# ---- serial_add_ctrl ----
### Placement view, serial_add_ctrl

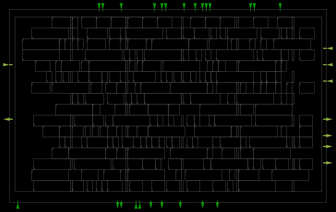

### config.mk
export PLATFORM = sky130hd
export DESIGN_NAME = serial_add_ctrl
export DESIGN_NICKNAME = d
export VERILOG_FILES = /design/src/rtl/serial_add_pkg.sv /design/src/rtl/fa_cell.sv /design/src/rtl/half_adder.sv /design/src/rtl/serial_add_ctrl.sv
export SDC_FILE = /design/constraint.sdc
export NUM_CORES = 1
export LEC_CHECK = 0
export ABC_AREA = 1
export ABC_CLOCK_PERIOD_IN_PS = 1600
export CAP_MARGIN = 20
export CORE_ASPECT_RATIO = 0.6
export CORE_UTILIZATION = 50
export DETAILED_ROUTE_END_ITERATION = 12
export PLACE_DENSITY = 0.81
export SLEW_MARGIN = 10
export SYNTH_ARGS = -nofsm -noshare
export SYNTH_HDL_FRONTEND = slang
export SYNTH_SLANG_ARGS = --single-unit
### constraint.sdc
create_clock -name clk -period 1.6 [get_ports clk]
set_clock_uncertainty 0.1 [all_clocks]
set_input_delay 0.4 -clock clk [delete_from_list [all_inputs] [get_ports clk]]
set_output_delay 0.4 -clock clk [all_outputs]
set_load 0.01 [all_outputs]
### src/rtl/serial_add_pkg.sv
// Shared types and defaults for the bit-serial adder controller.
// Optional subtract support is enabled with SERIAL_ADD_SUB_EN.
package serial_add_pkg;

    typedef enum logic [1:0] {
        IDLE = 2'd0,
        RUN  = 2'd1,
        DONE = 2'd2
    } state_t;

    localparam int DEFAULT_WIDTH = 8;

endpackage

### src/rtl/fa_cell.sv
// Combinational one-bit full adder made of two half adders and an OR.
module fa_cell (
    input  logic a,
    input  logic b,
    input  logic cin,
    output logic sum,
    output logic cout
);

    logic s1;
    logic c1;
    logic c2;

    half_adder u_ha0 (
        .a     (a),
        .b     (b),
        .sum   (s1),
        .carry (c1)
    );

    half_adder u_ha1 (
        .a     (s1),
        .b     (cin),
        .sum   (sum),
        .carry (c2)
    );

    assign cout = c1 | c2;

endmodule

### src/rtl/half_adder.sv
// One-bit half adder, the building block of the full-adder cell.
module half_adder (
    input  logic a,
    input  logic b,
    output logic sum,
    output logic carry
);

    assign sum   = a ^ b;
    assign carry = a & b;

endmodule

### src/rtl/serial_add_ctrl.sv
// Bit-serial WIDTH-bit adder sharing one full-adder cell, LSB first.
// Define SERIAL_ADD_SUB_EN to honour in_sub (A-B via ~B and carry-in 1).
module serial_add_ctrl
    import serial_add_pkg::*;
#(
    parameter int WIDTH = DEFAULT_WIDTH
) (
    input  logic             clk,
    input  logic             rst_n,
    input  logic             in_valid,
    output logic             in_ready,
    input  logic [WIDTH-1:0] in_a,
    input  logic [WIDTH-1:0] in_b,
    input  logic             in_sub,
    output logic             out_valid,
    input  logic             out_ready,
    output logic [WIDTH-1:0] out_sum,
    output logic             out_cout,
    output logic             busy
);

    localparam int CW = $clog2(WIDTH);

    state_t state;
    state_t state_nx;

    logic [WIDTH-1:0] a_sr;
    logic [WIDTH-1:0] b_sr;
    logic [WIDTH-2:0] s_hi;
    logic [WIDTH-1:0] s_nx;
    logic [CW-1:0]    cnt;
    logic             carry;
    logic             load;
    logic             step;
    logic             last;
    logic             b_bit;
    logic             cin0;
    logic             fa_sum;
    logic             fa_cout;

`ifdef SERIAL_ADD_SUB_EN
    logic sub_q;

    always_ff @(posedge clk or negedge rst_n) begin
        if (!rst_n) begin
            sub_q <= 1'b0;
        end else if (load) begin
            sub_q <= in_sub;
        end
    end

    assign b_bit = b_sr[0] ^ sub_q;
    assign cin0  = in_sub;
`else
    logic unused_sub;

    assign unused_sub = in_sub;
    assign b_bit      = b_sr[0];
    assign cin0       = 1'b0;
`endif

    fa_cell u_fa (
        .a    (a_sr[0]),
        .b    (b_bit),
        .cin  (carry),
        .sum  (fa_sum),
        .cout (fa_cout)
    );

    assign last = (cnt == CW'(WIDTH - 1));
    // Sum bits enter at the MSB, so after WIDTH steps bit 0 is oldest.
    assign s_nx = {fa_sum, s_hi};

    always_ff @(posedge clk or negedge rst_n) begin
        if (!rst_n) begin
            state <= IDLE;
        end else begin
            state <= state_nx;
        end
    end

    always_comb begin
        state_nx  = state;
        in_ready  = 1'b0;
        out_valid = 1'b0;
        busy      = 1'b0;
        load      = 1'b0;
        step      = 1'b0;
        unique case (state)
            IDLE: begin
                in_ready = 1'b1;
                if (in_valid) begin
                    load     = 1'b1;
                    state_nx = RUN;
                end
            end
            RUN: begin
                busy = 1'b1;
                step = 1'b1;
                if (last) begin
                    state_nx = DONE;
                end
            end
            DONE: begin
                busy      = 1'b1;
                out_valid = 1'b1;
                if (out_ready) begin
                    state_nx = IDLE;
                end
            end
            default: begin
                state_nx = IDLE;
            end
        endcase
    end

    always_ff @(posedge clk or negedge rst_n) begin
        if (!rst_n) begin
            a_sr     <= '0;
            b_sr     <= '0;
            s_hi     <= '0;
            cnt      <= '0;
            carry    <= 1'b0;
            out_sum  <= '0;
            out_cout <= 1'b0;
        end else if (load) begin
            a_sr  <= in_a;
            b_sr  <= in_b;
            cnt   <= '0;
            carry <= cin0;
        end else if (step) begin
            a_sr  <= a_sr >> 1;
            b_sr  <= b_sr >> 1;
            s_hi  <= s_nx[WIDTH-1:1];
            carry <= fa_cout;
            cnt   <= cnt + 1'b1;
            if (last) begin
                out_sum  <= s_nx;
                out_cout <= fa_cout;
            end
        end
    end

endmodule

# ---- seg7_scan_ctrl ----
--- src/rtl/seg7_scan_ctrl.sv ---
// seg7_scan_ctrl: multiplexed 7-segment display driver.
//   Scans NUM_DIGITS digits and holds each digit for SCAN_DIV clocks.
//   Display data is double-buffered: load captures it into a shadow register,
//   and the shadow is committed only at frame boundaries, so a frame never
//   shows a mix of old and new data.
//   Also provides per-digit decimal points and optional leading-zero blanking.
//
// Ports:
//   clk_g       system clock
//   rst_n       asynchronous active-low reset
//   busy        display suspend: scan halted, all digits off, shadow committed each cycle
//   disp_data   hex nibbles, digit k = disp_data[4k+3:4k]
//   dp_mask     bit k lights the decimal point of digit k
//   blank_lz    enable leading-zero suppression
//   load        one-cycle strobe capturing disp_data/dp_mask into the shadow
//   digit_en    digit enables (polarity per ACTIVE_LOW)
//   seg         {g,f,e,d,c,b,a} (polarity per ACTIVE_LOW)
//   seg_dp      decimal point (polarity per ACTIVE_LOW)
//   frame_done  one-cycle pulse after the last digit's slot ends
module seg7_scan_ctrl #(
  parameter int NUM_DIGITS = 8,
  parameter int SCAN_DIV   = 100000,
  parameter int DIV_W      = 17,
  parameter int ACTIVE_LOW = 1
) (
  input  logic                    clk_g,
  input  logic                    rst_n,
  input  logic                    busy,
  input  logic [4*NUM_DIGITS-1:0] disp_data,
  input  logic [NUM_DIGITS-1:0]   dp_mask,
  input  logic                    blank_lz,
  input  logic                    load,
  output logic [NUM_DIGITS-1:0]   digit_en,
  output logic [6:0]              seg,
  output logic                    seg_dp,
  output logic                    frame_done
);

  localparam int IDX_W = $clog2(NUM_DIGITS);
  localparam logic [DIV_W-1:0] DIV_LAST = DIV_W'(SCAN_DIV - 1);
  localparam logic [IDX_W-1:0] IDX_LAST = IDX_W'(NUM_DIGITS - 1);
  localparam logic             AL       = (ACTIVE_LOW != 0);

  logic [DIV_W-1:0]        div_cnt;
  logic [IDX_W-1:0]        idx;
  logic [4*NUM_DIGITS-1:0] shadow_data, disp_reg;
  logic [NUM_DIGITS-1:0]   shadow_dp, disp_dp;

  logic                  tick, boundary;
  logic [3:0]            cur_nib;
  logic                  cur_dp, cur_lz, blank, all_zero;
  logic [NUM_DIGITS-1:0] lz_zero, en_lit;
  logic [6:0]            pat, seg_lit;

  assign tick     = (div_cnt == DIV_LAST);
  assign boundary = tick && (idx == IDX_LAST);

  // Prescaler, digit index and frame pulse
  always_ff @(posedge clk_g or negedge rst_n) begin
    if (!rst_n) begin
      div_cnt    <= '0;
      idx        <= '0;
      frame_done <= 1'b0;
    end else if (busy) begin
      div_cnt    <= '0;
      idx        <= '0;
      frame_done <= 1'b0;
    end else begin
      frame_done <= boundary;
      if (tick) begin
        div_cnt <= '0;
        idx     <= boundary ? '0 : idx + 1'b1;
      end else begin
        div_cnt <= div_cnt + 1'b1;
      end
    end
  end

  // Double buffer. A load arriving on the commit edge bypasses the shadow,
  // so the newest data is never skipped.
  always_ff @(posedge clk_g or negedge rst_n) begin
    if (!rst_n) begin
      shadow_data <= '0;
      shadow_dp   <= '0;
      disp_reg    <= '0;
      disp_dp     <= '0;
    end else begin
      if (load) begin
        shadow_data <= disp_data;
        shadow_dp   <= dp_mask;
      end
      if (busy || boundary) begin
        disp_reg <= load ? disp_data : shadow_data;
        disp_dp  <= load ? dp_mask   : shadow_dp;
      end
    end
  end

  // lz_zero[k]: every displayed nibble from k up to the top digit is zero
  always_comb begin
    all_zero = 1'b1;
    lz_zero  = '0;
    for (int unsigned j = 0; j < NUM_DIGITS; j++) begin
      all_zero = all_zero & (disp_reg[4*(NUM_DIGITS-1-j) +: 4] == 4'd0);
      lz_zero[NUM_DIGITS-1-j] = all_zero;
    end
  end

  always_comb begin
    cur_nib = '0;
    cur_dp  = 1'b0;
    cur_lz  = 1'b0;
    for (int unsigned k = 0; k < NUM_DIGITS; k++) begin
      if (idx == IDX_W'(k)) begin
        cur_nib = disp_reg[4*k +: 4];
        cur_dp  = disp_dp[k];
        cur_lz  = lz_zero[k];
      end
    end
  end

  always_comb begin
    case (cur_nib)
      4'h0: pat = 7'h3F;
      4'h1: pat = 7'h06;
      4'h2: pat = 7'h5B;
      4'h3: pat = 7'h4F;
      4'h4: pat = 7'h66;
      4'h5: pat = 7'h6D;
      4'h6: pat = 7'h7D;
      4'h7: pat = 7'h07;
      4'h8: pat = 7'h7F;
      4'h9: pat = 7'h6F;
      4'hA: pat = 7'h77;
      4'hB: pat = 7'h7C;
      4'hC: pat = 7'h39;
      4'hD: pat = 7'h5E;
      4'hE: pat = 7'h79;
      default: pat = 7'h71;
    endcase
  end

  assign blank   = blank_lz && (idx != '0) && cur_lz;
  assign seg_lit = blank ? 7'h00 : pat;
  assign en_lit  = {{(NUM_DIGITS-1){1'b0}}, 1'b1} << idx;

  // Enable and segments are registered together from the same idx/display
  // snapshot, so an enable never appears with the previous digit's segments.
  // XOR with the polarity mask converts active-high values to pin levels.
  always_ff @(posedge clk_g or negedge rst_n) begin
    if (!rst_n) begin
      digit_en <= {NUM_DIGITS{AL}};
      seg      <= {7{AL}};
      seg_dp   <= AL;
    end else if (busy) begin
      digit_en <= {NUM_DIGITS{AL}};
      seg      <= {7{AL}};
      seg_dp   <= AL;
    end else begin
      digit_en <= en_lit ^ {NUM_DIGITS{AL}};
      seg      <= seg_lit ^ {7{AL}};
      seg_dp   <= cur_dp ^ AL;
    end
  end

endmodule
--- config.mk ---
export PLATFORM = sky130hd
export DESIGN_NAME = seg7_scan_ctrl
export DESIGN_NICKNAME = d
export VERILOG_FILES = /design/src/rtl/seg7_scan_ctrl.sv
export SDC_FILE = /design/constraint.sdc
export NUM_CORES = 1
export LEC_CHECK = 0
export CAP_MARGIN = 20
export CORE_ASPECT_RATIO = 1.5
export CORE_MARGIN = 4
export CORE_UTILIZATION = 35
export DETAILED_ROUTE_END_ITERATION = 10
export MAX_ROUTING_LAYER = met4
export PLACE_DENSITY = 0.66
export SYNTH_ARGS = -nofsm -noshare
export SYNTH_HDL_FRONTEND = slang
export SYNTH_SLANG_ARGS = --single-unit
--- constraint.sdc ---
create_clock -name clk_g -period 8.45 [get_ports clk_g]
set_clock_uncertainty 0.2 [all_clocks]
set_input_delay 1.2675 -clock clk_g [delete_from_list [all_inputs] [get_ports clk_g]]
set_output_delay 1.2675 -clock clk_g [all_outputs]
set_load 0.005 [all_outputs]
### Signal wires on met3, seg7_scan_ctrl

Scale bar: 20 µm.
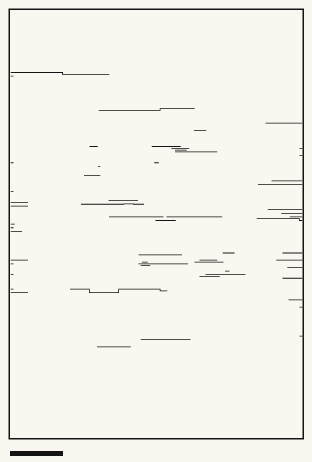
- nets with wire on the layer: 49
- wire length on this layer: 518 µm
- longest straight run: 23.0 µm
- share of all routed wire: 4.5%
- main direction: horizontal
final wirelength: 11600 µm
met3 GRT Util: 3.88%
Via Count: 3616

==> results.py, seg7_scan_ctrl <==
# Flow results
metrics = {
    "floorplan": {
        "floorplan.die_area_um2": 17800,
        "die_w_um": 110,
        "die_h_um": 161,
    },
    "finish": {
        "num_antenna_cells": 0,
        "final.clkbuf_count": 17,
        "clkCellAreaFrac_pct": 8.46,
    },
    "pwr": {
        "p_int_mw": 1.13,
        "power_frac_seq_pct": 43.4,
        "power_leader": "the clock network",
    },
    "logic_synthesis": {
        "yosysCellCount": 448,
        "synth.logic.top_family": "multiplexers",
        "top_cell_area_share_pct": 46.1,
        "synthSimpleGateAreaFrac_pct": 10.6,
    },
    "status": {
        "outcome": "finished clean",
    },
    "worst_hold_path": {
        "min_from": "shadow_data[9]",
    },
    "drt": {
        "met1Wirelength_um": 4690,
        "drt-initial-drc-count": 156,
    },
    "clock_tree": {
        "cts-htree-levels": 4,
        "cts_post_setup_buffers_inserted": 0,
        "ctsResizeCount": 0,
    },
    "grt": {
        "antenna_found_initial": 0,
    },
    "final_timing": {
        "fin_ws_ps": 4560,
        "maxSlewHeadroom_pct": 38.0,
    },
    "placed_design": {
        "dpl_cell_area_um2": 6170,
    },
}
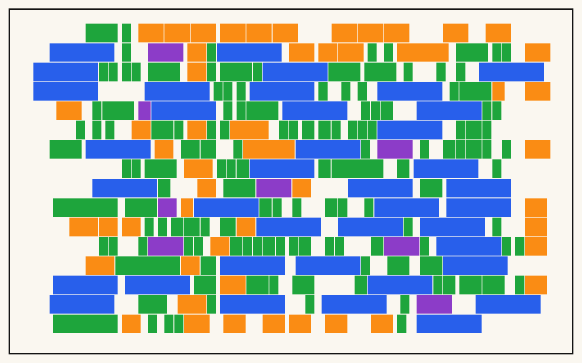
*Cell classes on the final placement, serial_add_ctrl*
- purple: clock drivers and dummy loads (cells 8; share of their area 4.1%)
- blue: flip-flops (cells 38; share of their area 41%)
- green: all other logic (cells 140; share of their area 35%)
- orange: other buffers and delay cells (cells 51; share of their area 21%)
cell area after layout: 2400 µm²
Core ar.: 3320 µm²

About 'Placement view' of serial_add_ctrl:
Fillers: 252
non-filler cells, final: 282
registers: 38
tap cells: 45

==> results.py, serial_add_ctrl <==
# Flow results
metrics = {
    "logic_synthesis": {
        "adder_share_pct": 5.36,
        "synthFlopType": "dfrtp_1",
        "ys_sh_mux_pct": 0,
    },
    "pwr": {
        "power_frac_clock_pct": 16.1,
        "total_power_mw": 4.31,
        "switching_share_pct": 37.9,
    },
    "clock_tree": {
        "cts_sinks": 38,
        "cts_post_setup_buffers_inserted": 4,
        "cts_buffer_depth": 2,
        "tritoncts": "yes",
        "hold_buffers": 1,
    },
    "worst_setup_path": {
        "start_kind": "register",
        "rr_endpoint": "a_sr[0]",
    },
    "drt": {
        "vias": 1393,
    },
    "finish": {
        "fin_util_pct": 72.2,
        "final.clkbuf_count": 6,
    },
    "final_timing": {
        "setup_viol": 1,
        "fin_ws_ps": -10.7,
        "tns_ps": -10.7,
    },
    "grt": {
        "grt.met1_usage_pct": 28.5,
    },
    "status": {
        "violations": "setup timing",
        "outcome": "finished with violations",
    },
}

# ---- alu_sequencer ----
### Sequential cells grouped by signal name, alu_sequencer

Scale bar: 20 µm. Other sequential cells in the stronger gray, the rest of the logic in the fainter gray.
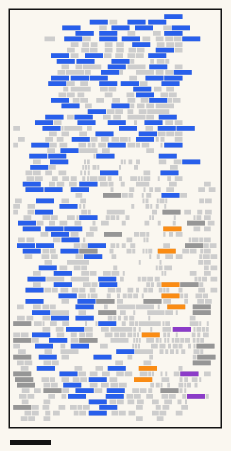

===== config.mk =====
export PLATFORM = sky130hd
export DESIGN_NAME = alu_sequencer
export DESIGN_NICKNAME = d
export VERILOG_FILES = /design/src/rtl/alu_sequencer.sv
export SDC_FILE = /design/constraint.sdc
export NUM_CORES = 1
export LEC_CHECK = 0
export CORE_ASPECT_RATIO = 2
export CORE_MARGIN = 1
export CORE_UTILIZATION = 40
export DETAILED_ROUTE_END_ITERATION = 10
export GPL_TIMING_DRIVEN = 0
export SLEW_MARGIN = 15
export SYNTH_ARGS = -nofsm -noshare
export SYNTH_HDL_FRONTEND = slang
export SYNTH_SLANG_ARGS = --single-unit

===== constraint.sdc =====
create_clock -name clk -period 3.8 [get_ports clk]
set_input_delay 0.57 -clock clk [delete_from_list [all_inputs] [get_ports clk]]
set_output_delay 0.57 -clock clk [all_outputs]
set_load 0.01 [all_outputs]

===== src/rtl/alu_sequencer.sv =====
// Instruction sequencer for the 8-bit processor: fetches opcodes, owns ACC/EXT/CB and the
// register file, and feeds the combinational ALU.
module alu_sequencer (
    input  logic       clk,
    input  logic       rst_n,
    input  logic       start,
    output logic       imem_rd,
    output logic [7:0] imem_addr,
    input  logic [7:0] imem_data,
    output logic [7:0] alu_acc,
    output logic [7:0] alu_ri,
    output logic [7:0] alu_opcode,
    input  logic [7:0] alu_result,
    input  logic       alu_cb,
    input  logic [7:0] alu_ext,
    output logic       busy,
    output logic       halted,
    output logic [7:0] acc_out,
    output logic [7:0] ext_out,
    output logic       cb_out,
    output logic [7:0] pc_out
);

    typedef enum logic [2:0] {
        StIdle,
        StFetch,
        StDecode,
        StExec,
        StFetchImm,
        StLoadImm,
        StHalt
    } state_e;

    state_e     state_q, state_d;
    logic [7:0] pc_q, pc_d;
    logic [7:0] ir_q, ir_d;
    logic [7:0] acc_q, acc_d;
    logic [7:0] ext_q, ext_d;
    logic       cb_q, cb_d;
    logic [7:0] rf_q [16];
    logic       rf_we;

    always_comb begin
        state_d    = state_q;
        pc_d       = pc_q;
        ir_d       = ir_q;
        acc_d      = acc_q;
        ext_d      = ext_q;
        cb_d       = cb_q;
        rf_we      = 1'b0;
        imem_rd    = 1'b0;
        alu_opcode = 8'h00;

        unique case (state_q)
            StIdle, StHalt: begin
                if (start) begin
                    pc_d    = 8'h00;
                    state_d = StFetch;
                end
            end
            StFetch: begin
                imem_rd = 1'b1;
                state_d = StDecode;
            end
            StDecode: begin
                ir_d = imem_data;
                pc_d = pc_q + 8'd1;
                if (imem_data == 8'hFF) begin
                    state_d = StHalt;
                end else if (imem_data[7:4] == 4'hA) begin
                    state_d = StFetchImm;
                end else begin
                    state_d = StExec;
                end
            end
            StFetchImm: begin
                imem_rd = 1'b1;
                state_d = StLoadImm;
            end
            StLoadImm: begin
                acc_d   = imem_data;
                pc_d    = pc_q + 8'd1;
                state_d = StFetch;
            end
            StExec: begin
                alu_opcode = ir_q;
                state_d    = StFetch;
                // Writeback is committed on the edge that leaves EXEC.
                case (ir_q[7:4])
                    4'h1, 4'h2, 4'h5, 4'h6: begin
                        acc_d = alu_result;
                        cb_d  = alu_cb;
                    end
                    4'h3: begin
                        acc_d = alu_result;
                        ext_d = alu_ext;
                        cb_d  = alu_cb;
                    end
                    4'h7: cb_d = alu_cb;
                    4'h8: rf_we = 1'b1;
                    4'h9: acc_d = alu_ri;
                    4'h0: begin
                        if (ir_q[3:0] inside {4'h1, 4'h2, 4'h6, 4'h7}) begin
                            acc_d = alu_result;
                            cb_d  = alu_cb;
                        end
                    end
                    default: ;
                endcase
            end
            default: state_d = StIdle;
        endcase
    end

    always_ff @(posedge clk or negedge rst_n) begin
        if (!rst_n) begin
            state_q <= StIdle;
            pc_q    <= 8'h00;
            ir_q    <= 8'h00;
            acc_q   <= 8'h00;
            ext_q   <= 8'h00;
            cb_q    <= 1'b0;
        end else begin
            state_q <= state_d;
            pc_q    <= pc_d;
            ir_q    <= ir_d;
            acc_q   <= acc_d;
            ext_q   <= ext_d;
            cb_q    <= cb_d;
        end
    end

    always_ff @(posedge clk or negedge rst_n) begin
        if (!rst_n) begin
            for (int i = 0; i < 16; i++) begin
                rf_q[i] <= 8'h00;
            end
        end else if (rf_we) begin
            rf_q[ir_q[3:0]] <= acc_q;
        end
    end

    assign imem_addr = pc_q;
    assign alu_acc   = acc_q;
    assign alu_ri    = rf_q[ir_q[3:0]];
    assign busy      = (state_q != StIdle) && (state_q != StHalt);
    assign halted    = (state_q == StHalt);
    assign acc_out   = acc_q;
    assign ext_out   = ext_q;
    assign cb_out    = cb_q;
    assign pc_out    = pc_q;

endmodule


# ---- tdm_demux4 ----
**config.mk**
```make
export PLATFORM = sky130hd
export DESIGN_NAME = tdm_demux4
export DESIGN_NICKNAME = d
export VERILOG_FILES = /design/src/rtl/tdm_pkg.sv /design/src/rtl/tdm_slot_ctr.sv /design/src/rtl/tdm_demux4.sv
export SDC_FILE = /design/constraint.sdc
export NUM_CORES = 1
export LEC_CHECK = 0
export ABC_AREA = 1
export CORE_UTILIZATION = 49
export DETAILED_ROUTE_END_ITERATION = 10
export PLACE_DENSITY = 0.72
export SLEW_MARGIN = 20
export SYNTH_ARGS = -nofsm -noshare
export SYNTH_HDL_FRONTEND = slang
export SYNTH_HIERARCHICAL = 1
export SYNTH_SLANG_ARGS = --single-unit
```
**constraint.sdc**
```tcl
create_clock -name clk -period 2.1 [get_ports clk]
set_input_delay 0.42 -clock clk [delete_from_list [all_inputs] [get_ports clk]]
set_output_delay 0.42 -clock clk [all_outputs]
set_load 0.05 [all_outputs]
```
**src/rtl/tdm_pkg.sv**
```systemverilog
// Shared definitions for the 4-channel TDM transmit/receive path.
package tdm_pkg;
  localparam int NCH    = 4;
  localparam int SLOT_W = 2;

  typedef enum logic [1:0] {HUNT, CHECK, LOCK} tdm_state_t;

  function automatic logic [NCH-1:0] slot_onehot(input logic [SLOT_W-1:0] s);
    logic [NCH-1:0] one;
    one = {{(NCH-1){1'b0}}, 1'b1};
    return one << s;
  endfunction
endpackage

```
**src/rtl/tdm_slot_ctr.sv**
```systemverilog
// Mod-4 slot counter with increment enable and load-to-1 (load wins).
module tdm_slot_ctr
  import tdm_pkg::*;
(
  input  logic              clk,
  input  logic              rst,
  input  logic              inc_i,
  input  logic              load1_i,
  output logic [SLOT_W-1:0] cnt_o
);

  logic [SLOT_W-1:0] cnt_q, cnt_d;

  always_comb begin
    cnt_d = cnt_q;
    if (load1_i) begin
      cnt_d = SLOT_W'(1);
    end else if (inc_i) begin
      cnt_d = cnt_q + 1'b1;
    end
  end

  always_ff @(posedge clk) begin
    if (rst) begin
      cnt_q <= '0;
    end else begin
      cnt_q <= cnt_d;
    end
  end

  assign cnt_o = cnt_q;

endmodule

```
**src/rtl/tdm_demux4.sv**
```systemverilog
// 4-channel TDM receiver: HUNT/CHECK/LOCK framer steering serial bits into held outputs.
module tdm_demux4
  import tdm_pkg::*;
#(
  parameter int LOCK_FRAMES = 2
) (
  input  logic              clk,
  input  logic              rst,
  input  logic              en,
  input  logic              d,
  input  logic              sync,
  output logic [NCH-1:0]    z,
  output logic [NCH-1:0]    upd,
  output logic [SLOT_W-1:0] slot,
  output logic              locked,
  output logic              err
);

  localparam int GOOD_W = $clog2(LOCK_FRAMES + 1);

  tdm_state_t        state_q, state_d;
  logic [GOOD_W-1:0] good_q, good_d;
  logic [NCH-1:0]    z_q, z_d;
  logic [NCH-1:0]    upd_q, upd_d;
  logic              err_q, err_d;

  logic [SLOT_W-1:0] cnt;
  logic [SLOT_W-1:0] cap_slot;
  logic              capture;
  logic              ctr_inc;
  logic              ctr_load1;
  logic              mismatch;

  tdm_slot_ctr u_slot_ctr (
    .clk     (clk),
    .rst     (rst),
    .inc_i   (ctr_inc),
    .load1_i (ctr_load1),
    .cnt_o   (cnt)
  );

  // sync must be high exactly in slot 0
  assign mismatch = sync ^ (cnt == '0);

  always_comb begin
    state_d   = state_q;
    good_d    = good_q;
    err_d     = 1'b0;
    ctr_inc   = 1'b0;
    ctr_load1 = 1'b0;
    capture   = 1'b0;
    cap_slot  = cnt;
    if (en) begin
      unique case (state_q)
        HUNT: begin
          if (sync) begin
            ctr_load1 = 1'b1;
            good_d    = GOOD_W'(1);
            if (LOCK_FRAMES == 1) begin
              state_d  = LOCK;
              capture  = 1'b1;
              cap_slot = '0;
            end else begin
              state_d = CHECK;
            end
          end
        end
        CHECK: begin
          if (sync && (cnt != '0)) begin
            ctr_load1 = 1'b1;
            good_d    = GOOD_W'(1);
          end else begin
            ctr_inc = 1'b1;
            if (cnt == '0) begin
              if (sync) begin
                good_d = good_q + 1'b1;
                if (int'(good_q) + 1 == LOCK_FRAMES) begin
                  state_d  = LOCK;
                  capture  = 1'b1;
                  cap_slot = '0;
                end
              end else begin
                state_d = HUNT;
              end
            end
          end
        end
        LOCK: begin
          if (mismatch) begin
            err_d   = 1'b1;
            state_d = HUNT;
            good_d  = '0;
          end else begin
            ctr_inc = 1'b1;
            capture = 1'b1;
          end
        end
        default: state_d = HUNT;
      endcase
    end
  end

  assign upd_d = capture ? slot_onehot(cap_slot) : '0;

  for (genvar gi = 0; gi < NCH; gi++) begin : g_chan
    assign z_d[gi] = (capture && (cap_slot == SLOT_W'(gi))) ? d : z_q[gi];
  end

  always_ff @(posedge clk) begin
    if (rst) begin
      state_q <= HUNT;
      good_q  <= '0;
      z_q     <= '0;
      upd_q   <= '0;
      err_q   <= 1'b0;
    end else begin
      state_q <= state_d;
      good_q  <= good_d;
      z_q     <= z_d;
      upd_q   <= upd_d;
      err_q   <= err_d;
    end
  end

  assign z      = z_q;
  assign upd    = upd_q;
  assign slot   = cnt;
  assign locked = (state_q == LOCK);
  assign err    = err_q;

endmodule
```
# ---- sample_serializer ----
File: config.mk
export PLATFORM = sky130hd
export DESIGN_NAME = sample_serializer
export DESIGN_NICKNAME = d
export VERILOG_FILES = /design/src/rtl/sample_serializer.sv
export SDC_FILE = /design/constraint.sdc
export NUM_CORES = 1
export LEC_CHECK = 0
export CAP_MARGIN = 20
export CELL_PAD_IN_SITES_DETAIL_PLACEMENT = 1
export CELL_PAD_IN_SITES_GLOBAL_PLACEMENT = 1
export CORE_MARGIN = 1
export CORE_UTILIZATION = 35
export CTS_BUF_LIST = sky130_fd_sc_hd__clkbuf_4 sky130_fd_sc_hd__clkbuf_8
export DETAILED_ROUTE_END_ITERATION = 7
export PLACE_DENSITY_LB_ADDON = 0.1
export SYNTH_ARGS = -nofsm -noshare
export SYNTH_HDL_FRONTEND = slang
export SYNTH_SLANG_ARGS = --single-unit
File: constraint.sdc
create_clock -name clk_i -period 3.38 [get_ports clk_i]
set_input_delay 0.507 -clock clk_i [delete_from_list [all_inputs] [get_ports clk_i]]
set_output_delay 0.507 -clock clk_i [all_outputs]
set_load 0.02 [all_outputs]
File: src/rtl/sample_serializer.sv
// sample_serializer
//   Splits an accepted 32-bit sample word into four byte groups and hands the
//   groups that are not disabled to tuart_tx one byte at a time, lowest
//   group first.
//
// Ports
//   clk_i             system clock, rising edge
//   rst_in            asynchronous active-low reset
//   data_i[31:0]      sample word, group g = bits [8g+7:8g]
//   stb_i             word valid, accepted when stb_i && rdy_o
//   rdy_o             idle and able to accept a word (decoded from state)
//   disabled_groups_i bit g set skips group g, sampled at acceptance
//   tx_data_o[7:0]    byte to tuart_tx, held until the next strobe
//   tx_stb_o          one-cycle strobe marking tx_data_o valid
//   tx_rdy_i          tuart_tx idle and able to take a byte

module sample_serializer (
  input  logic        clk_i,
  input  logic        rst_in,
  input  logic [31:0] data_i,
  input  logic        stb_i,
  output logic        rdy_o,
  input  logic [3:0]  disabled_groups_i,
  output logic [7:0]  tx_data_o,
  output logic        tx_stb_o,
  input  logic        tx_rdy_i
);

  typedef enum logic [1:0] {
    IDLE,
    SEND,
    HOLD
  } state_t;

  state_t      state_q, state_d;
  logic [31:0] word_q, word_d;
  // Latched mask kept in inverted form: bit g set = group g still to send.
  // Sent groups are cleared, so "any group remains" is simply pend_q != 0.
  logic [3:0]  pend_q, pend_d;
  logic [3:0]  pend_after;
  logic [1:0]  ptr_q, ptr_d;
  logic [7:0]  tx_data_d;
  logic        tx_stb_d;

  function automatic logic [1:0] lowest_set(input logic [3:0] m);
    if (m[0])      lowest_set = 2'd0;
    else if (m[1]) lowest_set = 2'd1;
    else if (m[2]) lowest_set = 2'd2;
    else           lowest_set = 2'd3;
  endfunction

  assign rdy_o = (state_q == IDLE);

  always_comb begin
    state_d    = state_q;
    word_d     = word_q;
    pend_d     = pend_q;
    ptr_d      = ptr_q;
    tx_data_d  = tx_data_o;
    tx_stb_d   = 1'b0;
    pend_after = pend_q & ~(4'b0001 << ptr_q);

    case (state_q)
      IDLE: begin
        if (stb_i) begin
          word_d = data_i;
          pend_d = ~disabled_groups_i;
          ptr_d  = lowest_set(~disabled_groups_i);
          if (disabled_groups_i != '1)
            state_d = SEND;
        end
      end
      SEND: begin
        if (tx_rdy_i) begin
          tx_data_d = word_q[{ptr_q, 3'b000} +: 8];
          tx_stb_d  = 1'b1;
          pend_d    = pend_after;
          ptr_d     = lowest_set(pend_after);
          state_d   = HOLD;
        end
      end
      HOLD: begin
        state_d = (pend_q != '0) ? SEND : IDLE;
      end
      default: state_d = IDLE;
    endcase
  end

  always_ff @(posedge clk_i or negedge rst_in) begin
    if (!rst_in) begin
      state_q   <= IDLE;
      word_q    <= '0;
      pend_q    <= '0;
      ptr_q     <= '0;
      tx_data_o <= '0;
      tx_stb_o  <= 1'b0;
    end else begin
      state_q   <= state_d;
      word_q    <= word_d;
      pend_q    <= pend_d;
      ptr_q     <= ptr_d;
      tx_data_o <= tx_data_d;
      tx_stb_o  <= tx_stb_d;
    end
  end

endmodule

# ---- pc_fetch_ctrl ----
`src/rtl/pc_fetch_ctrl.sv`:
```
// Fetch-stage PC controller: owns the architectural PC, selects the next fetch address
// (sequential, branch, jump, exception) and parks redirects that arrive while fetch is held.
module pc_fetch_ctrl #(
    parameter logic [31:0] RESET_PC   = 32'h0000_0000,
    parameter logic [31:0] EXC_VECTOR = 32'h8000_0180
) (
    input  logic        clk,
    input  logic        reset,
    input  logic        stall,
    input  logic        branch_taken,
    input  logic [31:0] branch_target,
    input  logic        jump,
    input  logic [31:0] jump_target,
    input  logic        exception,
    input  logic        imem_ready,
    output logic        imem_req,
    output logic [31:0] PC,
    output logic [31:0] PC_plus4,
    output logic        flush,
    output logic        redirect_pending
);

    typedef enum logic [1:0] {
        BOOT  = 2'd0,
        FETCH = 2'd1,
        HOLD  = 2'd2
    } state_t;

    state_t      state_q, state_d;
    logic [31:0] pc_q, pc_d;
    logic [31:0] pend_tgt_q, pend_tgt_d;
    logic        pend_vld_q, pend_vld_d;
    logic        pend_exc_q, pend_exc_d;
    logic        imem_req_q, imem_req_d;

    logic        can_load_s;
    logic        new_redir_s;
    logic [31:0] new_tgt_s;
    logic [31:0] pc_plus4_s;
    logic        flush_s;

    // Redirect targets are always word aligned.
    function automatic logic [31:0] align_tgt(input logic [31:0] tgt);
        return {tgt[31:2], 2'b00};
    endfunction

    assign pc_plus4_s = pc_q + 32'd4;

    // Next-PC selection, pending-redirect bookkeeping and state transitions.
    always_comb begin
        state_d     = state_q;
        pc_d        = pc_q;
        pend_tgt_d  = pend_tgt_q;
        pend_vld_d  = pend_vld_q;
        pend_exc_d  = pend_exc_q;
        flush_s     = 1'b0;
        new_redir_s = exception || branch_taken || jump;
        can_load_s  = (state_q != BOOT) && !stall && imem_ready;

        if (exception) begin
            new_tgt_s = EXC_VECTOR;
        end else if (branch_taken) begin
            new_tgt_s = align_tgt(branch_target);
        end else if (jump) begin
            new_tgt_s = align_tgt(jump_target);
        end else begin
            new_tgt_s = pc_plus4_s;
        end

        case (state_q)
            BOOT:        state_d = FETCH;
            FETCH, HOLD: state_d = can_load_s ? FETCH : HOLD;
            default:     state_d = BOOT;
        endcase

        if (can_load_s) begin
            if (new_redir_s) begin
                pc_d       = new_tgt_s;
                flush_s    = 1'b1;
                pend_vld_d = 1'b0;
                pend_exc_d = 1'b0;
            end else if (pend_vld_q) begin
                pc_d       = pend_tgt_q;
                flush_s    = 1'b1;
                pend_vld_d = 1'b0;
                pend_exc_d = 1'b0;
            end else begin
                pc_d = pc_plus4_s;
            end
        end else if (new_redir_s && (exception || !(pend_vld_q && pend_exc_q))) begin
            // A parked exception is never displaced by a younger branch or jump.
            pend_tgt_d = new_tgt_s;
            pend_vld_d = 1'b1;
            pend_exc_d = exception;
            flush_s    = 1'b1;
        end else begin
            pend_vld_d = pend_vld_q;
        end

        imem_req_d = (state_d != BOOT);
    end

    // State, PC, pending redirect and registered fetch request.
    always_ff @(posedge clk or negedge reset) begin
        if (!reset) begin
            state_q    <= BOOT;
            pc_q       <= RESET_PC;
            pend_tgt_q <= 32'h0000_0000;
            pend_vld_q <= 1'b0;
            pend_exc_q <= 1'b0;
            imem_req_q <= 1'b0;
        end else begin
            state_q    <= state_d;
            pc_q       <= pc_d;
            pend_tgt_q <= pend_tgt_d;
            pend_vld_q <= pend_vld_d;
            pend_exc_q <= pend_exc_d;
            imem_req_q <= imem_req_d;
        end
    end

    assign imem_req         = imem_req_q;
    assign PC               = pc_q;
    assign PC_plus4         = pc_plus4_s;
    assign flush            = flush_s;
    assign redirect_pending = pend_vld_q;

endmodule

```
`config.mk`:
```
export PLATFORM = sky130hd
export DESIGN_NAME = pc_fetch_ctrl
export DESIGN_NICKNAME = d
export VERILOG_FILES = /design/src/rtl/pc_fetch_ctrl.sv
export SDC_FILE = /design/constraint.sdc
export NUM_CORES = 1
export LEC_CHECK = 0
export CORE_MARGIN = 3
export CORE_UTILIZATION = 35
export CTS_CLUSTER_DIAMETER = 80
export DETAILED_ROUTE_END_ITERATION = 6
export PLACE_DENSITY_LB_ADDON = 0.3
export SLEW_MARGIN = 20
export SYNTH_ARGS = -nofsm -noshare
export SYNTH_HDL_FRONTEND = slang
export SYNTH_SLANG_ARGS = --single-unit
```
`constraint.sdc`:
```
create_clock -name clk -period 1.9 [get_ports clk]
set_input_delay 0.19 -clock clk [delete_from_list [all_inputs] [get_ports clk]]
set_output_delay 0.19 -clock clk [all_outputs]
set_load 0.01 [all_outputs]
```
# ---- round_controller ----
`config.mk`:
```
export PLATFORM = sky130hd
export DESIGN_NAME = round_controller
export DESIGN_NICKNAME = d
export VERILOG_FILES = /design/src/rtl/baccarat_pkg.sv /design/src/rtl/dealer_draw_rule.sv /design/src/rtl/round_controller.sv
export SDC_FILE = /design/constraint.sdc
export NUM_CORES = 1
export LEC_CHECK = 0
export CORE_MARGIN = 2
export CORE_UTILIZATION = 34
export DETAILED_ROUTE_END_ITERATION = 12
export GPL_TIMING_DRIVEN = 0
export PLACE_DENSITY = 0.76
export SKIP_LAST_GASP = 1
export SLEW_MARGIN = 25
export SYNTH_ARGS = -nofsm -noshare
export SYNTH_HDL_FRONTEND = slang
export SYNTH_SLANG_ARGS = --single-unit
```
`constraint.sdc`:
```
create_clock -name slow_clock -period 1.3 [get_ports slow_clock]
set_input_delay 0.39 -clock slow_clock [delete_from_list [all_inputs] [get_ports slow_clock]]
set_output_delay 0.39 -clock slow_clock [all_outputs]
set_load 0.02 [all_outputs]
```
`src/rtl/baccarat_pkg.sv`:
```
// Shared types and helpers for the baccarat round sequencer.
//   state_t      : round state encoding (4-bit, exported on state_o)
//   NATURAL_MIN  : two-card total that ends the deal as a natural
//   PLAYER_STAND_MIN : lowest two-card player total that stands
//   card_value() : rank (0 = none, 1..13 = A..K) to baccarat value 0..9
package baccarat_pkg;

    typedef enum logic [3:0] {
        IDLE    = 4'd0,
        P1      = 4'd1,
        D1      = 4'd2,
        P2      = 4'd3,
        D2      = 4'd4,
        EVAL    = 4'd5,
        DRAW_P3 = 4'd6,
        EVAL_P3 = 4'd7,
        DRAW_D3 = 4'd8,
        RESULT  = 4'd9,
        DONE    = 4'd10
    } state_t;

    localparam logic [3:0] NATURAL_MIN      = 4'd8;
    localparam logic [3:0] PLAYER_STAND_MIN = 4'd6;

    // Tens and faces count zero, as does "no card".
    function automatic logic [3:0] card_value(input logic [3:0] rank);
        if (rank >= 4'd1 && rank <= 4'd9) begin
            return rank;
        end
        return 4'd0;
    endfunction

endpackage

```
`src/rtl/dealer_draw_rule.sv`:
```
// Banker third-card table, used once the player has drawn a third card.
//   dscore : dealer two-card score
//   v      : value (0..9) of the player's third card
//   draw   : 1 when the dealer must take a third card
module dealer_draw_rule (
    input  logic [3:0] dscore,
    input  logic [3:0] v,
    output logic       draw
);

    always_comb begin
        draw = 1'b0;
        case (dscore)
            4'd0, 4'd1, 4'd2: draw = 1'b1;
            4'd3:             draw = (v != 4'd8);
            4'd4:             draw = (v >= 4'd2) && (v <= 4'd7);
            4'd5:             draw = (v >= 4'd4) && (v <= 4'd7);
            4'd6:             draw = (v >= 4'd6) && (v <= 4'd7);
            default:          draw = 1'b0;
        endcase
    end

endmodule

```
`src/rtl/round_controller.sv`:
```
// Baccarat round sequencer: deals four cards, applies natural / player /
// banker drawing rules, then latches the winner onto the lights.
//   slow_clock, resetb        : clock and synchronous active-low reset
//   pscore, dscore, pcard3    : hand scores and player third card from datapath
//   load_pcard1..load_dcard3  : one-cycle card-load strobes (Moore)
//   player_win_light, dealer_win_light, round_done : result, valid in DONE
//   state_o                   : current state encoding
module round_controller
    import baccarat_pkg::*;
(
    input  logic       slow_clock,
    input  logic       resetb,
    input  logic [3:0] pscore,
    input  logic [3:0] dscore,
    input  logic [3:0] pcard3,
    output logic       load_pcard1,
    output logic       load_pcard2,
    output logic       load_pcard3,
    output logic       load_dcard1,
    output logic       load_dcard2,
    output logic       load_dcard3,
    output logic       player_win_light,
    output logic       dealer_win_light,
    output logic       round_done,
    output logic [3:0] state_o
);

    state_t     state;
    state_t     next_state;
    logic       player_win_q;
    logic       dealer_win_q;
    logic [3:0] p3_value;
    logic       dealer_draw;

    assign p3_value = card_value(pcard3);

    dealer_draw_rule u_dealer_draw_rule (
        .dscore (dscore),
        .v      (p3_value),
        .draw   (dealer_draw)
    );

    // State register.
    always_ff @(posedge slow_clock) begin
        if (!resetb) begin
            state <= IDLE;
        end else begin
            state <= next_state;
        end
    end

    // Next-state logic.
    always_comb begin
        next_state = state;
        case (state)
            IDLE:    next_state = P1;
            P1:      next_state = D1;
            D1:      next_state = P2;
            P2:      next_state = D2;
            D2:      next_state = EVAL;
            EVAL: begin
                if (pscore >= NATURAL_MIN || dscore >= NATURAL_MIN) begin
                    next_state = RESULT;
                end else if (pscore < PLAYER_STAND_MIN) begin
                    next_state = DRAW_P3;
                end else if (dscore < PLAYER_STAND_MIN) begin
                    // Player stood on 6/7: dealer draws on 0..5.
                    next_state = DRAW_D3;
                end else begin
                    next_state = RESULT;
                end
            end
            DRAW_P3: next_state = EVAL_P3;
            EVAL_P3: next_state = dealer_draw ? DRAW_D3 : RESULT;
            DRAW_D3: next_state = RESULT;
            RESULT:  next_state = DONE;
            DONE:    next_state = DONE;
            default: next_state = IDLE;
        endcase
    end

    // Winner flops, captured on the edge leaving RESULT.
    always_ff @(posedge slow_clock) begin
        if (!resetb) begin
            player_win_q <= 1'b0;
            dealer_win_q <= 1'b0;
        end else if (state == RESULT) begin
            player_win_q <= (pscore >= dscore);
            dealer_win_q <= (dscore >= pscore);
        end
    end

    // Moore output decode.
    always_comb begin
        load_pcard1      = 1'b0;
        load_pcard2      = 1'b0;
        load_pcard3      = 1'b0;
        load_dcard1      = 1'b0;
        load_dcard2      = 1'b0;
        load_dcard3      = 1'b0;
        player_win_light = 1'b0;
        dealer_win_light = 1'b0;
        round_done       = 1'b0;
        state_o          = state;
        case (state)
            P1:      load_pcard1 = 1'b1;
            D1:      load_dcard1 = 1'b1;
            P2:      load_pcard2 = 1'b1;
            D2:      load_dcard2 = 1'b1;
            DRAW_P3: load_pcard3 = 1'b1;
            DRAW_D3: load_dcard3 = 1'b1;
            DONE: begin
                player_win_light = player_win_q;
                dealer_win_light = dealer_win_q;
                round_done       = 1'b1;
            end
            default: ;
        endcase
    end

endmodule

```
### Signal wires on met3, alu_sequencer

Scale bar: 20 µm.
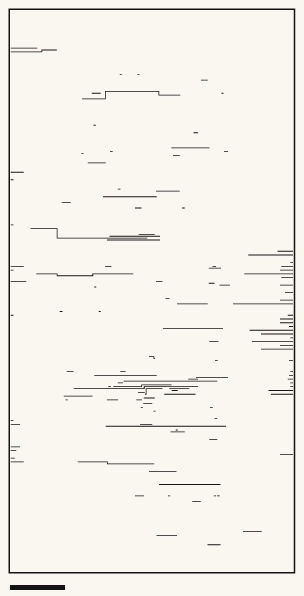
- share of all routed wire: 3.7%
- longest straight run: 43.2 µm
- nets with wire on the layer: 89
Via Count: 5669
final wirelength: 23200 µm
met3 GRT Util: 3.98%

## Picture notes: 'Sequential cells grouped by signal name' of alu_sequencer
- blue: rf_q (flops 128; where all over the die)
- orange: ir_q (flops 8)
- purple: state_q (flops 3)
Seq group: 2.45 mW
post-layout util: 50.2%
sequential cell area share: 41.3%
Storage cell area: 4100 µm²

==> results.py, alu_sequencer <==
# Flow results
metrics = {
    "status": {
        "outcome": "finished clean",
    },
    "final_timing": {
        "fmax_ghz": 0.275,
        "clock_skew_ps": 10.8,
        "maxSlewHeadroom_pct": 51.6,
        "final_max_slew_viol_count": 0,
        "finalClockPeriodUsage_pct": 95.6,
        "finalCriticalPeriod_ps": 3630,
    },
    "logic_synthesis": {
        "aoi_share_pct": 8.09,
        "yosys_warnings": 0,
    },
    "grt": {
        "grt_pass1_wl_um": 35900,
        "grt_max_degree": 90,
        "grt.total_usage_pct": 24.0,
        "met2_usage_pct": 42.4,
    },
    "clock_tree": {
        "path_clk_slew_ps": 60,
        "ctsResizeCount": 5,
    },
    "flow_run": {
        "warnings": 26,
    },
    "finish": {
        "buffer_area_share_pct": 11.9,
        "clkCellAreaFrac_pct": 6.15,
        "top_area_cell_class": "sequential cells",
    },
    "pwr": {
        "power_frac_clock_pct": 24.0,
    },
    "floorplan": {
        "floorplan.tapcells": 262,
        "rows": 73,
    },
    "drt": {
        "highest_layer": "met4",
        "via_per_inst": 5.48,
    },
    "worst_setup_path": {
        "cp-end-kind": "output port",
    },
}
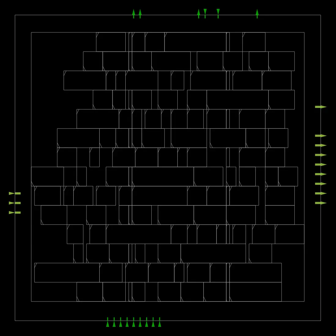
*Placement view, round_controller*
Core ar.: 1470 µm²
post-layout util: 73.6%
non-filler cells, final: 131
Core Rows: 14

==> results.py, round_controller <==
# Flow results
metrics = {
    "clock_tree": {
        "hold_buffers": 0,
        "cts_buffer_depth": 2,
    },
    "drt": {
        "dr.pass1.iters": 4,
        "met1Wirelength_um": 732,
        "dr_wl_met2_um": 948,
        "via_per_inst": 5.58,
        "wl_per_cell_um": 13.9,
    },
    "worst_setup_path": {
        "crit_cells": 5,
        "path_class": "reg -> out",
        "ff2ff_setup_slack_ps": -80,
        "crit_fanout": 4,
    },
    "flow_run": {
        "cap_violations": 0,
    },
    "finish": {
        "layout_top_cells": "18 x buf_4, 7 x buf_6, 7 x dlygate4sd2_1",
        "num_antenna_cells": 0,
        "clkCellAreaFrac_pct": 2.43,
    },
    "status": {
        "outcome": "finished with violations",
        "violations": "setup timing",
    },
    "placed_design": {
        "dpl_cell_area_um2": 897,
    },
    "final_timing": {
        "finalCriticalPeriod_ps": 1610,
        "fin_ws_ps": -311,
        "holdWs_ps": 547,
        "setup_viol": 11,
    },
    "logic_synthesis": {
        "synth-edff-count": 0,
        "top_cell_area_share_pct": 22.9,
        "ys_chip_area_um2": 524,
        "syn-instance-count": 72,
    },
    "floorplan": {
        "floorplan.core_util_pct": 35.6,
        "die_w_um": 43.3,
    },
}
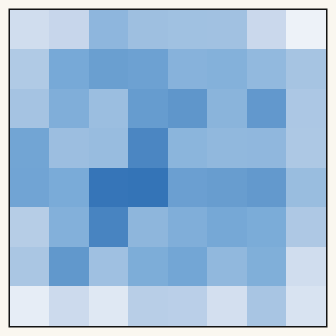
*Cell area per tile, sample_serializer*
The die is cut into 8 by 8 equal tiles; white is low, dark blue is high, 0 to 100% covered.
- fullest tile: 73%
- densest ninth of the die: middle
- mean over tiles: 42%
Core ar.: 6030 µm²
FP Core Util: 36.9%
post-layout util: 47.7%

==> results.py, sample_serializer <==
# Flow results
metrics = {
    "logic_synthesis": {
        "top_cell_area_share_pct": 55.1,
        "xor_area_share_pct": 0,
        "netlist_top_cells_area": "dfrtp_1 55%, nand2_1 17%, mux4_1 4.7%",
    },
    "pwr": {
        "pwr-share-comb_pct": 39.8,
        "power_frac_seq_pct": 44.8,
        "p_leak_nw": 1.36,
        "p_int_mw": 1.59,
    },
    "finish": {
        "n_all_buffers": 52,
    },
    "clock_tree": {
        "clock_latency_ps": 300,
        "cts_buffers": 5,
        "tritoncts": "yes",
    },
    "worst_setup_path": {
        "rr_endpoint": "tx_data_o[5]",
    },
    "status": {
        "outcome": "finished clean",
    },
    "final_timing": {
        "setup_viol": 0,
    },
    "grt": {
        "met2_usage_pct": 30.0,
    },
    "drt": {
        "via_per_inst": 4.91,
        "wl_met3_um": 169,
    },
    "worst_hold_path": {
        "hold_path.class": "in -> async",
    },
}
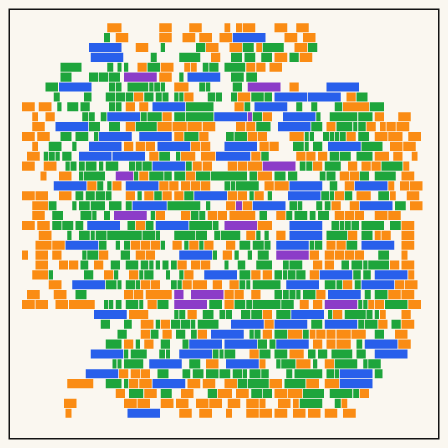
*Cell classes on the final placement, pc_fetch_ctrl*
- orange: other buffers and delay cells (cells 325; share of their area 36%)
- blue: flip-flops (cells 69; share of their area 22%)
- green: all other logic (cells 389; share of their area 38%)
- purple: clock drivers and dummy loads (cells 13; share of their area 3.3%)
cell area after layout: 7940 µm²
post-layout util: 65.6%
Core Rows: 40

==> results.py, pc_fetch_ctrl <==
# Flow results
metrics = {
    "status": {
        "outcome": "finished with violations",
        "violations": "setup timing",
    },
    "grt": {
        "grt_pass1_wl_um": 30100,
    },
    "final_timing": {
        "setup_viol": 40,
        "clock_skew_ps": 7.12,
        "fin_ws_ps": -437,
        "finalCriticalPeriod_ps": 2340,
    },
    "clock_tree": {
        "tritoncts": "yes",
    },
    "worst_setup_path": {
        "startpoint": "PC[5]",
        "path_class": "reg -> out",
    },
    "finish": {
        "top_area_cell_class": "logic gates",
        "syn_to_final_growth_pct": 81.6,
        "stdcell_count": 964,
        "buffer_area_share_pct": 35.4,
        "clkCellAreaFrac_pct": 3.21,
        "num_antenna_cells": 0,
        "n_all_inverters": 14,
    },
    "drt": {
        "vias": 5568,
    },
    "floorplan": {
        "core_area_um2": 12100,
        "ios": 138,
        "floorplan.core_util_pct": 36.1,
    },
    "logic_synthesis": {
        "synth_nets": 569,
        "synth_flops": 69,
        "synth.largest_area_cell": "dfrtp_1",
        "synthFlopType": "dfrtp_1",
        "yosys_warnings": 0,
    },
    "pwr": {
        "comb_power_mw": 5.17,
        "pwr-share-comb_pct": 57.4,
    },
    "placed_design": {
        "gp_routability_congestion": 0.894,
    },
}
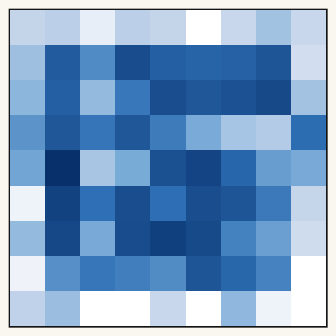
*Cell area per tile, tdm_demux4*
The die is cut into 9 by 9 equal tiles; white is low, dark blue is high, 0 to 100% covered.
- nearly empty tiles: 7.4%
- densest ninth of the die: middle
- fullest tile: 100%
- emptiest ninth of the die: bottom right
FP Core Util: 54.5%
post-layout util: 68.5%
Core ar.: 1580 µm²

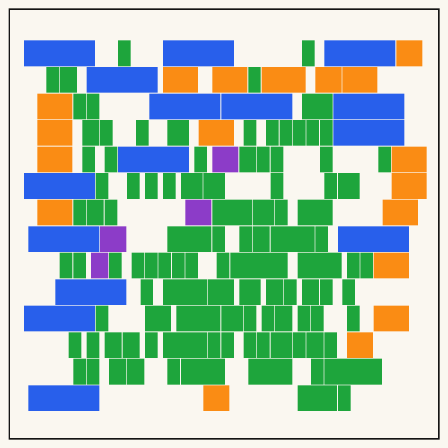
*Cell classes on the final placement, tdm_demux4*
- orange: other buffers and delay cells (cells 18; share of their area 16%)
- purple: clock drivers and dummy loads (cells 4; share of their area 2.6%)
- green: all other logic (cells 105; share of their area 53%)
- blue: flip-flops (cells 15; share of their area 28%)
Core Rows: 14
cell area after layout: 1080 µm²
sequential cell area share: 27.8%

==> results.py, tdm_demux4 <==
# Flow results
metrics = {
    "pwr": {
        "power_frac_seq_pct": 45.8,
        "power_frac_clock_pct": 23.3,
        "pwr-share-comb_pct": 30.9,
    },
    "logic_synthesis": {
        "xor_area_share_pct": 0,
    },
    "placed_design": {
        "io_buffers": 16,
        "place_inst": 154,
    },
    "finish": {
        "regArea_um2": 300,
        "logic_area_um2": 458,
        "num_antenna_cells": 0,
        "logic_gates": 78,
        "fillers": 140,
        "final.clkbuf_count": 3,
        "stdcell_count": 158,
        "n_all_buffers": 18,
    },
    "worst_setup_path": {
        "crit_arrival_ps": 1430,
    },
    "clock_tree": {
        "clock_latency_ps": 280,
    },
    "flow_run": {
        "cap_violations": 0,
    },
    "worst_hold_path": {
        "min_to": "z[1]",
    },
    "grt": {
        "grt.met1_usage_pct": 28.1,
    },
    "status": {
        "outcome": "finished clean",
    },
}

# ---- ldl_hs_ctrl ----
**src/rtl/ldl_hs_ctrl.sv**
```systemverilog
// rtl/ldl_hs_ctrl.sv - per-channel 4-phase req/latch handshake controller
// Each channel: IDLE->ASK->ACK->REL->IDLE, with an ASK timeout into a sticky-error state.
module ldl_hs_ctrl #(
  parameter int NCH   = 4,
  parameter int SYNC  = 2,
  parameter int TMO_W = 8,
  parameter int TMO   = 200
) (
  input  logic           wb_clk_i,
  input  logic           wb_rst_i,
  input  logic [NCH-1:0] req,
  input  logic [NCH-1:0] latched,
  input  logic [NCH-1:0] err_clr,
  output logic [NCH-1:0] ask,
  output logic [NCH-1:0] ack,
  output logic [NCH-1:0] err,
  output logic [NCH-1:0] done
);

  if (!(TMO < 2**TMO_W)) begin : g_bad_tmo
    $error("ldl_hs_ctrl: TMO must be < 2**TMO_W");
  end
  if (SYNC != 0 && SYNC != 2) begin : g_bad_sync
    $error("ldl_hs_ctrl: SYNC must be 0 or 2");
  end

  typedef enum logic [2:0] {S_IDLE, S_ASK, S_ACK, S_REL, S_ERR} state_t;

  localparam logic [TMO_W-1:0] TMO_LAST = (TMO == 0) ? '0 : TMO_W'(TMO - 1);

  logic [NCH-1:0] req_s, lat_s;

  if (SYNC == 2) begin : g_sync
    logic [NCH-1:0] req_m_q, req_s_q, lat_m_q, lat_s_q;
    always_ff @(posedge wb_clk_i) begin
      if (wb_rst_i) begin
        req_m_q <= '0;
        req_s_q <= '0;
        lat_m_q <= '0;
        lat_s_q <= '0;
      end else begin
        req_m_q <= req;
        req_s_q <= req_m_q;
        lat_m_q <= latched;
        lat_s_q <= lat_m_q;
      end
    end
    assign req_s = req_s_q;
    assign lat_s = lat_s_q;
  end else begin : g_nosync
    assign req_s = req;
    assign lat_s = latched;
  end

  state_t         state_q [NCH];
  state_t         state_d [NCH];
  logic [TMO_W-1:0] cnt_q [NCH];
  logic [TMO_W-1:0] cnt_d [NCH];
  logic [NCH-1:0] ask_q, ask_d, ack_q, ack_d, err_q, err_d, done_q, done_d;
  logic [NCH-1:0] err_set;

  always_comb begin
    for (int i = 0; i < NCH; i++) begin
      state_d[i] = state_q[i];
      cnt_d[i]   = cnt_q[i];
      done_d[i]  = 1'b0;
      err_set[i] = 1'b0;
      case (state_q[i])
        S_IDLE: begin
          if (req_s[i] && !lat_s[i]) begin
            state_d[i] = S_ASK;
            cnt_d[i]   = '0;
          end
        end
        S_ASK: begin
          // Saturating count; a captured latch outranks both abort and timeout.
          if (cnt_q[i] != '1) cnt_d[i] = cnt_q[i] + TMO_W'(1);
          if (lat_s[i]) begin
            state_d[i] = S_ACK;
          end else if (!req_s[i]) begin
            state_d[i] = S_IDLE;
          end else if (TMO != 0 && cnt_q[i] == TMO_LAST) begin
            state_d[i] = S_ERR;
            err_set[i] = 1'b1;
          end
        end
        S_ACK: if (!req_s[i]) state_d[i] = S_REL;
        S_REL: begin
          if (!lat_s[i]) begin
            state_d[i] = S_IDLE;
            done_d[i]  = 1'b1;
          end
        end
        S_ERR:   if (!req_s[i]) state_d[i] = S_IDLE;
        default: state_d[i] = S_IDLE;
      endcase
      ask_d[i] = (state_d[i] == S_ASK);
      ack_d[i] = (state_d[i] == S_ACK) || (state_d[i] == S_REL);
      err_d[i] = err_set[i] | (err_q[i] & ~err_clr[i]);
    end
  end

  always_ff @(posedge wb_clk_i) begin
    if (wb_rst_i) begin
      for (int i = 0; i < NCH; i++) begin
        state_q[i] <= S_IDLE;
        cnt_q[i]   <= '0;
      end
      ask_q  <= '0;
      ack_q  <= '0;
      err_q  <= '0;
      done_q <= '0;
    end else begin
      for (int i = 0; i < NCH; i++) begin
        state_q[i] <= state_d[i];
        cnt_q[i]   <= cnt_d[i];
      end
      ask_q  <= ask_d;
      ack_q  <= ack_d;
      err_q  <= err_d;
      done_q <= done_d;
    end
  end

  assign ask  = ask_q;
  assign ack  = ack_q;
  assign err  = err_q;
  assign done = done_q;

endmodule

```
**config.mk**
```make
export PLATFORM = sky130hd
export DESIGN_NAME = ldl_hs_ctrl
export DESIGN_NICKNAME = d
export VERILOG_FILES = /design/src/rtl/ldl_hs_ctrl.sv
export SDC_FILE = /design/constraint.sdc
export NUM_CORES = 1
export LEC_CHECK = 0
export CAP_MARGIN = 20
export CORE_MARGIN = 2
export CORE_UTILIZATION = 40
export DETAILED_ROUTE_END_ITERATION = 8
export MAX_ROUTING_LAYER = met4
export SYNTH_ARGS = -nofsm -noshare
export SYNTH_HDL_FRONTEND = slang
export SYNTH_SLANG_ARGS = --single-unit
```
**constraint.sdc**
```tcl
create_clock -name wb_clk_i -period 1.9 [get_ports wb_clk_i]
set_input_delay 0.38 -clock wb_clk_i [delete_from_list [all_inputs] [get_ports wb_clk_i]]
set_output_delay 0.38 -clock wb_clk_i [all_outputs]
set_load 0.02 [all_outputs]
```
# ---- muldiv_unit_flat ----
--- src/rtl/muldiv_unit_if.sv ---
// Request/response bundle between the issue stage and the iterative RV32M multiply/divide unit.
// The master drives the operation request; the slave returns the write-back tuple.
interface muldiv_unit_if #(
    parameter int XLEN           = 32,
    parameter int REG_ADDR_WIDTH = 5
);
    logic                      start;
    logic [2:0]                funct3;
    logic [XLEN-1:0]           op_a;
    logic [XLEN-1:0]           op_b;
    logic [REG_ADDR_WIDTH-1:0] rd_in;
    logic                      kill;
    logic                      busy;
    logic                      done;
    logic [XLEN-1:0]           result;
    logic [REG_ADDR_WIDTH-1:0] rd_out;
    logic                      we_out;

    modport master (
        output start, funct3, op_a, op_b, rd_in, kill,
        input  busy, done, result, rd_out, we_out
    );

    modport slave (
        input  start, funct3, op_a, op_b, rd_in, kill,
        output busy, done, result, rd_out, we_out
    );
endinterface

--- src/rtl/muldiv_unit.sv ---
// Iterative RV32M multiply/divide: shift-add multiply and restoring divide on operand
// magnitudes, one bit per clock, with sign correction after the last step.
module muldiv_unit #(
    parameter int XLEN           = 32,
    parameter int REG_ADDR_WIDTH = 5
) (
    input  logic         clk,
    input  logic         rst,
    muldiv_unit_if.slave bus
);
    localparam int CNT_W = $clog2(XLEN);
    localparam logic [CNT_W-1:0] LAST_ITER = CNT_W'(XLEN - 1);
    localparam logic [CNT_W-1:0] CNT_ZERO  = {CNT_W{1'b0}};
    localparam logic [CNT_W-1:0] CNT_ONE   = {{(CNT_W-1){1'b0}}, 1'b1};
    localparam logic [XLEN-1:0]  ZERO      = {XLEN{1'b0}};
    localparam logic [XLEN-1:0]  ALL_ONES  = {XLEN{1'b1}};
    localparam logic [XLEN-1:0]  MIN_NEG   = {1'b1, {(XLEN-1){1'b0}}};

    localparam logic [2:0] F_MUL    = 3'd0;
    localparam logic [2:0] F_MULH   = 3'd1;
    localparam logic [2:0] F_MULHSU = 3'd2;
    localparam logic [2:0] F_MULHU  = 3'd3;
    localparam logic [2:0] F_DIV    = 3'd4;
    localparam logic [2:0] F_DIVU   = 3'd5;
    localparam logic [2:0] F_REM    = 3'd6;
    localparam logic [2:0] F_REMU   = 3'd7;

    typedef enum logic [1:0] {
        IDLE = 2'd0,
        CALC = 2'd1,
        DONE = 2'd2
    } state_t;

    state_t                    state_r, state_s;
    logic [CNT_W-1:0]          cnt_r;
    logic [2:0]                funct3_r;
    logic [REG_ADDR_WIDTH-1:0] rd_r, rd_out_r;
    logic [XLEN-1:0]           acc_hi_r, acc_lo_r, opd_r, res_r, result_r;
    logic                      neg_q_r, neg_r_r, busy_r, done_r, we_r;

    logic                      accept_s, special_s, b_zero_s, ovf_s;
    logic                      a_signed_s, b_signed_s, a_neg_s, b_neg_s;
    logic [XLEN-1:0]           a_mag_s, b_mag_s, spec_res_s;
    logic [XLEN-1:0]           hi_nx_s, lo_nx_s, final_s;
    logic [XLEN:0]             mul_sum_s, rem_sh_s, diff_s;
    logic [2*XLEN-1:0]         prod_s, prod_fix_s;

    function automatic logic [XLEN-1:0] neg_if(input logic neg, input logic [XLEN-1:0] v);
        return neg ? -v : v;
    endfunction

    // Operand signedness per funct3 and magnitudes for the unsigned core
    always_comb begin
        a_signed_s = 1'b0;
        b_signed_s = 1'b0;
        case (bus.funct3)
            F_MULH, F_DIV, F_REM: begin
                a_signed_s = 1'b1;
                b_signed_s = 1'b1;
            end
            F_MULHSU: a_signed_s = 1'b1;
            default: begin
                a_signed_s = 1'b0;
                b_signed_s = 1'b0;
            end
        endcase
        a_neg_s = a_signed_s & bus.op_a[XLEN-1];
        b_neg_s = b_signed_s & bus.op_b[XLEN-1];
        a_mag_s = neg_if(a_neg_s, bus.op_a);
        b_mag_s = neg_if(b_neg_s, bus.op_b);
    end

    // Divide-by-zero and signed-overflow fast path, resolved at accept
    always_comb begin
        b_zero_s  = (bus.op_b == ZERO);
        ovf_s     = ((bus.funct3 == F_DIV) || (bus.funct3 == F_REM)) &&
                    (bus.op_a == MIN_NEG) && (bus.op_b == ALL_ONES);
        special_s = bus.funct3[2] & (b_zero_s | ovf_s);
        if (b_zero_s) begin
            spec_res_s = bus.funct3[1] ? bus.op_a : ALL_ONES;
        end else if (ovf_s) begin
            spec_res_s = bus.funct3[1] ? ZERO : MIN_NEG;
        end else begin
            spec_res_s = ZERO;
        end
    end

    // One iteration: acc_hi:acc_lo is the product (multiply) or remainder:quotient (divide)
    always_comb begin
        mul_sum_s = {1'b0, acc_hi_r} + (acc_lo_r[0] ? {1'b0, opd_r} : {(XLEN+1){1'b0}});
        rem_sh_s  = {acc_hi_r, acc_lo_r[XLEN-1]};
        diff_s    = rem_sh_s - {1'b0, opd_r};
        if (funct3_r[2]) begin
            if (!diff_s[XLEN]) begin
                hi_nx_s = diff_s[XLEN-1:0];
                lo_nx_s = {acc_lo_r[XLEN-2:0], 1'b1};
            end else begin
                hi_nx_s = rem_sh_s[XLEN-1:0];
                lo_nx_s = {acc_lo_r[XLEN-2:0], 1'b0};
            end
        end else begin
            hi_nx_s = mul_sum_s[XLEN:1];
            lo_nx_s = {mul_sum_s[0], acc_lo_r[XLEN-1:1]};
        end
    end

    // Sign correction and result selection applied to the final iteration's output
    always_comb begin
        prod_s     = {hi_nx_s, lo_nx_s};
        prod_fix_s = neg_q_r ? -prod_s : prod_s;
        case (funct3_r)
            F_MUL:                      final_s = prod_fix_s[XLEN-1:0];
            F_MULH, F_MULHSU, F_MULHU:  final_s = prod_fix_s[2*XLEN-1:XLEN];
            F_DIV, F_DIVU:              final_s = neg_if(neg_q_r, lo_nx_s);
            F_REM, F_REMU:              final_s = neg_if(neg_r_r, hi_nx_s);
            default:                    final_s = ZERO;
        endcase
    end

    // Next-state logic; kill wins over start, and start is ignored while iterating
    always_comb begin
        state_s  = state_r;
        accept_s = 1'b0;
        case (state_r)
            IDLE, DONE: begin
                if (bus.kill) begin
                    state_s = IDLE;
                end else if (bus.start) begin
                    accept_s = 1'b1;
                    state_s  = special_s ? DONE : CALC;
                end else begin
                    state_s = IDLE;
                end
            end
            CALC: begin
                if (bus.kill) begin
                    state_s = IDLE;
                end else if (cnt_r == LAST_ITER) begin
                    state_s = DONE;
                end else begin
                    state_s = CALC;
                end
            end
            default: state_s = IDLE;
        endcase
    end

    // State register
    always_ff @(posedge clk) begin
        if (rst) begin
            state_r <= IDLE;
        end else begin
            state_r <= state_s;
        end
    end

    // Operand latch at accept and datapath iteration while in CALC
    always_ff @(posedge clk) begin
        if (rst) begin
            cnt_r    <= CNT_ZERO;
            funct3_r <= 3'd0;
            rd_r     <= {REG_ADDR_WIDTH{1'b0}};
            acc_hi_r <= ZERO;
            acc_lo_r <= ZERO;
            opd_r    <= ZERO;
            neg_q_r  <= 1'b0;
            neg_r_r  <= 1'b0;
            res_r    <= ZERO;
        end else if (accept_s) begin
            cnt_r    <= CNT_ZERO;
            funct3_r <= bus.funct3;
            rd_r     <= bus.rd_in;
            acc_hi_r <= ZERO;
            acc_lo_r <= a_mag_s;
            opd_r    <= b_mag_s;
            neg_q_r  <= a_neg_s ^ b_neg_s;
            neg_r_r  <= a_neg_s;
            res_r    <= spec_res_s;
        end else if (state_r == CALC) begin
            cnt_r    <= cnt_r + CNT_ONE;
            acc_hi_r <= hi_nx_s;
            acc_lo_r <= lo_nx_s;
            if (cnt_r == LAST_ITER) begin
                res_r <= final_s;
            end
        end
    end

    // Registered write-back outputs; the done pulse follows the cycle spent in DONE
    always_ff @(posedge clk) begin
        if (rst) begin
            busy_r   <= 1'b0;
            done_r   <= 1'b0;
            we_r     <= 1'b0;
            result_r <= ZERO;
            rd_out_r <= {REG_ADDR_WIDTH{1'b0}};
        end else begin
            busy_r <= (state_s == CALC);
            done_r <= (state_r == DONE);
            we_r   <= (state_r == DONE) && (rd_r != {REG_ADDR_WIDTH{1'b0}});
            if (state_r == DONE) begin
                result_r <= res_r;
                rd_out_r <= rd_r;
            end
        end
    end

    assign bus.busy   = busy_r;
    assign bus.done   = done_r;
    assign bus.we_out = we_r;
    assign bus.result = result_r;
    assign bus.rd_out = rd_out_r;
endmodule

--- src/flat_wrapper.sv ---
// flat-port wrapper written by rule: the top's interface ports become plain ports
module muldiv_unit_flat 
#(
    parameter int XLEN           = 32,
    parameter int REG_ADDR_WIDTH = 5
)
  (clk, rst, bus_start, bus_funct3, bus_op_a, bus_op_b, bus_rd_in, bus_kill, bus_busy, bus_done, bus_result, bus_rd_out, bus_we_out);
  muldiv_unit_if #(.XLEN(XLEN), .REG_ADDR_WIDTH(REG_ADDR_WIDTH)) bus_i ();
  input  logic clk;
  input  logic rst;
  input wire logic [$bits(bus_i.start)-1:0] bus_start;
  input wire logic [$bits(bus_i.funct3)-1:0] bus_funct3;
  input wire logic [$bits(bus_i.op_a)-1:0] bus_op_a;
  input wire logic [$bits(bus_i.op_b)-1:0] bus_op_b;
  input wire logic [$bits(bus_i.rd_in)-1:0] bus_rd_in;
  input wire logic [$bits(bus_i.kill)-1:0] bus_kill;
  output wire logic [$bits(bus_i.busy)-1:0] bus_busy;
  output wire logic [$bits(bus_i.done)-1:0] bus_done;
  output wire logic [$bits(bus_i.result)-1:0] bus_result;
  output wire logic [$bits(bus_i.rd_out)-1:0] bus_rd_out;
  output wire logic [$bits(bus_i.we_out)-1:0] bus_we_out;
  assign bus_i.start = bus_start;
  assign bus_i.funct3 = bus_funct3;
  assign bus_i.op_a = bus_op_a;
  assign bus_i.op_b = bus_op_b;
  assign bus_i.rd_in = bus_rd_in;
  assign bus_i.kill = bus_kill;
  assign bus_busy = bus_i.busy;
  assign bus_done = bus_i.done;
  assign bus_result = bus_i.result;
  assign bus_rd_out = bus_i.rd_out;
  assign bus_we_out = bus_i.we_out;
  muldiv_unit #(.XLEN(XLEN), .REG_ADDR_WIDTH(REG_ADDR_WIDTH)) u_core (.clk(clk), .rst(rst), .bus(bus_i));
endmodule
--- config.mk ---
export PLATFORM = sky130hd
export DESIGN_NAME = muldiv_unit_flat
export DESIGN_NICKNAME = d
export VERILOG_FILES = /design/src/rtl/muldiv_unit_if.sv /design/src/rtl/muldiv_unit.sv /design/src/flat_wrapper.sv
export SDC_FILE = /design/constraint.sdc
export NUM_CORES = 1
export LEC_CHECK = 0
export CAP_MARGIN = 20
export CORE_AREA = 4 4 209 211
export CTS_BUF_LIST = sky130_fd_sc_hd__clkbuf_2
export CTS_CLUSTER_SIZE = 14
export DETAILED_ROUTE_END_ITERATION = 10
export DIE_AREA = 0 0 213 215
export MAX_ROUTING_LAYER = met4
export PLACE_DENSITY_LB_ADDON = 0.05
export SYNTH_ARGS = -nofsm -noshare
export SYNTH_HDL_FRONTEND = slang
export SYNTH_SLANG_ARGS = --single-unit
--- constraint.sdc ---
create_clock -name clk -period 7.5 [get_ports clk]
set_input_delay 1.5 -clock clk [delete_from_list [all_inputs] [get_ports clk]]
set_output_delay 1.5 -clock clk [all_outputs]
set_load 0.01 [all_outputs]
# ---- ro_meas_ctrl ----
`src/rtl/ro_meas_pkg.sv`:
```
// Shared types and constants for the ring-oscillator measurement controller.
// Gate length is 2^(gate_sel + GATE_EXP_BASE) clk cycles.
package ro_meas_pkg;

    typedef enum logic [1:0] {
        ST_IDLE    = 2'd0,
        ST_WARMUP  = 2'd1,
        ST_MEASURE = 2'd2,
        ST_DONE    = 2'd3
    } meas_state_t;

    localparam int GATE_EXP_BASE = 8;
    localparam int GSEL_W        = 3;
    // Wide enough for the longest gate (2^15) and WARM_CYC up to 255.
    localparam int TMR_W         = 16;

    function automatic logic [TMR_W-1:0] gate_last(input logic [GSEL_W-1:0] sel);
        return (TMR_W'(1) << (32'(sel) + GATE_EXP_BASE)) - TMR_W'(1);
    endfunction

endpackage

```
`src/rtl/ro_sync_edge.sv`:
```
// Two-flop synchronizer plus previous-value register; rise pulses one cycle per rising edge.
// Latency: 2-3 clk from the asynchronous edge to rise; no backpressure.
module ro_sync_edge (
    input  logic clk,
    input  logic rst,
    input  logic d_async,
    output logic rise
);

    logic meta_q;
    logic sync_q;
    logic prev_q;

    always_ff @(posedge clk) begin
        if (rst) begin
            meta_q <= 1'b0;
            sync_q <= 1'b0;
            prev_q <= 1'b0;
        end else begin
            meta_q <= d_async;
            sync_q <= meta_q;
            prev_q <= sync_q;
        end
    end

    assign rise = sync_q & ~prev_q;

endmodule

```
`src/rtl/ro_meas_ctrl.sv`:
```
// Ring-oscillator frequency measurement: warm up, count edges over a 2^(gate_sel+8) gate, report.
// Latency: done at T+WARM_CYC+G+1 after start; no backpressure. Define RO_MEAS_CONT_EN for back-to-back runs.
module ro_meas_ctrl
    import ro_meas_pkg::*;
#(
    parameter int CNT_W    = 16,
    parameter int WARM_CYC = 16
) (
    input  logic              clk,
    input  logic              rst,
    input  logic              start,
    input  logic              abort,
    input  logic [GSEL_W-1:0] gate_sel,
    input  logic              ro_in,
    output logic              ro_en,
    output logic              busy,
    output logic              done,
    output logic [CNT_W-1:0]  count,
    output logic              overflow
);

    localparam logic [TMR_W-1:0] WARM_LAST = TMR_W'(WARM_CYC - 1);

    meas_state_t       state_q, state_d;
    logic [TMR_W-1:0]  tmr_q;
    logic [GSEL_W-1:0] gsel_q;
    logic [CNT_W-1:0]  edge_cnt, cnt_nxt;
    logic              edge_ovf, ovf_nxt;
    logic              rise;
    logic              accept_start, restart, load, gate_close, tmr_zero;

    ro_sync_edge u_sync (
        .clk     (clk),
        .rst     (rst),
        .d_async (ro_in),
        .rise    (rise)
    );

    assign tmr_zero     = (tmr_q == '0);
    assign accept_start = (state_q == ST_IDLE) && start && !abort;
`ifdef RO_MEAS_CONT_EN
    assign restart      = (state_q == ST_DONE) && start;
`else
    assign restart      = 1'b0;
`endif
    assign load         = accept_start || restart;
    assign gate_close   = (state_q == ST_MEASURE) && tmr_zero && !abort;

    always_ff @(posedge clk) begin
        if (rst) state_q <= ST_IDLE;
        else     state_q <= state_d;
    end

    always_comb begin
        state_d = state_q;
        case (state_q)
            ST_IDLE:    if (accept_start) state_d = ST_WARMUP;
            ST_WARMUP:  if (abort) state_d = ST_IDLE;
                        else if (tmr_zero) state_d = ST_MEASURE;
            ST_MEASURE: if (abort) state_d = ST_IDLE;
                        else if (tmr_zero) state_d = ST_DONE;
            ST_DONE:    state_d = restart ? ST_WARMUP : ST_IDLE;
            default:    state_d = ST_IDLE;
        endcase
    end

    always_comb begin
        busy  = (state_q == ST_WARMUP) || (state_q == ST_MEASURE);
        done  = (state_q == ST_DONE);
        // Keeping the oscillator enabled through a restarting DONE avoids a needless re-settle glitch.
        ro_en = busy || restart;
    end

    // Saturating edge counter next value; includes the edge seen in the gate's last cycle.
    always_comb begin
        cnt_nxt = edge_cnt;
        ovf_nxt = edge_ovf;
        if ((state_q == ST_MEASURE) && rise) begin
            if (edge_cnt == '1) ovf_nxt = 1'b1;
            else                cnt_nxt = edge_cnt + CNT_W'(1);
        end
    end

    always_ff @(posedge clk) begin
        if (rst) begin
            tmr_q    <= '0;
            gsel_q   <= '0;
            edge_cnt <= '0;
            edge_ovf <= 1'b0;
            count    <= '0;
            overflow <= 1'b0;
        end else begin
            if (load) begin
                gsel_q   <= gate_sel;
                edge_cnt <= '0;
                edge_ovf <= 1'b0;
                tmr_q    <= WARM_LAST;
            end else if (state_q == ST_WARMUP) begin
                tmr_q <= tmr_zero ? gate_last(gsel_q) : tmr_q - TMR_W'(1);
            end else if (state_q == ST_MEASURE) begin
                tmr_q    <= tmr_q - TMR_W'(1);
                edge_cnt <= cnt_nxt;
                edge_ovf <= ovf_nxt;
            end
            // Published result changes only at a completed gate; abort leaves the old one.
            if (gate_close) begin
                count    <= cnt_nxt;
                overflow <= ovf_nxt;
            end
        end
    end

endmodule

```
`config.mk`:
```
export PLATFORM = sky130hd
export DESIGN_NAME = ro_meas_ctrl
export DESIGN_NICKNAME = d
export VERILOG_FILES = /design/src/rtl/ro_meas_pkg.sv /design/src/rtl/ro_sync_edge.sv /design/src/rtl/ro_meas_ctrl.sv
export SDC_FILE = /design/constraint.sdc
export NUM_CORES = 1
export LEC_CHECK = 0
export CORE_ASPECT_RATIO = 1.1
export CORE_MARGIN = 2
export CORE_UTILIZATION = 31
export DETAILED_ROUTE_END_ITERATION = 10
export PLACE_DENSITY = 0.52
export REMOVE_ABC_BUFFERS = 1
export SLEW_MARGIN = 30
export SYNTH_ARGS = -nofsm -noshare
export SYNTH_HDL_FRONTEND = slang
export SYNTH_SLANG_ARGS = --single-unit
export TNS_END_PERCENT = 20
```
`constraint.sdc`:
```
create_clock -name clk -period 3.3 [get_ports clk]
set_clock_uncertainty 0.15 [all_clocks]
set_input_delay 0.33 -clock clk [delete_from_list [all_inputs] [get_ports clk]]
set_output_delay 0.33 -clock clk [all_outputs]
set_load 0.01 [all_outputs]
```
# ---- axi_lite_regfile_controller ----
### src/rtl/axi_lite_regfile_controller.sv
// AXI-Lite user-side register bank: round-robin read/write arbitration, one access in flight.
// Define AXI_LITE_REGCTRL_STATUS_EN to add a read-only status word at idx == NUM_REGS.
module axi_lite_regfile_controller #(
    parameter int C_S_AXI_ADDR_WIDTH = 32,
    parameter int C_S_AXI_DATA_WIDTH = 32,
    parameter int NUM_REGS           = 4
) (
    input  logic                                   ACLK,
    input  logic                                   ARESET,
    input  logic [C_S_AXI_ADDR_WIDTH-1:0]          awaddr,
    input  logic                                   awvalid,
    output logic                                   awready,
    input  logic [C_S_AXI_DATA_WIDTH-1:0]          wdata,
    input  logic [C_S_AXI_DATA_WIDTH/8-1:0]        wstrb,
    input  logic                                   wvalid,
    output logic                                   wready,
    input  logic [C_S_AXI_ADDR_WIDTH-1:0]          araddr,
    input  logic                                   arvalid,
    output logic                                   arready,
    output logic [C_S_AXI_DATA_WIDTH-1:0]          rdata,
    output logic                                   rvalid,
    input  logic                                   rready,
`ifdef AXI_LITE_REGCTRL_STATUS_EN
    input  logic [C_S_AXI_DATA_WIDTH-1:0]          status_in,
`endif
    output logic [NUM_REGS*C_S_AXI_DATA_WIDTH-1:0] reg_out,
    output logic [NUM_REGS-1:0]                    wr_pulse
);

    localparam int AW       = C_S_AXI_ADDR_WIDTH;
    localparam int DW       = C_S_AXI_DATA_WIDTH;
    localparam int NB       = DW / 8;
    localparam int ADDR_LSB = $clog2(NB);

    typedef enum logic [1:0] {
        IDLE    = 2'd0,
        WRITE   = 2'd1,
        RD_ADDR = 2'd2,
        RD_DATA = 2'd3
    } state_t;

    state_t              state_reg, state_next;
    logic                last_grant_reg, last_grant_next;   // 1: write was granted last
    logic [DW-1:0]       reg_bank_reg [NUM_REGS];
    logic [DW-1:0]       rdata_reg, rdata_next;
    logic [NUM_REGS-1:0] wr_pulse_reg, wr_pulse_next;
    logic [AW-1:0]       wr_idx;
    logic [AW-1:0]       rd_idx;
    logic                wreq;
    logic                rreq;

    // Address/data stay valid on the bus until accepted, so WRITE/RD_ADDR decode them live.
    assign wr_idx = awaddr >> ADDR_LSB;
    assign rd_idx = araddr >> ADDR_LSB;
    assign wreq   = awvalid && wvalid;
    assign rreq   = arvalid;

    always_ff @(posedge ACLK) begin
        if (ARESET) begin
            state_reg      <= IDLE;
            last_grant_reg <= 1'b0;
        end else begin
            state_reg      <= state_next;
            last_grant_reg <= last_grant_next;
        end
    end

    always_comb begin
        state_next      = state_reg;
        last_grant_next = last_grant_reg;
        case (state_reg)
            IDLE: begin
                if (wreq && (!rreq || !last_grant_reg)) begin
                    state_next      = WRITE;
                    last_grant_next = 1'b1;
                end else if (rreq) begin
                    state_next      = RD_ADDR;
                    last_grant_next = 1'b0;
                end
            end
            WRITE:   state_next = IDLE;
            RD_ADDR: state_next = RD_DATA;
            RD_DATA: if (rready) state_next = IDLE;
            default: state_next = IDLE;
        endcase
    end

    always_comb begin
        awready = 1'b0;
        wready  = 1'b0;
        arready = 1'b0;
        rvalid  = 1'b0;
        case (state_reg)
            WRITE: begin
                awready = 1'b1;
                wready  = 1'b1;
            end
            RD_ADDR: arready = 1'b1;
            RD_DATA: rvalid  = 1'b1;
            default: ;
        endcase
    end

    // Read data is captured once in RD_ADDR and then frozen for the whole RD_DATA wait.
    always_comb begin
        rdata_next = rdata_reg;
        if (state_reg == RD_ADDR) begin
            rdata_next = '0;
            for (int i = 0; i < NUM_REGS; i++) begin
                if (rd_idx == AW'(i)) rdata_next = reg_bank_reg[i];
            end
`ifdef AXI_LITE_REGCTRL_STATUS_EN
            if (rd_idx == AW'(NUM_REGS)) rdata_next = status_in;
`endif
        end
    end

    generate
        for (genvar gi = 0; gi < NUM_REGS; gi++) begin : g_reg
            assign wr_pulse_next[gi]   = (state_reg == WRITE) && (wr_idx == AW'(gi));
            assign reg_out[gi*DW +: DW] = reg_bank_reg[gi];
        end
    endgenerate

    always_ff @(posedge ACLK) begin
        if (ARESET) begin
            rdata_reg    <= '0;
            wr_pulse_reg <= '0;
            for (int i = 0; i < NUM_REGS; i++) begin
                reg_bank_reg[i] <= '0;
            end
        end else begin
            rdata_reg    <= rdata_next;
            wr_pulse_reg <= wr_pulse_next;
            for (int i = 0; i < NUM_REGS; i++) begin
                if (wr_pulse_next[i]) begin
                    for (int b = 0; b < NB; b++) begin
                        if (wstrb[b]) reg_bank_reg[i][b*8 +: 8] <= wdata[b*8 +: 8];
                    end
                end
            end
        end
    end

    assign rdata    = rdata_reg;
    assign wr_pulse = wr_pulse_reg;

endmodule

### config.mk
export PLATFORM = sky130hd
export DESIGN_NAME = axi_lite_regfile_controller
export DESIGN_NICKNAME = d
export VERILOG_FILES = /design/src/rtl/axi_lite_regfile_controller.sv
export SDC_FILE = /design/constraint.sdc
export NUM_CORES = 1
export LEC_CHECK = 0
export CORE_UTILIZATION = 45
export DETAILED_ROUTE_END_ITERATION = 6
export GPL_TIMING_DRIVEN = 0
export PLACE_DENSITY_LB_ADDON = 0.1
export SYNTH_ARGS = -nofsm -noshare
export SYNTH_HDL_FRONTEND = slang
export SYNTH_SLANG_ARGS = --single-unit
### constraint.sdc
create_clock -name ACLK -period 2.3 [get_ports ACLK]
set_clock_uncertainty 0.15 [all_clocks]
set_input_delay 0.23 -clock ACLK [delete_from_list [all_inputs] [get_ports ACLK]]
set_output_delay 0.23 -clock ACLK [all_outputs]
set_load 0.02 [all_outputs]
### Sequential cells grouped by signal name, axi_lite_regfile_controller

Scale bar: 50 µm. Other sequential cells in the stronger gray, the rest of the logic in the fainter gray.
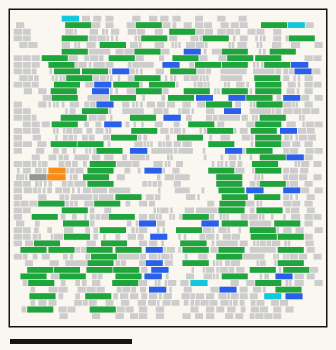
- blue: rdata (flops 32)
- green: reg_bank_reg (flops 128; where all over the die)
- cyan: wr_pulse (flops 4)
- orange: state_reg (flops 2)
- not colored: 1
Storage cell area: 4630 µm²
post-layout util: 69.3%
sequential cell area share: 41.9%
Seq group: 3.46 mW

==> results.py, axi_lite_regfile_controller <==
# Flow results
metrics = {
    "finish": {
        "num_antenna_cells": 0,
    },
    "drt": {
        "wl_met3_um": 1930,
        "dr_wl_met2_um": 12100,
    },
    "logic_synthesis": {
        "top_cell": "nor2_1",
        "synthFlopType": "edfxtp_1",
    },
    "clock_tree": {
        "ctsResizeCount": 23,
        "path_clk_slew_ps": 60,
    },
    "worst_setup_path": {
        "rr_startpoint": "state_reg[0]",
        "critPathRequiredTime_ps": 2280,
        "crit_cells": 7,
        "cp-end-kind": "register",
    },
    "pwr": {
        "comb_power_mw": 1.12,
        "p_leak_nw": 4.29,
    },
    "placed_design": {
        "io_buffers": 266,
    },
    "status": {
        "outcome": "finished clean",
    },
    "floorplan": {
        "die_h_um": 130,
    },
}
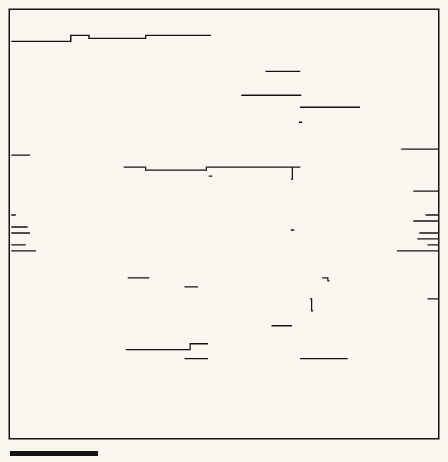
*Signal wires on met3, ldl_hs_ctrl*
Scale bar: 20 µm.
- wire length on this layer: 242 µm
- nets with wire on the layer: 25
- longest straight run: 21.2 µm
- main direction: horizontal
- share of all routed wire: 3.5%
final wirelength: 6950 µm
met3 GRT Util: 4.24%
Via Count: 2947

==> results.py, ldl_hs_ctrl <==
# Flow results
metrics = {
    "floorplan": {
        "floorplan.core_util_pct": 40.5,
        "ios": 30,
    },
    "logic_synthesis": {
        "yosysCellCount": 390,
        "synth.logic.top_family": "simple AND/OR/NAND/NOR gates",
        "yosysUniqueCellTypes": 42,
        "synth.largest_area_cell": "dfxtp_1",
        "yosys_warnings": 0,
        "xor_area_share_pct": 0,
        "synth-edff-count": 0,
        "ys_sh_mux_pct": 2.95,
        "top_cell_area_share_pct": 43.8,
    },
    "final_timing": {
        "final_max_slew_viol_count": 0,
    },
    "drt": {
        "drt-initial-drc-count": 85,
        "dr.pass1.iters": 4,
        "dr_wl_met2_um": 3190,
        "via_per_inst": 5.41,
    },
    "pwr": {
        "clock_net_power_mw": 1.60,
        "p_leak_nw": 1.50,
        "p_switching_uw": 715,
    },
    "worst_setup_path": {
        "startpoint": "state_q[1][2]",
        "crit_arrival_ps": 2060,
        "cp_top_family": "simple AND/OR/NAND/NOR gates",
    },
    "finish": {
        "comb_share_pct": 43.3,
    },
    "clock_tree": {
        "hold_buffers": 0,
    },
    "status": {
        "outcome": "finished clean",
    },
}
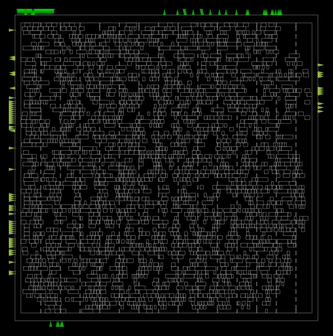
*Placement view, muldiv_unit_flat*
registers: 185
Core ar.: 41800 µm²

==> results.py, muldiv_unit_flat <==
# Flow results
metrics = {
    "logic_synthesis": {
        "top_cells_by_count": "309 x nand2_1, 250 x nor2_1, 210 x a21oi_1, 185 x dfxtp_1, 148 x o21ai_0",
        "synthFlopType": "dfxtp_1",
        "synthSimpleGateAreaFrac_pct": 26.4,
        "ys_sh_mux_pct": 3.01,
    },
    "floorplan": {
        "floorplan.core_util_pct": 40.8,
        "die_w_um": 213,
        "ios": 116,
        "rows": 75,
    },
    "drt": {
        "wl_per_cell_um": 24.1,
    },
    "status": {
        "outcome": "finished clean",
    },
    "worst_hold_path": {
        "min_from": "u_core.bus.result[19]",
        "holdPathStages": 2,
    },
    "final_timing": {
        "grt_setup_unrepaired": "false",
        "finalCriticalPeriod_ps": 6150,
        "clock_skew_ps": 59.1,
    },
    "finish": {
        "n_all_buffers": 159,
        "comb_share_pct": 66.1,
        "fillers": 4392,
    },
    "grt": {
        "top_usage_layer": "met1",
    },
    "clock_tree": {
        "ctsResizeCount": 0,
    },
    "pwr": {
        "p_per_area_nw_per_um2": 145,
    },
}
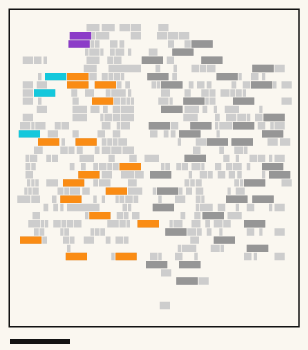
*Sequential cells grouped by signal name, ro_meas_ctrl*
Scale bar: 20 µm. Other sequential cells in the stronger gray, the rest of the logic in the fainter gray.
- orange: tmr_q (flops 16)
- purple: state_q (flops 2)
- cyan: gsel_q (flops 3)
- not colored: 37
Seq group: 798 µW
sequential cell area share: 33.3%
Storage cell area: 1160 µm²

==> results.py, ro_meas_ctrl <==
# Flow results
metrics = {
    "worst_setup_path": {
        "crit_fanout": 14,
        "ff2ff_setup_slack_ps": 640,
        "worst-r2r-cell-count": 7,
        "startpoint": "tmr_q[0]",
    },
    "grt": {
        "antenna_found_initial": 0,
        "grt.met1_usage_pct": 17.7,
    },
    "finish": {
        "n_all_buffers": 35,
        "fin_util_pct": 38.9,
        "layout.cells.most_common": "dfxtp_1",
        "stdcell_count": 484,
    },
    "placed_design": {
        "dpl_cell_area_um2": 3260,
        "place_ws_ps": 678,
    },
    "logic_synthesis": {
        "aoi_share_pct": 16.4,
    },
    "pwr": {
        "p_leak_nw": 1.21,
        "p_per_area_nw_per_um2": 582,
    },
    "drt": {
        "drc_errors": 0,
        "wl_per_cell_um": 14.1,
        "wl_met3_um": 235,
    },
    "clock_tree": {
        "cts_sinks": 58,
    },
    "worst_hold_path": {
        "holdPathStages": 1,
    },
    "status": {
        "outcome": "finished clean",
    },
    "final_timing": {
        "setup_viol": 0,
    },
    "floorplan": {
        "floorplan.die_area_um2": 10100,
    },
}

# ---- instr_fetch_flat ----
### Cell classes on the final placement, instr_fetch_flat

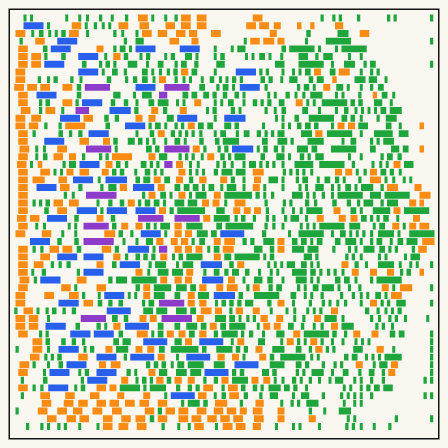

<file path="config.mk">
export PLATFORM = sky130hd
export DESIGN_NAME = instr_fetch_flat
export DESIGN_NICKNAME = d
export VERILOG_FILES = /design/src/rtl/instr_fetch_if.sv /design/src/rtl/instr_fetch.sv /design/src/flat_wrapper.sv
export SDC_FILE = /design/constraint.sdc
export NUM_CORES = 1
export LEC_CHECK = 0
export ABC_AREA = 1
export ABC_CLOCK_PERIOD_IN_PS = 2900
export CAP_MARGIN = 20
export CELL_PAD_IN_SITES_DETAIL_PLACEMENT = 1
export CELL_PAD_IN_SITES_GLOBAL_PLACEMENT = 1
export CORE_UTILIZATION = 30
export DETAILED_ROUTE_END_ITERATION = 7
export PLACE_DENSITY_LB_ADDON = 0.1
export RECOVER_POWER = 25
export SYNTH_ARGS = -nofsm -noshare
export SYNTH_HDL_FRONTEND = slang
export SYNTH_SLANG_ARGS = --single-unit
</file>
<file path="constraint.sdc">
create_clock -name clk -period 2.9 [get_ports clk]
set_input_delay 0.87 -clock clk [delete_from_list [all_inputs] [get_ports clk]]
set_output_delay 0.87 -clock clk [all_outputs]
set_load 0.01 [all_outputs]
</file>
<file path="src/rtl/instr_fetch_if.sv">
// rtl/instr_fetch_if.sv - fetch stage buses: imem req/ack and decoder valid/ready
interface instr_fetch_if #(
  parameter int PC_W = 32
);
  logic            imem_req;
  logic [PC_W-1:0] imem_addr;
  logic            imem_ack;
  logic [31:0]     imem_rdata;
  logic            instr_valid;
  logic            dec_ready;
  logic [31:0]     instr;
  logic [5:0]      op;
  logic [5:0]      funct;
  logic [PC_W-1:0] pc;
  logic [PC_W-1:0] pc_plus4;
  logic            branch_taken;
  logic            jump;

  modport master (
    output imem_req, imem_addr, instr_valid, instr, op, funct, pc, pc_plus4,
    input  imem_ack, imem_rdata, dec_ready, branch_taken, jump
  );

  modport slave (
    input  imem_req, imem_addr, instr_valid, instr, op, funct, pc, pc_plus4,
    output imem_ack, imem_rdata, dec_ready, branch_taken, jump
  );
endinterface

</file>
<file path="src/rtl/instr_fetch.sv">
// rtl/instr_fetch.sv - MIPS fetch stage: PC, imem req/ack, decoder valid/ready, next-PC
// Define IFETCH_PERF_CNT_EN to build the retired-instruction and imem-stall counters.
module instr_fetch #(
  parameter int              PC_W     = 32,
  parameter logic [PC_W-1:0] RESET_PC = '0
) (
  input  logic                clk,
  input  logic                reset,
  instr_fetch_if.master       bus,
  output logic [31:0]         instr_count,
  output logic [31:0]         stall_count
);
  localparam logic [0:0] S_REQ  = 1'b0;
  localparam logic [0:0] S_HOLD = 1'b1;

  logic [0:0]      state_q, state_d;
  logic [PC_W-1:0] pc_q, pc_d;
  logic [31:0]     instr_q, instr_d;
  logic [PC_W-1:0] pc_plus4;
  logic [PC_W-1:0] branch_target;
  logic [PC_W-1:0] jump_target;
  logic            imem_req;
  logic            instr_valid;
  logic            consume;

  // Handshake outputs are masked in the reset cycle so nothing stale leaks out.
  assign imem_req    = (state_q == S_REQ) && !reset;
  assign instr_valid = (state_q == S_HOLD) && !reset;
  assign consume     = instr_valid && bus.dec_ready;

  assign pc_plus4      = pc_q + PC_W'(4);
  assign branch_target = pc_plus4 + {{(PC_W-18){instr_q[15]}}, instr_q[15:0], 2'b00};
  assign jump_target   = {pc_plus4[PC_W-1:28], instr_q[25:0], 2'b00};

  always_comb begin
    state_d = state_q;
    pc_d    = pc_q;
    instr_d = instr_q;
    case (state_q)
      S_REQ: begin
        if (imem_req && bus.imem_ack) begin
          instr_d = bus.imem_rdata;
          state_d = S_HOLD;
        end
      end
      default: begin
        if (consume) begin
          if (bus.jump)              pc_d = jump_target;
          else if (bus.branch_taken) pc_d = branch_target;
          else                       pc_d = pc_plus4;
          state_d = S_REQ;
        end
      end
    endcase
  end

  always_ff @(posedge clk) begin
    if (reset) begin
      state_q <= S_REQ;
      pc_q    <= RESET_PC;
      instr_q <= '0;
    end else begin
      state_q <= state_d;
      pc_q    <= pc_d;
      instr_q <= instr_d;
    end
  end

  assign bus.imem_req    = imem_req;
  assign bus.imem_addr   = pc_q;
  assign bus.instr_valid = instr_valid;
  assign bus.instr       = instr_q;
  assign bus.op          = instr_q[31:26];
  assign bus.funct       = instr_q[5:0];
  assign bus.pc          = pc_q;
  assign bus.pc_plus4    = pc_plus4;

`ifdef IFETCH_PERF_CNT_EN
  logic [31:0] instr_count_q, instr_count_d;
  logic [31:0] stall_count_q, stall_count_d;

  always_comb begin
    instr_count_d = instr_count_q + {31'd0, consume};
    stall_count_d = stall_count_q + {31'd0, imem_req && !bus.imem_ack};
  end

  always_ff @(posedge clk) begin
    if (reset) begin
      instr_count_q <= '0;
      stall_count_q <= '0;
    end else begin
      instr_count_q <= instr_count_d;
      stall_count_q <= stall_count_d;
    end
  end

  assign instr_count = instr_count_q;
  assign stall_count = stall_count_q;
`else
  assign instr_count = '0;
  assign stall_count = '0;
`endif
endmodule
</file>
<file path="src/flat_wrapper.sv">
// flat-port wrapper written by rule: the top's interface ports become plain ports
module instr_fetch_flat 
#(
  parameter int              PC_W     = 32,
  parameter logic [PC_W-1:0] RESET_PC = '0
)
  (clk, reset, instr_count, stall_count, bus_imem_req, bus_imem_addr, bus_instr_valid, bus_instr, bus_op, bus_funct, bus_pc, bus_pc_plus4, bus_imem_ack, bus_imem_rdata, bus_dec_ready, bus_branch_taken, bus_jump);
  instr_fetch_if #(.PC_W(PC_W)) bus_i ();
  input  logic clk;
  input  logic reset;
  output logic [31:0] instr_count;
  output logic [31:0] stall_count;
  output wire logic [$bits(bus_i.imem_req)-1:0] bus_imem_req;
  output wire logic [$bits(bus_i.imem_addr)-1:0] bus_imem_addr;
  output wire logic [$bits(bus_i.instr_valid)-1:0] bus_instr_valid;
  output wire logic [$bits(bus_i.instr)-1:0] bus_instr;
  output wire logic [$bits(bus_i.op)-1:0] bus_op;
  output wire logic [$bits(bus_i.funct)-1:0] bus_funct;
  output wire logic [$bits(bus_i.pc)-1:0] bus_pc;
  output wire logic [$bits(bus_i.pc_plus4)-1:0] bus_pc_plus4;
  input wire logic [$bits(bus_i.imem_ack)-1:0] bus_imem_ack;
  input wire logic [$bits(bus_i.imem_rdata)-1:0] bus_imem_rdata;
  input wire logic [$bits(bus_i.dec_ready)-1:0] bus_dec_ready;
  input wire logic [$bits(bus_i.branch_taken)-1:0] bus_branch_taken;
  input wire logic [$bits(bus_i.jump)-1:0] bus_jump;
  assign bus_imem_req = bus_i.imem_req;
  assign bus_imem_addr = bus_i.imem_addr;
  assign bus_instr_valid = bus_i.instr_valid;
  assign bus_instr = bus_i.instr;
  assign bus_op = bus_i.op;
  assign bus_funct = bus_i.funct;
  assign bus_pc = bus_i.pc;
  assign bus_pc_plus4 = bus_i.pc_plus4;
  assign bus_i.imem_ack = bus_imem_ack;
  assign bus_i.imem_rdata = bus_imem_rdata;
  assign bus_i.dec_ready = bus_dec_ready;
  assign bus_i.branch_taken = bus_branch_taken;
  assign bus_i.jump = bus_jump;
  instr_fetch #(.PC_W(PC_W), .RESET_PC(RESET_PC)) u_core (.clk(clk), .reset(reset), .bus(bus_i), .instr_count(instr_count), .stall_count(stall_count));
endmodule
</file>
# ---- lieat_general_lzc_expand ----
<file path="config.mk">
export PLATFORM = sky130hd
export DESIGN_NAME = lieat_general_lzc_expand
export DESIGN_NICKNAME = d
export VERILOG_FILES = /design/src/rtl/lieat_general_lzc_expand.sv
export SDC_FILE = /design/constraint.sdc
export NUM_CORES = 1
export LEC_CHECK = 0
export CAP_MARGIN = 10
export CORE_ASPECT_RATIO = 1.25
export CORE_MARGIN = 5
export CORE_UTILIZATION = 49
export DETAILED_ROUTE_END_ITERATION = 10
export PLACE_DENSITY = 0.87
export SLEW_MARGIN = 30
export SYNTH_ARGS = -nofsm -noshare
export SYNTH_HDL_FRONTEND = slang
export SYNTH_SLANG_ARGS = --single-unit
</file>
<file path="constraint.sdc">
create_clock -name clk -period 3 [get_ports clk]
set_input_delay 0.9 -clock clk [delete_from_list [all_inputs] [get_ports clk]]
set_output_delay 0.9 -clock clk [all_outputs]
set_load 0.005 [all_outputs]
</file>
<file path="src/rtl/lieat_general_lzc_expand.sv">
// lieat_general_lzc_expand
//
// Inverse of the general leading-zero counter. It takes a 5-bit leading-zero
// count and an empty flag, and applies them to a 32-bit operand. A left shift
// normalizes the operand and a logical right shift denormalizes it. The block
// also rebuilds the leading-one one-hot vector and the leading-zero
// thermometer mask.
//
// The shifter is an iterative log-shifter. Its stages shift by 16, 8, 4, 2
// and 1, and STAGES_PER_CYCLE of them run on each clock. With L equal to
// ceil(5 / STAGES_PER_CYCLE), the result appears L cycles after the request
// is accepted. Both sides use a valid/ready handshake. The block holds only
// one request at a time.
//
// Parameters:
//   STAGES_PER_CYCLE  shift stages applied per clock, legal range 1..5
//
// Optional feature (compile-time macro LIEAT_LZC_EXPAND_BYPASS_EN):
//   When defined, a request whose effective count is zero skips every shift
//   stage. It spends one pass-through cycle, so its latency is 1.
//   When undefined, every request runs the full latency L.
//
// Ports:
//   clk          clock
//   rst          synchronous active-high reset
//   in_valid_i   request valid
//   in_ready_o   block can accept a request (IDLE only)
//   data_i       operand
//   cnt_i        leading-zero count
//   empty_i      LZC empty flag (forces effective count to 0)
//   dir_i        0 = left shift (normalize), 1 = logical right shift
//   out_valid_o  result valid
//   out_ready_i  consumer accepts result
//   data_o       shifted operand
//   onehot_o     leading-one position
//   zmask_o      leading-zero thermometer mask
//   busy_o       block is not IDLE

module lieat_general_lzc_expand #(
  parameter int STAGES_PER_CYCLE = 1
) (
  input  logic        clk,
  input  logic        rst,
  input  logic        in_valid_i,
  output logic        in_ready_o,
  input  logic [31:0] data_i,
  input  logic [4:0]  cnt_i,
  input  logic        empty_i,
  input  logic        dir_i,
  output logic        out_valid_o,
  input  logic        out_ready_i,
  output logic [31:0] data_o,
  output logic [31:0] onehot_o,
  output logic [31:0] zmask_o,
  output logic        busy_o
);

  typedef enum logic [1:0] {
    IDLE  = 2'd0,
    SHIFT = 2'd1,
    DONE  = 2'd2
  } state_t;

  state_t      state_q, state_d;

  logic [31:0] data_q;
  logic [31:0] onehot_q;
  logic [31:0] zmask_q;
  logic [4:0]  ecnt_q;
  logic        dir_q;
  // Index of the next shift stage to apply: 0 is the 16-bit stage and 4 is
  // the 1-bit stage. A value of 5 means no stages are left.
  logic [2:0]  idx_q;

  logic        accept;
  logic        last_group;
  logic [4:0]  ecnt_in;
  logic [31:0] onehot_in;
  logic [31:0] zmask_in;
  logic [2:0]  idx_start;
  logic [31:0] shifted;
  logic [4:0]  amt;

  assign accept     = in_valid_i & in_ready_o;
  assign last_group = (int'(idx_q) + STAGES_PER_CYCLE) >= 5;

  // Values fixed at accept time.
  always_comb begin
    ecnt_in   = empty_i ? 5'd0 : cnt_i;
    onehot_in = empty_i ? 32'd0 : (32'h8000_0000 >> cnt_i);
    // cnt_i = 0 gives ~32'hFFFF_FFFF = 0, so the mask is empty as required.
    zmask_in  = empty_i ? 32'hFFFF_FFFF : ~(32'hFFFF_FFFF >> cnt_i);
`ifdef LIEAT_LZC_EXPAND_BYPASS_EN
    // A zero count starts past the last stage. The single SHIFT cycle that
    // follows moves straight on to DONE, so out_valid_o rises after one edge.
    idx_start = (ecnt_in == 5'd0) ? 3'd5 : 3'd0;
`else
    idx_start = 3'd0;
`endif
  end

  // Apply the current group of stages. The loop unrolls into
  // STAGES_PER_CYCLE chained conditional shifters.
  always_comb begin
    // NOTE: every variable written here gets a default first, so no path
    // leaves it unassigned and no latch is inferred.
    shifted = data_q;
    amt     = 5'd0;
    for (int j = 0; j < STAGES_PER_CYCLE; j++) begin
      if (int'(idx_q) + j < 5) begin
        amt = 5'(16 >> (int'(idx_q) + j));
        if ((ecnt_q & amt) != 5'd0) begin
          shifted = dir_q ? (shifted >> amt) : (shifted << amt);
        end
      end
    end
  end

  // FSM state register.
  always_ff @(posedge clk) begin
    // NOTE: sequential state is updated with non-blocking assignments, so
    // every flop samples values from before the edge.
    if (rst) begin
      state_q <= IDLE;
    end else begin
      state_q <= state_d;
    end
  end

  // FSM next state and handshake outputs.
  always_comb begin
    state_d     = state_q;
    in_ready_o  = 1'b0;
    out_valid_o = 1'b0;
    busy_o      = 1'b1;
    unique case (state_q)
      IDLE: begin
        in_ready_o = 1'b1;
        busy_o     = 1'b0;
        if (in_valid_i) state_d = SHIFT;
      end
      SHIFT: begin
        if (last_group) state_d = DONE;
      end
      DONE: begin
        out_valid_o = 1'b1;
        if (out_ready_i) state_d = IDLE;
      end
      default: begin
        state_d = IDLE;
      end
    endcase
  end

  // Datapath registers. After a transfer they keep their last values in IDLE
  // and change only when a new request is captured.
  always_ff @(posedge clk) begin
    if (rst) begin
      data_q   <= 32'd0;
      onehot_q <= 32'd0;
      zmask_q  <= 32'd0;
      ecnt_q   <= 5'd0;
      dir_q    <= 1'b0;
      idx_q    <= 3'd0;
    end else if (accept) begin
      data_q   <= data_i;
      onehot_q <= onehot_in;
      zmask_q  <= zmask_in;
      ecnt_q   <= ecnt_in;
      dir_q    <= dir_i;
      idx_q    <= idx_start;
    end else if (state_q == SHIFT) begin
      data_q <= shifted;
      if (!last_group) idx_q <= idx_q + 3'(STAGES_PER_CYCLE);
    end
  end

  assign data_o   = data_q;
  assign onehot_o = onehot_q;
  assign zmask_o  = zmask_q;

endmodule

</file>
# ---- ram_arbiter ----
`src/rtl/ram_arb_pkg.sv`:
```
// ram_arb_pkg
// Shared definitions for the scratch-RAM arbiter.
//   - FSM state encoding (IDLE, ACCESS, RESP)
//   - default RAM geometry: RAM_DEPTH, RAM_ADDR_W, RAM_DATA_W
//   - addr_in_range(): full-width address bound check (no modulo wrap)
// Optional build macro used by this slice: RAM_ARB_FIXED_PRIORITY_EN
// (consumed in rr_picker).
package ram_arb_pkg;

    localparam int RAM_DEPTH  = 8;
    localparam int RAM_ADDR_W = 8;
    localparam int RAM_DATA_W = 8;

    typedef logic [1:0] state_t;
    localparam state_t ST_IDLE   = 2'd0;
    localparam state_t ST_ACCESS = 2'd1;
    localparam state_t ST_RESP   = 2'd2;

    // Caller zero-extends the address to 32 bits, so upper address bits
    // take part in the compare rather than being dropped.
    function automatic logic addr_in_range(input logic [31:0] addr,
                                           input logic [31:0] depth);
        return (addr < depth);
    endfunction

endpackage

```
`src/rtl/ram_arbiter_rr_picker.sv`:
```
// rr_picker
// Combinational arbiter pick for ram_arbiter.
// Ports:
//   req        in  NUM_REQ  request levels
//   last_grant in  IDX_W    index of the previous winner
//   grant      out NUM_REQ  one-hot winner (0 when no request)
//   valid      out 1        at least one request present
// Build macro RAM_ARB_FIXED_PRIORITY_EN: when defined, lowest index always
// wins and last_grant is ignored; otherwise round-robin starting after
// last_grant.
module rr_picker #(
    parameter int NUM_REQ = 2,
    parameter int IDX_W   = (NUM_REQ > 1) ? $clog2(NUM_REQ) : 1
) (
    input  logic [NUM_REQ-1:0] req,
    input  logic [IDX_W-1:0]   last_grant,
    output logic [NUM_REQ-1:0] grant,
    output logic               valid
);

    assign valid = |req;

`ifdef RAM_ARB_FIXED_PRIORITY_EN
    logic unused_last_grant;
    assign unused_last_grant = ^last_grant;

    always_comb begin
        grant = '0;
        for (int i = NUM_REQ - 1; i >= 0; i--) begin
            if (req[i]) begin
                grant    = '0;
                grant[i] = 1'b1;
            end
        end
    end
`else
    logic [IDX_W-1:0] idx;
    logic             found;

    // Scan starts one past the previous winner and wraps, so the previous
    // winner is considered last.
    always_comb begin
        grant = '0;
        found = 1'b0;
        idx   = '0;
        for (int k = 1; k <= NUM_REQ; k++) begin
            idx = IDX_W'((int'(last_grant) + k) % NUM_REQ);
            if (!found && req[idx]) begin
                grant[idx] = 1'b1;
                found      = 1'b1;
            end
        end
    end
`endif

endmodule

```
`src/rtl/ram_arbiter.sv`:
```
// ram_arbiter
// Shares one scratch RAM (1 read port, 1 write port, registered read)
// between NUM_REQ requesters. Each transaction runs IDLE -> ACCESS -> RESP.
// Ports:
//   clk_system, reset_n            clock, async active-low reset
//   req/req_wr/req_addr/req_wdata  per-requester request (packed slices)
//   ack, err, rdata                one-hot completion pulse, range error, read data
//   ram_rd/ram_rd_addr             RAM read strobe/address
//   ram_wr/ram_wr_addr/ram_wr_data RAM write strobe/address/data
//   ram_rd_data                    RAM read data (valid the cycle after ram_rd)
// Build macro RAM_ARB_FIXED_PRIORITY_EN selects fixed priority arbitration.
module ram_arbiter
    import ram_arb_pkg::*;
#(
    parameter int NUM_REQ = 2,
    parameter int ADDR_W  = RAM_ADDR_W,
    parameter int DATA_W  = RAM_DATA_W,
    parameter int DEPTH   = RAM_DEPTH
) (
    input  logic                      clk_system,
    input  logic                      reset_n,
    input  logic [NUM_REQ-1:0]        req,
    input  logic [NUM_REQ-1:0]        req_wr,
    input  logic [NUM_REQ*ADDR_W-1:0] req_addr,
    input  logic [NUM_REQ*DATA_W-1:0] req_wdata,
    output logic [NUM_REQ-1:0]        ack,
    output logic                      err,
    output logic [DATA_W-1:0]         rdata,
    output logic [ADDR_W-1:0]         ram_rd_addr,
    output logic                      ram_rd,
    output logic [ADDR_W-1:0]         ram_wr_addr,
    output logic                      ram_wr,
    output logic [DATA_W-1:0]         ram_wr_data,
    input  logic [DATA_W-1:0]         ram_rd_data
);

    localparam int IDX_W = (NUM_REQ > 1) ? $clog2(NUM_REQ) : 1;

    state_t              state_q, state_d;
    logic [NUM_REQ-1:0]  grant_q, grant_d;
    logic [IDX_W-1:0]    last_grant_q, last_grant_d;
    logic                wr_q, wr_d;
    logic                in_range_q, in_range_d;
    logic [ADDR_W-1:0]   addr_q, addr_d;
    logic [DATA_W-1:0]   wdata_q, wdata_d;

    logic [NUM_REQ-1:0]  pick_grant;
    logic                pick_valid;
    logic [IDX_W-1:0]    pick_idx;
    logic                sel_wr;
    logic [ADDR_W-1:0]   sel_addr;
    logic [DATA_W-1:0]   sel_wdata;
    logic                in_access;
    logic                in_resp;

    rr_picker #(
        .NUM_REQ (NUM_REQ),
        .IDX_W   (IDX_W)
    ) u_picker (
        .req        (req),
        .last_grant (last_grant_q),
        .grant      (pick_grant),
        .valid      (pick_valid)
    );

    // One-hot grant to index plus request-field mux.
    always_comb begin
        pick_idx  = '0;
        sel_wr    = 1'b0;
        sel_addr  = '0;
        sel_wdata = '0;
        for (int i = 0; i < NUM_REQ; i++) begin
            if (pick_grant[i]) begin
                pick_idx  = IDX_W'(i);
                sel_wr    = req_wr[i];
                sel_addr  = req_addr[i*ADDR_W +: ADDR_W];
                sel_wdata = req_wdata[i*DATA_W +: DATA_W];
            end
        end
    end

    always_comb begin
        state_d      = state_q;
        grant_d      = grant_q;
        last_grant_d = last_grant_q;
        wr_d         = wr_q;
        in_range_d   = in_range_q;
        addr_d       = addr_q;
        wdata_d      = wdata_q;
        case (state_q)
            ST_IDLE: begin
                if (pick_valid) begin
                    grant_d      = pick_grant;
                    last_grant_d = pick_idx;
                    wr_d         = sel_wr;
                    addr_d       = sel_addr;
                    wdata_d      = sel_wdata;
                    in_range_d   = addr_in_range(32'(sel_addr), 32'(DEPTH));
                    state_d      = ST_ACCESS;
                end
            end
            ST_ACCESS: state_d = ST_RESP;
            ST_RESP:   state_d = ST_IDLE;
            default:   state_d = ST_IDLE;
        endcase
    end

    // Control state: async reset so a mid-transaction reset kills all
    // strobes and ack immediately.
    always_ff @(posedge clk_system or negedge reset_n) begin
        if (!reset_n) begin
            state_q      <= ST_IDLE;
            grant_q      <= '0;
            last_grant_q <= IDX_W'(NUM_REQ - 1);
            wr_q         <= 1'b0;
            in_range_q   <= 1'b0;
        end else begin
            state_q      <= state_d;
            grant_q      <= grant_d;
            last_grant_q <= last_grant_d;
            wr_q         <= wr_d;
            in_range_q   <= in_range_d;
        end
    end

    // Captured address/data: every consumer is gated by state, so no reset.
    always_ff @(posedge clk_system) begin
        addr_q  <= addr_d;
        wdata_q <= wdata_d;
    end

    // Outputs decode straight from registered state.
    assign in_access   = (state_q == ST_ACCESS);
    assign in_resp     = (state_q == ST_RESP);
    assign ram_wr      = in_access & wr_q & in_range_q;
    assign ram_rd      = in_access & ~wr_q & in_range_q;
    assign ram_wr_addr = ram_wr ? addr_q : '0;
    assign ram_wr_data = ram_wr ? wdata_q : '0;
    assign ram_rd_addr = ram_rd ? addr_q : '0;
    assign ack         = in_resp ? grant_q : '0;
    assign err         = in_resp & ~in_range_q;
    // RAM registered the read on the edge leaving ACCESS.
    assign rdata       = (in_resp & ~wr_q & in_range_q) ? ram_rd_data : '0;

endmodule

```
`config.mk`:
```
export PLATFORM = sky130hd
export DESIGN_NAME = ram_arbiter
export DESIGN_NICKNAME = d
export VERILOG_FILES = /design/src/rtl/ram_arb_pkg.sv /design/src/rtl/ram_arbiter_rr_picker.sv /design/src/rtl/ram_arbiter.sv
export SDC_FILE = /design/constraint.sdc
export NUM_CORES = 1
export LEC_CHECK = 0
export ABC_AREA = 1
export CELL_PAD_IN_SITES_DETAIL_PLACEMENT = 0
export CELL_PAD_IN_SITES_GLOBAL_PLACEMENT = 2
export CORE_MARGIN = 1
export CORE_UTILIZATION = 19
export CTS_CLUSTER_SIZE = 30
export DETAILED_ROUTE_END_ITERATION = 10
export PLACE_DENSITY = 0.83
export SLEW_MARGIN = 20
export SYNTH_ARGS = -nofsm -noshare
export SYNTH_HDL_FRONTEND = slang
export SYNTH_SLANG_ARGS = --single-unit
```
`constraint.sdc`:
```
create_clock -name clk_system -period 2.32 [get_ports clk_system]
set_clock_uncertainty 0.2 [all_clocks]
set_input_delay 0.348 -clock clk_system [delete_from_list [all_inputs] [get_ports clk_system]]
set_output_delay 0.348 -clock clk_system [all_outputs]
set_load 0.05 [all_outputs]
```

==> gallery <==
Placement view.
picture 1
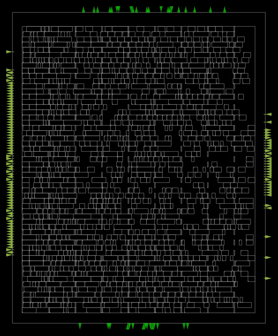
picture 2
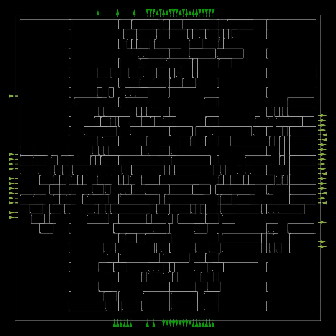
picture 3
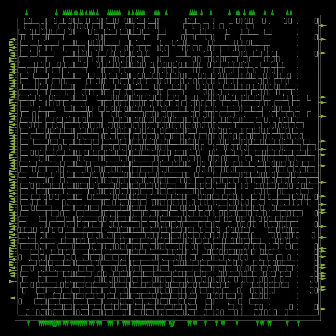
- fewest cells: picture 2
Picture 1 is lieat_general_lzc_expand.
Picture 3 is instr_fetch_flat.
Picture 2 is ram_arbiter.

### Signal wires on met3, lieat_general_lzc_expand

Scale bar: 50 µm.
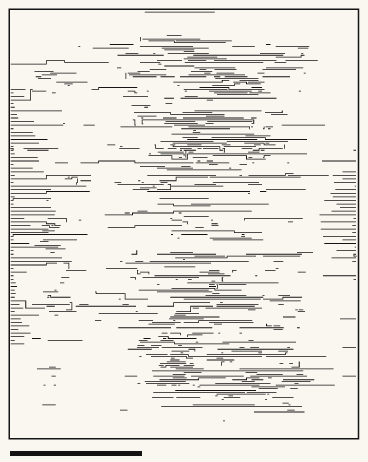
- wire length on this layer: 5240 µm
- main direction: horizontal
Via Count: 10800
final wirelength: 45000 µm
met3 GRT Util: 10.2%

==> results.py, lieat_general_lzc_expand <==
# Flow results
metrics = {
    "status": {
        "outcome": "finished clean",
    },
    "clock_tree": {
        "cts_buffer_depth": 2,
        "cts-root-buf": "clkbuf_16",
    },
    "final_timing": {
        "hold_viol": 0,
        "fmax_ghz": 0.341,
        "setup_viol": 0,
        "finalCriticalPeriod_ps": 2940,
        "tns_ps": 0,
    },
    "pwr": {
        "clock_net_power_mw": 1.22,
        "power_frac_clock_pct": 21.5,
        "power_leader": "combinational logic",
        "vdd_ir_drop_max_mv": 0.308,
    },
    "logic_synthesis": {
        "yosysUniqueCellTypes": 68,
        "top_cell_area_share_pct": 23.5,
        "syn-instance-count": 1092,
        "synth_nets": 1142,
        "xor_area_share_pct": 0,
        "synth.logic.top_family": "AND-OR/OR-AND gates",
    },
    "worst_hold_path": {
        "min_to": "zmask_o[14]",
    },
    "finish": {
        "layout_top_cells": "150 x buf_4, 140 x clkdlybuf4s50_1, 124 x nor2_1",
        "clkCellAreaFrac_pct": 2.35,
        "regArea_um2": 2140,
        "top_area_cell_class": "logic gates",
        "final.clkbuf_count": 9,
    },
    "floorplan": {
        "rows": 55,
    },
    "flow_run": {
        "warnings": 31,
    },
    "worst_setup_path": {
        "path_class": "reg -> reg",
    },
    "drt": {
        "highest_layer": "met5",
    },
    "grt": {
        "grt_max_degree": 68,
    },
}
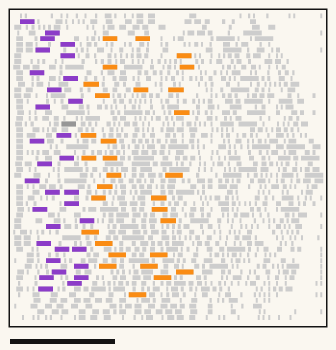
*Sequential cells grouped by signal name, instr_fetch_flat*
Scale bar: 50 µm. Other sequential cells in the stronger gray, the rest of the logic in the fainter gray.
- purple: u_core.bus.instr (flops 32; where a vertical strip on the left)
- orange: u_core.bus.imem_addr (flops 30)
Storage cell area: 1310 µm²
post-layout util: 49.8%

## Picture notes: 'Cell classes on the final placement' of instr_fetch_flat
- purple: clock drivers and dummy loads (cells 16; share of their area 3.4%)
- green: all other logic (cells 1007; share of their area 55%)
- blue: flip-flops (cells 63; share of their area 12%)
- orange: other buffers and delay cells (cells 343; share of their area 29%)
Core Rows: 54
sequential cell area share: 12.1%

==> results.py, instr_fetch_flat <==
# Flow results
metrics = {
    "status": {
        "outcome": "finished with violations",
        "violations": "setup timing",
    },
    "pwr": {
        "p_per_area_nw_per_um2": 325,
    },
    "finish": {
        "clkCellAreaFrac_pct": 3.27,
        "buffer_area_share_pct": 27.9,
    },
    "final_timing": {
        "fin_ws_ps": -13.8,
        "final_max_slew_viol_count": 0,
        "setup_viol": 1,
    },
    "clock_tree": {
        "tritoncts": "yes",
    },
    "logic_synthesis": {
        "top_cell": "nand2_1",
        "synth_seq_share_pct": 18.9,
    },
    "flow_run": {
        "warnings": 34,
    },
    "worst_setup_path": {
        "start_kind": "register",
    },
    "drt": {
        "highest_layer": "met4",
    },
    "floorplan": {
        "floorplan.die_area_um2": 22800,
    },
}
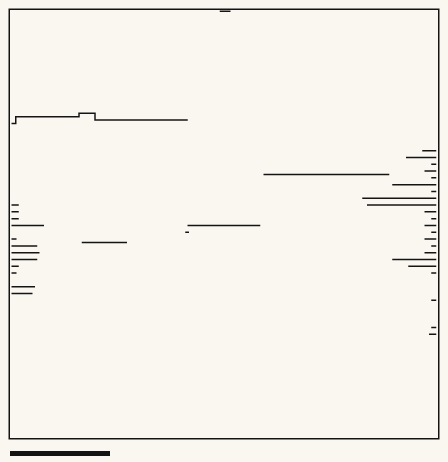
*Signal wires on met3, ram_arbiter*
Scale bar: 20 µm.
- nets with wire on the layer: 38
- wire length on this layer: 200 µm
final wirelength: 3680 µm
Via Count: 1257

==> results.py, ram_arbiter <==
# Flow results
metrics = {
    "logic_synthesis": {
        "yosysCellCount": 151,
        "synth_seq_share_pct": 49.5,
    },
    "worst_setup_path": {
        "rr_startpoint": "state_q[0]",
        "cp_top_family": "simple AND/OR/NAND/NOR gates",
        "crit_path_end": "ram_rd_addr[2]",
        "rr_endpoint": "wdata_q[6]",
    },
    "finish": {
        "comb_share_pct": 18.5,
        "num_antenna_cells": 0,
    },
    "pwr": {
        "total_power_mw": 1.88,
        "p_leak_nw": 1.16,
    },
    "drt": {
        "met1Wirelength_um": 1510,
        "wl_per_cell_um": 11.7,
    },
    "grt": {
        "grt_max_degree": 19,
        "grt.met1_usage_pct": 12.2,
    },
    "status": {
        "outcome": "finished clean",
    },
    "clock_tree": {
        "hold_buffers": 0,
    },
    "final_timing": {
        "final_max_slew_viol_count": 0,
    },
}

# ---- mul_issue_ctrl ----
### Cell area per tile, mul_issue_ctrl

The die is cut into 9 by 9 equal tiles; white is low, dark blue is high, 0 to 100% covered.
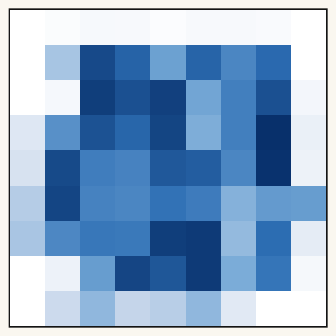

File: src/rtl/mul_issue_ctrl.sv
// ---------------------------------------------------------------------------
// mul_issue_ctrl
//
// Issue and writeback controller for the multi-cycle multiplier in a 3-stage
// pipeline (IF/ID -> ID/EX -> EX/WB). It launches the multiplier and remembers
// the destination register of the multiply in flight. It raises stall for
// structural, RAW and WAW hazards on that register. It also owns the single
// register-file write port, so that the pipeline writer and the multiplier
// writer never use the port in the same cycle.
//
// Ports
//   clk, rst          clock (rising edge), asynchronous active-high reset
//   id_valid          instruction present in ID
//   id_rs, id_rt      source registers of the ID instruction
//   id_rd             destination register of the ID instruction
//   id_reg_write      ID instruction writes the register file via the pipeline
//   id_is_mul         ID instruction is a multiply (always writes id_rd)
//   ex_wb_reg_write   EX/WB stage write enable
//   ex_wb_rd          EX/WB stage destination
//   stall             hold PC and IF/ID, bubble into ID/EX (combinational)
//   mul_start         one-cycle launch pulse to the multiplier (combinational)
//   mul_busy          multiplier occupied (state != IDLE)
//   wb_sel            0 = EX/WB result to regfile, 1 = multiplier result
//   wb_en, wb_rd      register-file write enable and address
//   wb_collision      error pulse: EX/WB tried to write in the multiplier slot
// ---------------------------------------------------------------------------
module mul_issue_ctrl #(
  parameter int REG_AW  = 3,
  parameter int MUL_LAT = 4   // accept at t, write at t+MUL_LAT; must be >= 2
) (
  input  logic              clk,
  input  logic              rst,
  input  logic              id_valid,
  input  logic [REG_AW-1:0] id_rs,
  input  logic [REG_AW-1:0] id_rt,
  input  logic [REG_AW-1:0] id_rd,
  input  logic              id_reg_write,
  input  logic              id_is_mul,
  input  logic              ex_wb_reg_write,
  input  logic [REG_AW-1:0] ex_wb_rd,
  output logic              stall,
  output logic              mul_start,
  output logic              mul_busy,
  output logic              wb_sel,
  output logic              wb_en,
  output logic [REG_AW-1:0] wb_rd,
  output logic              wb_collision
);

  localparam int CNT_W = $clog2(MUL_LAT + 1);
  localparam logic [CNT_W-1:0] CNT_LOAD = CNT_W'(MUL_LAT - 1);
  localparam logic [CNT_W-1:0] CNT_ONE  = CNT_W'(1);
  localparam logic [CNT_W-1:0] CNT_TWO  = CNT_W'(2);

  typedef enum logic [1:0] {
    IDLE = 2'd0,
    BUSY = 2'd1,
    WB   = 2'd2
  } state_t;

  state_t            state_reg, state_next;
  logic [CNT_W-1:0]  cnt_reg, cnt_next;
  logic [REG_AW-1:0] mul_rd_reg, mul_rd_next;

  logic pend;
  logic haz_struct, haz_raw, haz_waw, haz_port;

  // State register
  always_ff @(posedge clk or posedge rst) begin
    if (rst) begin
      state_reg  <= IDLE;
      cnt_reg    <= '0;
      mul_rd_reg <= '0;
    end else begin
      state_reg  <= state_next;
      cnt_reg    <= cnt_next;
      mul_rd_reg <= mul_rd_next;
    end
  end

  // Hazard detection, next state and outputs
  always_comb begin
    state_next   = state_reg;
    cnt_next     = cnt_reg;
    mul_rd_next  = mul_rd_reg;
    stall        = 1'b0;
    mul_start    = 1'b0;
    wb_sel       = 1'b0;
    wb_en        = ex_wb_reg_write;
    wb_rd        = ex_wb_rd;
    wb_collision = 1'b0;

    // mul_rd stays pending from the cycle after accept through the WB cycle
    pend       = (state_reg != IDLE);
    haz_struct = id_is_mul & pend;
    haz_raw    = pend & ((id_rs == mul_rd_reg) | (id_rt == mul_rd_reg));
    haz_waw    = pend & (id_reg_write | id_is_mul) & (id_rd == mul_rd_reg);
    // A pipeline writer in ID now reaches the write port two cycles later.
    // With cnt==2 in BUSY, that cycle is the multiplier's WB slot.
    haz_port   = (state_reg == BUSY) & (cnt_reg == CNT_TWO) &
                 id_reg_write & ~id_is_mul;

    stall     = id_valid & (haz_struct | haz_raw | haz_waw | haz_port);
    mul_start = id_valid & id_is_mul & ~stall;

    unique case (state_reg)
      IDLE: begin
        // Structural stall guarantees mul_start only fires here
        if (mul_start) begin
          state_next  = BUSY;
          cnt_next    = CNT_LOAD;
          mul_rd_next = id_rd;
        end
      end
      BUSY: begin
        if (cnt_reg == CNT_ONE) begin
          state_next = WB;
        end else begin
          cnt_next = cnt_reg - CNT_ONE;
        end
      end
      WB: begin
        state_next   = IDLE;
        // Multiplier owns the port this cycle; a pipeline write is an error
        wb_sel       = 1'b1;
        wb_en        = 1'b1;
        wb_rd        = mul_rd_reg;
        wb_collision = ex_wb_reg_write;
      end
      default: begin
        state_next = IDLE;
      end
    endcase
  end

  assign mul_busy = (state_reg != IDLE);

endmodule

File: config.mk
export PLATFORM = sky130hd
export DESIGN_NAME = mul_issue_ctrl
export DESIGN_NICKNAME = d
export VERILOG_FILES = /design/src/rtl/mul_issue_ctrl.sv
export SDC_FILE = /design/constraint.sdc
export NUM_CORES = 1
export LEC_CHECK = 0
export CAP_MARGIN = 20
export CORE_MARGIN = 2
export CORE_UTILIZATION = 39
export CTS_CLUSTER_SIZE = 25
export DETAILED_ROUTE_END_ITERATION = 8
export PLACE_DENSITY_LB_ADDON = 0.15
export SKIP_LAST_GASP = 1
export SYNTH_ARGS = -nofsm -noshare
export SYNTH_HDL_FRONTEND = slang
export SYNTH_SLANG_ARGS = --single-unit
File: constraint.sdc
create_clock -name clk -period 2 [get_ports clk]
set_clock_uncertainty 0.1 [all_clocks]
set_input_delay 0.3 -clock clk [delete_from_list [all_inputs] [get_ports clk]]
set_output_delay 0.3 -clock clk [all_outputs]
set_load 0.03 [all_outputs]
# ---- ikascc_waveram_arb ----
## config.mk

```make
export PLATFORM = sky130hd
export DESIGN_NAME = ikascc_waveram_arb
export DESIGN_NICKNAME = d
export VERILOG_FILES = /design/src/rtl/ikascc_waveram_arb.sv
export SDC_FILE = /design/constraint.sdc
export NUM_CORES = 1
export LEC_CHECK = 0
export ABC_AREA = 1
export CORE_MARGIN = 5
export CORE_UTILIZATION = 30
export CTS_CLUSTER_SIZE = 10
export DETAILED_ROUTE_END_ITERATION = 8
export HOLD_SLACK_MARGIN = 0.15
export SLEW_MARGIN = 10
export SYNTH_ARGS = -nofsm -noshare
export SYNTH_HDL_FRONTEND = slang
export SYNTH_SLANG_ARGS = --single-unit
export TNS_END_PERCENT = 100
```

## constraint.sdc

```tcl
create_clock -name i_EMUCLK -period 2.5 [get_ports i_EMUCLK]
set_input_delay 0.625 -clock i_EMUCLK [delete_from_list [all_inputs] [get_ports i_EMUCLK]]
set_output_delay 0.625 -clock i_EMUCLK [all_outputs]
set_load 0.03 [all_outputs]
```

## src/rtl/ikascc_waveram_arb.sv

```systemverilog
// Wave-RAM slot arbiter: an 8-slot frame gives slots 0-4 to the sample channels and 5-7 to
// the CPU, with a two-enabled-cycle path from address issue to data capture.
module ikascc_waveram_arb #(
    parameter bit CPU_STEAL = 1'b1
) (
    input  logic        i_EMUCLK,
    input  logic        i_RST,
    input  logic        i_MCLK_PCEN_n,
    input  logic        i_CPU_WRRQ,
    input  logic        i_CPU_RDRQ,
    input  logic [6:0]  i_CPU_ADDR,
    input  logic [7:0]  i_CPU_DB,
    output logic [7:0]  o_CPU_DB,
    output logic        o_CPU_RDVALID,
    output logic        o_CPU_BUSY,
    input  logic [4:0]  i_CH_REQ,
    input  logic [24:0] i_CH_PTR,
    output logic [39:0] o_CH_SAMPLE,
    output logic [4:0]  o_CH_ACK,
    output logic [6:0]  o_RAM_ADDR,
    output logic [7:0]  o_RAM_DI,
    output logic        o_RAM_WE,
    input  logic [7:0]  i_RAM_DO
);

    typedef enum logic [1:0] {TAG_NONE, TAG_CH, TAG_RD, TAG_WR} tag_t;

    logic       cen;
    logic [2:0] slot_reg;
    logic       pend_reg;
    logic       op_wr_reg;
    logic [6:0] op_addr_reg;
    logic [7:0] op_data_reg;
    tag_t       tag1_reg;
    tag_t       tag2_reg;
    logic [2:0] tag1_ch_reg;
    logic [2:0] tag2_ch_reg;

    logic [4:0] ch_ptr [8];
    logic [7:0] ch_req_ext;
    logic       slot_is_ch;
    logic       ch_take;
    logic       cpu_take;
    logic       busy_clear;
    logic       cpu_accept;
    logic [1:0] wave_sel;

    assign cen = ~i_MCLK_PCEN_n;

    // Per-slot pointer table; CPU slots read a zero pointer that is never used.
    genvar gi;
    generate
        for (gi = 0; gi < 8; gi++) begin : g_ptr
            if (gi < 5) begin : g_ch
                assign ch_ptr[gi] = i_CH_PTR[5*gi +: 5];
            end else begin : g_pad
                assign ch_ptr[gi] = 5'd0;
            end
        end
    endgenerate

    always_comb begin
        ch_req_ext = {3'b000, i_CH_REQ};
        slot_is_ch = (slot_reg < 3'd5);
        ch_take    = ch_req_ext[slot_reg];
        cpu_take   = pend_reg && !ch_take && (!slot_is_ch || CPU_STEAL);
        wave_sel   = (slot_reg == 3'd4) ? 2'd3 : slot_reg[1:0];
        // Writes retire one cycle after issue, reads when their data is captured.
        busy_clear = (tag1_reg == TAG_WR) || (tag2_reg == TAG_RD);
        cpu_accept = (!o_CPU_BUSY || busy_clear) && (i_CPU_WRRQ || i_CPU_RDRQ);
    end

    always_ff @(posedge i_EMUCLK) begin
        if (i_RST) begin
            slot_reg      <= 3'd0;
            pend_reg      <= 1'b0;
            op_wr_reg     <= 1'b0;
            op_addr_reg   <= 7'd0;
            op_data_reg   <= 8'd0;
            tag1_reg      <= TAG_NONE;
            tag2_reg      <= TAG_NONE;
            tag1_ch_reg   <= 3'd0;
            tag2_ch_reg   <= 3'd0;
            o_CPU_DB      <= 8'd0;
            o_CPU_RDVALID <= 1'b0;
            o_CPU_BUSY    <= 1'b0;
            o_CH_SAMPLE   <= 40'd0;
            o_CH_ACK      <= 5'd0;
            o_RAM_ADDR    <= 7'd0;
            o_RAM_DI      <= 8'd0;
            o_RAM_WE      <= 1'b0;
        end else if (cen) begin
            slot_reg      <= slot_reg + 3'd1;
            o_CPU_RDVALID <= 1'b0;
            o_CH_ACK      <= 5'd0;

            if (ch_take) begin
                o_RAM_ADDR  <= {wave_sel, ch_ptr[slot_reg]};
                o_RAM_WE    <= 1'b0;
                tag1_reg    <= TAG_CH;
                tag1_ch_reg <= slot_reg;
            end else if (cpu_take) begin
                o_RAM_ADDR  <= op_addr_reg;
                o_RAM_DI    <= op_data_reg;
                o_RAM_WE    <= op_wr_reg;
                tag1_reg    <= op_wr_reg ? TAG_WR : TAG_RD;
                pend_reg    <= 1'b0;
            end else begin
                o_RAM_WE    <= 1'b0;
                tag1_reg    <= TAG_NONE;
            end

            tag2_reg    <= tag1_reg;
            tag2_ch_reg <= tag1_ch_reg;

            if (tag2_reg == TAG_CH) begin
                o_CH_SAMPLE[{tag2_ch_reg, 3'b000} +: 8] <= i_RAM_DO;
                o_CH_ACK <= 5'd1 << tag2_ch_reg;
            end
            if (tag2_reg == TAG_RD) begin
                o_CPU_DB      <= i_RAM_DO;
                o_CPU_RDVALID <= 1'b1;
            end

            if (busy_clear)
                o_CPU_BUSY <= 1'b0;
            // A write request wins over a simultaneous read.
            if (cpu_accept) begin
                op_wr_reg   <= i_CPU_WRRQ;
                op_addr_reg <= i_CPU_ADDR;
                op_data_reg <= i_CPU_DB;
                pend_reg    <= 1'b1;
                o_CPU_BUSY  <= 1'b1;
            end
        end
    end

endmodule

```

# ---- psi_pow_gen ----
--- src/rtl/psi_pow_gen.sv ---
// ---------------------------------------------------------------------------
// psi_pow_gen -- twiddle-factor table generator for a small NTT.
//
// Given a root of unity psi (mod Q), fills an 8-entry table so that
// fwd[a] = psi^brv(a) mod Q, where brv is AW-bit bit reversal. The table is
// built one power per cycle by repeated modular multiplication. Each read
// returns its result one cycle after the request.
//
// Optional feature (macro PSI_GEN_INV_EN):
//   When defined, generation runs 16 powers instead of 8. The extra powers
//   fill an inverse table so that inv[brv(j)] = psi^(16-j), with inv[0] = 1.
//   A second read port, rd_data_inv, is added.
//
// Ports:
//   clk, rst_n     clock, asynchronous active-low reset
//   start, psi_in  generation request and its root (must be < Q)
//   busy           generation in progress
//   done           one-cycle pulse when generation completes
//   ready          table contents valid
//   err            one-cycle pulse when a start is rejected (psi_in >= Q)
//   rd_en, rd_addr read request and address
//   rd_data        forward table entry, one cycle after rd_en
//   rd_valid       rd_data (and rd_data_inv) valid this cycle
//   rd_data_inv    inverse table entry (PSI_GEN_INV_EN only)
// ---------------------------------------------------------------------------
module psi_pow_gen #(
    parameter int Q  = 257,
    parameter int W  = 9,
    parameter int AW = 3
) (
    input  logic          clk,
    input  logic          rst_n,
    input  logic          start,
    input  logic [W-1:0]  psi_in,
    output logic          busy,
    output logic          done,
    output logic          ready,
    output logic          err,
    input  logic          rd_en,
    input  logic [AW-1:0] rd_addr,
    output logic [W-1:0]  rd_data,
    output logic          rd_valid
`ifdef PSI_GEN_INV_EN
    ,
    output logic [W-1:0]  rd_data_inv
`endif
);

    localparam int N = 1 << AW;
`ifdef PSI_GEN_INV_EN
    localparam int K = 2 * N;
`else
    localparam int K = N;
`endif
    localparam int KW = $clog2(K + 1);

    localparam logic [KW-1:0]  K_LAST = KW'(K);
    localparam logic [KW-1:0]  N_K    = KW'(N);
    localparam logic [W:0]     Q_CMP  = (W + 1)'(Q);
    localparam logic [2*W-1:0] Q_MOD  = (2 * W)'(Q);

    typedef enum logic [0:0] {
        IDLE = 1'b0,
        GEN  = 1'b1
    } state_t;

    // AW-bit bit reversal of a table index.
    function automatic logic [AW-1:0] brv(input logic [AW-1:0] a);
        logic [AW-1:0] r;
        for (int i = 0; i < AW; i++) begin
            r[i] = a[AW-1-i];
        end
        return r;
    endfunction

    state_t         state_r;
    state_t         state_nxt_s;
    logic           accept_s;
    logic           reject_s;
    logic           last_s;
    logic           psi_ok_s;
    logic [W-1:0]   acc_r;
    logic [W-1:0]   psi_r;
    logic [KW-1:0]  k_r;
    logic [W-1:0]   fwd_r [N];
    logic [2*W-1:0] prod_s;
    logic [2*W-1:0] rem_s;
    logic           busy_r;
    logic           done_r;
    logic           ready_r;
    logic           err_r;
    logic           rd_valid_r;
    logic [W-1:0]   rd_data_r;
`ifdef PSI_GEN_INV_EN
    logic [W-1:0]   inv_r [N];
    logic [W-1:0]   rd_data_inv_r;
    logic [AW-1:0]  inv_idx_s;
`endif

    // Modular multiply on the full 2W-bit product.
    always_comb begin
        prod_s = (2 * W)'(acc_r) * (2 * W)'(psi_r);
        rem_s  = prod_s % Q_MOD;
    end

    // Range check of the incoming root.
    always_comb begin
        psi_ok_s = ({1'b0, psi_in} < Q_CMP);
    end

`ifdef PSI_GEN_INV_EN
    // Inverse-table slot for power k: brv(2N - k), low AW bits only.
    always_comb begin
        inv_idx_s = brv(AW'(K_LAST - k_r));
    end
`endif

    // FSM next-state and strobes; the last GEN cycle (k == K) only finalises.
    always_comb begin
        state_nxt_s = state_r;
        accept_s    = 1'b0;
        reject_s    = 1'b0;
        last_s      = 1'b0;
        case (state_r)
            IDLE: begin
                if (start) begin
                    if (psi_ok_s) begin
                        accept_s    = 1'b1;
                        state_nxt_s = GEN;
                    end else begin
                        reject_s    = 1'b1;
                    end
                end else begin
                    state_nxt_s = IDLE;
                end
            end
            GEN: begin
                if (k_r == K_LAST) begin
                    last_s      = 1'b1;
                    state_nxt_s = IDLE;
                end else begin
                    state_nxt_s = GEN;
                end
            end
            default: begin
                state_nxt_s = IDLE;
            end
        endcase
    end

    // FSM state register.
    always_ff @(posedge clk or negedge rst_n) begin
        if (!rst_n) begin
            state_r <= IDLE;
        end else begin
            state_r <= state_nxt_s;
        end
    end

    // Power accumulator, table writes and status flags.
    always_ff @(posedge clk or negedge rst_n) begin
        if (!rst_n) begin
            acc_r   <= W'(1);
            psi_r   <= '0;
            k_r     <= '0;
            busy_r  <= 1'b0;
            done_r  <= 1'b0;
            ready_r <= 1'b0;
            err_r   <= 1'b0;
            for (int i = 0; i < N; i++) begin
                fwd_r[i] <= '0;
`ifdef PSI_GEN_INV_EN
                inv_r[i] <= '0;
`endif
            end
        end else begin
            done_r <= last_s;
            err_r  <= reject_s;
            if (accept_s) begin
                acc_r   <= W'(1);
                k_r     <= '0;
                psi_r   <= psi_in;
                ready_r <= 1'b0;
                busy_r  <= 1'b1;
            end else if (last_s) begin
                busy_r  <= 1'b0;
                ready_r <= 1'b1;
            end else if (state_r == GEN) begin
                if (k_r < N_K) begin
                    fwd_r[brv(AW'(k_r))] <= acc_r;
                end else begin
                    fwd_r[0] <= fwd_r[0];
                end
`ifdef PSI_GEN_INV_EN
                // inv[0] takes psi^0; powers N+1..2N-1 land mirrored.
                if (k_r == '0) begin
                    inv_r[0] <= acc_r;
                end else if (k_r > N_K) begin
                    inv_r[inv_idx_s] <= acc_r;
                end else begin
                    inv_r[0] <= inv_r[0];
                end
`endif
                acc_r <= W'(rem_s);
                k_r   <= k_r + KW'(1);
            end else begin
                acc_r <= acc_r;
            end
        end
    end

    // Read port: one-cycle latency, data held when no valid read.
    always_ff @(posedge clk or negedge rst_n) begin
        if (!rst_n) begin
            rd_valid_r <= 1'b0;
            rd_data_r  <= '0;
`ifdef PSI_GEN_INV_EN
            rd_data_inv_r <= '0;
`endif
        end else begin
            if (rd_en && ready_r) begin
                rd_valid_r <= 1'b1;
                rd_data_r  <= fwd_r[rd_addr];
`ifdef PSI_GEN_INV_EN
                rd_data_inv_r <= inv_r[rd_addr];
`endif
            end else begin
                rd_valid_r <= 1'b0;
            end
        end
    end

    assign busy     = busy_r;
    assign done     = done_r;
    assign ready    = ready_r;
    assign err      = err_r;
    assign rd_valid = rd_valid_r;
    assign rd_data  = rd_data_r;
`ifdef PSI_GEN_INV_EN
    assign rd_data_inv = rd_data_inv_r;
`endif

endmodule

--- config.mk ---
export PLATFORM = sky130hd
export DESIGN_NAME = psi_pow_gen
export DESIGN_NICKNAME = d
export VERILOG_FILES = /design/src/rtl/psi_pow_gen.sv
export SDC_FILE = /design/constraint.sdc
export NUM_CORES = 1
export LEC_CHECK = 0
export ABC_AREA = 1
export CAP_MARGIN = 20
export CELL_PAD_IN_SITES_DETAIL_PLACEMENT = 1
export CELL_PAD_IN_SITES_GLOBAL_PLACEMENT = 2
export CORE_MARGIN = 5
export CORE_UTILIZATION = 37
export CTS_CLUSTER_DIAMETER = 40
export CTS_CLUSTER_SIZE = 40
export DETAILED_ROUTE_END_ITERATION = 6
export DONT_BUFFER_PORTS = 1
export PLACE_DENSITY_LB_ADDON = 0.1
export SLEW_MARGIN = 20
export SYNTH_ARGS = -nofsm -noshare
export SYNTH_HDL_FRONTEND = slang
export SYNTH_SLANG_ARGS = --single-unit
--- constraint.sdc ---
create_clock -name clk -period 12.55 [get_ports clk]
set_input_delay 2.51 -clock clk [delete_from_list [all_inputs] [get_ports clk]]
set_output_delay 2.51 -clock clk [all_outputs]
set_load 0.01 [all_outputs]
### Cell classes on the final placement, mul_issue_ctrl

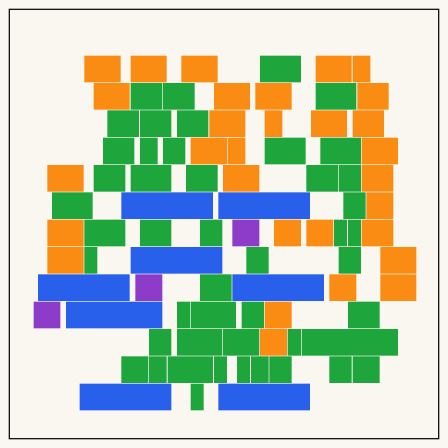
- orange: other buffers and delay cells (cells 30; share of their area 31%)
- green: all other logic (cells 47; share of their area 44%)
- purple: cells driving clock nets (cells 3; share of their area 2.6%)
- blue: flip-flops (cells 8; share of their area 23%)
cell area after layout: 888 µm²
post-layout util: 65.8%

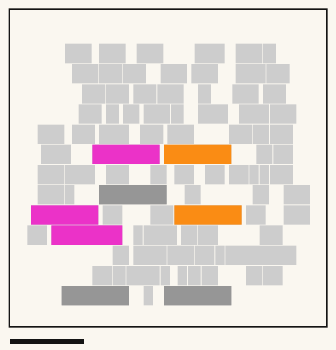
*Sequential cells grouped by signal name, mul_issue_ctrl*
Scale bar: 10 µm. Other sequential cells in the stronger gray, the rest of the logic in the fainter gray.
- orange: state_reg (flops 2)
- magenta: mul_rd_reg (flops 3)
- not colored: 3
Storage cell area: 201 µm²
sequential cell area share: 22.7%

About 'Cell area per tile' of mul_issue_ctrl:
- nearly empty tiles: 12%
- mean over tiles: 48%
- emptiest ninth of the die: top left
- tiles over 75% full: 28%
- fullest tile: 100%
FP Core Util: 43.0%
Core ar.: 1350 µm²

==> results.py, mul_issue_ctrl <==
# Flow results
metrics = {
    "finish": {
        "clkCellAreaFrac_pct": 2.54,
        "syn_to_final_growth_pct": 53.0,
        "layout_top_cells": "17 x clkdlybuf4s50_1, 7 x dfrtp_1, 6 x mux2_2, 6 x xnor2_1, 6 x buf_4",
        "logic_gates": 42,
        "num_antenna_cells": 0,
        "n_all_buffers": 30,
    },
    "worst_setup_path": {
        "cp-end-kind": "output port",
        "start_kind": "register",
    },
    "logic_synthesis": {
        "xor_area_share_pct": 13.6,
        "synth_flops": 8,
        "netlist_top_cells_area": "dfrtp_1 34%, mux2_2 12%, xnor2_1 9.1%",
        "syn_avg_cell_area_um2": 10.4,
        "synth_seq_share_pct": 34.5,
        "yosysUniqueCellTypes": 24,
    },
    "grt": {
        "grt_max_degree": 9,
        "met2_usage_pct": 26.8,
        "antenna_found_initial": 0,
        "grt.met1_usage_pct": 19.6,
    },
    "drt": {
        "drc_errors": 0,
        "via_per_inst": 4.95,
    },
    "status": {
        "outcome": "finished clean",
    },
    "clock_tree": {
        "clock_latency_ps": 250,
        "cts_buffers": 3,
    },
    "final_timing": {
        "grt_setup_unrepaired": "true",
        "setup_viol": 0,
    },
    "floorplan": {
        "rows": 13,
    },
    "placed_design": {
        "place_inst": 98,
        "place_ws_ps": 3.09,
    },
}
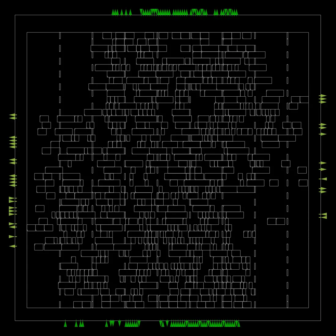
*Placement view, ikascc_waveram_arb*
registers: 101
post-layout util: 43.4%
sequential cell area share: 33.3%
non-filler cells, final: 874

==> results.py, ikascc_waveram_arb <==
# Flow results
metrics = {
    "worst_hold_path": {
        "hold_path.class": "reg -> reg",
        "min_to": "pend_reg",
    },
    "worst_setup_path": {
        "crit_fanout": 16,
        "cpPeakStageDelay_ps": 470,
        "crit_cells": 8,
        "cp_top_family": "adder cells",
        "rr_startpoint": "tag2_ch_reg[0]",
    },
    "drt": {
        "met1Wirelength_um": 5750,
        "dr.pass1.iters": 4,
    },
    "final_timing": {
        "hold_viol": 0,
    },
    "logic_synthesis": {
        "adder_share_pct": 2.62,
        "ys_sh_mux_pct": 0,
        "top_cells_by_count": "131 x nand2_1, 101 x dfxtp_1, 81 x a21oi_1, 55 x nor2_1, 49 x o21ai_0",
    },
    "clock_tree": {
        "path_clk_slew_ps": 70,
        "cts-htree-levels": 3,
        "hold_buffers": 0,
    },
    "grt": {
        "gr-total-overflow": 0,
        "top_usage_layer": "met2",
    },
    "status": {
        "outcome": "finished clean",
    },
    "finish": {
        "layout-drive-gt1-share_pct": 7.78,
        "syn_to_final_growth_pct": 41.0,
    },
    "placed_design": {
        "place_ws_ps": 145,
    },
}
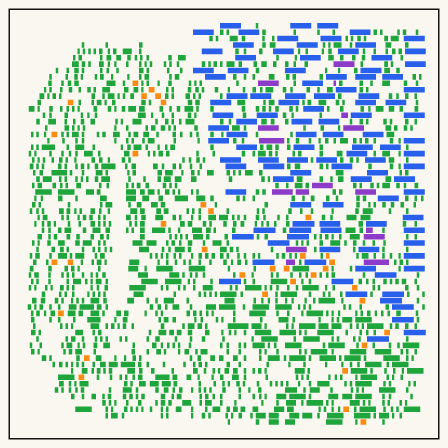
*Cell classes on the final placement, psi_pow_gen*
- blue: flip-flops (cells 109; share of their area 23%)
- purple: clock drivers and dummy loads (cells 16; share of their area 2.9%)
- orange: other buffers and delay cells (cells 35; share of their area 2.2%)
- green: all other logic (cells 1505; share of their area 71%)
Core Rows: 63
sequential cell area share: 22.5%
Core ar.: 29500 µm²
post-layout util: 41.4%

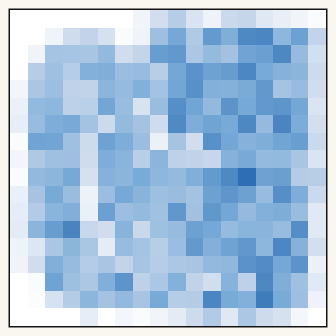
*Cell area per tile, psi_pow_gen*
The die is cut into 18 by 18 equal tiles; white is low, dark blue is high, 0 to 100% covered.
- tiles over 75% full: 0.30%
- densest ninth of the die: right middle
- fullest tile: 75%
- mean over tiles: 35%
- nearly empty tiles: 6.2%
FP Core Util: 37.2%

==> results.py, psi_pow_gen <==
# Flow results
metrics = {
    "clock_tree": {
        "tritoncts": "yes",
        "cts_sinks": 109,
    },
    "logic_synthesis": {
        "syn-instance-count": 1658,
        "aoi_share_pct": 9.89,
        "syn_avg_cell_area_um2": 6.61,
        "ys_chip_area_um2": 11000,
        "adder_share_pct": 14.6,
        "xor_area_share_pct": 1.60,
    },
    "drt": {
        "drt-initial-drc-count": 459,
        "drc_errors": 0,
        "via_per_inst": 5.01,
        "antenna_left": 0,
    },
    "status": {
        "outcome": "finished clean",
    },
    "final_timing": {
        "clock_skew_ps": 12.0,
        "worst_pin_slew_ps": 872,
    },
    "floorplan": {
        "ios": 30,
    },
    "placed_design": {
        "gp_routability_congestion": 0.807,
    },
    "finish": {
        "n_all_inverters": 297,
    },
}

## Gallery

Signal wires on met3.
panel A
Scale bar: 50 µm.
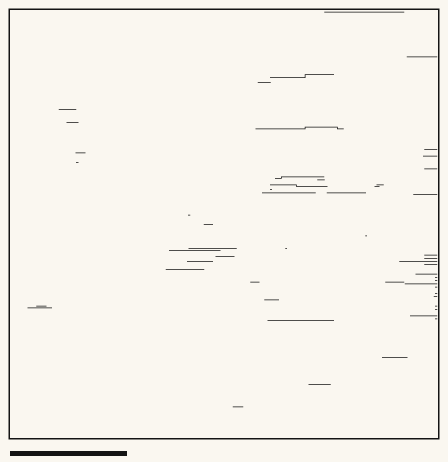
panel B
Scale bar: 10 µm.
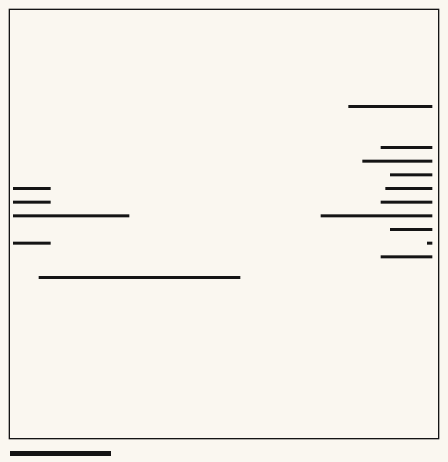
panel C
Scale bar: 50 µm.
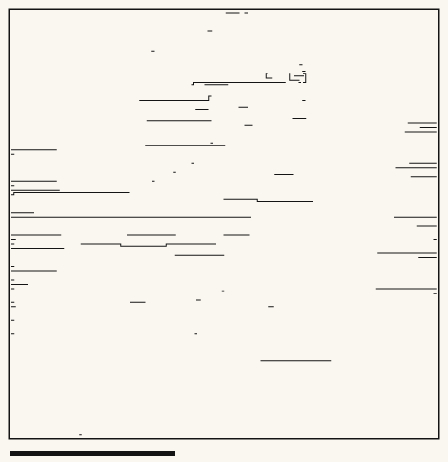
psi_pow_gen -> panel A
ikascc_waveram_arb -> panel C
mul_issue_ctrl -> panel B

Key to panel B:
- nets with wire on the layer: 15
- share of all routed wire: 7.4%


# ---- hello_uart_tx ----
===== src/rtl/hello_uart_tx.sv =====
// hello_uart_tx: sends the fixed string "Hello World!\r\n" as 8N1 UART frames.
// Each bit (start, data, stop) is held for CLK_DIV clock cycles. All outputs
// are registered, so there is no combinational path from start to any output.
//
// Handshake: start is a level request that is only looked at in IDLE. A high
// start sampled in IDLE launches one full 14-byte message; busy is high for
// the whole message, and start is ignored until done has pulsed. If start is
// still high in the done cycle, the next message follows after exactly one
// idle-high tx cycle.
module hello_uart_tx #(
    parameter int unsigned CLK_DIV = 434
) (
    input  logic       clock,
    input  logic       reset,
    input  logic       start,
    output logic       tx,
    output logic       busy,
    output logic       done,
    output logic [3:0] char_idx,
    output logic [1:0] dbg_state
);

    typedef enum logic [1:0] {
        S_IDLE  = 2'd0,
        S_START = 2'd1,
        S_DATA  = 2'd2,
        S_STOP  = 2'd3
    } state_t;

    localparam logic [15:0] BAUD_RELOAD = 16'(CLK_DIV - 1);
    localparam logic [3:0]  LAST_CHAR   = 4'd13;

    state_t      state, state_n;
    logic [7:0]  shift_reg, shift_n;
    logic [2:0]  bit_cnt, bit_n;
    logic [15:0] baud_cnt, baud_n;
    logic [3:0]  idx_n;
    logic        tx_n, busy_n, done_n;

    // Message ROM; indices 14 and 15 are never reached.
    function automatic logic [7:0] msg_rom(input logic [3:0] idx);
        case (idx)
            4'd0:    msg_rom = 8'h48;
            4'd1:    msg_rom = 8'h65;
            4'd2:    msg_rom = 8'h6C;
            4'd3:    msg_rom = 8'h6C;
            4'd4:    msg_rom = 8'h6F;
            4'd5:    msg_rom = 8'h20;
            4'd6:    msg_rom = 8'h57;
            4'd7:    msg_rom = 8'h6F;
            4'd8:    msg_rom = 8'h72;
            4'd9:    msg_rom = 8'h6C;
            4'd10:   msg_rom = 8'h64;
            4'd11:   msg_rom = 8'h21;
            4'd12:   msg_rom = 8'h0D;
            4'd13:   msg_rom = 8'h0A;
            default: msg_rom = 8'h00;
        endcase
    endfunction

    // State and output registers; reset aborts any frame and idles the line.
    always_ff @(posedge clock) begin
        if (reset) begin
            state     <= S_IDLE;
            shift_reg <= 8'h00;
            bit_cnt   <= 3'd0;
            baud_cnt  <= 16'd0;
            char_idx  <= 4'd0;
            tx        <= 1'b1;
            busy      <= 1'b0;
            done      <= 1'b0;
        end else begin
            state     <= state_n;
            shift_reg <= shift_n;
            bit_cnt   <= bit_n;
            baud_cnt  <= baud_n;
            char_idx  <= idx_n;
            tx        <= tx_n;
            busy      <= busy_n;
            done      <= done_n;
        end
    end

    // Next-state logic; outputs are computed for the next cycle so they can be registered.
    always_comb begin
        state_n = state;
        shift_n = shift_reg;
        bit_n   = bit_cnt;
        baud_n  = baud_cnt;
        idx_n   = char_idx;
        tx_n    = tx;
        busy_n  = busy;
        done_n  = 1'b0;

        case (state)
            S_IDLE: begin
                tx_n   = 1'b1;
                busy_n = 1'b0;
                if (start) begin
                    shift_n = msg_rom(char_idx);
                    bit_n   = 3'd0;
                    baud_n  = BAUD_RELOAD;
                    state_n = S_START;
                    tx_n    = 1'b0;
                    busy_n  = 1'b1;
                end
            end

            S_START: begin
                if (baud_cnt == 16'd0) begin
                    baud_n  = BAUD_RELOAD;
                    state_n = S_DATA;
                    tx_n    = shift_reg[0];
                end else begin
                    baud_n = baud_cnt - 16'd1;
                end
            end

            S_DATA: begin
                if (baud_cnt == 16'd0) begin
                    baud_n  = BAUD_RELOAD;
                    shift_n = shift_reg >> 1;
                    if (bit_cnt == 3'd7) begin
                        state_n = S_STOP;
                        tx_n    = 1'b1;
                    end else begin
                        bit_n = bit_cnt + 3'd1;
                        tx_n  = shift_reg[1];
                    end
                end else begin
                    baud_n = baud_cnt - 16'd1;
                end
            end

            S_STOP: begin
                if (baud_cnt == 16'd0) begin
                    if (char_idx < LAST_CHAR) begin
                        // Back-to-back frames: next start bit follows the stop bit directly.
                        idx_n   = char_idx + 4'd1;
                        shift_n = msg_rom(char_idx + 4'd1);
                        bit_n   = 3'd0;
                        baud_n  = BAUD_RELOAD;
                        state_n = S_START;
                        tx_n    = 1'b0;
                    end else begin
                        idx_n   = 4'd0;
                        done_n  = 1'b1;
                        state_n = S_IDLE;
                        tx_n    = 1'b1;
                        busy_n  = 1'b0;
                    end
                end else begin
                    baud_n = baud_cnt - 16'd1;
                end
            end

            default: begin
                state_n = S_IDLE;
                tx_n    = 1'b1;
                busy_n  = 1'b0;
            end
        endcase
    end

    // Debug view of the FSM state.
    assign dbg_state = state;

endmodule


===== config.mk =====
export PLATFORM = sky130hd
export DESIGN_NAME = hello_uart_tx
export DESIGN_NICKNAME = d
export VERILOG_FILES = /design/src/rtl/hello_uart_tx.sv
export SDC_FILE = /design/constraint.sdc
export NUM_CORES = 1
export LEC_CHECK = 0
export ABC_AREA = 1
export CORE_UTILIZATION = 43
export CTS_CLUSTER_SIZE = 8
export DETAILED_ROUTE_END_ITERATION = 10
export PLACE_DENSITY = 0.66
export SYNTH_ARGS = -nofsm -noshare
export SYNTH_HDL_FRONTEND = slang
export SYNTH_SLANG_ARGS = --single-unit

===== constraint.sdc =====
create_clock -name clock -period 3 [get_ports clock]
set_clock_uncertainty 0.15 [all_clocks]
set_input_delay 0.3 -clock clock [delete_from_list [all_inputs] [get_ports clock]]
set_output_delay 0.3 -clock clock [all_outputs]
set_load 0.005 [all_outputs]

# ---- gam_pattern_feeder ----
### config.mk
export PLATFORM = sky130hd
export DESIGN_NAME = gam_pattern_feeder
export DESIGN_NICKNAME = d
export VERILOG_FILES = /design/src/rtl/gam_pattern_feeder.sv
export SDC_FILE = /design/constraint.sdc
export NUM_CORES = 1
export LEC_CHECK = 0
export CORE_ASPECT_RATIO = 0.7
export CORE_MARGIN = 10
export CORE_UTILIZATION = 41
export DETAILED_ROUTE_END_ITERATION = 7
export HOLD_SLACK_MARGIN = 0.12
export REMOVE_ABC_BUFFERS = 1
export SLEW_MARGIN = 20
export SYNTH_ARGS = -nofsm -noshare
export SYNTH_HDL_FRONTEND = slang
export SYNTH_SLANG_ARGS = --single-unit
export TNS_END_PERCENT = 10
### constraint.sdc
create_clock -name clk -period 6 [get_ports clk]
set_input_delay 1.2 -clock clk [delete_from_list [all_inputs] [get_ports clk]]
set_output_delay 1.2 -clock clk [all_outputs]
set_load 0.05 [all_outputs]
### src/rtl/gam_pattern_feeder.sv
// Pattern FIFO and handshake sequencer feeding Memory_Layer: buffers {node, class, last}
// entries and presents one pattern per READY pulse, flagging the end of a learning set.
module gam_pattern_feeder #(
  parameter int unsigned NODE_W  = 32,
  parameter int unsigned CLASS_W = 8,
  parameter int unsigned DEPTH   = 16
) (
  input  logic                     clk,
  input  logic                     reset,
  input  logic                     start,
  input  logic                     mode_in,
  input  logic                     wr_valid,
  output logic                     wr_ready,
  input  logic [NODE_W-1:0]        wr_node,
  input  logic [CLASS_W-1:0]       wr_class,
  input  logic                     wr_last,
  input  logic                     ready_wait,
  output logic [NODE_W-1:0]        x,
  output logic [31:0]              c,
  output logic                     x_valid,
  output logic                     learning_done,
  output logic                     learning_recall,
  output logic [15:0]              pattern_count,
  output logic [$clog2(DEPTH):0]   level,
  output logic                     err_zero
);

  localparam int unsigned AW = $clog2(DEPTH);
  localparam int unsigned EW = NODE_W + CLASS_W + 1;
  localparam logic [AW:0] LvlFull    = (AW+1)'(DEPTH);
  // LEARNING_RECALL_T / READY_WAIT_T encodings
  localparam logic        LrLearning = 1'b0;
  localparam logic        RwReady    = 1'b1;
  localparam logic        RwWait     = 1'b0;

  typedef enum logic [2:0] {StIdle, StWaitReady, StPresent, StWaitBusy, StDone} state_e;

  state_e              r_state, w_state_d;
  logic [EW-1:0]       r_mem [DEPTH];
  logic [AW-1:0]       r_wptr, r_rptr;
  logic [AW:0]         r_level;
  logic [NODE_W-1:0]   r_head_node;
  logic [CLASS_W-1:0]  r_head_class;
  logic                r_head_last;
  logic [NODE_W-1:0]   r_x;
  logic [31:0]         r_c;
  logic                r_x_valid, r_done, r_mode, r_err;
  logic [15:0]         r_count;

  logic w_full, w_empty, w_nonzero, w_accept, w_push, w_drop, w_pop, w_start;

  assign w_full    = (r_level == LvlFull);
  assign w_empty   = (r_level == '0);
  assign w_nonzero = (|wr_node) && (|wr_class);
  assign w_accept  = wr_valid && !w_full;
  assign w_push    = w_accept && w_nonzero;
  assign w_drop    = w_accept && !w_nonzero;
  assign w_pop     = (r_state == StWaitReady) && (ready_wait == RwReady) && !w_empty;
  assign w_start   = start && ((r_state == StIdle) || (r_state == StDone));

  always_comb begin
    w_state_d = r_state;
    unique case (r_state)
      StIdle, StDone: if (w_start) w_state_d = StWaitReady;
      StWaitReady:    if (w_pop) w_state_d = StPresent;
      StPresent:      w_state_d = r_head_last ? StDone : StWaitBusy;
      StWaitBusy:     if (ready_wait == RwWait) w_state_d = StWaitReady;
      default:        w_state_d = StIdle;
    endcase
  end

  // Storage array has no reset; occupancy is tracked by the pointers and level.
  always_ff @(posedge clk) begin
    if (w_push) r_mem[r_wptr] <= {wr_node, wr_class, wr_last};
  end

  always_ff @(posedge clk or negedge reset) begin
    if (!reset) begin
      r_state      <= StIdle;
      r_wptr       <= '0;
      r_rptr       <= '0;
      r_level      <= '0;
      r_head_node  <= '0;
      r_head_class <= '0;
      r_head_last  <= 1'b0;
      r_x          <= '0;
      r_c          <= '0;
      r_x_valid    <= 1'b0;
      r_done       <= 1'b0;
      r_mode       <= LrLearning;
      r_err        <= 1'b0;
      r_count      <= '0;
    end else begin
      r_state   <= w_state_d;
      r_x_valid <= (r_state == StPresent);
      if (w_push) r_wptr <= r_wptr + AW'(1);
      if (w_pop) begin
        r_rptr <= r_rptr + AW'(1);
        {r_head_node, r_head_class, r_head_last} <= r_mem[r_rptr];
      end
      if (w_push && !w_pop)      r_level <= r_level + (AW+1)'(1);
      else if (!w_push && w_pop) r_level <= r_level - (AW+1)'(1);
      if (w_start) begin
        r_mode  <= mode_in;
        r_count <= '0;
        r_done  <= 1'b0;
      end
      // A dropped write in the same cycle as start still leaves the error visible
      if (w_drop)       r_err <= 1'b1;
      else if (w_start) r_err <= 1'b0;
      if (r_state == StPresent) begin
        r_x    <= r_head_node;
        r_c    <= 32'(r_head_class);
        r_done <= r_head_last && (r_mode == LrLearning);
        if (r_count != 16'hFFFF) r_count <= r_count + 16'd1;
      end
    end
  end

  assign wr_ready        = !w_full;
  assign x               = r_x;
  assign c               = r_c;
  assign x_valid         = r_x_valid;
  assign learning_done   = r_done;
  assign learning_recall = r_mode;
  assign pattern_count   = r_count;
  assign level           = r_level;
  assign err_zero        = r_err;

endmodule

# ---- mat_row_streamer_flat ----
<file path="src/rtl/mat_pkg.sv">
// Shared matrix-coprocessor package: dimensions, row/matrix types and the
// streamer state encoding. Operation units import the same definitions.
package mat_pkg;

  localparam int N      = 5;
  localparam int ELEM_W = 8;
  localparam int ROW_W  = N * ELEM_W;   // 40
  localparam int MAT_W  = N * ROW_W;    // 200
  localparam int IDX_W  = 3;

  typedef logic [ELEM_W-1:0] elem_t;
  typedef logic [ROW_W-1:0]  row_t;
  typedef logic [MAT_W-1:0]  mat_t;
  typedef logic [IDX_W-1:0]  idx_t;

  localparam idx_t LAST_IDX = idx_t'(N - 1);

  typedef enum logic [1:0] {
    IDLE = 2'd0,
    SEND = 2'd1,
    FIN  = 2'd2
  } state_t;

endpackage

</file>
<file path="src/rtl/mat_row_streamer_if.sv">
// Row-beat bus between the streamer (master) and the HPS-facing consumer.
//
// Handshake: a beat transfers on a rising edge where row_valid && row_ready.
// Once row_valid is high it stays high, and row_data/row_idx/row_last stay
// stable, until that beat transfers. row_ready may change freely.
interface mat_row_streamer_if;
  import mat_pkg::*;

  logic row_valid;
  logic row_ready;
  row_t row_data;
  idx_t row_idx;
  logic row_last;

  modport master (
    output row_valid,
    output row_data,
    output row_idx,
    output row_last,
    input  row_ready
  );

  modport slave (
    input  row_valid,
    input  row_data,
    input  row_idx,
    input  row_last,
    output row_ready
  );

endinterface

</file>
<file path="src/rtl/mat_beat_select.sv">
// Combinational beat slicer: picks beat i_idx out of the captured matrix.
// Build option MAT_ROW_STREAMER_COLMAJOR_EN: beat j is column j, with
// matrix[i][j] placed at element position i; otherwise beat j is row j.
module mat_beat_select
  import mat_pkg::*;
(
  input  mat_t i_buf,
  input  idx_t i_idx,
  output row_t o_beat
);

  // Select the row (or column) addressed by i_idx; out-of-range gives zero.
  always_comb begin
    o_beat = '0;
    for (int j = 0; j < N; j++) begin
      if (i_idx == idx_t'(j)) begin
`ifdef MAT_ROW_STREAMER_COLMAJOR_EN
        for (int i = 0; i < N; i++) begin
          o_beat[ROW_W-1-ELEM_W*i -: ELEM_W] =
            i_buf[MAT_W-1-ROW_W*i-ELEM_W*j -: ELEM_W];
        end
`else
        o_beat = i_buf[MAT_W-1-ROW_W*j -: ROW_W];
`endif
      end
    end
  end

endmodule

</file>
<file path="src/rtl/mat_row_streamer.sv">
// Output streamer: captures a 5x5 result matrix plus overflow flag on start,
// then sends it one 40-bit beat per handshake, followed by a one-cycle done.
// Optional build macro MAT_ROW_STREAMER_COLMAJOR_EN (column-major beats) is
// handled inside mat_beat_select.
module mat_row_streamer
  import mat_pkg::*;
(
  input  logic                       clk,
  input  logic                       rst_n,
  input  logic                       start,
  input  mat_t                       m_in,
  input  logic                       ovf_in,
  mat_row_streamer_if.master         row_if,
  output logic                       busy,
  output logic                       done,
  output logic                       ovf_out,
  output state_t                     dbg_state
);

  state_t r_state;
  state_t w_state_nxt;
  idx_t   r_idx;
  mat_t   r_buf;
  logic   r_ovf;
  logic   w_capture;
  logic   w_advance;
  logic   w_valid;
  logic   w_hs;
  row_t   w_beat;

  assign w_valid = (r_state == SEND);
  assign w_hs    = w_valid && row_if.row_ready;

  // State register.
  always_ff @(posedge clk or negedge rst_n) begin
    if (!rst_n) begin
      r_state <= IDLE;
    end else begin
      r_state <= w_state_nxt;
    end
  end

  // Next-state logic and capture/advance strobes.
  always_comb begin
    w_state_nxt = r_state;
    w_capture   = 1'b0;
    w_advance   = 1'b0;
    case (r_state)
      IDLE: begin
        if (start) begin
          w_capture   = 1'b1;
          w_state_nxt = SEND;
        end
      end
      SEND: begin
        if (w_hs) begin
          if (r_idx == LAST_IDX) begin
            w_state_nxt = FIN;
          end else begin
            w_advance = 1'b1;
          end
        end
      end
      FIN: begin
        w_state_nxt = IDLE;
      end
      default: begin
        w_state_nxt = IDLE;
      end
    endcase
  end

  // Matrix buffer, overflow flag and beat index; buffer only loads in IDLE.
  always_ff @(posedge clk or negedge rst_n) begin
    if (!rst_n) begin
      r_buf <= '0;
      r_ovf <= 1'b0;
      r_idx <= '0;
    end else if (w_capture) begin
      r_buf <= m_in;
      r_ovf <= ovf_in;
      r_idx <= '0;
    end else if (w_advance) begin
      r_idx <= r_idx + idx_t'(1);
    end
  end

  mat_beat_select u_beat_select (
    .i_buf  (r_buf),
    .i_idx  (r_idx),
    .o_beat (w_beat)
  );

  assign row_if.row_valid = w_valid;
  assign row_if.row_data  = w_beat;
  assign row_if.row_idx   = r_idx;
  assign row_if.row_last  = w_valid && (r_idx == LAST_IDX);
  assign busy             = w_valid;
  assign done             = (r_state == FIN);
  assign ovf_out          = r_ovf;
  assign dbg_state        = r_state;

endmodule

</file>
<file path="src/flat_wrapper.sv">
// flat-port wrapper written by rule: the top's interface ports become plain ports
module mat_row_streamer_flat import mat_pkg::*;
  (clk, rst_n, start, m_in, ovf_in, busy, done, ovf_out, dbg_state, row_if_row_valid, row_if_row_data, row_if_row_idx, row_if_row_last, row_if_row_ready);
  mat_row_streamer_if row_if_i ();
  input  logic clk;
  input  logic rst_n;
  input  logic start;
  input  mat_t m_in;
  input  logic ovf_in;
  output logic busy;
  output logic done;
  output logic ovf_out;
  output state_t dbg_state;
  output wire logic [$bits(row_if_i.row_valid)-1:0] row_if_row_valid;
  output wire logic [$bits(row_if_i.row_data)-1:0] row_if_row_data;
  output wire logic [$bits(row_if_i.row_idx)-1:0] row_if_row_idx;
  output wire logic [$bits(row_if_i.row_last)-1:0] row_if_row_last;
  input wire logic [$bits(row_if_i.row_ready)-1:0] row_if_row_ready;
  assign row_if_row_valid = row_if_i.row_valid;
  assign row_if_row_data = row_if_i.row_data;
  assign row_if_row_idx = row_if_i.row_idx;
  assign row_if_row_last = row_if_i.row_last;
  assign row_if_i.row_ready = row_if_row_ready;
  mat_row_streamer u_core (.clk(clk), .rst_n(rst_n), .start(start), .m_in(m_in), .ovf_in(ovf_in), .row_if(row_if_i), .busy(busy), .done(done), .ovf_out(ovf_out), .dbg_state(dbg_state));
endmodule
</file>
<file path="config.mk">
export PLATFORM = sky130hd
export DESIGN_NAME = mat_row_streamer_flat
export DESIGN_NICKNAME = d
export VERILOG_FILES = /design/src/rtl/mat_pkg.sv /design/src/rtl/mat_row_streamer_if.sv /design/src/rtl/mat_beat_select.sv /design/src/rtl/mat_row_streamer.sv /design/src/flat_wrapper.sv
export SDC_FILE = /design/constraint.sdc
export NUM_CORES = 1
export LEC_CHECK = 0
export CAP_MARGIN = 30
export CORE_MARGIN = 2
export CORE_UTILIZATION = 60
export CTS_CLUSTER_SIZE = 24
export DETAILED_ROUTE_END_ITERATION = 8
export DONT_BUFFER_PORTS = 1
export HOLD_SLACK_MARGIN = 0.06
export PLACE_DENSITY = 0.77
export REMOVE_ABC_BUFFERS = 1
export SETUP_SLACK_MARGIN = 0.15
export SLEW_MARGIN = 20
export SYNTH_ARGS = -nofsm -noshare
export SYNTH_HDL_FRONTEND = slang
export SYNTH_SLANG_ARGS = --single-unit
</file>
<file path="constraint.sdc">
create_clock -name clk -period 2.41 [get_ports clk]
set_clock_uncertainty 0.15 [all_clocks]
set_input_delay 0.482 -clock clk [delete_from_list [all_inputs] [get_ports clk]]
set_output_delay 0.482 -clock clk [all_outputs]
set_load 0.05 [all_outputs]
</file>

==> layout pictures side by side <==
Placement view.
shot_01.png
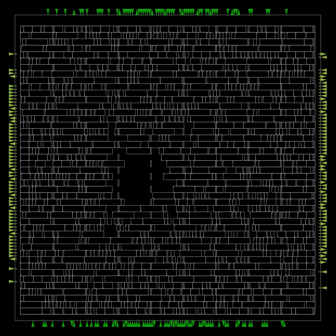
shot_02.png
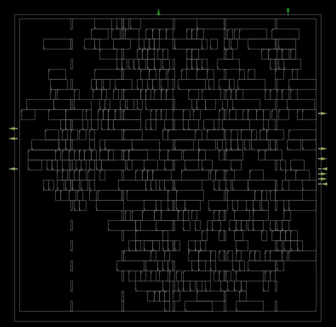
shot_03.png
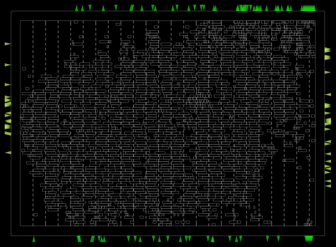
The one with the fewest sequential cells is shot_02.png.
The one with the fewest cells is shot_02.png.
hello_uart_tx: shot_02.png
mat_row_streamer_flat: shot_01.png
gam_pattern_feeder: shot_03.png

### Cell classes on the final placement, gam_pattern_feeder

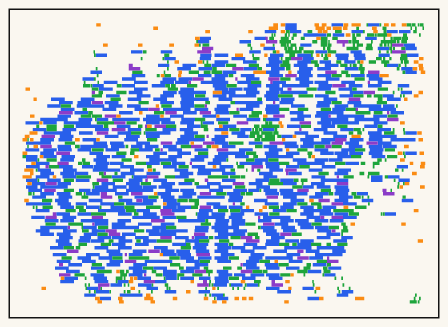
- purple: clock drivers and dummy loads (cells 137; share of their area 7.5%)
- blue: flip-flops (cells 773; share of their area 67%)
- orange: other buffers and delay cells (cells 168; share of their area 4.7%)
- green: all other logic (cells 659; share of their area 21%)
Core ar.: 73200 µm²
Core Rows: 83
post-layout util: 47.9%
sequential cell area share: 64.5%
cell area after layout: 35100 µm²

==> results.py, gam_pattern_feeder <==
# Flow results
metrics = {
    "drt": {
        "dr_wl_met2_um": 32500,
        "via_per_inst": 5.44,
    },
    "logic_synthesis": {
        "syn_avg_cell_area_um2": 20.1,
        "synthFlopType": "edfxtp_1",
        "syn-instance-count": 1508,
    },
    "finish": {
        "syn_to_final_growth_pct": 16.0,
        "layout-drive-gt1-share_pct": 23.9,
        "flop-count": 773,
        "n_all_buffers": 168,
    },
    "status": {
        "outcome": "finished clean",
    },
    "worst_setup_path": {
        "cp_top_family": "simple AND/OR/NAND/NOR gates",
        "crit_path_cell_trace": "clkdlybuf4s50_1 -> nor4_1 -> nand4_1 -> o2111a_1 -> ha_1 -> inv_1 -> ha_1 -> nor2b_1 -> o21a_1 -> or3_1 -> a21oi_1 -> xor2_1",
        "cpPeakStageDelay_ps": 790,
    },
    "pwr": {
        "total_power_mw": 16.9,
    },
    "grt": {
        "gr-total-overflow": 0,
        "met2_usage_pct": 25.2,
        "first_global_vias": 15300,
    },
    "worst_hold_path": {
        "hold_path.class": "reg -> reg",
    },
    "final_timing": {
        "finalClockPeriodUsage_pct": 78.5,
        "final_max_slew_viol_count": 0,
    },
    "clock_tree": {
        "ctsResizeCount": 0,
        "cts_post_setup_buffers_inserted": 0,
    },
    "placed_design": {
        "io_buffers": 112,
    },
}
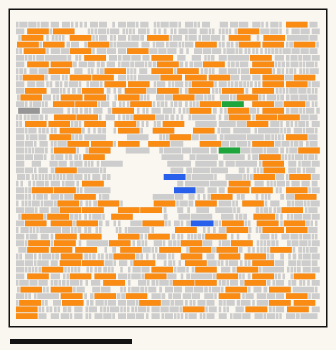
*Sequential cells grouped by signal name, mat_row_streamer_flat*
Scale bar: 50 µm. Other sequential cells in the stronger gray, the rest of the logic in the fainter gray.
- green: u_core.dbg_state (flops 2)
- orange: u_core.r_buf (flops 200; where all over the die)
- blue: u_core.row_if.row_idx (flops 3)
- not colored: 1
sequential cell area share: 38.4%
Seq group: 6.13 mW
post-layout util: 87.6%
Storage cell area: 5160 µm²

==> results.py, mat_row_streamer_flat <==
# Flow results
metrics = {
    "logic_synthesis": {
        "ys_chip_area_um2": 9490,
        "syn_avg_cell_area_um2": 8.17,
    },
    "drt": {
        "dr.pass1.iters": 6,
    },
    "final_timing": {
        "holdWs_ps": -471,
        "fmax_ghz": 0.333,
        "setup_viol": 41,
        "fin_ws_ps": -590,
        "hold_viol": 206,
    },
    "pwr": {
        "p_int_mw": 11.1,
        "switching_share_pct": 46.1,
        "clock_net_power_mw": 3.38,
    },
    "grt": {
        "grt.met1_usage_pct": 44.7,
    },
    "flow_run": {
        "cap_violations": 0,
        "warnings": 38,
    },
    "status": {
        "violations": "hold timing, setup timing",
        "outcome": "finished with violations",
    },
}
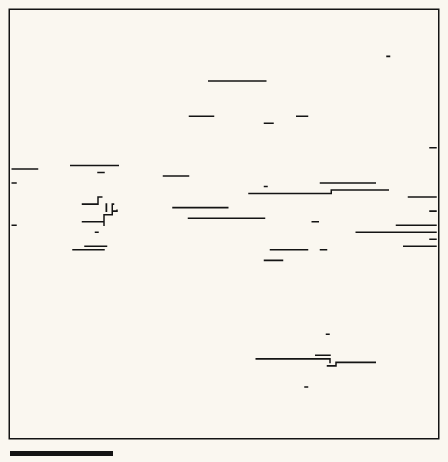
*Signal wires on met3, hello_uart_tx*
Scale bar: 20 µm.
- wire length on this layer: 211 µm
- longest straight run: 15.9 µm
- nets with wire on the layer: 25
- main direction: horizontal
- share of all routed wire: 3.2%
met3 GRT Util: 2.53%
Via Count: 2605

==> results.py, hello_uart_tx <==
# Flow results
metrics = {
    "floorplan": {
        "core_area_um2": 6310,
        "die_w_um": 82.8,
    },
    "logic_synthesis": {
        "synth-edff-count": 0,
        "top_cell": "nand2_1",
        "ys_chip_area_um2": 2800,
        "synth_nets": 436,
        "adder_share_pct": 10.7,
    },
    "worst_setup_path": {
        "ff2ff_setup_slack_ps": 470,
        "crit_arrival_ps": 2570,
    },
    "grt": {
        "antenna_found_initial": 0,
        "gr-total-overflow": 0,
        "grt.met1_usage_pct": 27.8,
        "top_usage_layer": "met2",
    },
    "drt": {
        "wl_per_cell_um": 13.1,
        "drt-initial-drc-count": 168,
        "highest_layer": "met4",
    },
    "placed_design": {
        "io_buffers": 11,
        "dpl_cell_area_um2": 2990,
        "gp_routability_congestion": 0.880,
    },
    "finish": {
        "finalNetCount": 450,
        "n_all_buffers": 16,
        "fin_util_pct": 49.2,
    },
    "clock_tree": {
        "ctsResizeCount": 0,
    },
    "worst_hold_path": {
        "hold_path.class": "reg -> reg",
    },
    "pwr": {
        "pwr-share-comb_pct": 54.1,
        "power_frac_clock_pct": 16.3,
    },
    "status": {
        "outcome": "finished clean",
    },
    "final_timing": {
        "finalCriticalPeriod_ps": 2530,
    },
}

# ---- bcd_mod_counter ----
### Met2 routing, bcd_mod_counter

Scale bar: 20 µm.
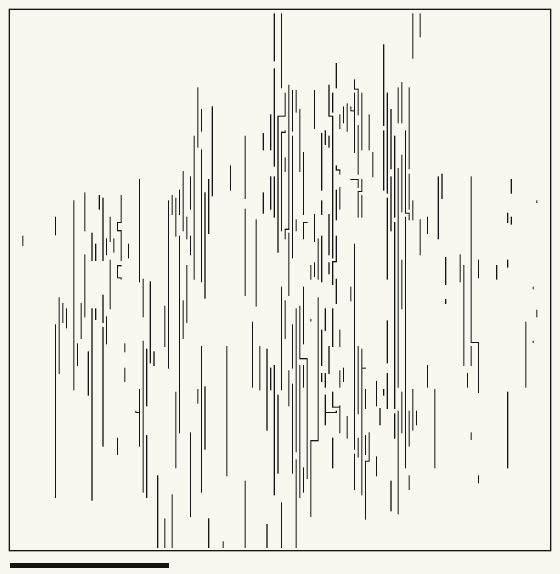

--- src/rtl/bcd_mod_counter.sv ---
// Two-digit BCD modulo counter with up/down counting, wrap or saturate at the
// limits, parallel load with range checking, and a one-cycle carry/borrow pulse.
module bcd_mod_counter #(
    parameter int MODULUS = 60,
    parameter bit WRAP    = 1'b1
) (
    input  logic       clk,
    input  logic       reset,
    input  logic       tick,
    input  logic       pause,
    input  logic       dir,
    input  logic       clr,
    input  logic       load,
    input  logic [3:0] load_ones,
    input  logic [3:0] load_tens,
    output logic [3:0] ones,
    output logic [3:0] tens,
    output logic       carry,
    output logic       at_limit,
    output logic       load_err
);

    localparam logic [3:0] TENS_TOP = 4'((MODULUS - 1) / 10);
    localparam logic [3:0] ONES_TOP = 4'((MODULUS - 1) % 10);
    localparam logic [7:0] MOD_V    = 8'(MODULUS);

    logic [3:0] r_ones;
    logic [3:0] r_tens;
    logic       r_carry;
    logic       r_load_err;

    logic       w_at_max;
    logic       w_at_zero;
    logic       w_count;
    logic [7:0] w_load_val;
    logic       w_load_ok;
    logic [3:0] w_up_ones;
    logic [3:0] w_up_tens;
    logic [3:0] w_dn_ones;
    logic [3:0] w_dn_tens;

    assign w_at_max  = (r_tens == TENS_TOP) && (r_ones == ONES_TOP);
    assign w_at_zero = (r_tens == 4'd0) && (r_ones == 4'd0);
    assign w_count   = tick && !pause;

    // 10*tens computed as 8*tens + 2*tens; an out-of-range digit still fits in 8 bits.
    assign w_load_val = ({4'd0, load_tens} << 3) + ({4'd0, load_tens} << 1)
                      + {4'd0, load_ones};
    assign w_load_ok  = (load_ones <= 4'd9) && (load_tens <= 4'd9)
                      && (w_load_val < MOD_V);

    // Per-digit increment/decrement; tens only moves on a ones rollover.
    always_comb begin
        w_up_ones = r_ones + 4'd1;
        w_up_tens = r_tens;
        if (r_ones == 4'd9) begin
            w_up_ones = 4'd0;
            w_up_tens = r_tens + 4'd1;
        end
        w_dn_ones = r_ones - 4'd1;
        w_dn_tens = r_tens;
        if (r_ones == 4'd0) begin
            w_dn_ones = 4'd9;
            w_dn_tens = r_tens - 4'd1;
        end
    end

    always_ff @(posedge clk or negedge reset) begin
        if (!reset) begin
            r_ones     <= 4'd0;
            r_tens     <= 4'd0;
            r_carry    <= 1'b0;
            r_load_err <= 1'b0;
        end else begin
            r_carry    <= 1'b0;
            r_load_err <= 1'b0;
            if (clr) begin
                r_ones <= 4'd0;
                r_tens <= 4'd0;
            end else if (load) begin
                if (w_load_ok) begin
                    r_ones <= load_ones;
                    r_tens <= load_tens;
                end else begin
                    r_load_err <= 1'b1;
                end
            end else if (w_count) begin
                if (dir) begin
                    if (!w_at_max) begin
                        r_ones <= w_up_ones;
                        r_tens <= w_up_tens;
                    end else if (WRAP) begin
                        r_ones  <= 4'd0;
                        r_tens  <= 4'd0;
                        r_carry <= 1'b1;
                    end
                end else begin
                    if (!w_at_zero) begin
                        r_ones <= w_dn_ones;
                        r_tens <= w_dn_tens;
                    end else if (WRAP) begin
                        r_ones  <= ONES_TOP;
                        r_tens  <= TENS_TOP;
                        r_carry <= 1'b1;
                    end
                end
            end
        end
    end

    assign ones     = r_ones;
    assign tens     = r_tens;
    assign carry    = r_carry;
    assign load_err = r_load_err;
    assign at_limit = dir ? w_at_max : w_at_zero;

endmodule

--- config.mk ---
export PLATFORM = sky130hd
export DESIGN_NAME = bcd_mod_counter
export DESIGN_NICKNAME = d
export VERILOG_FILES = /design/src/rtl/bcd_mod_counter.sv
export SDC_FILE = /design/constraint.sdc
export NUM_CORES = 1
export LEC_CHECK = 0
export CORE_UTILIZATION = 25
export CTS_BUF_LIST = sky130_fd_sc_hd__clkbuf_16
export DETAILED_ROUTE_END_ITERATION = 8
export GPL_TIMING_DRIVEN = 0
export PLACE_DENSITY = 0.45
export SLEW_MARGIN = 40
export SYNTH_ARGS = -nofsm -noshare
export SYNTH_HDL_FRONTEND = slang
export SYNTH_SLANG_ARGS = --single-unit
--- constraint.sdc ---
create_clock -name clk -period 2.05 [get_ports clk]
set_input_delay 0.205 -clock clk [delete_from_list [all_inputs] [get_ports clk]]
set_output_delay 0.205 -clock clk [all_outputs]
set_load 0.02 [all_outputs]
# ---- cdc_dst ----
--- src/rtl/cdc_dst.sv ---
// Receiving half of a two-phase (toggle) req/ack crossing. It synchronises the
// request toggle, captures the word the source holds and offers it on valid/ready.
//  state   | meaning
//  S_IDLE  | no word held; waiting for a request toggle
//  S_VALID | data_o holds a word until ready_i accepts it
module cdc_dst #(
  parameter type         T           = logic [31:0],
  parameter int unsigned SYNC_STAGES = 2
) (
  input  logic clk_i,
  input  logic rst_i,
  input  logic async_req_i,
  input  T     async_data_i,
  output logic async_ack_o,
  output logic valid_o,
  input  logic ready_i,
  output T     data_o
);

  typedef enum logic {S_IDLE, S_VALID} state_e;

  state_e                 state_q, state_d;
  logic [SYNC_STAGES-1:0] req_sync_q;
  logic                   req_prev_q;
  logic                   new_req;
  logic                   load;
  logic                   accept;
  logic                   ack_q;
  T                       data_q;

  // req_prev keeps tracking in S_VALID so a forbidden early toggle is dropped
  always_ff @(posedge clk_i or posedge rst_i) begin
    if (rst_i) begin
      req_sync_q <= '0;
      req_prev_q <= 1'b0;
    end else begin
      req_sync_q <= {req_sync_q[SYNC_STAGES-2:0], async_req_i};
      req_prev_q <= req_sync_q[SYNC_STAGES-1];
    end
  end

  assign new_req = req_sync_q[SYNC_STAGES-1] ^ req_prev_q;

  always_ff @(posedge clk_i or posedge rst_i) begin
    if (rst_i) begin
      state_q <= S_IDLE;
    end else begin
      state_q <= state_d;
    end
  end

  always_comb begin
    state_d = state_q;
    case (state_q)
      S_IDLE:  if (new_req) state_d = S_VALID;
      S_VALID: if (ready_i) state_d = S_IDLE;
      default: state_d = S_IDLE;
    endcase
  end

  always_comb begin
    load   = 1'b0;
    accept = 1'b0;
    case (state_q)
      S_IDLE:  load   = new_req;
      S_VALID: accept = ready_i;
      default: ;
    endcase
  end

  // Data is sampled only on the capture edge; the source holds it until ack returns
  always_ff @(posedge clk_i or posedge rst_i) begin
    if (rst_i) begin
      data_q <= '0;
      ack_q  <= 1'b0;
    end else begin
      if (load)   data_q <= async_data_i;
      if (accept) ack_q  <= ~ack_q;
    end
  end

  assign valid_o     = (state_q == S_VALID);
  assign data_o      = data_q;
  assign async_ack_o = ack_q;

endmodule

--- config.mk ---
export PLATFORM = sky130hd
export DESIGN_NAME = cdc_dst
export DESIGN_NICKNAME = d
export VERILOG_FILES = /design/src/rtl/cdc_dst.sv
export SDC_FILE = /design/constraint.sdc
export NUM_CORES = 1
export LEC_CHECK = 0
export CAP_MARGIN = 25
export CORE_MARGIN = 2
export CORE_UTILIZATION = 35
export DETAILED_ROUTE_END_ITERATION = 7
export PLACE_DENSITY_LB_ADDON = 0.12
export SYNTH_ARGS = -nofsm -noshare
export SYNTH_HDL_FRONTEND = slang
export SYNTH_SLANG_ARGS = --single-unit
--- constraint.sdc ---
create_clock -name clk_i -period 1.3 [get_ports clk_i]
set_input_delay 0.13 -clock clk_i [delete_from_list [all_inputs] [get_ports clk_i]]
set_output_delay 0.13 -clock clk_i [all_outputs]
set_load 0.1 [all_outputs]
# ---- sys_bus_arbiter_flat ----
### src/rtl/sys_bus_arbiter_if.sv
// Bus bundle for sys_bus_arbiter: two master ports plus the shared slave bus.
// The "slave" modport is the arbiter's view (it serves the masters and drives
// the slaves); the "master" modport is the surrounding system's view.
interface sys_bus_arbiter_if #(
  parameter int unsigned NUM_SLAVES = 8
);
  // Master 0 (core data port)
  logic                       m0_req_i;
  logic                       m0_we_i;
  logic [31:0]                m0_addr_i;
  logic [31:0]                m0_wd_i;
  logic [3:0]                 m0_be_i;
  logic [31:0]                m0_rd_o;
  logic                       m0_ready_o;
  logic                       m0_err_o;
  logic                       m0_stall_o;

  // Master 1 (DMA / loader)
  logic                       m1_req_i;
  logic                       m1_we_i;
  logic [31:0]                m1_addr_i;
  logic [31:0]                m1_wd_i;
  logic [3:0]                 m1_be_i;
  logic [31:0]                m1_rd_o;
  logic                       m1_ready_o;
  logic                       m1_err_o;
  logic                       m1_stall_o;

  // Shared slave bus
  logic [NUM_SLAVES-1:0]      s_req_o;
  logic                       s_we_o;
  logic [31:0]                s_addr_o;
  logic [31:0]                s_wd_o;
  logic [3:0]                 s_be_o;
  logic [NUM_SLAVES*32-1:0]   s_rd_i;
  logic [NUM_SLAVES-1:0]      s_ready_i;

  modport slave (
    input  m0_req_i, m0_we_i, m0_addr_i, m0_wd_i, m0_be_i,
    output m0_rd_o, m0_ready_o, m0_err_o, m0_stall_o,
    input  m1_req_i, m1_we_i, m1_addr_i, m1_wd_i, m1_be_i,
    output m1_rd_o, m1_ready_o, m1_err_o, m1_stall_o,
    output s_req_o, s_we_o, s_addr_o, s_wd_o, s_be_o,
    input  s_rd_i, s_ready_i
  );

  modport master (
    output m0_req_i, m0_we_i, m0_addr_i, m0_wd_i, m0_be_i,
    input  m0_rd_o, m0_ready_o, m0_err_o, m0_stall_o,
    output m1_req_i, m1_we_i, m1_addr_i, m1_wd_i, m1_be_i,
    input  m1_rd_o, m1_ready_o, m1_err_o, m1_stall_o,
    input  s_req_o, s_we_o, s_addr_o, s_wd_o, s_be_o,
    output s_rd_i, s_ready_i
  );
endinterface

### src/rtl/sys_bus_arbiter.sv
// Two-master round-robin system-bus controller with addr[31:24] slave decode.
// One transaction at a time: IDLE (arbitrate/decode) -> ACCESS (wait slave
// ready) -> DONE (one-cycle completion pulse to the granted master).
// Optional macro BUS_TIMEOUT_EN adds an ACCESS watchdog that completes with
// ERR_DATA and err after TIMEOUT_CYCLES cycles without slave ready; without
// it ACCESS waits indefinitely and TIMEOUT_CYCLES does not exist.
module sys_bus_arbiter #(
  parameter int unsigned NUM_SLAVES     = 8,
`ifdef BUS_TIMEOUT_EN
  parameter int unsigned TIMEOUT_CYCLES = 255,
`endif
  parameter logic [31:0] ERR_DATA       = 32'hDEAD_BEEF
) (
  input  logic               clk_i,
  input  logic               resetn_i,
  sys_bus_arbiter_if.slave   bus
);

  localparam int unsigned DW    = 32;
  localparam int unsigned BEW   = 4;
  localparam int unsigned SEL_W = 8;
`ifdef BUS_TIMEOUT_EN
  localparam int unsigned TO_W  = ($clog2(TIMEOUT_CYCLES) < 8) ? 8 : $clog2(TIMEOUT_CYCLES);
`endif

  typedef enum logic [1:0] {
    IDLE   = 2'd0,
    ACCESS = 2'd1,
    DONE   = 2'd2
  } state_e;

  state_e                state_q, state_d;
  logic                  last_grant_q, last_grant_d;   // 1: m1 was served last
  logic                  gnt_q, gnt_d;                 // 1: m1 owns the bus
  logic [SEL_W-1:0]      sel_q, sel_d;
  logic [NUM_SLAVES-1:0] s_req_q, s_req_d;
  logic                  s_we_q, s_we_d;
  logic [DW-1:0]         s_addr_q, s_addr_d;
  logic [DW-1:0]         s_wd_q, s_wd_d;
  logic [BEW-1:0]        s_be_q, s_be_d;
  logic [DW-1:0]         m0_rd_q, m0_rd_d, m1_rd_q, m1_rd_d;
  logic                  m0_ready_q, m0_ready_d, m1_ready_q, m1_ready_d;
  logic                  m0_err_q, m0_err_d, m1_err_q, m1_err_d;
`ifdef BUS_TIMEOUT_EN
  logic [TO_W-1:0]       to_cnt_q, to_cnt_d;
`endif

  // Winner-side request fields and decode
  logic                  pick_m1;
  logic                  req_we;
  logic [DW-1:0]         req_addr;
  logic [DW-1:0]         req_wd;
  logic [BEW-1:0]        req_be;
  logic [SEL_W-1:0]      req_sel;
  logic                  req_mapped;

  // Selected-slave response
  logic                  sel_ready;
  logic [DW-1:0]         sel_rd;

  // Completion payload routed to the granted master
  logic                  cpl;
  logic [DW-1:0]         cpl_rd;
  logic                  cpl_err;

  // Round-robin pick: on a tie the master that was not served last wins
  always_comb begin
    pick_m1 = bus.m1_req_i;
    if (bus.m0_req_i && bus.m1_req_i) begin
      pick_m1 = ~last_grant_q;
    end
    req_we     = pick_m1 ? bus.m1_we_i   : bus.m0_we_i;
    req_addr   = pick_m1 ? bus.m1_addr_i : bus.m0_addr_i;
    req_wd     = pick_m1 ? bus.m1_wd_i   : bus.m0_wd_i;
    req_be     = pick_m1 ? bus.m1_be_i   : bus.m0_be_i;
    req_sel    = req_addr[31:24];
    req_mapped = {24'b0, req_sel} < NUM_SLAVES;
  end

  // Mux ready and read data of the latched slave index
  always_comb begin
    sel_ready = 1'b0;
    sel_rd    = '0;
    for (int unsigned i = 0; i < NUM_SLAVES; i++) begin
      if (sel_q == SEL_W'(i)) begin
        sel_ready = bus.s_ready_i[i];
        sel_rd    = bus.s_rd_i[DW*i +: DW];
      end
    end
  end

  // Next-state and next-output logic
  always_comb begin
    state_d      = state_q;
    last_grant_d = last_grant_q;
    gnt_d        = gnt_q;
    sel_d        = sel_q;
    s_req_d      = s_req_q;
    s_we_d       = s_we_q;
    s_addr_d     = s_addr_q;
    s_wd_d       = s_wd_q;
    s_be_d       = s_be_q;
    m0_rd_d      = '0;
    m1_rd_d      = '0;
    m0_ready_d   = 1'b0;
    m1_ready_d   = 1'b0;
    m0_err_d     = 1'b0;
    m1_err_d     = 1'b0;
    cpl          = 1'b0;
    cpl_rd       = '0;
    cpl_err      = 1'b0;
`ifdef BUS_TIMEOUT_EN
    to_cnt_d     = to_cnt_q;
`endif

    case (state_q)
      IDLE: begin
        if (bus.m0_req_i || bus.m1_req_i) begin
          gnt_d        = pick_m1;
          last_grant_d = pick_m1;
          sel_d        = req_sel;
          s_we_d       = req_we;
          s_addr_d     = req_addr;
          s_wd_d       = req_wd;
          s_be_d       = req_be;
          if (req_mapped) begin
            state_d = ACCESS;
            for (int unsigned i = 0; i < NUM_SLAVES; i++) begin
              s_req_d[i] = (req_sel == SEL_W'(i));
            end
`ifdef BUS_TIMEOUT_EN
            to_cnt_d = '0;
`endif
          end else begin
            // Decode error: answer directly without touching any slave
            state_d = DONE;
            cpl     = 1'b1;
            cpl_rd  = ERR_DATA;
            cpl_err = 1'b1;
          end
        end
      end

      ACCESS: begin
        if (sel_ready) begin
          state_d = DONE;
          s_req_d = '0;
          cpl     = 1'b1;
          cpl_rd  = s_we_q ? '0 : sel_rd;
        end
`ifdef BUS_TIMEOUT_EN
        else if (to_cnt_q == TO_W'(TIMEOUT_CYCLES - 1)) begin
          state_d = DONE;
          s_req_d = '0;
          cpl     = 1'b1;
          cpl_rd  = ERR_DATA;
          cpl_err = 1'b1;
        end else begin
          to_cnt_d = to_cnt_q + TO_W'(1);
        end
`endif
      end

      DONE: begin
        state_d = IDLE;
      end

      default: begin
        state_d = IDLE;
        s_req_d = '0;
      end
    endcase

    // Completion is presented during DONE, so it is loaded on the way in
    if (cpl) begin
      if (gnt_d) begin
        m1_ready_d = 1'b1;
        m1_rd_d    = cpl_rd;
        m1_err_d   = cpl_err;
      end else begin
        m0_ready_d = 1'b1;
        m0_rd_d    = cpl_rd;
        m0_err_d   = cpl_err;
      end
    end
  end

  // State and output registers; reset abandons any transaction in flight
  always_ff @(posedge clk_i) begin
    if (!resetn_i) begin
      state_q      <= IDLE;
      last_grant_q <= 1'b1;
      gnt_q        <= 1'b0;
      sel_q        <= '0;
      s_req_q      <= '0;
      s_we_q       <= 1'b0;
      s_addr_q     <= '0;
      s_wd_q       <= '0;
      s_be_q       <= '0;
      m0_rd_q      <= '0;
      m1_rd_q      <= '0;
      m0_ready_q   <= 1'b0;
      m1_ready_q   <= 1'b0;
      m0_err_q     <= 1'b0;
      m1_err_q     <= 1'b0;
`ifdef BUS_TIMEOUT_EN
      to_cnt_q     <= '0;
`endif
    end else begin
      state_q      <= state_d;
      last_grant_q <= last_grant_d;
      gnt_q        <= gnt_d;
      sel_q        <= sel_d;
      s_req_q      <= s_req_d;
      s_we_q       <= s_we_d;
      s_addr_q     <= s_addr_d;
      s_wd_q       <= s_wd_d;
      s_be_q       <= s_be_d;
      m0_rd_q      <= m0_rd_d;
      m1_rd_q      <= m1_rd_d;
      m0_ready_q   <= m0_ready_d;
      m1_ready_q   <= m1_ready_d;
      m0_err_q     <= m0_err_d;
      m1_err_q     <= m1_err_d;
`ifdef BUS_TIMEOUT_EN
      to_cnt_q     <= to_cnt_d;
`endif
    end
  end

  assign bus.s_req_o    = s_req_q;
  assign bus.s_we_o     = s_we_q;
  assign bus.s_addr_o   = s_addr_q;
  assign bus.s_wd_o     = s_wd_q;
  assign bus.s_be_o     = s_be_q;
  assign bus.m0_rd_o    = m0_rd_q;
  assign bus.m1_rd_o    = m1_rd_q;
  assign bus.m0_ready_o = m0_ready_q;
  assign bus.m1_ready_o = m1_ready_q;
  assign bus.m0_err_o   = m0_err_q;
  assign bus.m1_err_o   = m1_err_q;

  // Stall is combinational so the core freezes from the very request cycle
  assign bus.m0_stall_o = bus.m0_req_i & ~m0_ready_q;
  assign bus.m1_stall_o = bus.m1_req_i & ~m1_ready_q;

endmodule

### src/flat_wrapper.sv
// flat-port wrapper written by rule: the top's interface ports become plain ports
module sys_bus_arbiter_flat 
#(
  parameter int unsigned NUM_SLAVES     = 8,

  parameter logic [31:0] ERR_DATA       = 32'hDEAD_BEEF
)
  (clk_i, resetn_i, bus_m0_req_i, bus_m0_we_i, bus_m0_addr_i, bus_m0_wd_i, bus_m0_be_i, bus_m0_rd_o, bus_m0_ready_o, bus_m0_err_o, bus_m0_stall_o, bus_m1_req_i, bus_m1_we_i, bus_m1_addr_i, bus_m1_wd_i, bus_m1_be_i, bus_m1_rd_o, bus_m1_ready_o, bus_m1_err_o, bus_m1_stall_o, bus_s_req_o, bus_s_we_o, bus_s_addr_o, bus_s_wd_o, bus_s_be_o, bus_s_rd_i, bus_s_ready_i);
  sys_bus_arbiter_if #(.NUM_SLAVES(NUM_SLAVES)) bus_i ();
  input  logic clk_i;
  input  logic resetn_i;
  input wire logic [$bits(bus_i.m0_req_i)-1:0] bus_m0_req_i;
  input wire logic [$bits(bus_i.m0_we_i)-1:0] bus_m0_we_i;
  input wire logic [$bits(bus_i.m0_addr_i)-1:0] bus_m0_addr_i;
  input wire logic [$bits(bus_i.m0_wd_i)-1:0] bus_m0_wd_i;
  input wire logic [$bits(bus_i.m0_be_i)-1:0] bus_m0_be_i;
  output wire logic [$bits(bus_i.m0_rd_o)-1:0] bus_m0_rd_o;
  output wire logic [$bits(bus_i.m0_ready_o)-1:0] bus_m0_ready_o;
  output wire logic [$bits(bus_i.m0_err_o)-1:0] bus_m0_err_o;
  output wire logic [$bits(bus_i.m0_stall_o)-1:0] bus_m0_stall_o;
  input wire logic [$bits(bus_i.m1_req_i)-1:0] bus_m1_req_i;
  input wire logic [$bits(bus_i.m1_we_i)-1:0] bus_m1_we_i;
  input wire logic [$bits(bus_i.m1_addr_i)-1:0] bus_m1_addr_i;
  input wire logic [$bits(bus_i.m1_wd_i)-1:0] bus_m1_wd_i;
  input wire logic [$bits(bus_i.m1_be_i)-1:0] bus_m1_be_i;
  output wire logic [$bits(bus_i.m1_rd_o)-1:0] bus_m1_rd_o;
  output wire logic [$bits(bus_i.m1_ready_o)-1:0] bus_m1_ready_o;
  output wire logic [$bits(bus_i.m1_err_o)-1:0] bus_m1_err_o;
  output wire logic [$bits(bus_i.m1_stall_o)-1:0] bus_m1_stall_o;
  output wire logic [$bits(bus_i.s_req_o)-1:0] bus_s_req_o;
  output wire logic [$bits(bus_i.s_we_o)-1:0] bus_s_we_o;
  output wire logic [$bits(bus_i.s_addr_o)-1:0] bus_s_addr_o;
  output wire logic [$bits(bus_i.s_wd_o)-1:0] bus_s_wd_o;
  output wire logic [$bits(bus_i.s_be_o)-1:0] bus_s_be_o;
  input wire logic [$bits(bus_i.s_rd_i)-1:0] bus_s_rd_i;
  input wire logic [$bits(bus_i.s_ready_i)-1:0] bus_s_ready_i;
  assign bus_i.m0_req_i = bus_m0_req_i;
  assign bus_i.m0_we_i = bus_m0_we_i;
  assign bus_i.m0_addr_i = bus_m0_addr_i;
  assign bus_i.m0_wd_i = bus_m0_wd_i;
  assign bus_i.m0_be_i = bus_m0_be_i;
  assign bus_m0_rd_o = bus_i.m0_rd_o;
  assign bus_m0_ready_o = bus_i.m0_ready_o;
  assign bus_m0_err_o = bus_i.m0_err_o;
  assign bus_m0_stall_o = bus_i.m0_stall_o;
  assign bus_i.m1_req_i = bus_m1_req_i;
  assign bus_i.m1_we_i = bus_m1_we_i;
  assign bus_i.m1_addr_i = bus_m1_addr_i;
  assign bus_i.m1_wd_i = bus_m1_wd_i;
  assign bus_i.m1_be_i = bus_m1_be_i;
  assign bus_m1_rd_o = bus_i.m1_rd_o;
  assign bus_m1_ready_o = bus_i.m1_ready_o;
  assign bus_m1_err_o = bus_i.m1_err_o;
  assign bus_m1_stall_o = bus_i.m1_stall_o;
  assign bus_s_req_o = bus_i.s_req_o;
  assign bus_s_we_o = bus_i.s_we_o;
  assign bus_s_addr_o = bus_i.s_addr_o;
  assign bus_s_wd_o = bus_i.s_wd_o;
  assign bus_s_be_o = bus_i.s_be_o;
  assign bus_i.s_rd_i = bus_s_rd_i;
  assign bus_i.s_ready_i = bus_s_ready_i;
  sys_bus_arbiter #(.NUM_SLAVES(NUM_SLAVES), .ERR_DATA(ERR_DATA)) u_core (.clk_i(clk_i), .resetn_i(resetn_i), .bus(bus_i));
endmodule
### config.mk
export PLATFORM = sky130hd
export DESIGN_NAME = sys_bus_arbiter_flat
export DESIGN_NICKNAME = d
export VERILOG_FILES = /design/src/rtl/sys_bus_arbiter_if.sv /design/src/rtl/sys_bus_arbiter.sv /design/src/flat_wrapper.sv
export SDC_FILE = /design/constraint.sdc
export NUM_CORES = 1
export LEC_CHECK = 0
export ABC_AREA = 1
export CELL_PAD_IN_SITES_DETAIL_PLACEMENT = 1
export CELL_PAD_IN_SITES_GLOBAL_PLACEMENT = 2
export CORE_MARGIN = 2
export CORE_UTILIZATION = 17
export CTS_CLUSTER_SIZE = 24
export DETAILED_ROUTE_END_ITERATION = 10
export HOLD_SLACK_MARGIN = 0.15
export PLACE_DENSITY_LB_ADDON = 0.3
export SETUP_SLACK_MARGIN = 0.1
export SLEW_MARGIN = 20
export SYNTH_ARGS = -nofsm -noshare
export SYNTH_HDL_FRONTEND = slang
export SYNTH_SLANG_ARGS = --single-unit
### constraint.sdc
create_clock -name clk_i -period 2.9 [get_ports clk_i]
set_input_delay 0.435 -clock clk_i [delete_from_list [all_inputs] [get_ports clk_i]]
set_output_delay 0.435 -clock clk_i [all_outputs]
set_load 0.01 [all_outputs]
# ---- branch_compare_seq ----
===== src/rtl/branch_compare_seq.sv =====
// branch_compare_seq: multi-cycle MSB-first sliced comparator with RISC-V branch funct3 decode
module branch_compare_seq #(
  parameter int WIDTH = 32,
  parameter int CHUNK = 8,
  parameter int EARLY_EXIT = 1
) (
  input  logic             clk,
  input  logic             rst_n,
  input  logic             i_valid,
  output logic             o_ready,
  input  logic [WIDTH-1:0] a,
  input  logic [WIDTH-1:0] b,
  input  logic [2:0]       i_funct3,
  input  logic             i_flush,
  output logic             o_valid,
  input  logic             i_ready,
  output logic             o_lt,
  output logic             o_eq,
  output logic             o_taken,
  output logic             o_illegal
);
  localparam int NCHUNK = WIDTH / CHUNK;
  localparam int KW = NCHUNK > 1 ? $clog2(NCHUNK) : 1;
  localparam logic [WIDTH-1:0] MSB = {1'b1, {(WIDTH-1){1'b0}}};
  typedef enum logic [1:0] {IDLE, SCAN, DONE} state_t;
  state_t state;
  logic [WIDTH-1:0] ra, rb;
  logic [2:0] f3;
  logic [KW-1:0] k;
  logic found, first_lt;
  logic [CHUNK-1:0] sa, sb;
  logic diff, slt, fin_lt, fin_eq, fin_taken, fin_last;
  assign o_ready = state == IDLE;
  assign o_valid = state == DONE;
  assign sa = ra[k*CHUNK +: CHUNK];
  assign sb = rb[k*CHUNK +: CHUNK];
  // found/first_lt only ever get set in the constant-latency mode, so one finalise path serves both
  always_comb begin
    diff = sa != sb;
    slt = sa < sb;
    fin_lt = found ? first_lt : (diff && slt);
    fin_eq = !found && !diff;
    fin_taken = f3[2] ? (f3[0] ? !fin_lt : fin_lt) : (f3[1] ? 1'b0 : (f3[0] ? !fin_eq : fin_eq));
    fin_last = ((EARLY_EXIT != 0) && diff) || (k == '0);
  end
  always_ff @(posedge clk or negedge rst_n) begin
    if (!rst_n) begin
      state <= IDLE;
      ra <= '0;
      rb <= '0;
      f3 <= '0;
      k <= '0;
      found <= 1'b0;
      first_lt <= 1'b0;
      o_lt <= 1'b0;
      o_eq <= 1'b0;
      o_taken <= 1'b0;
      o_illegal <= 1'b0;
    end else if (i_flush) begin
      state <= IDLE;
      o_lt <= 1'b0;
      o_eq <= 1'b0;
      o_taken <= 1'b0;
      o_illegal <= 1'b0;
    end else begin
      case (state)
        IDLE: if (i_valid) begin
          // flipping the sign bits lets the unsigned slice scan produce signed order
          ra <= i_funct3[1] ? a : a ^ MSB;
          rb <= i_funct3[1] ? b : b ^ MSB;
          f3 <= i_funct3;
          k <= KW'(NCHUNK - 1);
          found <= 1'b0;
          first_lt <= 1'b0;
          state <= SCAN;
        end
        SCAN: begin
          if (diff && !found && (EARLY_EXIT == 0)) begin
            found <= 1'b1;
            first_lt <= slt;
          end
          if (fin_last) begin
            o_lt <= fin_lt;
            o_eq <= fin_eq;
            o_taken <= fin_taken;
            o_illegal <= !f3[2] && f3[1];
            state <= DONE;
          end else begin
            k <= k - 1'b1;
          end
        end
        DONE: if (i_ready) state <= IDLE;
        default: state <= IDLE;
      endcase
    end
  end
endmodule


===== config.mk =====
export PLATFORM = sky130hd
export DESIGN_NAME = branch_compare_seq
export DESIGN_NICKNAME = d
export VERILOG_FILES = /design/src/rtl/branch_compare_seq.sv
export SDC_FILE = /design/constraint.sdc
export NUM_CORES = 1
export LEC_CHECK = 0
export CAP_MARGIN = 20
export CORE_MARGIN = 5
export CORE_UTILIZATION = 54
export DETAILED_ROUTE_END_ITERATION = 7
export PLACE_DENSITY = 0.94
export SYNTH_ARGS = -nofsm -noshare
export SYNTH_HDL_FRONTEND = slang
export SYNTH_SLANG_ARGS = --single-unit
export TNS_END_PERCENT = 5

===== constraint.sdc =====
create_clock -name clk -period 4.95 [get_ports clk]
set_clock_uncertainty 0.1 [all_clocks]
set_input_delay 0.7425 -clock clk [delete_from_list [all_inputs] [get_ports clk]]
set_output_delay 0.7425 -clock clk [all_outputs]
set_load 0.01 [all_outputs]

### Placement view, cdc_dst

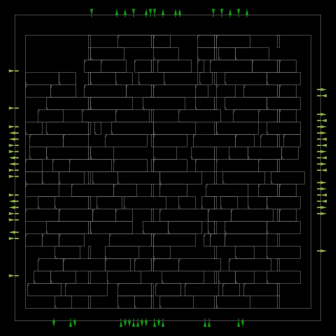
post-layout util: 71.3%
Core ar.: 3740 µm²

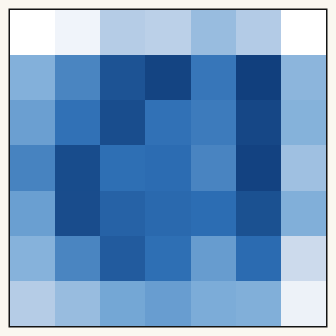
*Cell area per tile, cdc_dst*
The die is cut into 7 by 7 equal tiles; white is low, dark blue is high, 0 to 100% covered.
- mean over tiles: 58%
- emptiest ninth of the die: top left
- nearly empty tiles: 4.1%
- fullest tile: 94%
- tiles over 75% full: 31%
FP Core Util: 37.1%

==> results.py, cdc_dst <==
# Flow results
metrics = {
    "drt": {
        "vias": 912,
        "drt-initial-drc-count": 12,
        "met1Wirelength_um": 1150,
    },
    "logic_synthesis": {
        "ys_sh_mux_pct": 27.7,
        "synthSimpleGateAreaFrac_pct": 1.08,
        "netlist_top_cells_area": "dfrtp_1 67%, mux2_2 23%, mux2_4 4.3%",
        "syn_avg_cell_area_um2": 17.8,
    },
    "status": {
        "outcome": "finished with violations",
        "violations": "setup timing",
    },
    "grt": {
        "grt_max_degree": 21,
        "antenna_found_initial": 0,
    },
    "finish": {
        "fillers": 259,
        "regArea_um2": 930,
        "comb_share_pct": 18.5,
    },
    "final_timing": {
        "fin_ws_ps": -65.1,
        "grt_setup_unrepaired": "true",
        "maxSlewHeadroom_pct": 83.7,
        "setup_viol": 32,
    },
    "floorplan": {
        "floorplan.tapcells": 48,
    },
}
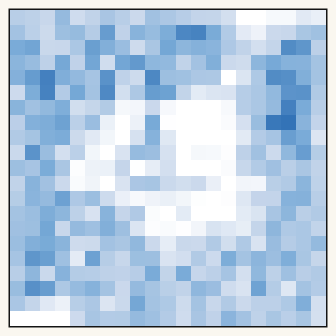
*Cell area per tile, sys_bus_arbiter_flat*
The die is cut into 21 by 21 equal tiles; white is low, dark blue is high, 0 to 100% covered.
- fullest tile: 73%
- nearly empty tiles: 8.8%
- densest ninth of the die: top left
- emptiest ninth of the die: middle
- mean over tiles: 30%
Core ar.: 43100 µm²
FP Core Util: 17.2%
post-layout util: 33.2%

==> results.py, sys_bus_arbiter_flat <==
# Flow results
metrics = {
    "worst_setup_path": {
        "path_buffers": 2,
        "cp-end-kind": "register",
        "start_kind": "register",
        "crit_arrival_ps": 2840,
        "crit_fanout": 18,
        "cpPeakStageDelay_ps": 350,
    },
    "finish": {
        "finalNetCount": 2071,
        "stdcell_count": 2267,
        "layout_top_cells": "551 x clkdlybuf4s50_1, 359 x nand2_1, 149 x dfxtp_1",
        "layout.cells.most_common": "clkdlybuf4s50_1",
        "flop-count": 149,
        "n_all_buffers": 584,
        "fillers": 5301,
    },
    "grt": {
        "grt_pass1_wl_um": 69100,
        "antenna_found_initial": 13,
    },
    "logic_synthesis": {
        "synth.largest_area_cell": "dfxtp_1",
        "synthSimpleGateAreaFrac_pct": 34.0,
        "xor_area_share_pct": 0,
    },
    "pwr": {
        "comb_power_mw": 1.89,
        "pwr-share-comb_pct": 29.5,
    },
    "final_timing": {
        "tns_ps": 0,
        "fin_ws_ps": 382,
        "fmax_ghz": 0.397,
    },
    "drt": {
        "highest_layer": "met5",
        "met1Wirelength_um": 18300,
    },
    "status": {
        "outcome": "finished clean",
    },
    "placed_design": {
        "dpl_cell_area_um2": 13700,
        "place_ws_ps": 106,
    },
    "floorplan": {
        "die_h_um": 213,
    },
}
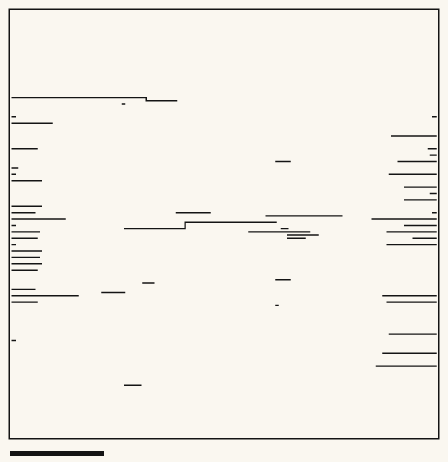
*Signal wires on met3, branch_compare_seq*
Scale bar: 20 µm.
- longest straight run: 28.5 µm
- nets with wire on the layer: 49
- wire length on this layer: 387 µm
- main direction: horizontal
final wirelength: 7010 µm
Via Count: 2205
met3 GRT Util: 4.46%

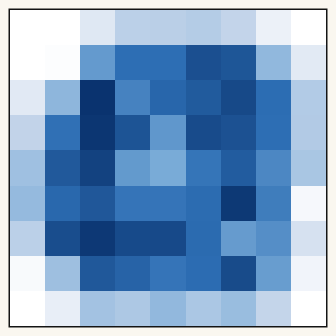
*Cell area per tile, branch_compare_seq*
The die is cut into 9 by 9 equal tiles; white is low, dark blue is high, 0 to 100% covered.
- mean over tiles: 53%
- nearly empty tiles: 8.6%
- fullest tile: 99%
- tiles over 75% full: 33%
- emptiest ninth of the die: top left
post-layout util: 70.1%
FP Core Util: 55.6%

==> results.py, branch_compare_seq <==
# Flow results
metrics = {
    "logic_synthesis": {
        "top_cell_area_share_pct": 52.9,
        "ys_chip_area_um2": 3550,
        "yosys_warnings": 0,
    },
    "clock_tree": {
        "cts_buffers": 9,
        "cts-root-buf": "clkbuf_8",
        "cts_buffer_depth": 2,
    },
    "worst_hold_path": {
        "hold_path.class": "reg -> reg",
    },
    "drt": {
        "wl_met3_um": 386,
    },
    "floorplan": {
        "ios": 78,
    },
    "finish": {
        "logic_gates": 135,
        "buffer_area_share_pct": 17.5,
    },
    "final_timing": {
        "final_max_slew_viol_count": 0,
        "hold_viol": 0,
    },
    "worst_setup_path": {
        "cpPeakStageDelay_ps": 830,
    },
    "pwr": {
        "switching_share_pct": 27.1,
        "total_power_mw": 1.58,
    },
    "placed_design": {
        "gp_routability_congestion": 0.783,
    },
    "status": {
        "outcome": "finished clean",
    },
}
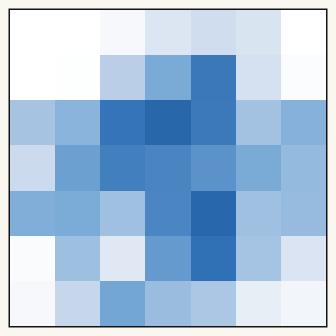
*Cell area per tile, bcd_mod_counter*
The die is cut into 7 by 7 equal tiles; white is low, dark blue is high, 0 to 100% covered.
- tiles over 75% full: 4.1%
- mean over tiles: 36%
- fullest tile: 78%
- nearly empty tiles: 12%
FP Core Util: 26.8%
post-layout util: 41.9%
Core ar.: 4090 µm²

Notes on 'Met2 routing' of bcd_mod_counter above:
- main direction: vertical
- share of all routed wire: 50%
- nets with wire on the layer: 166
Via Count: 1074
M2 GR Usage: 26.6%

==> results.py, bcd_mod_counter <==
# Flow results
metrics = {
    "worst_setup_path": {
        "critPathRequiredTime_ps": 2170,
        "path_class": "in -> reg",
        "cp-end-kind": "register",
    },
    "clock_tree": {
        "tritoncts": "yes",
        "cts_post_setup_buffers_inserted": 11,
    },
    "final_timing": {
        "finalClockPeriodUsage_pct": 116,
        "fmax_ghz": 0.422,
        "fin_ws_ps": -322,
        "tns_ps": -2620,
        "setup_viol": 10,
    },
    "pwr": {
        "pwr-share-comb_pct": 42.4,
        "clock_net_power_uw": 354,
        "p_leak_nw": 0.714,
    },
    "logic_synthesis": {
        "yosys_warnings": 0,
        "synthArstFlopShare_pct": 100,
        "synth-edff-count": 0,
        "yosysCellCount": 122,
        "synth_seq_share_pct": 22.9,
    },
    "worst_hold_path": {
        "holdPathStages": 2,
    },
    "status": {
        "outcome": "finished with violations",
        "violations": "setup timing",
    },
    "finish": {
        "syn_to_final_growth_pct": 56.4,
    },
    "drt": {
        "drc_errors": 0,
    },
}


==> notes/layouts.md <==
Pictures saved along the way, in no particular order.

Cell area per tile.
Plate I
The die is cut into 10 by 10 equal tiles; white is low, dark blue is high, 0 to 100% covered.
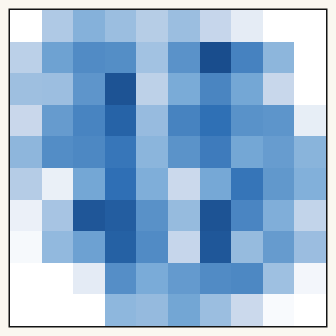
Plate II
The die is cut into 9 by 9 equal tiles; white is low, dark blue is high, 0 to 100% covered.
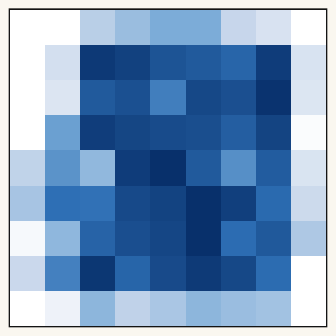
Plate III
The die is cut into 9 by 9 equal tiles; white is low, dark blue is high, 0 to 100% covered.
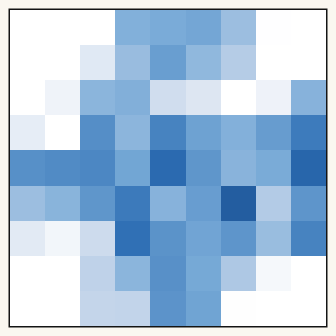
Plate IV
The die is cut into 11 by 16 equal tiles; white is low, dark blue is high, 0 to 100% covered.
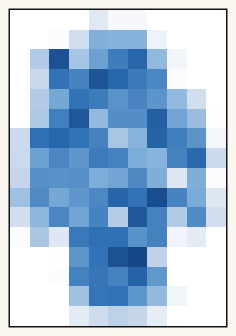
Plate V
The die is cut into 10 by 20 equal tiles; white is low, dark blue is high, 0 to 100% covered.
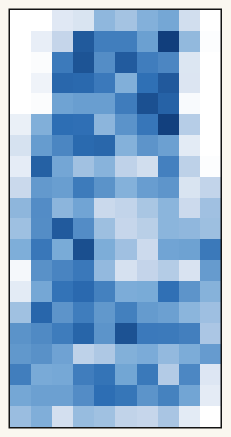
Plate VI
The die is cut into 15 by 15 equal tiles; white is low, dark blue is high, 0 to 100% covered.
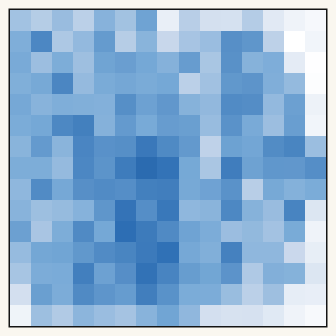
- highest utilization: Plate II
| from | picture |
|---|---|
| ldl_hs_ctrl | Plate I |
| alu_sequencer | Plate V |
| round_controller | Plate II |
| instr_fetch_flat | Plate VI |
| seg7_scan_ctrl | Plate IV |
| ram_arbiter | Plate III |

Key to Plate V:
- nearly empty tiles: 8.5%
- tiles over 75% full: 9.5%
- mean over tiles: 46%


==> notes/layouts.md <==
Pictures saved along the way, in no particular order.

Cell area per tile.
image #1
The die is cut into 13 by 16 equal tiles; white is low, dark blue is high, 0 to 100% covered.
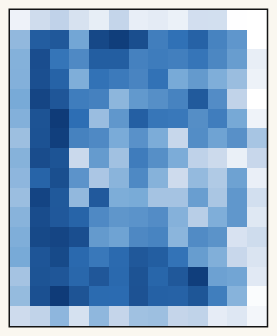
image #2
The die is cut into 13 by 13 equal tiles; white is low, dark blue is high, 0 to 100% covered.
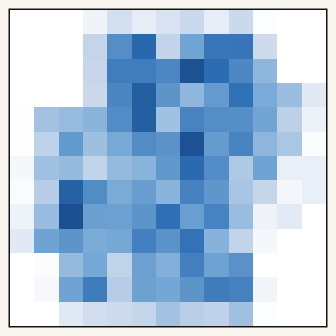
image #3
The die is cut into 34 by 25 equal tiles; white is low, dark blue is high, 0 to 100% covered.
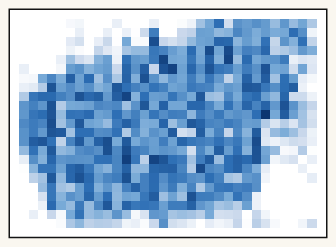
image #4
The die is cut into 21 by 22 equal tiles; white is low, dark blue is high, 0 to 100% covered.
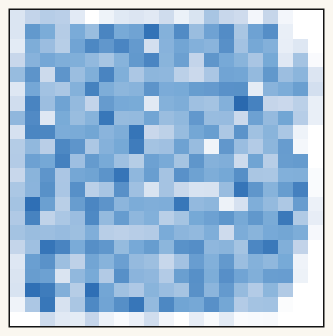
image #5
The die is cut into 13 by 13 equal tiles; white is low, dark blue is high, 0 to 100% covered.
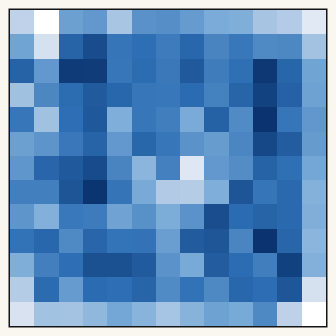
image #6
The die is cut into 8 by 8 equal tiles; white is low, dark blue is high, 0 to 100% covered.
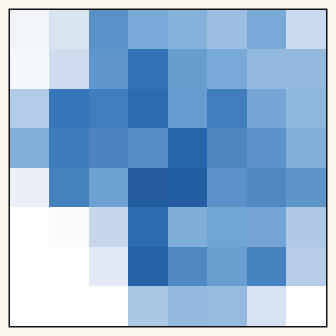
| picture | from |
|---|---|
| image #3 | gam_pattern_feeder |
| image #2 | ikascc_waveram_arb |
| image #4 | muldiv_unit_flat |
| image #5 | axi_lite_regfile_controller |
| image #6 | hello_uart_tx |
| image #1 | lieat_general_lzc_expand |

Power figures rest on the tool's default switching activity, not on a simulated workload.
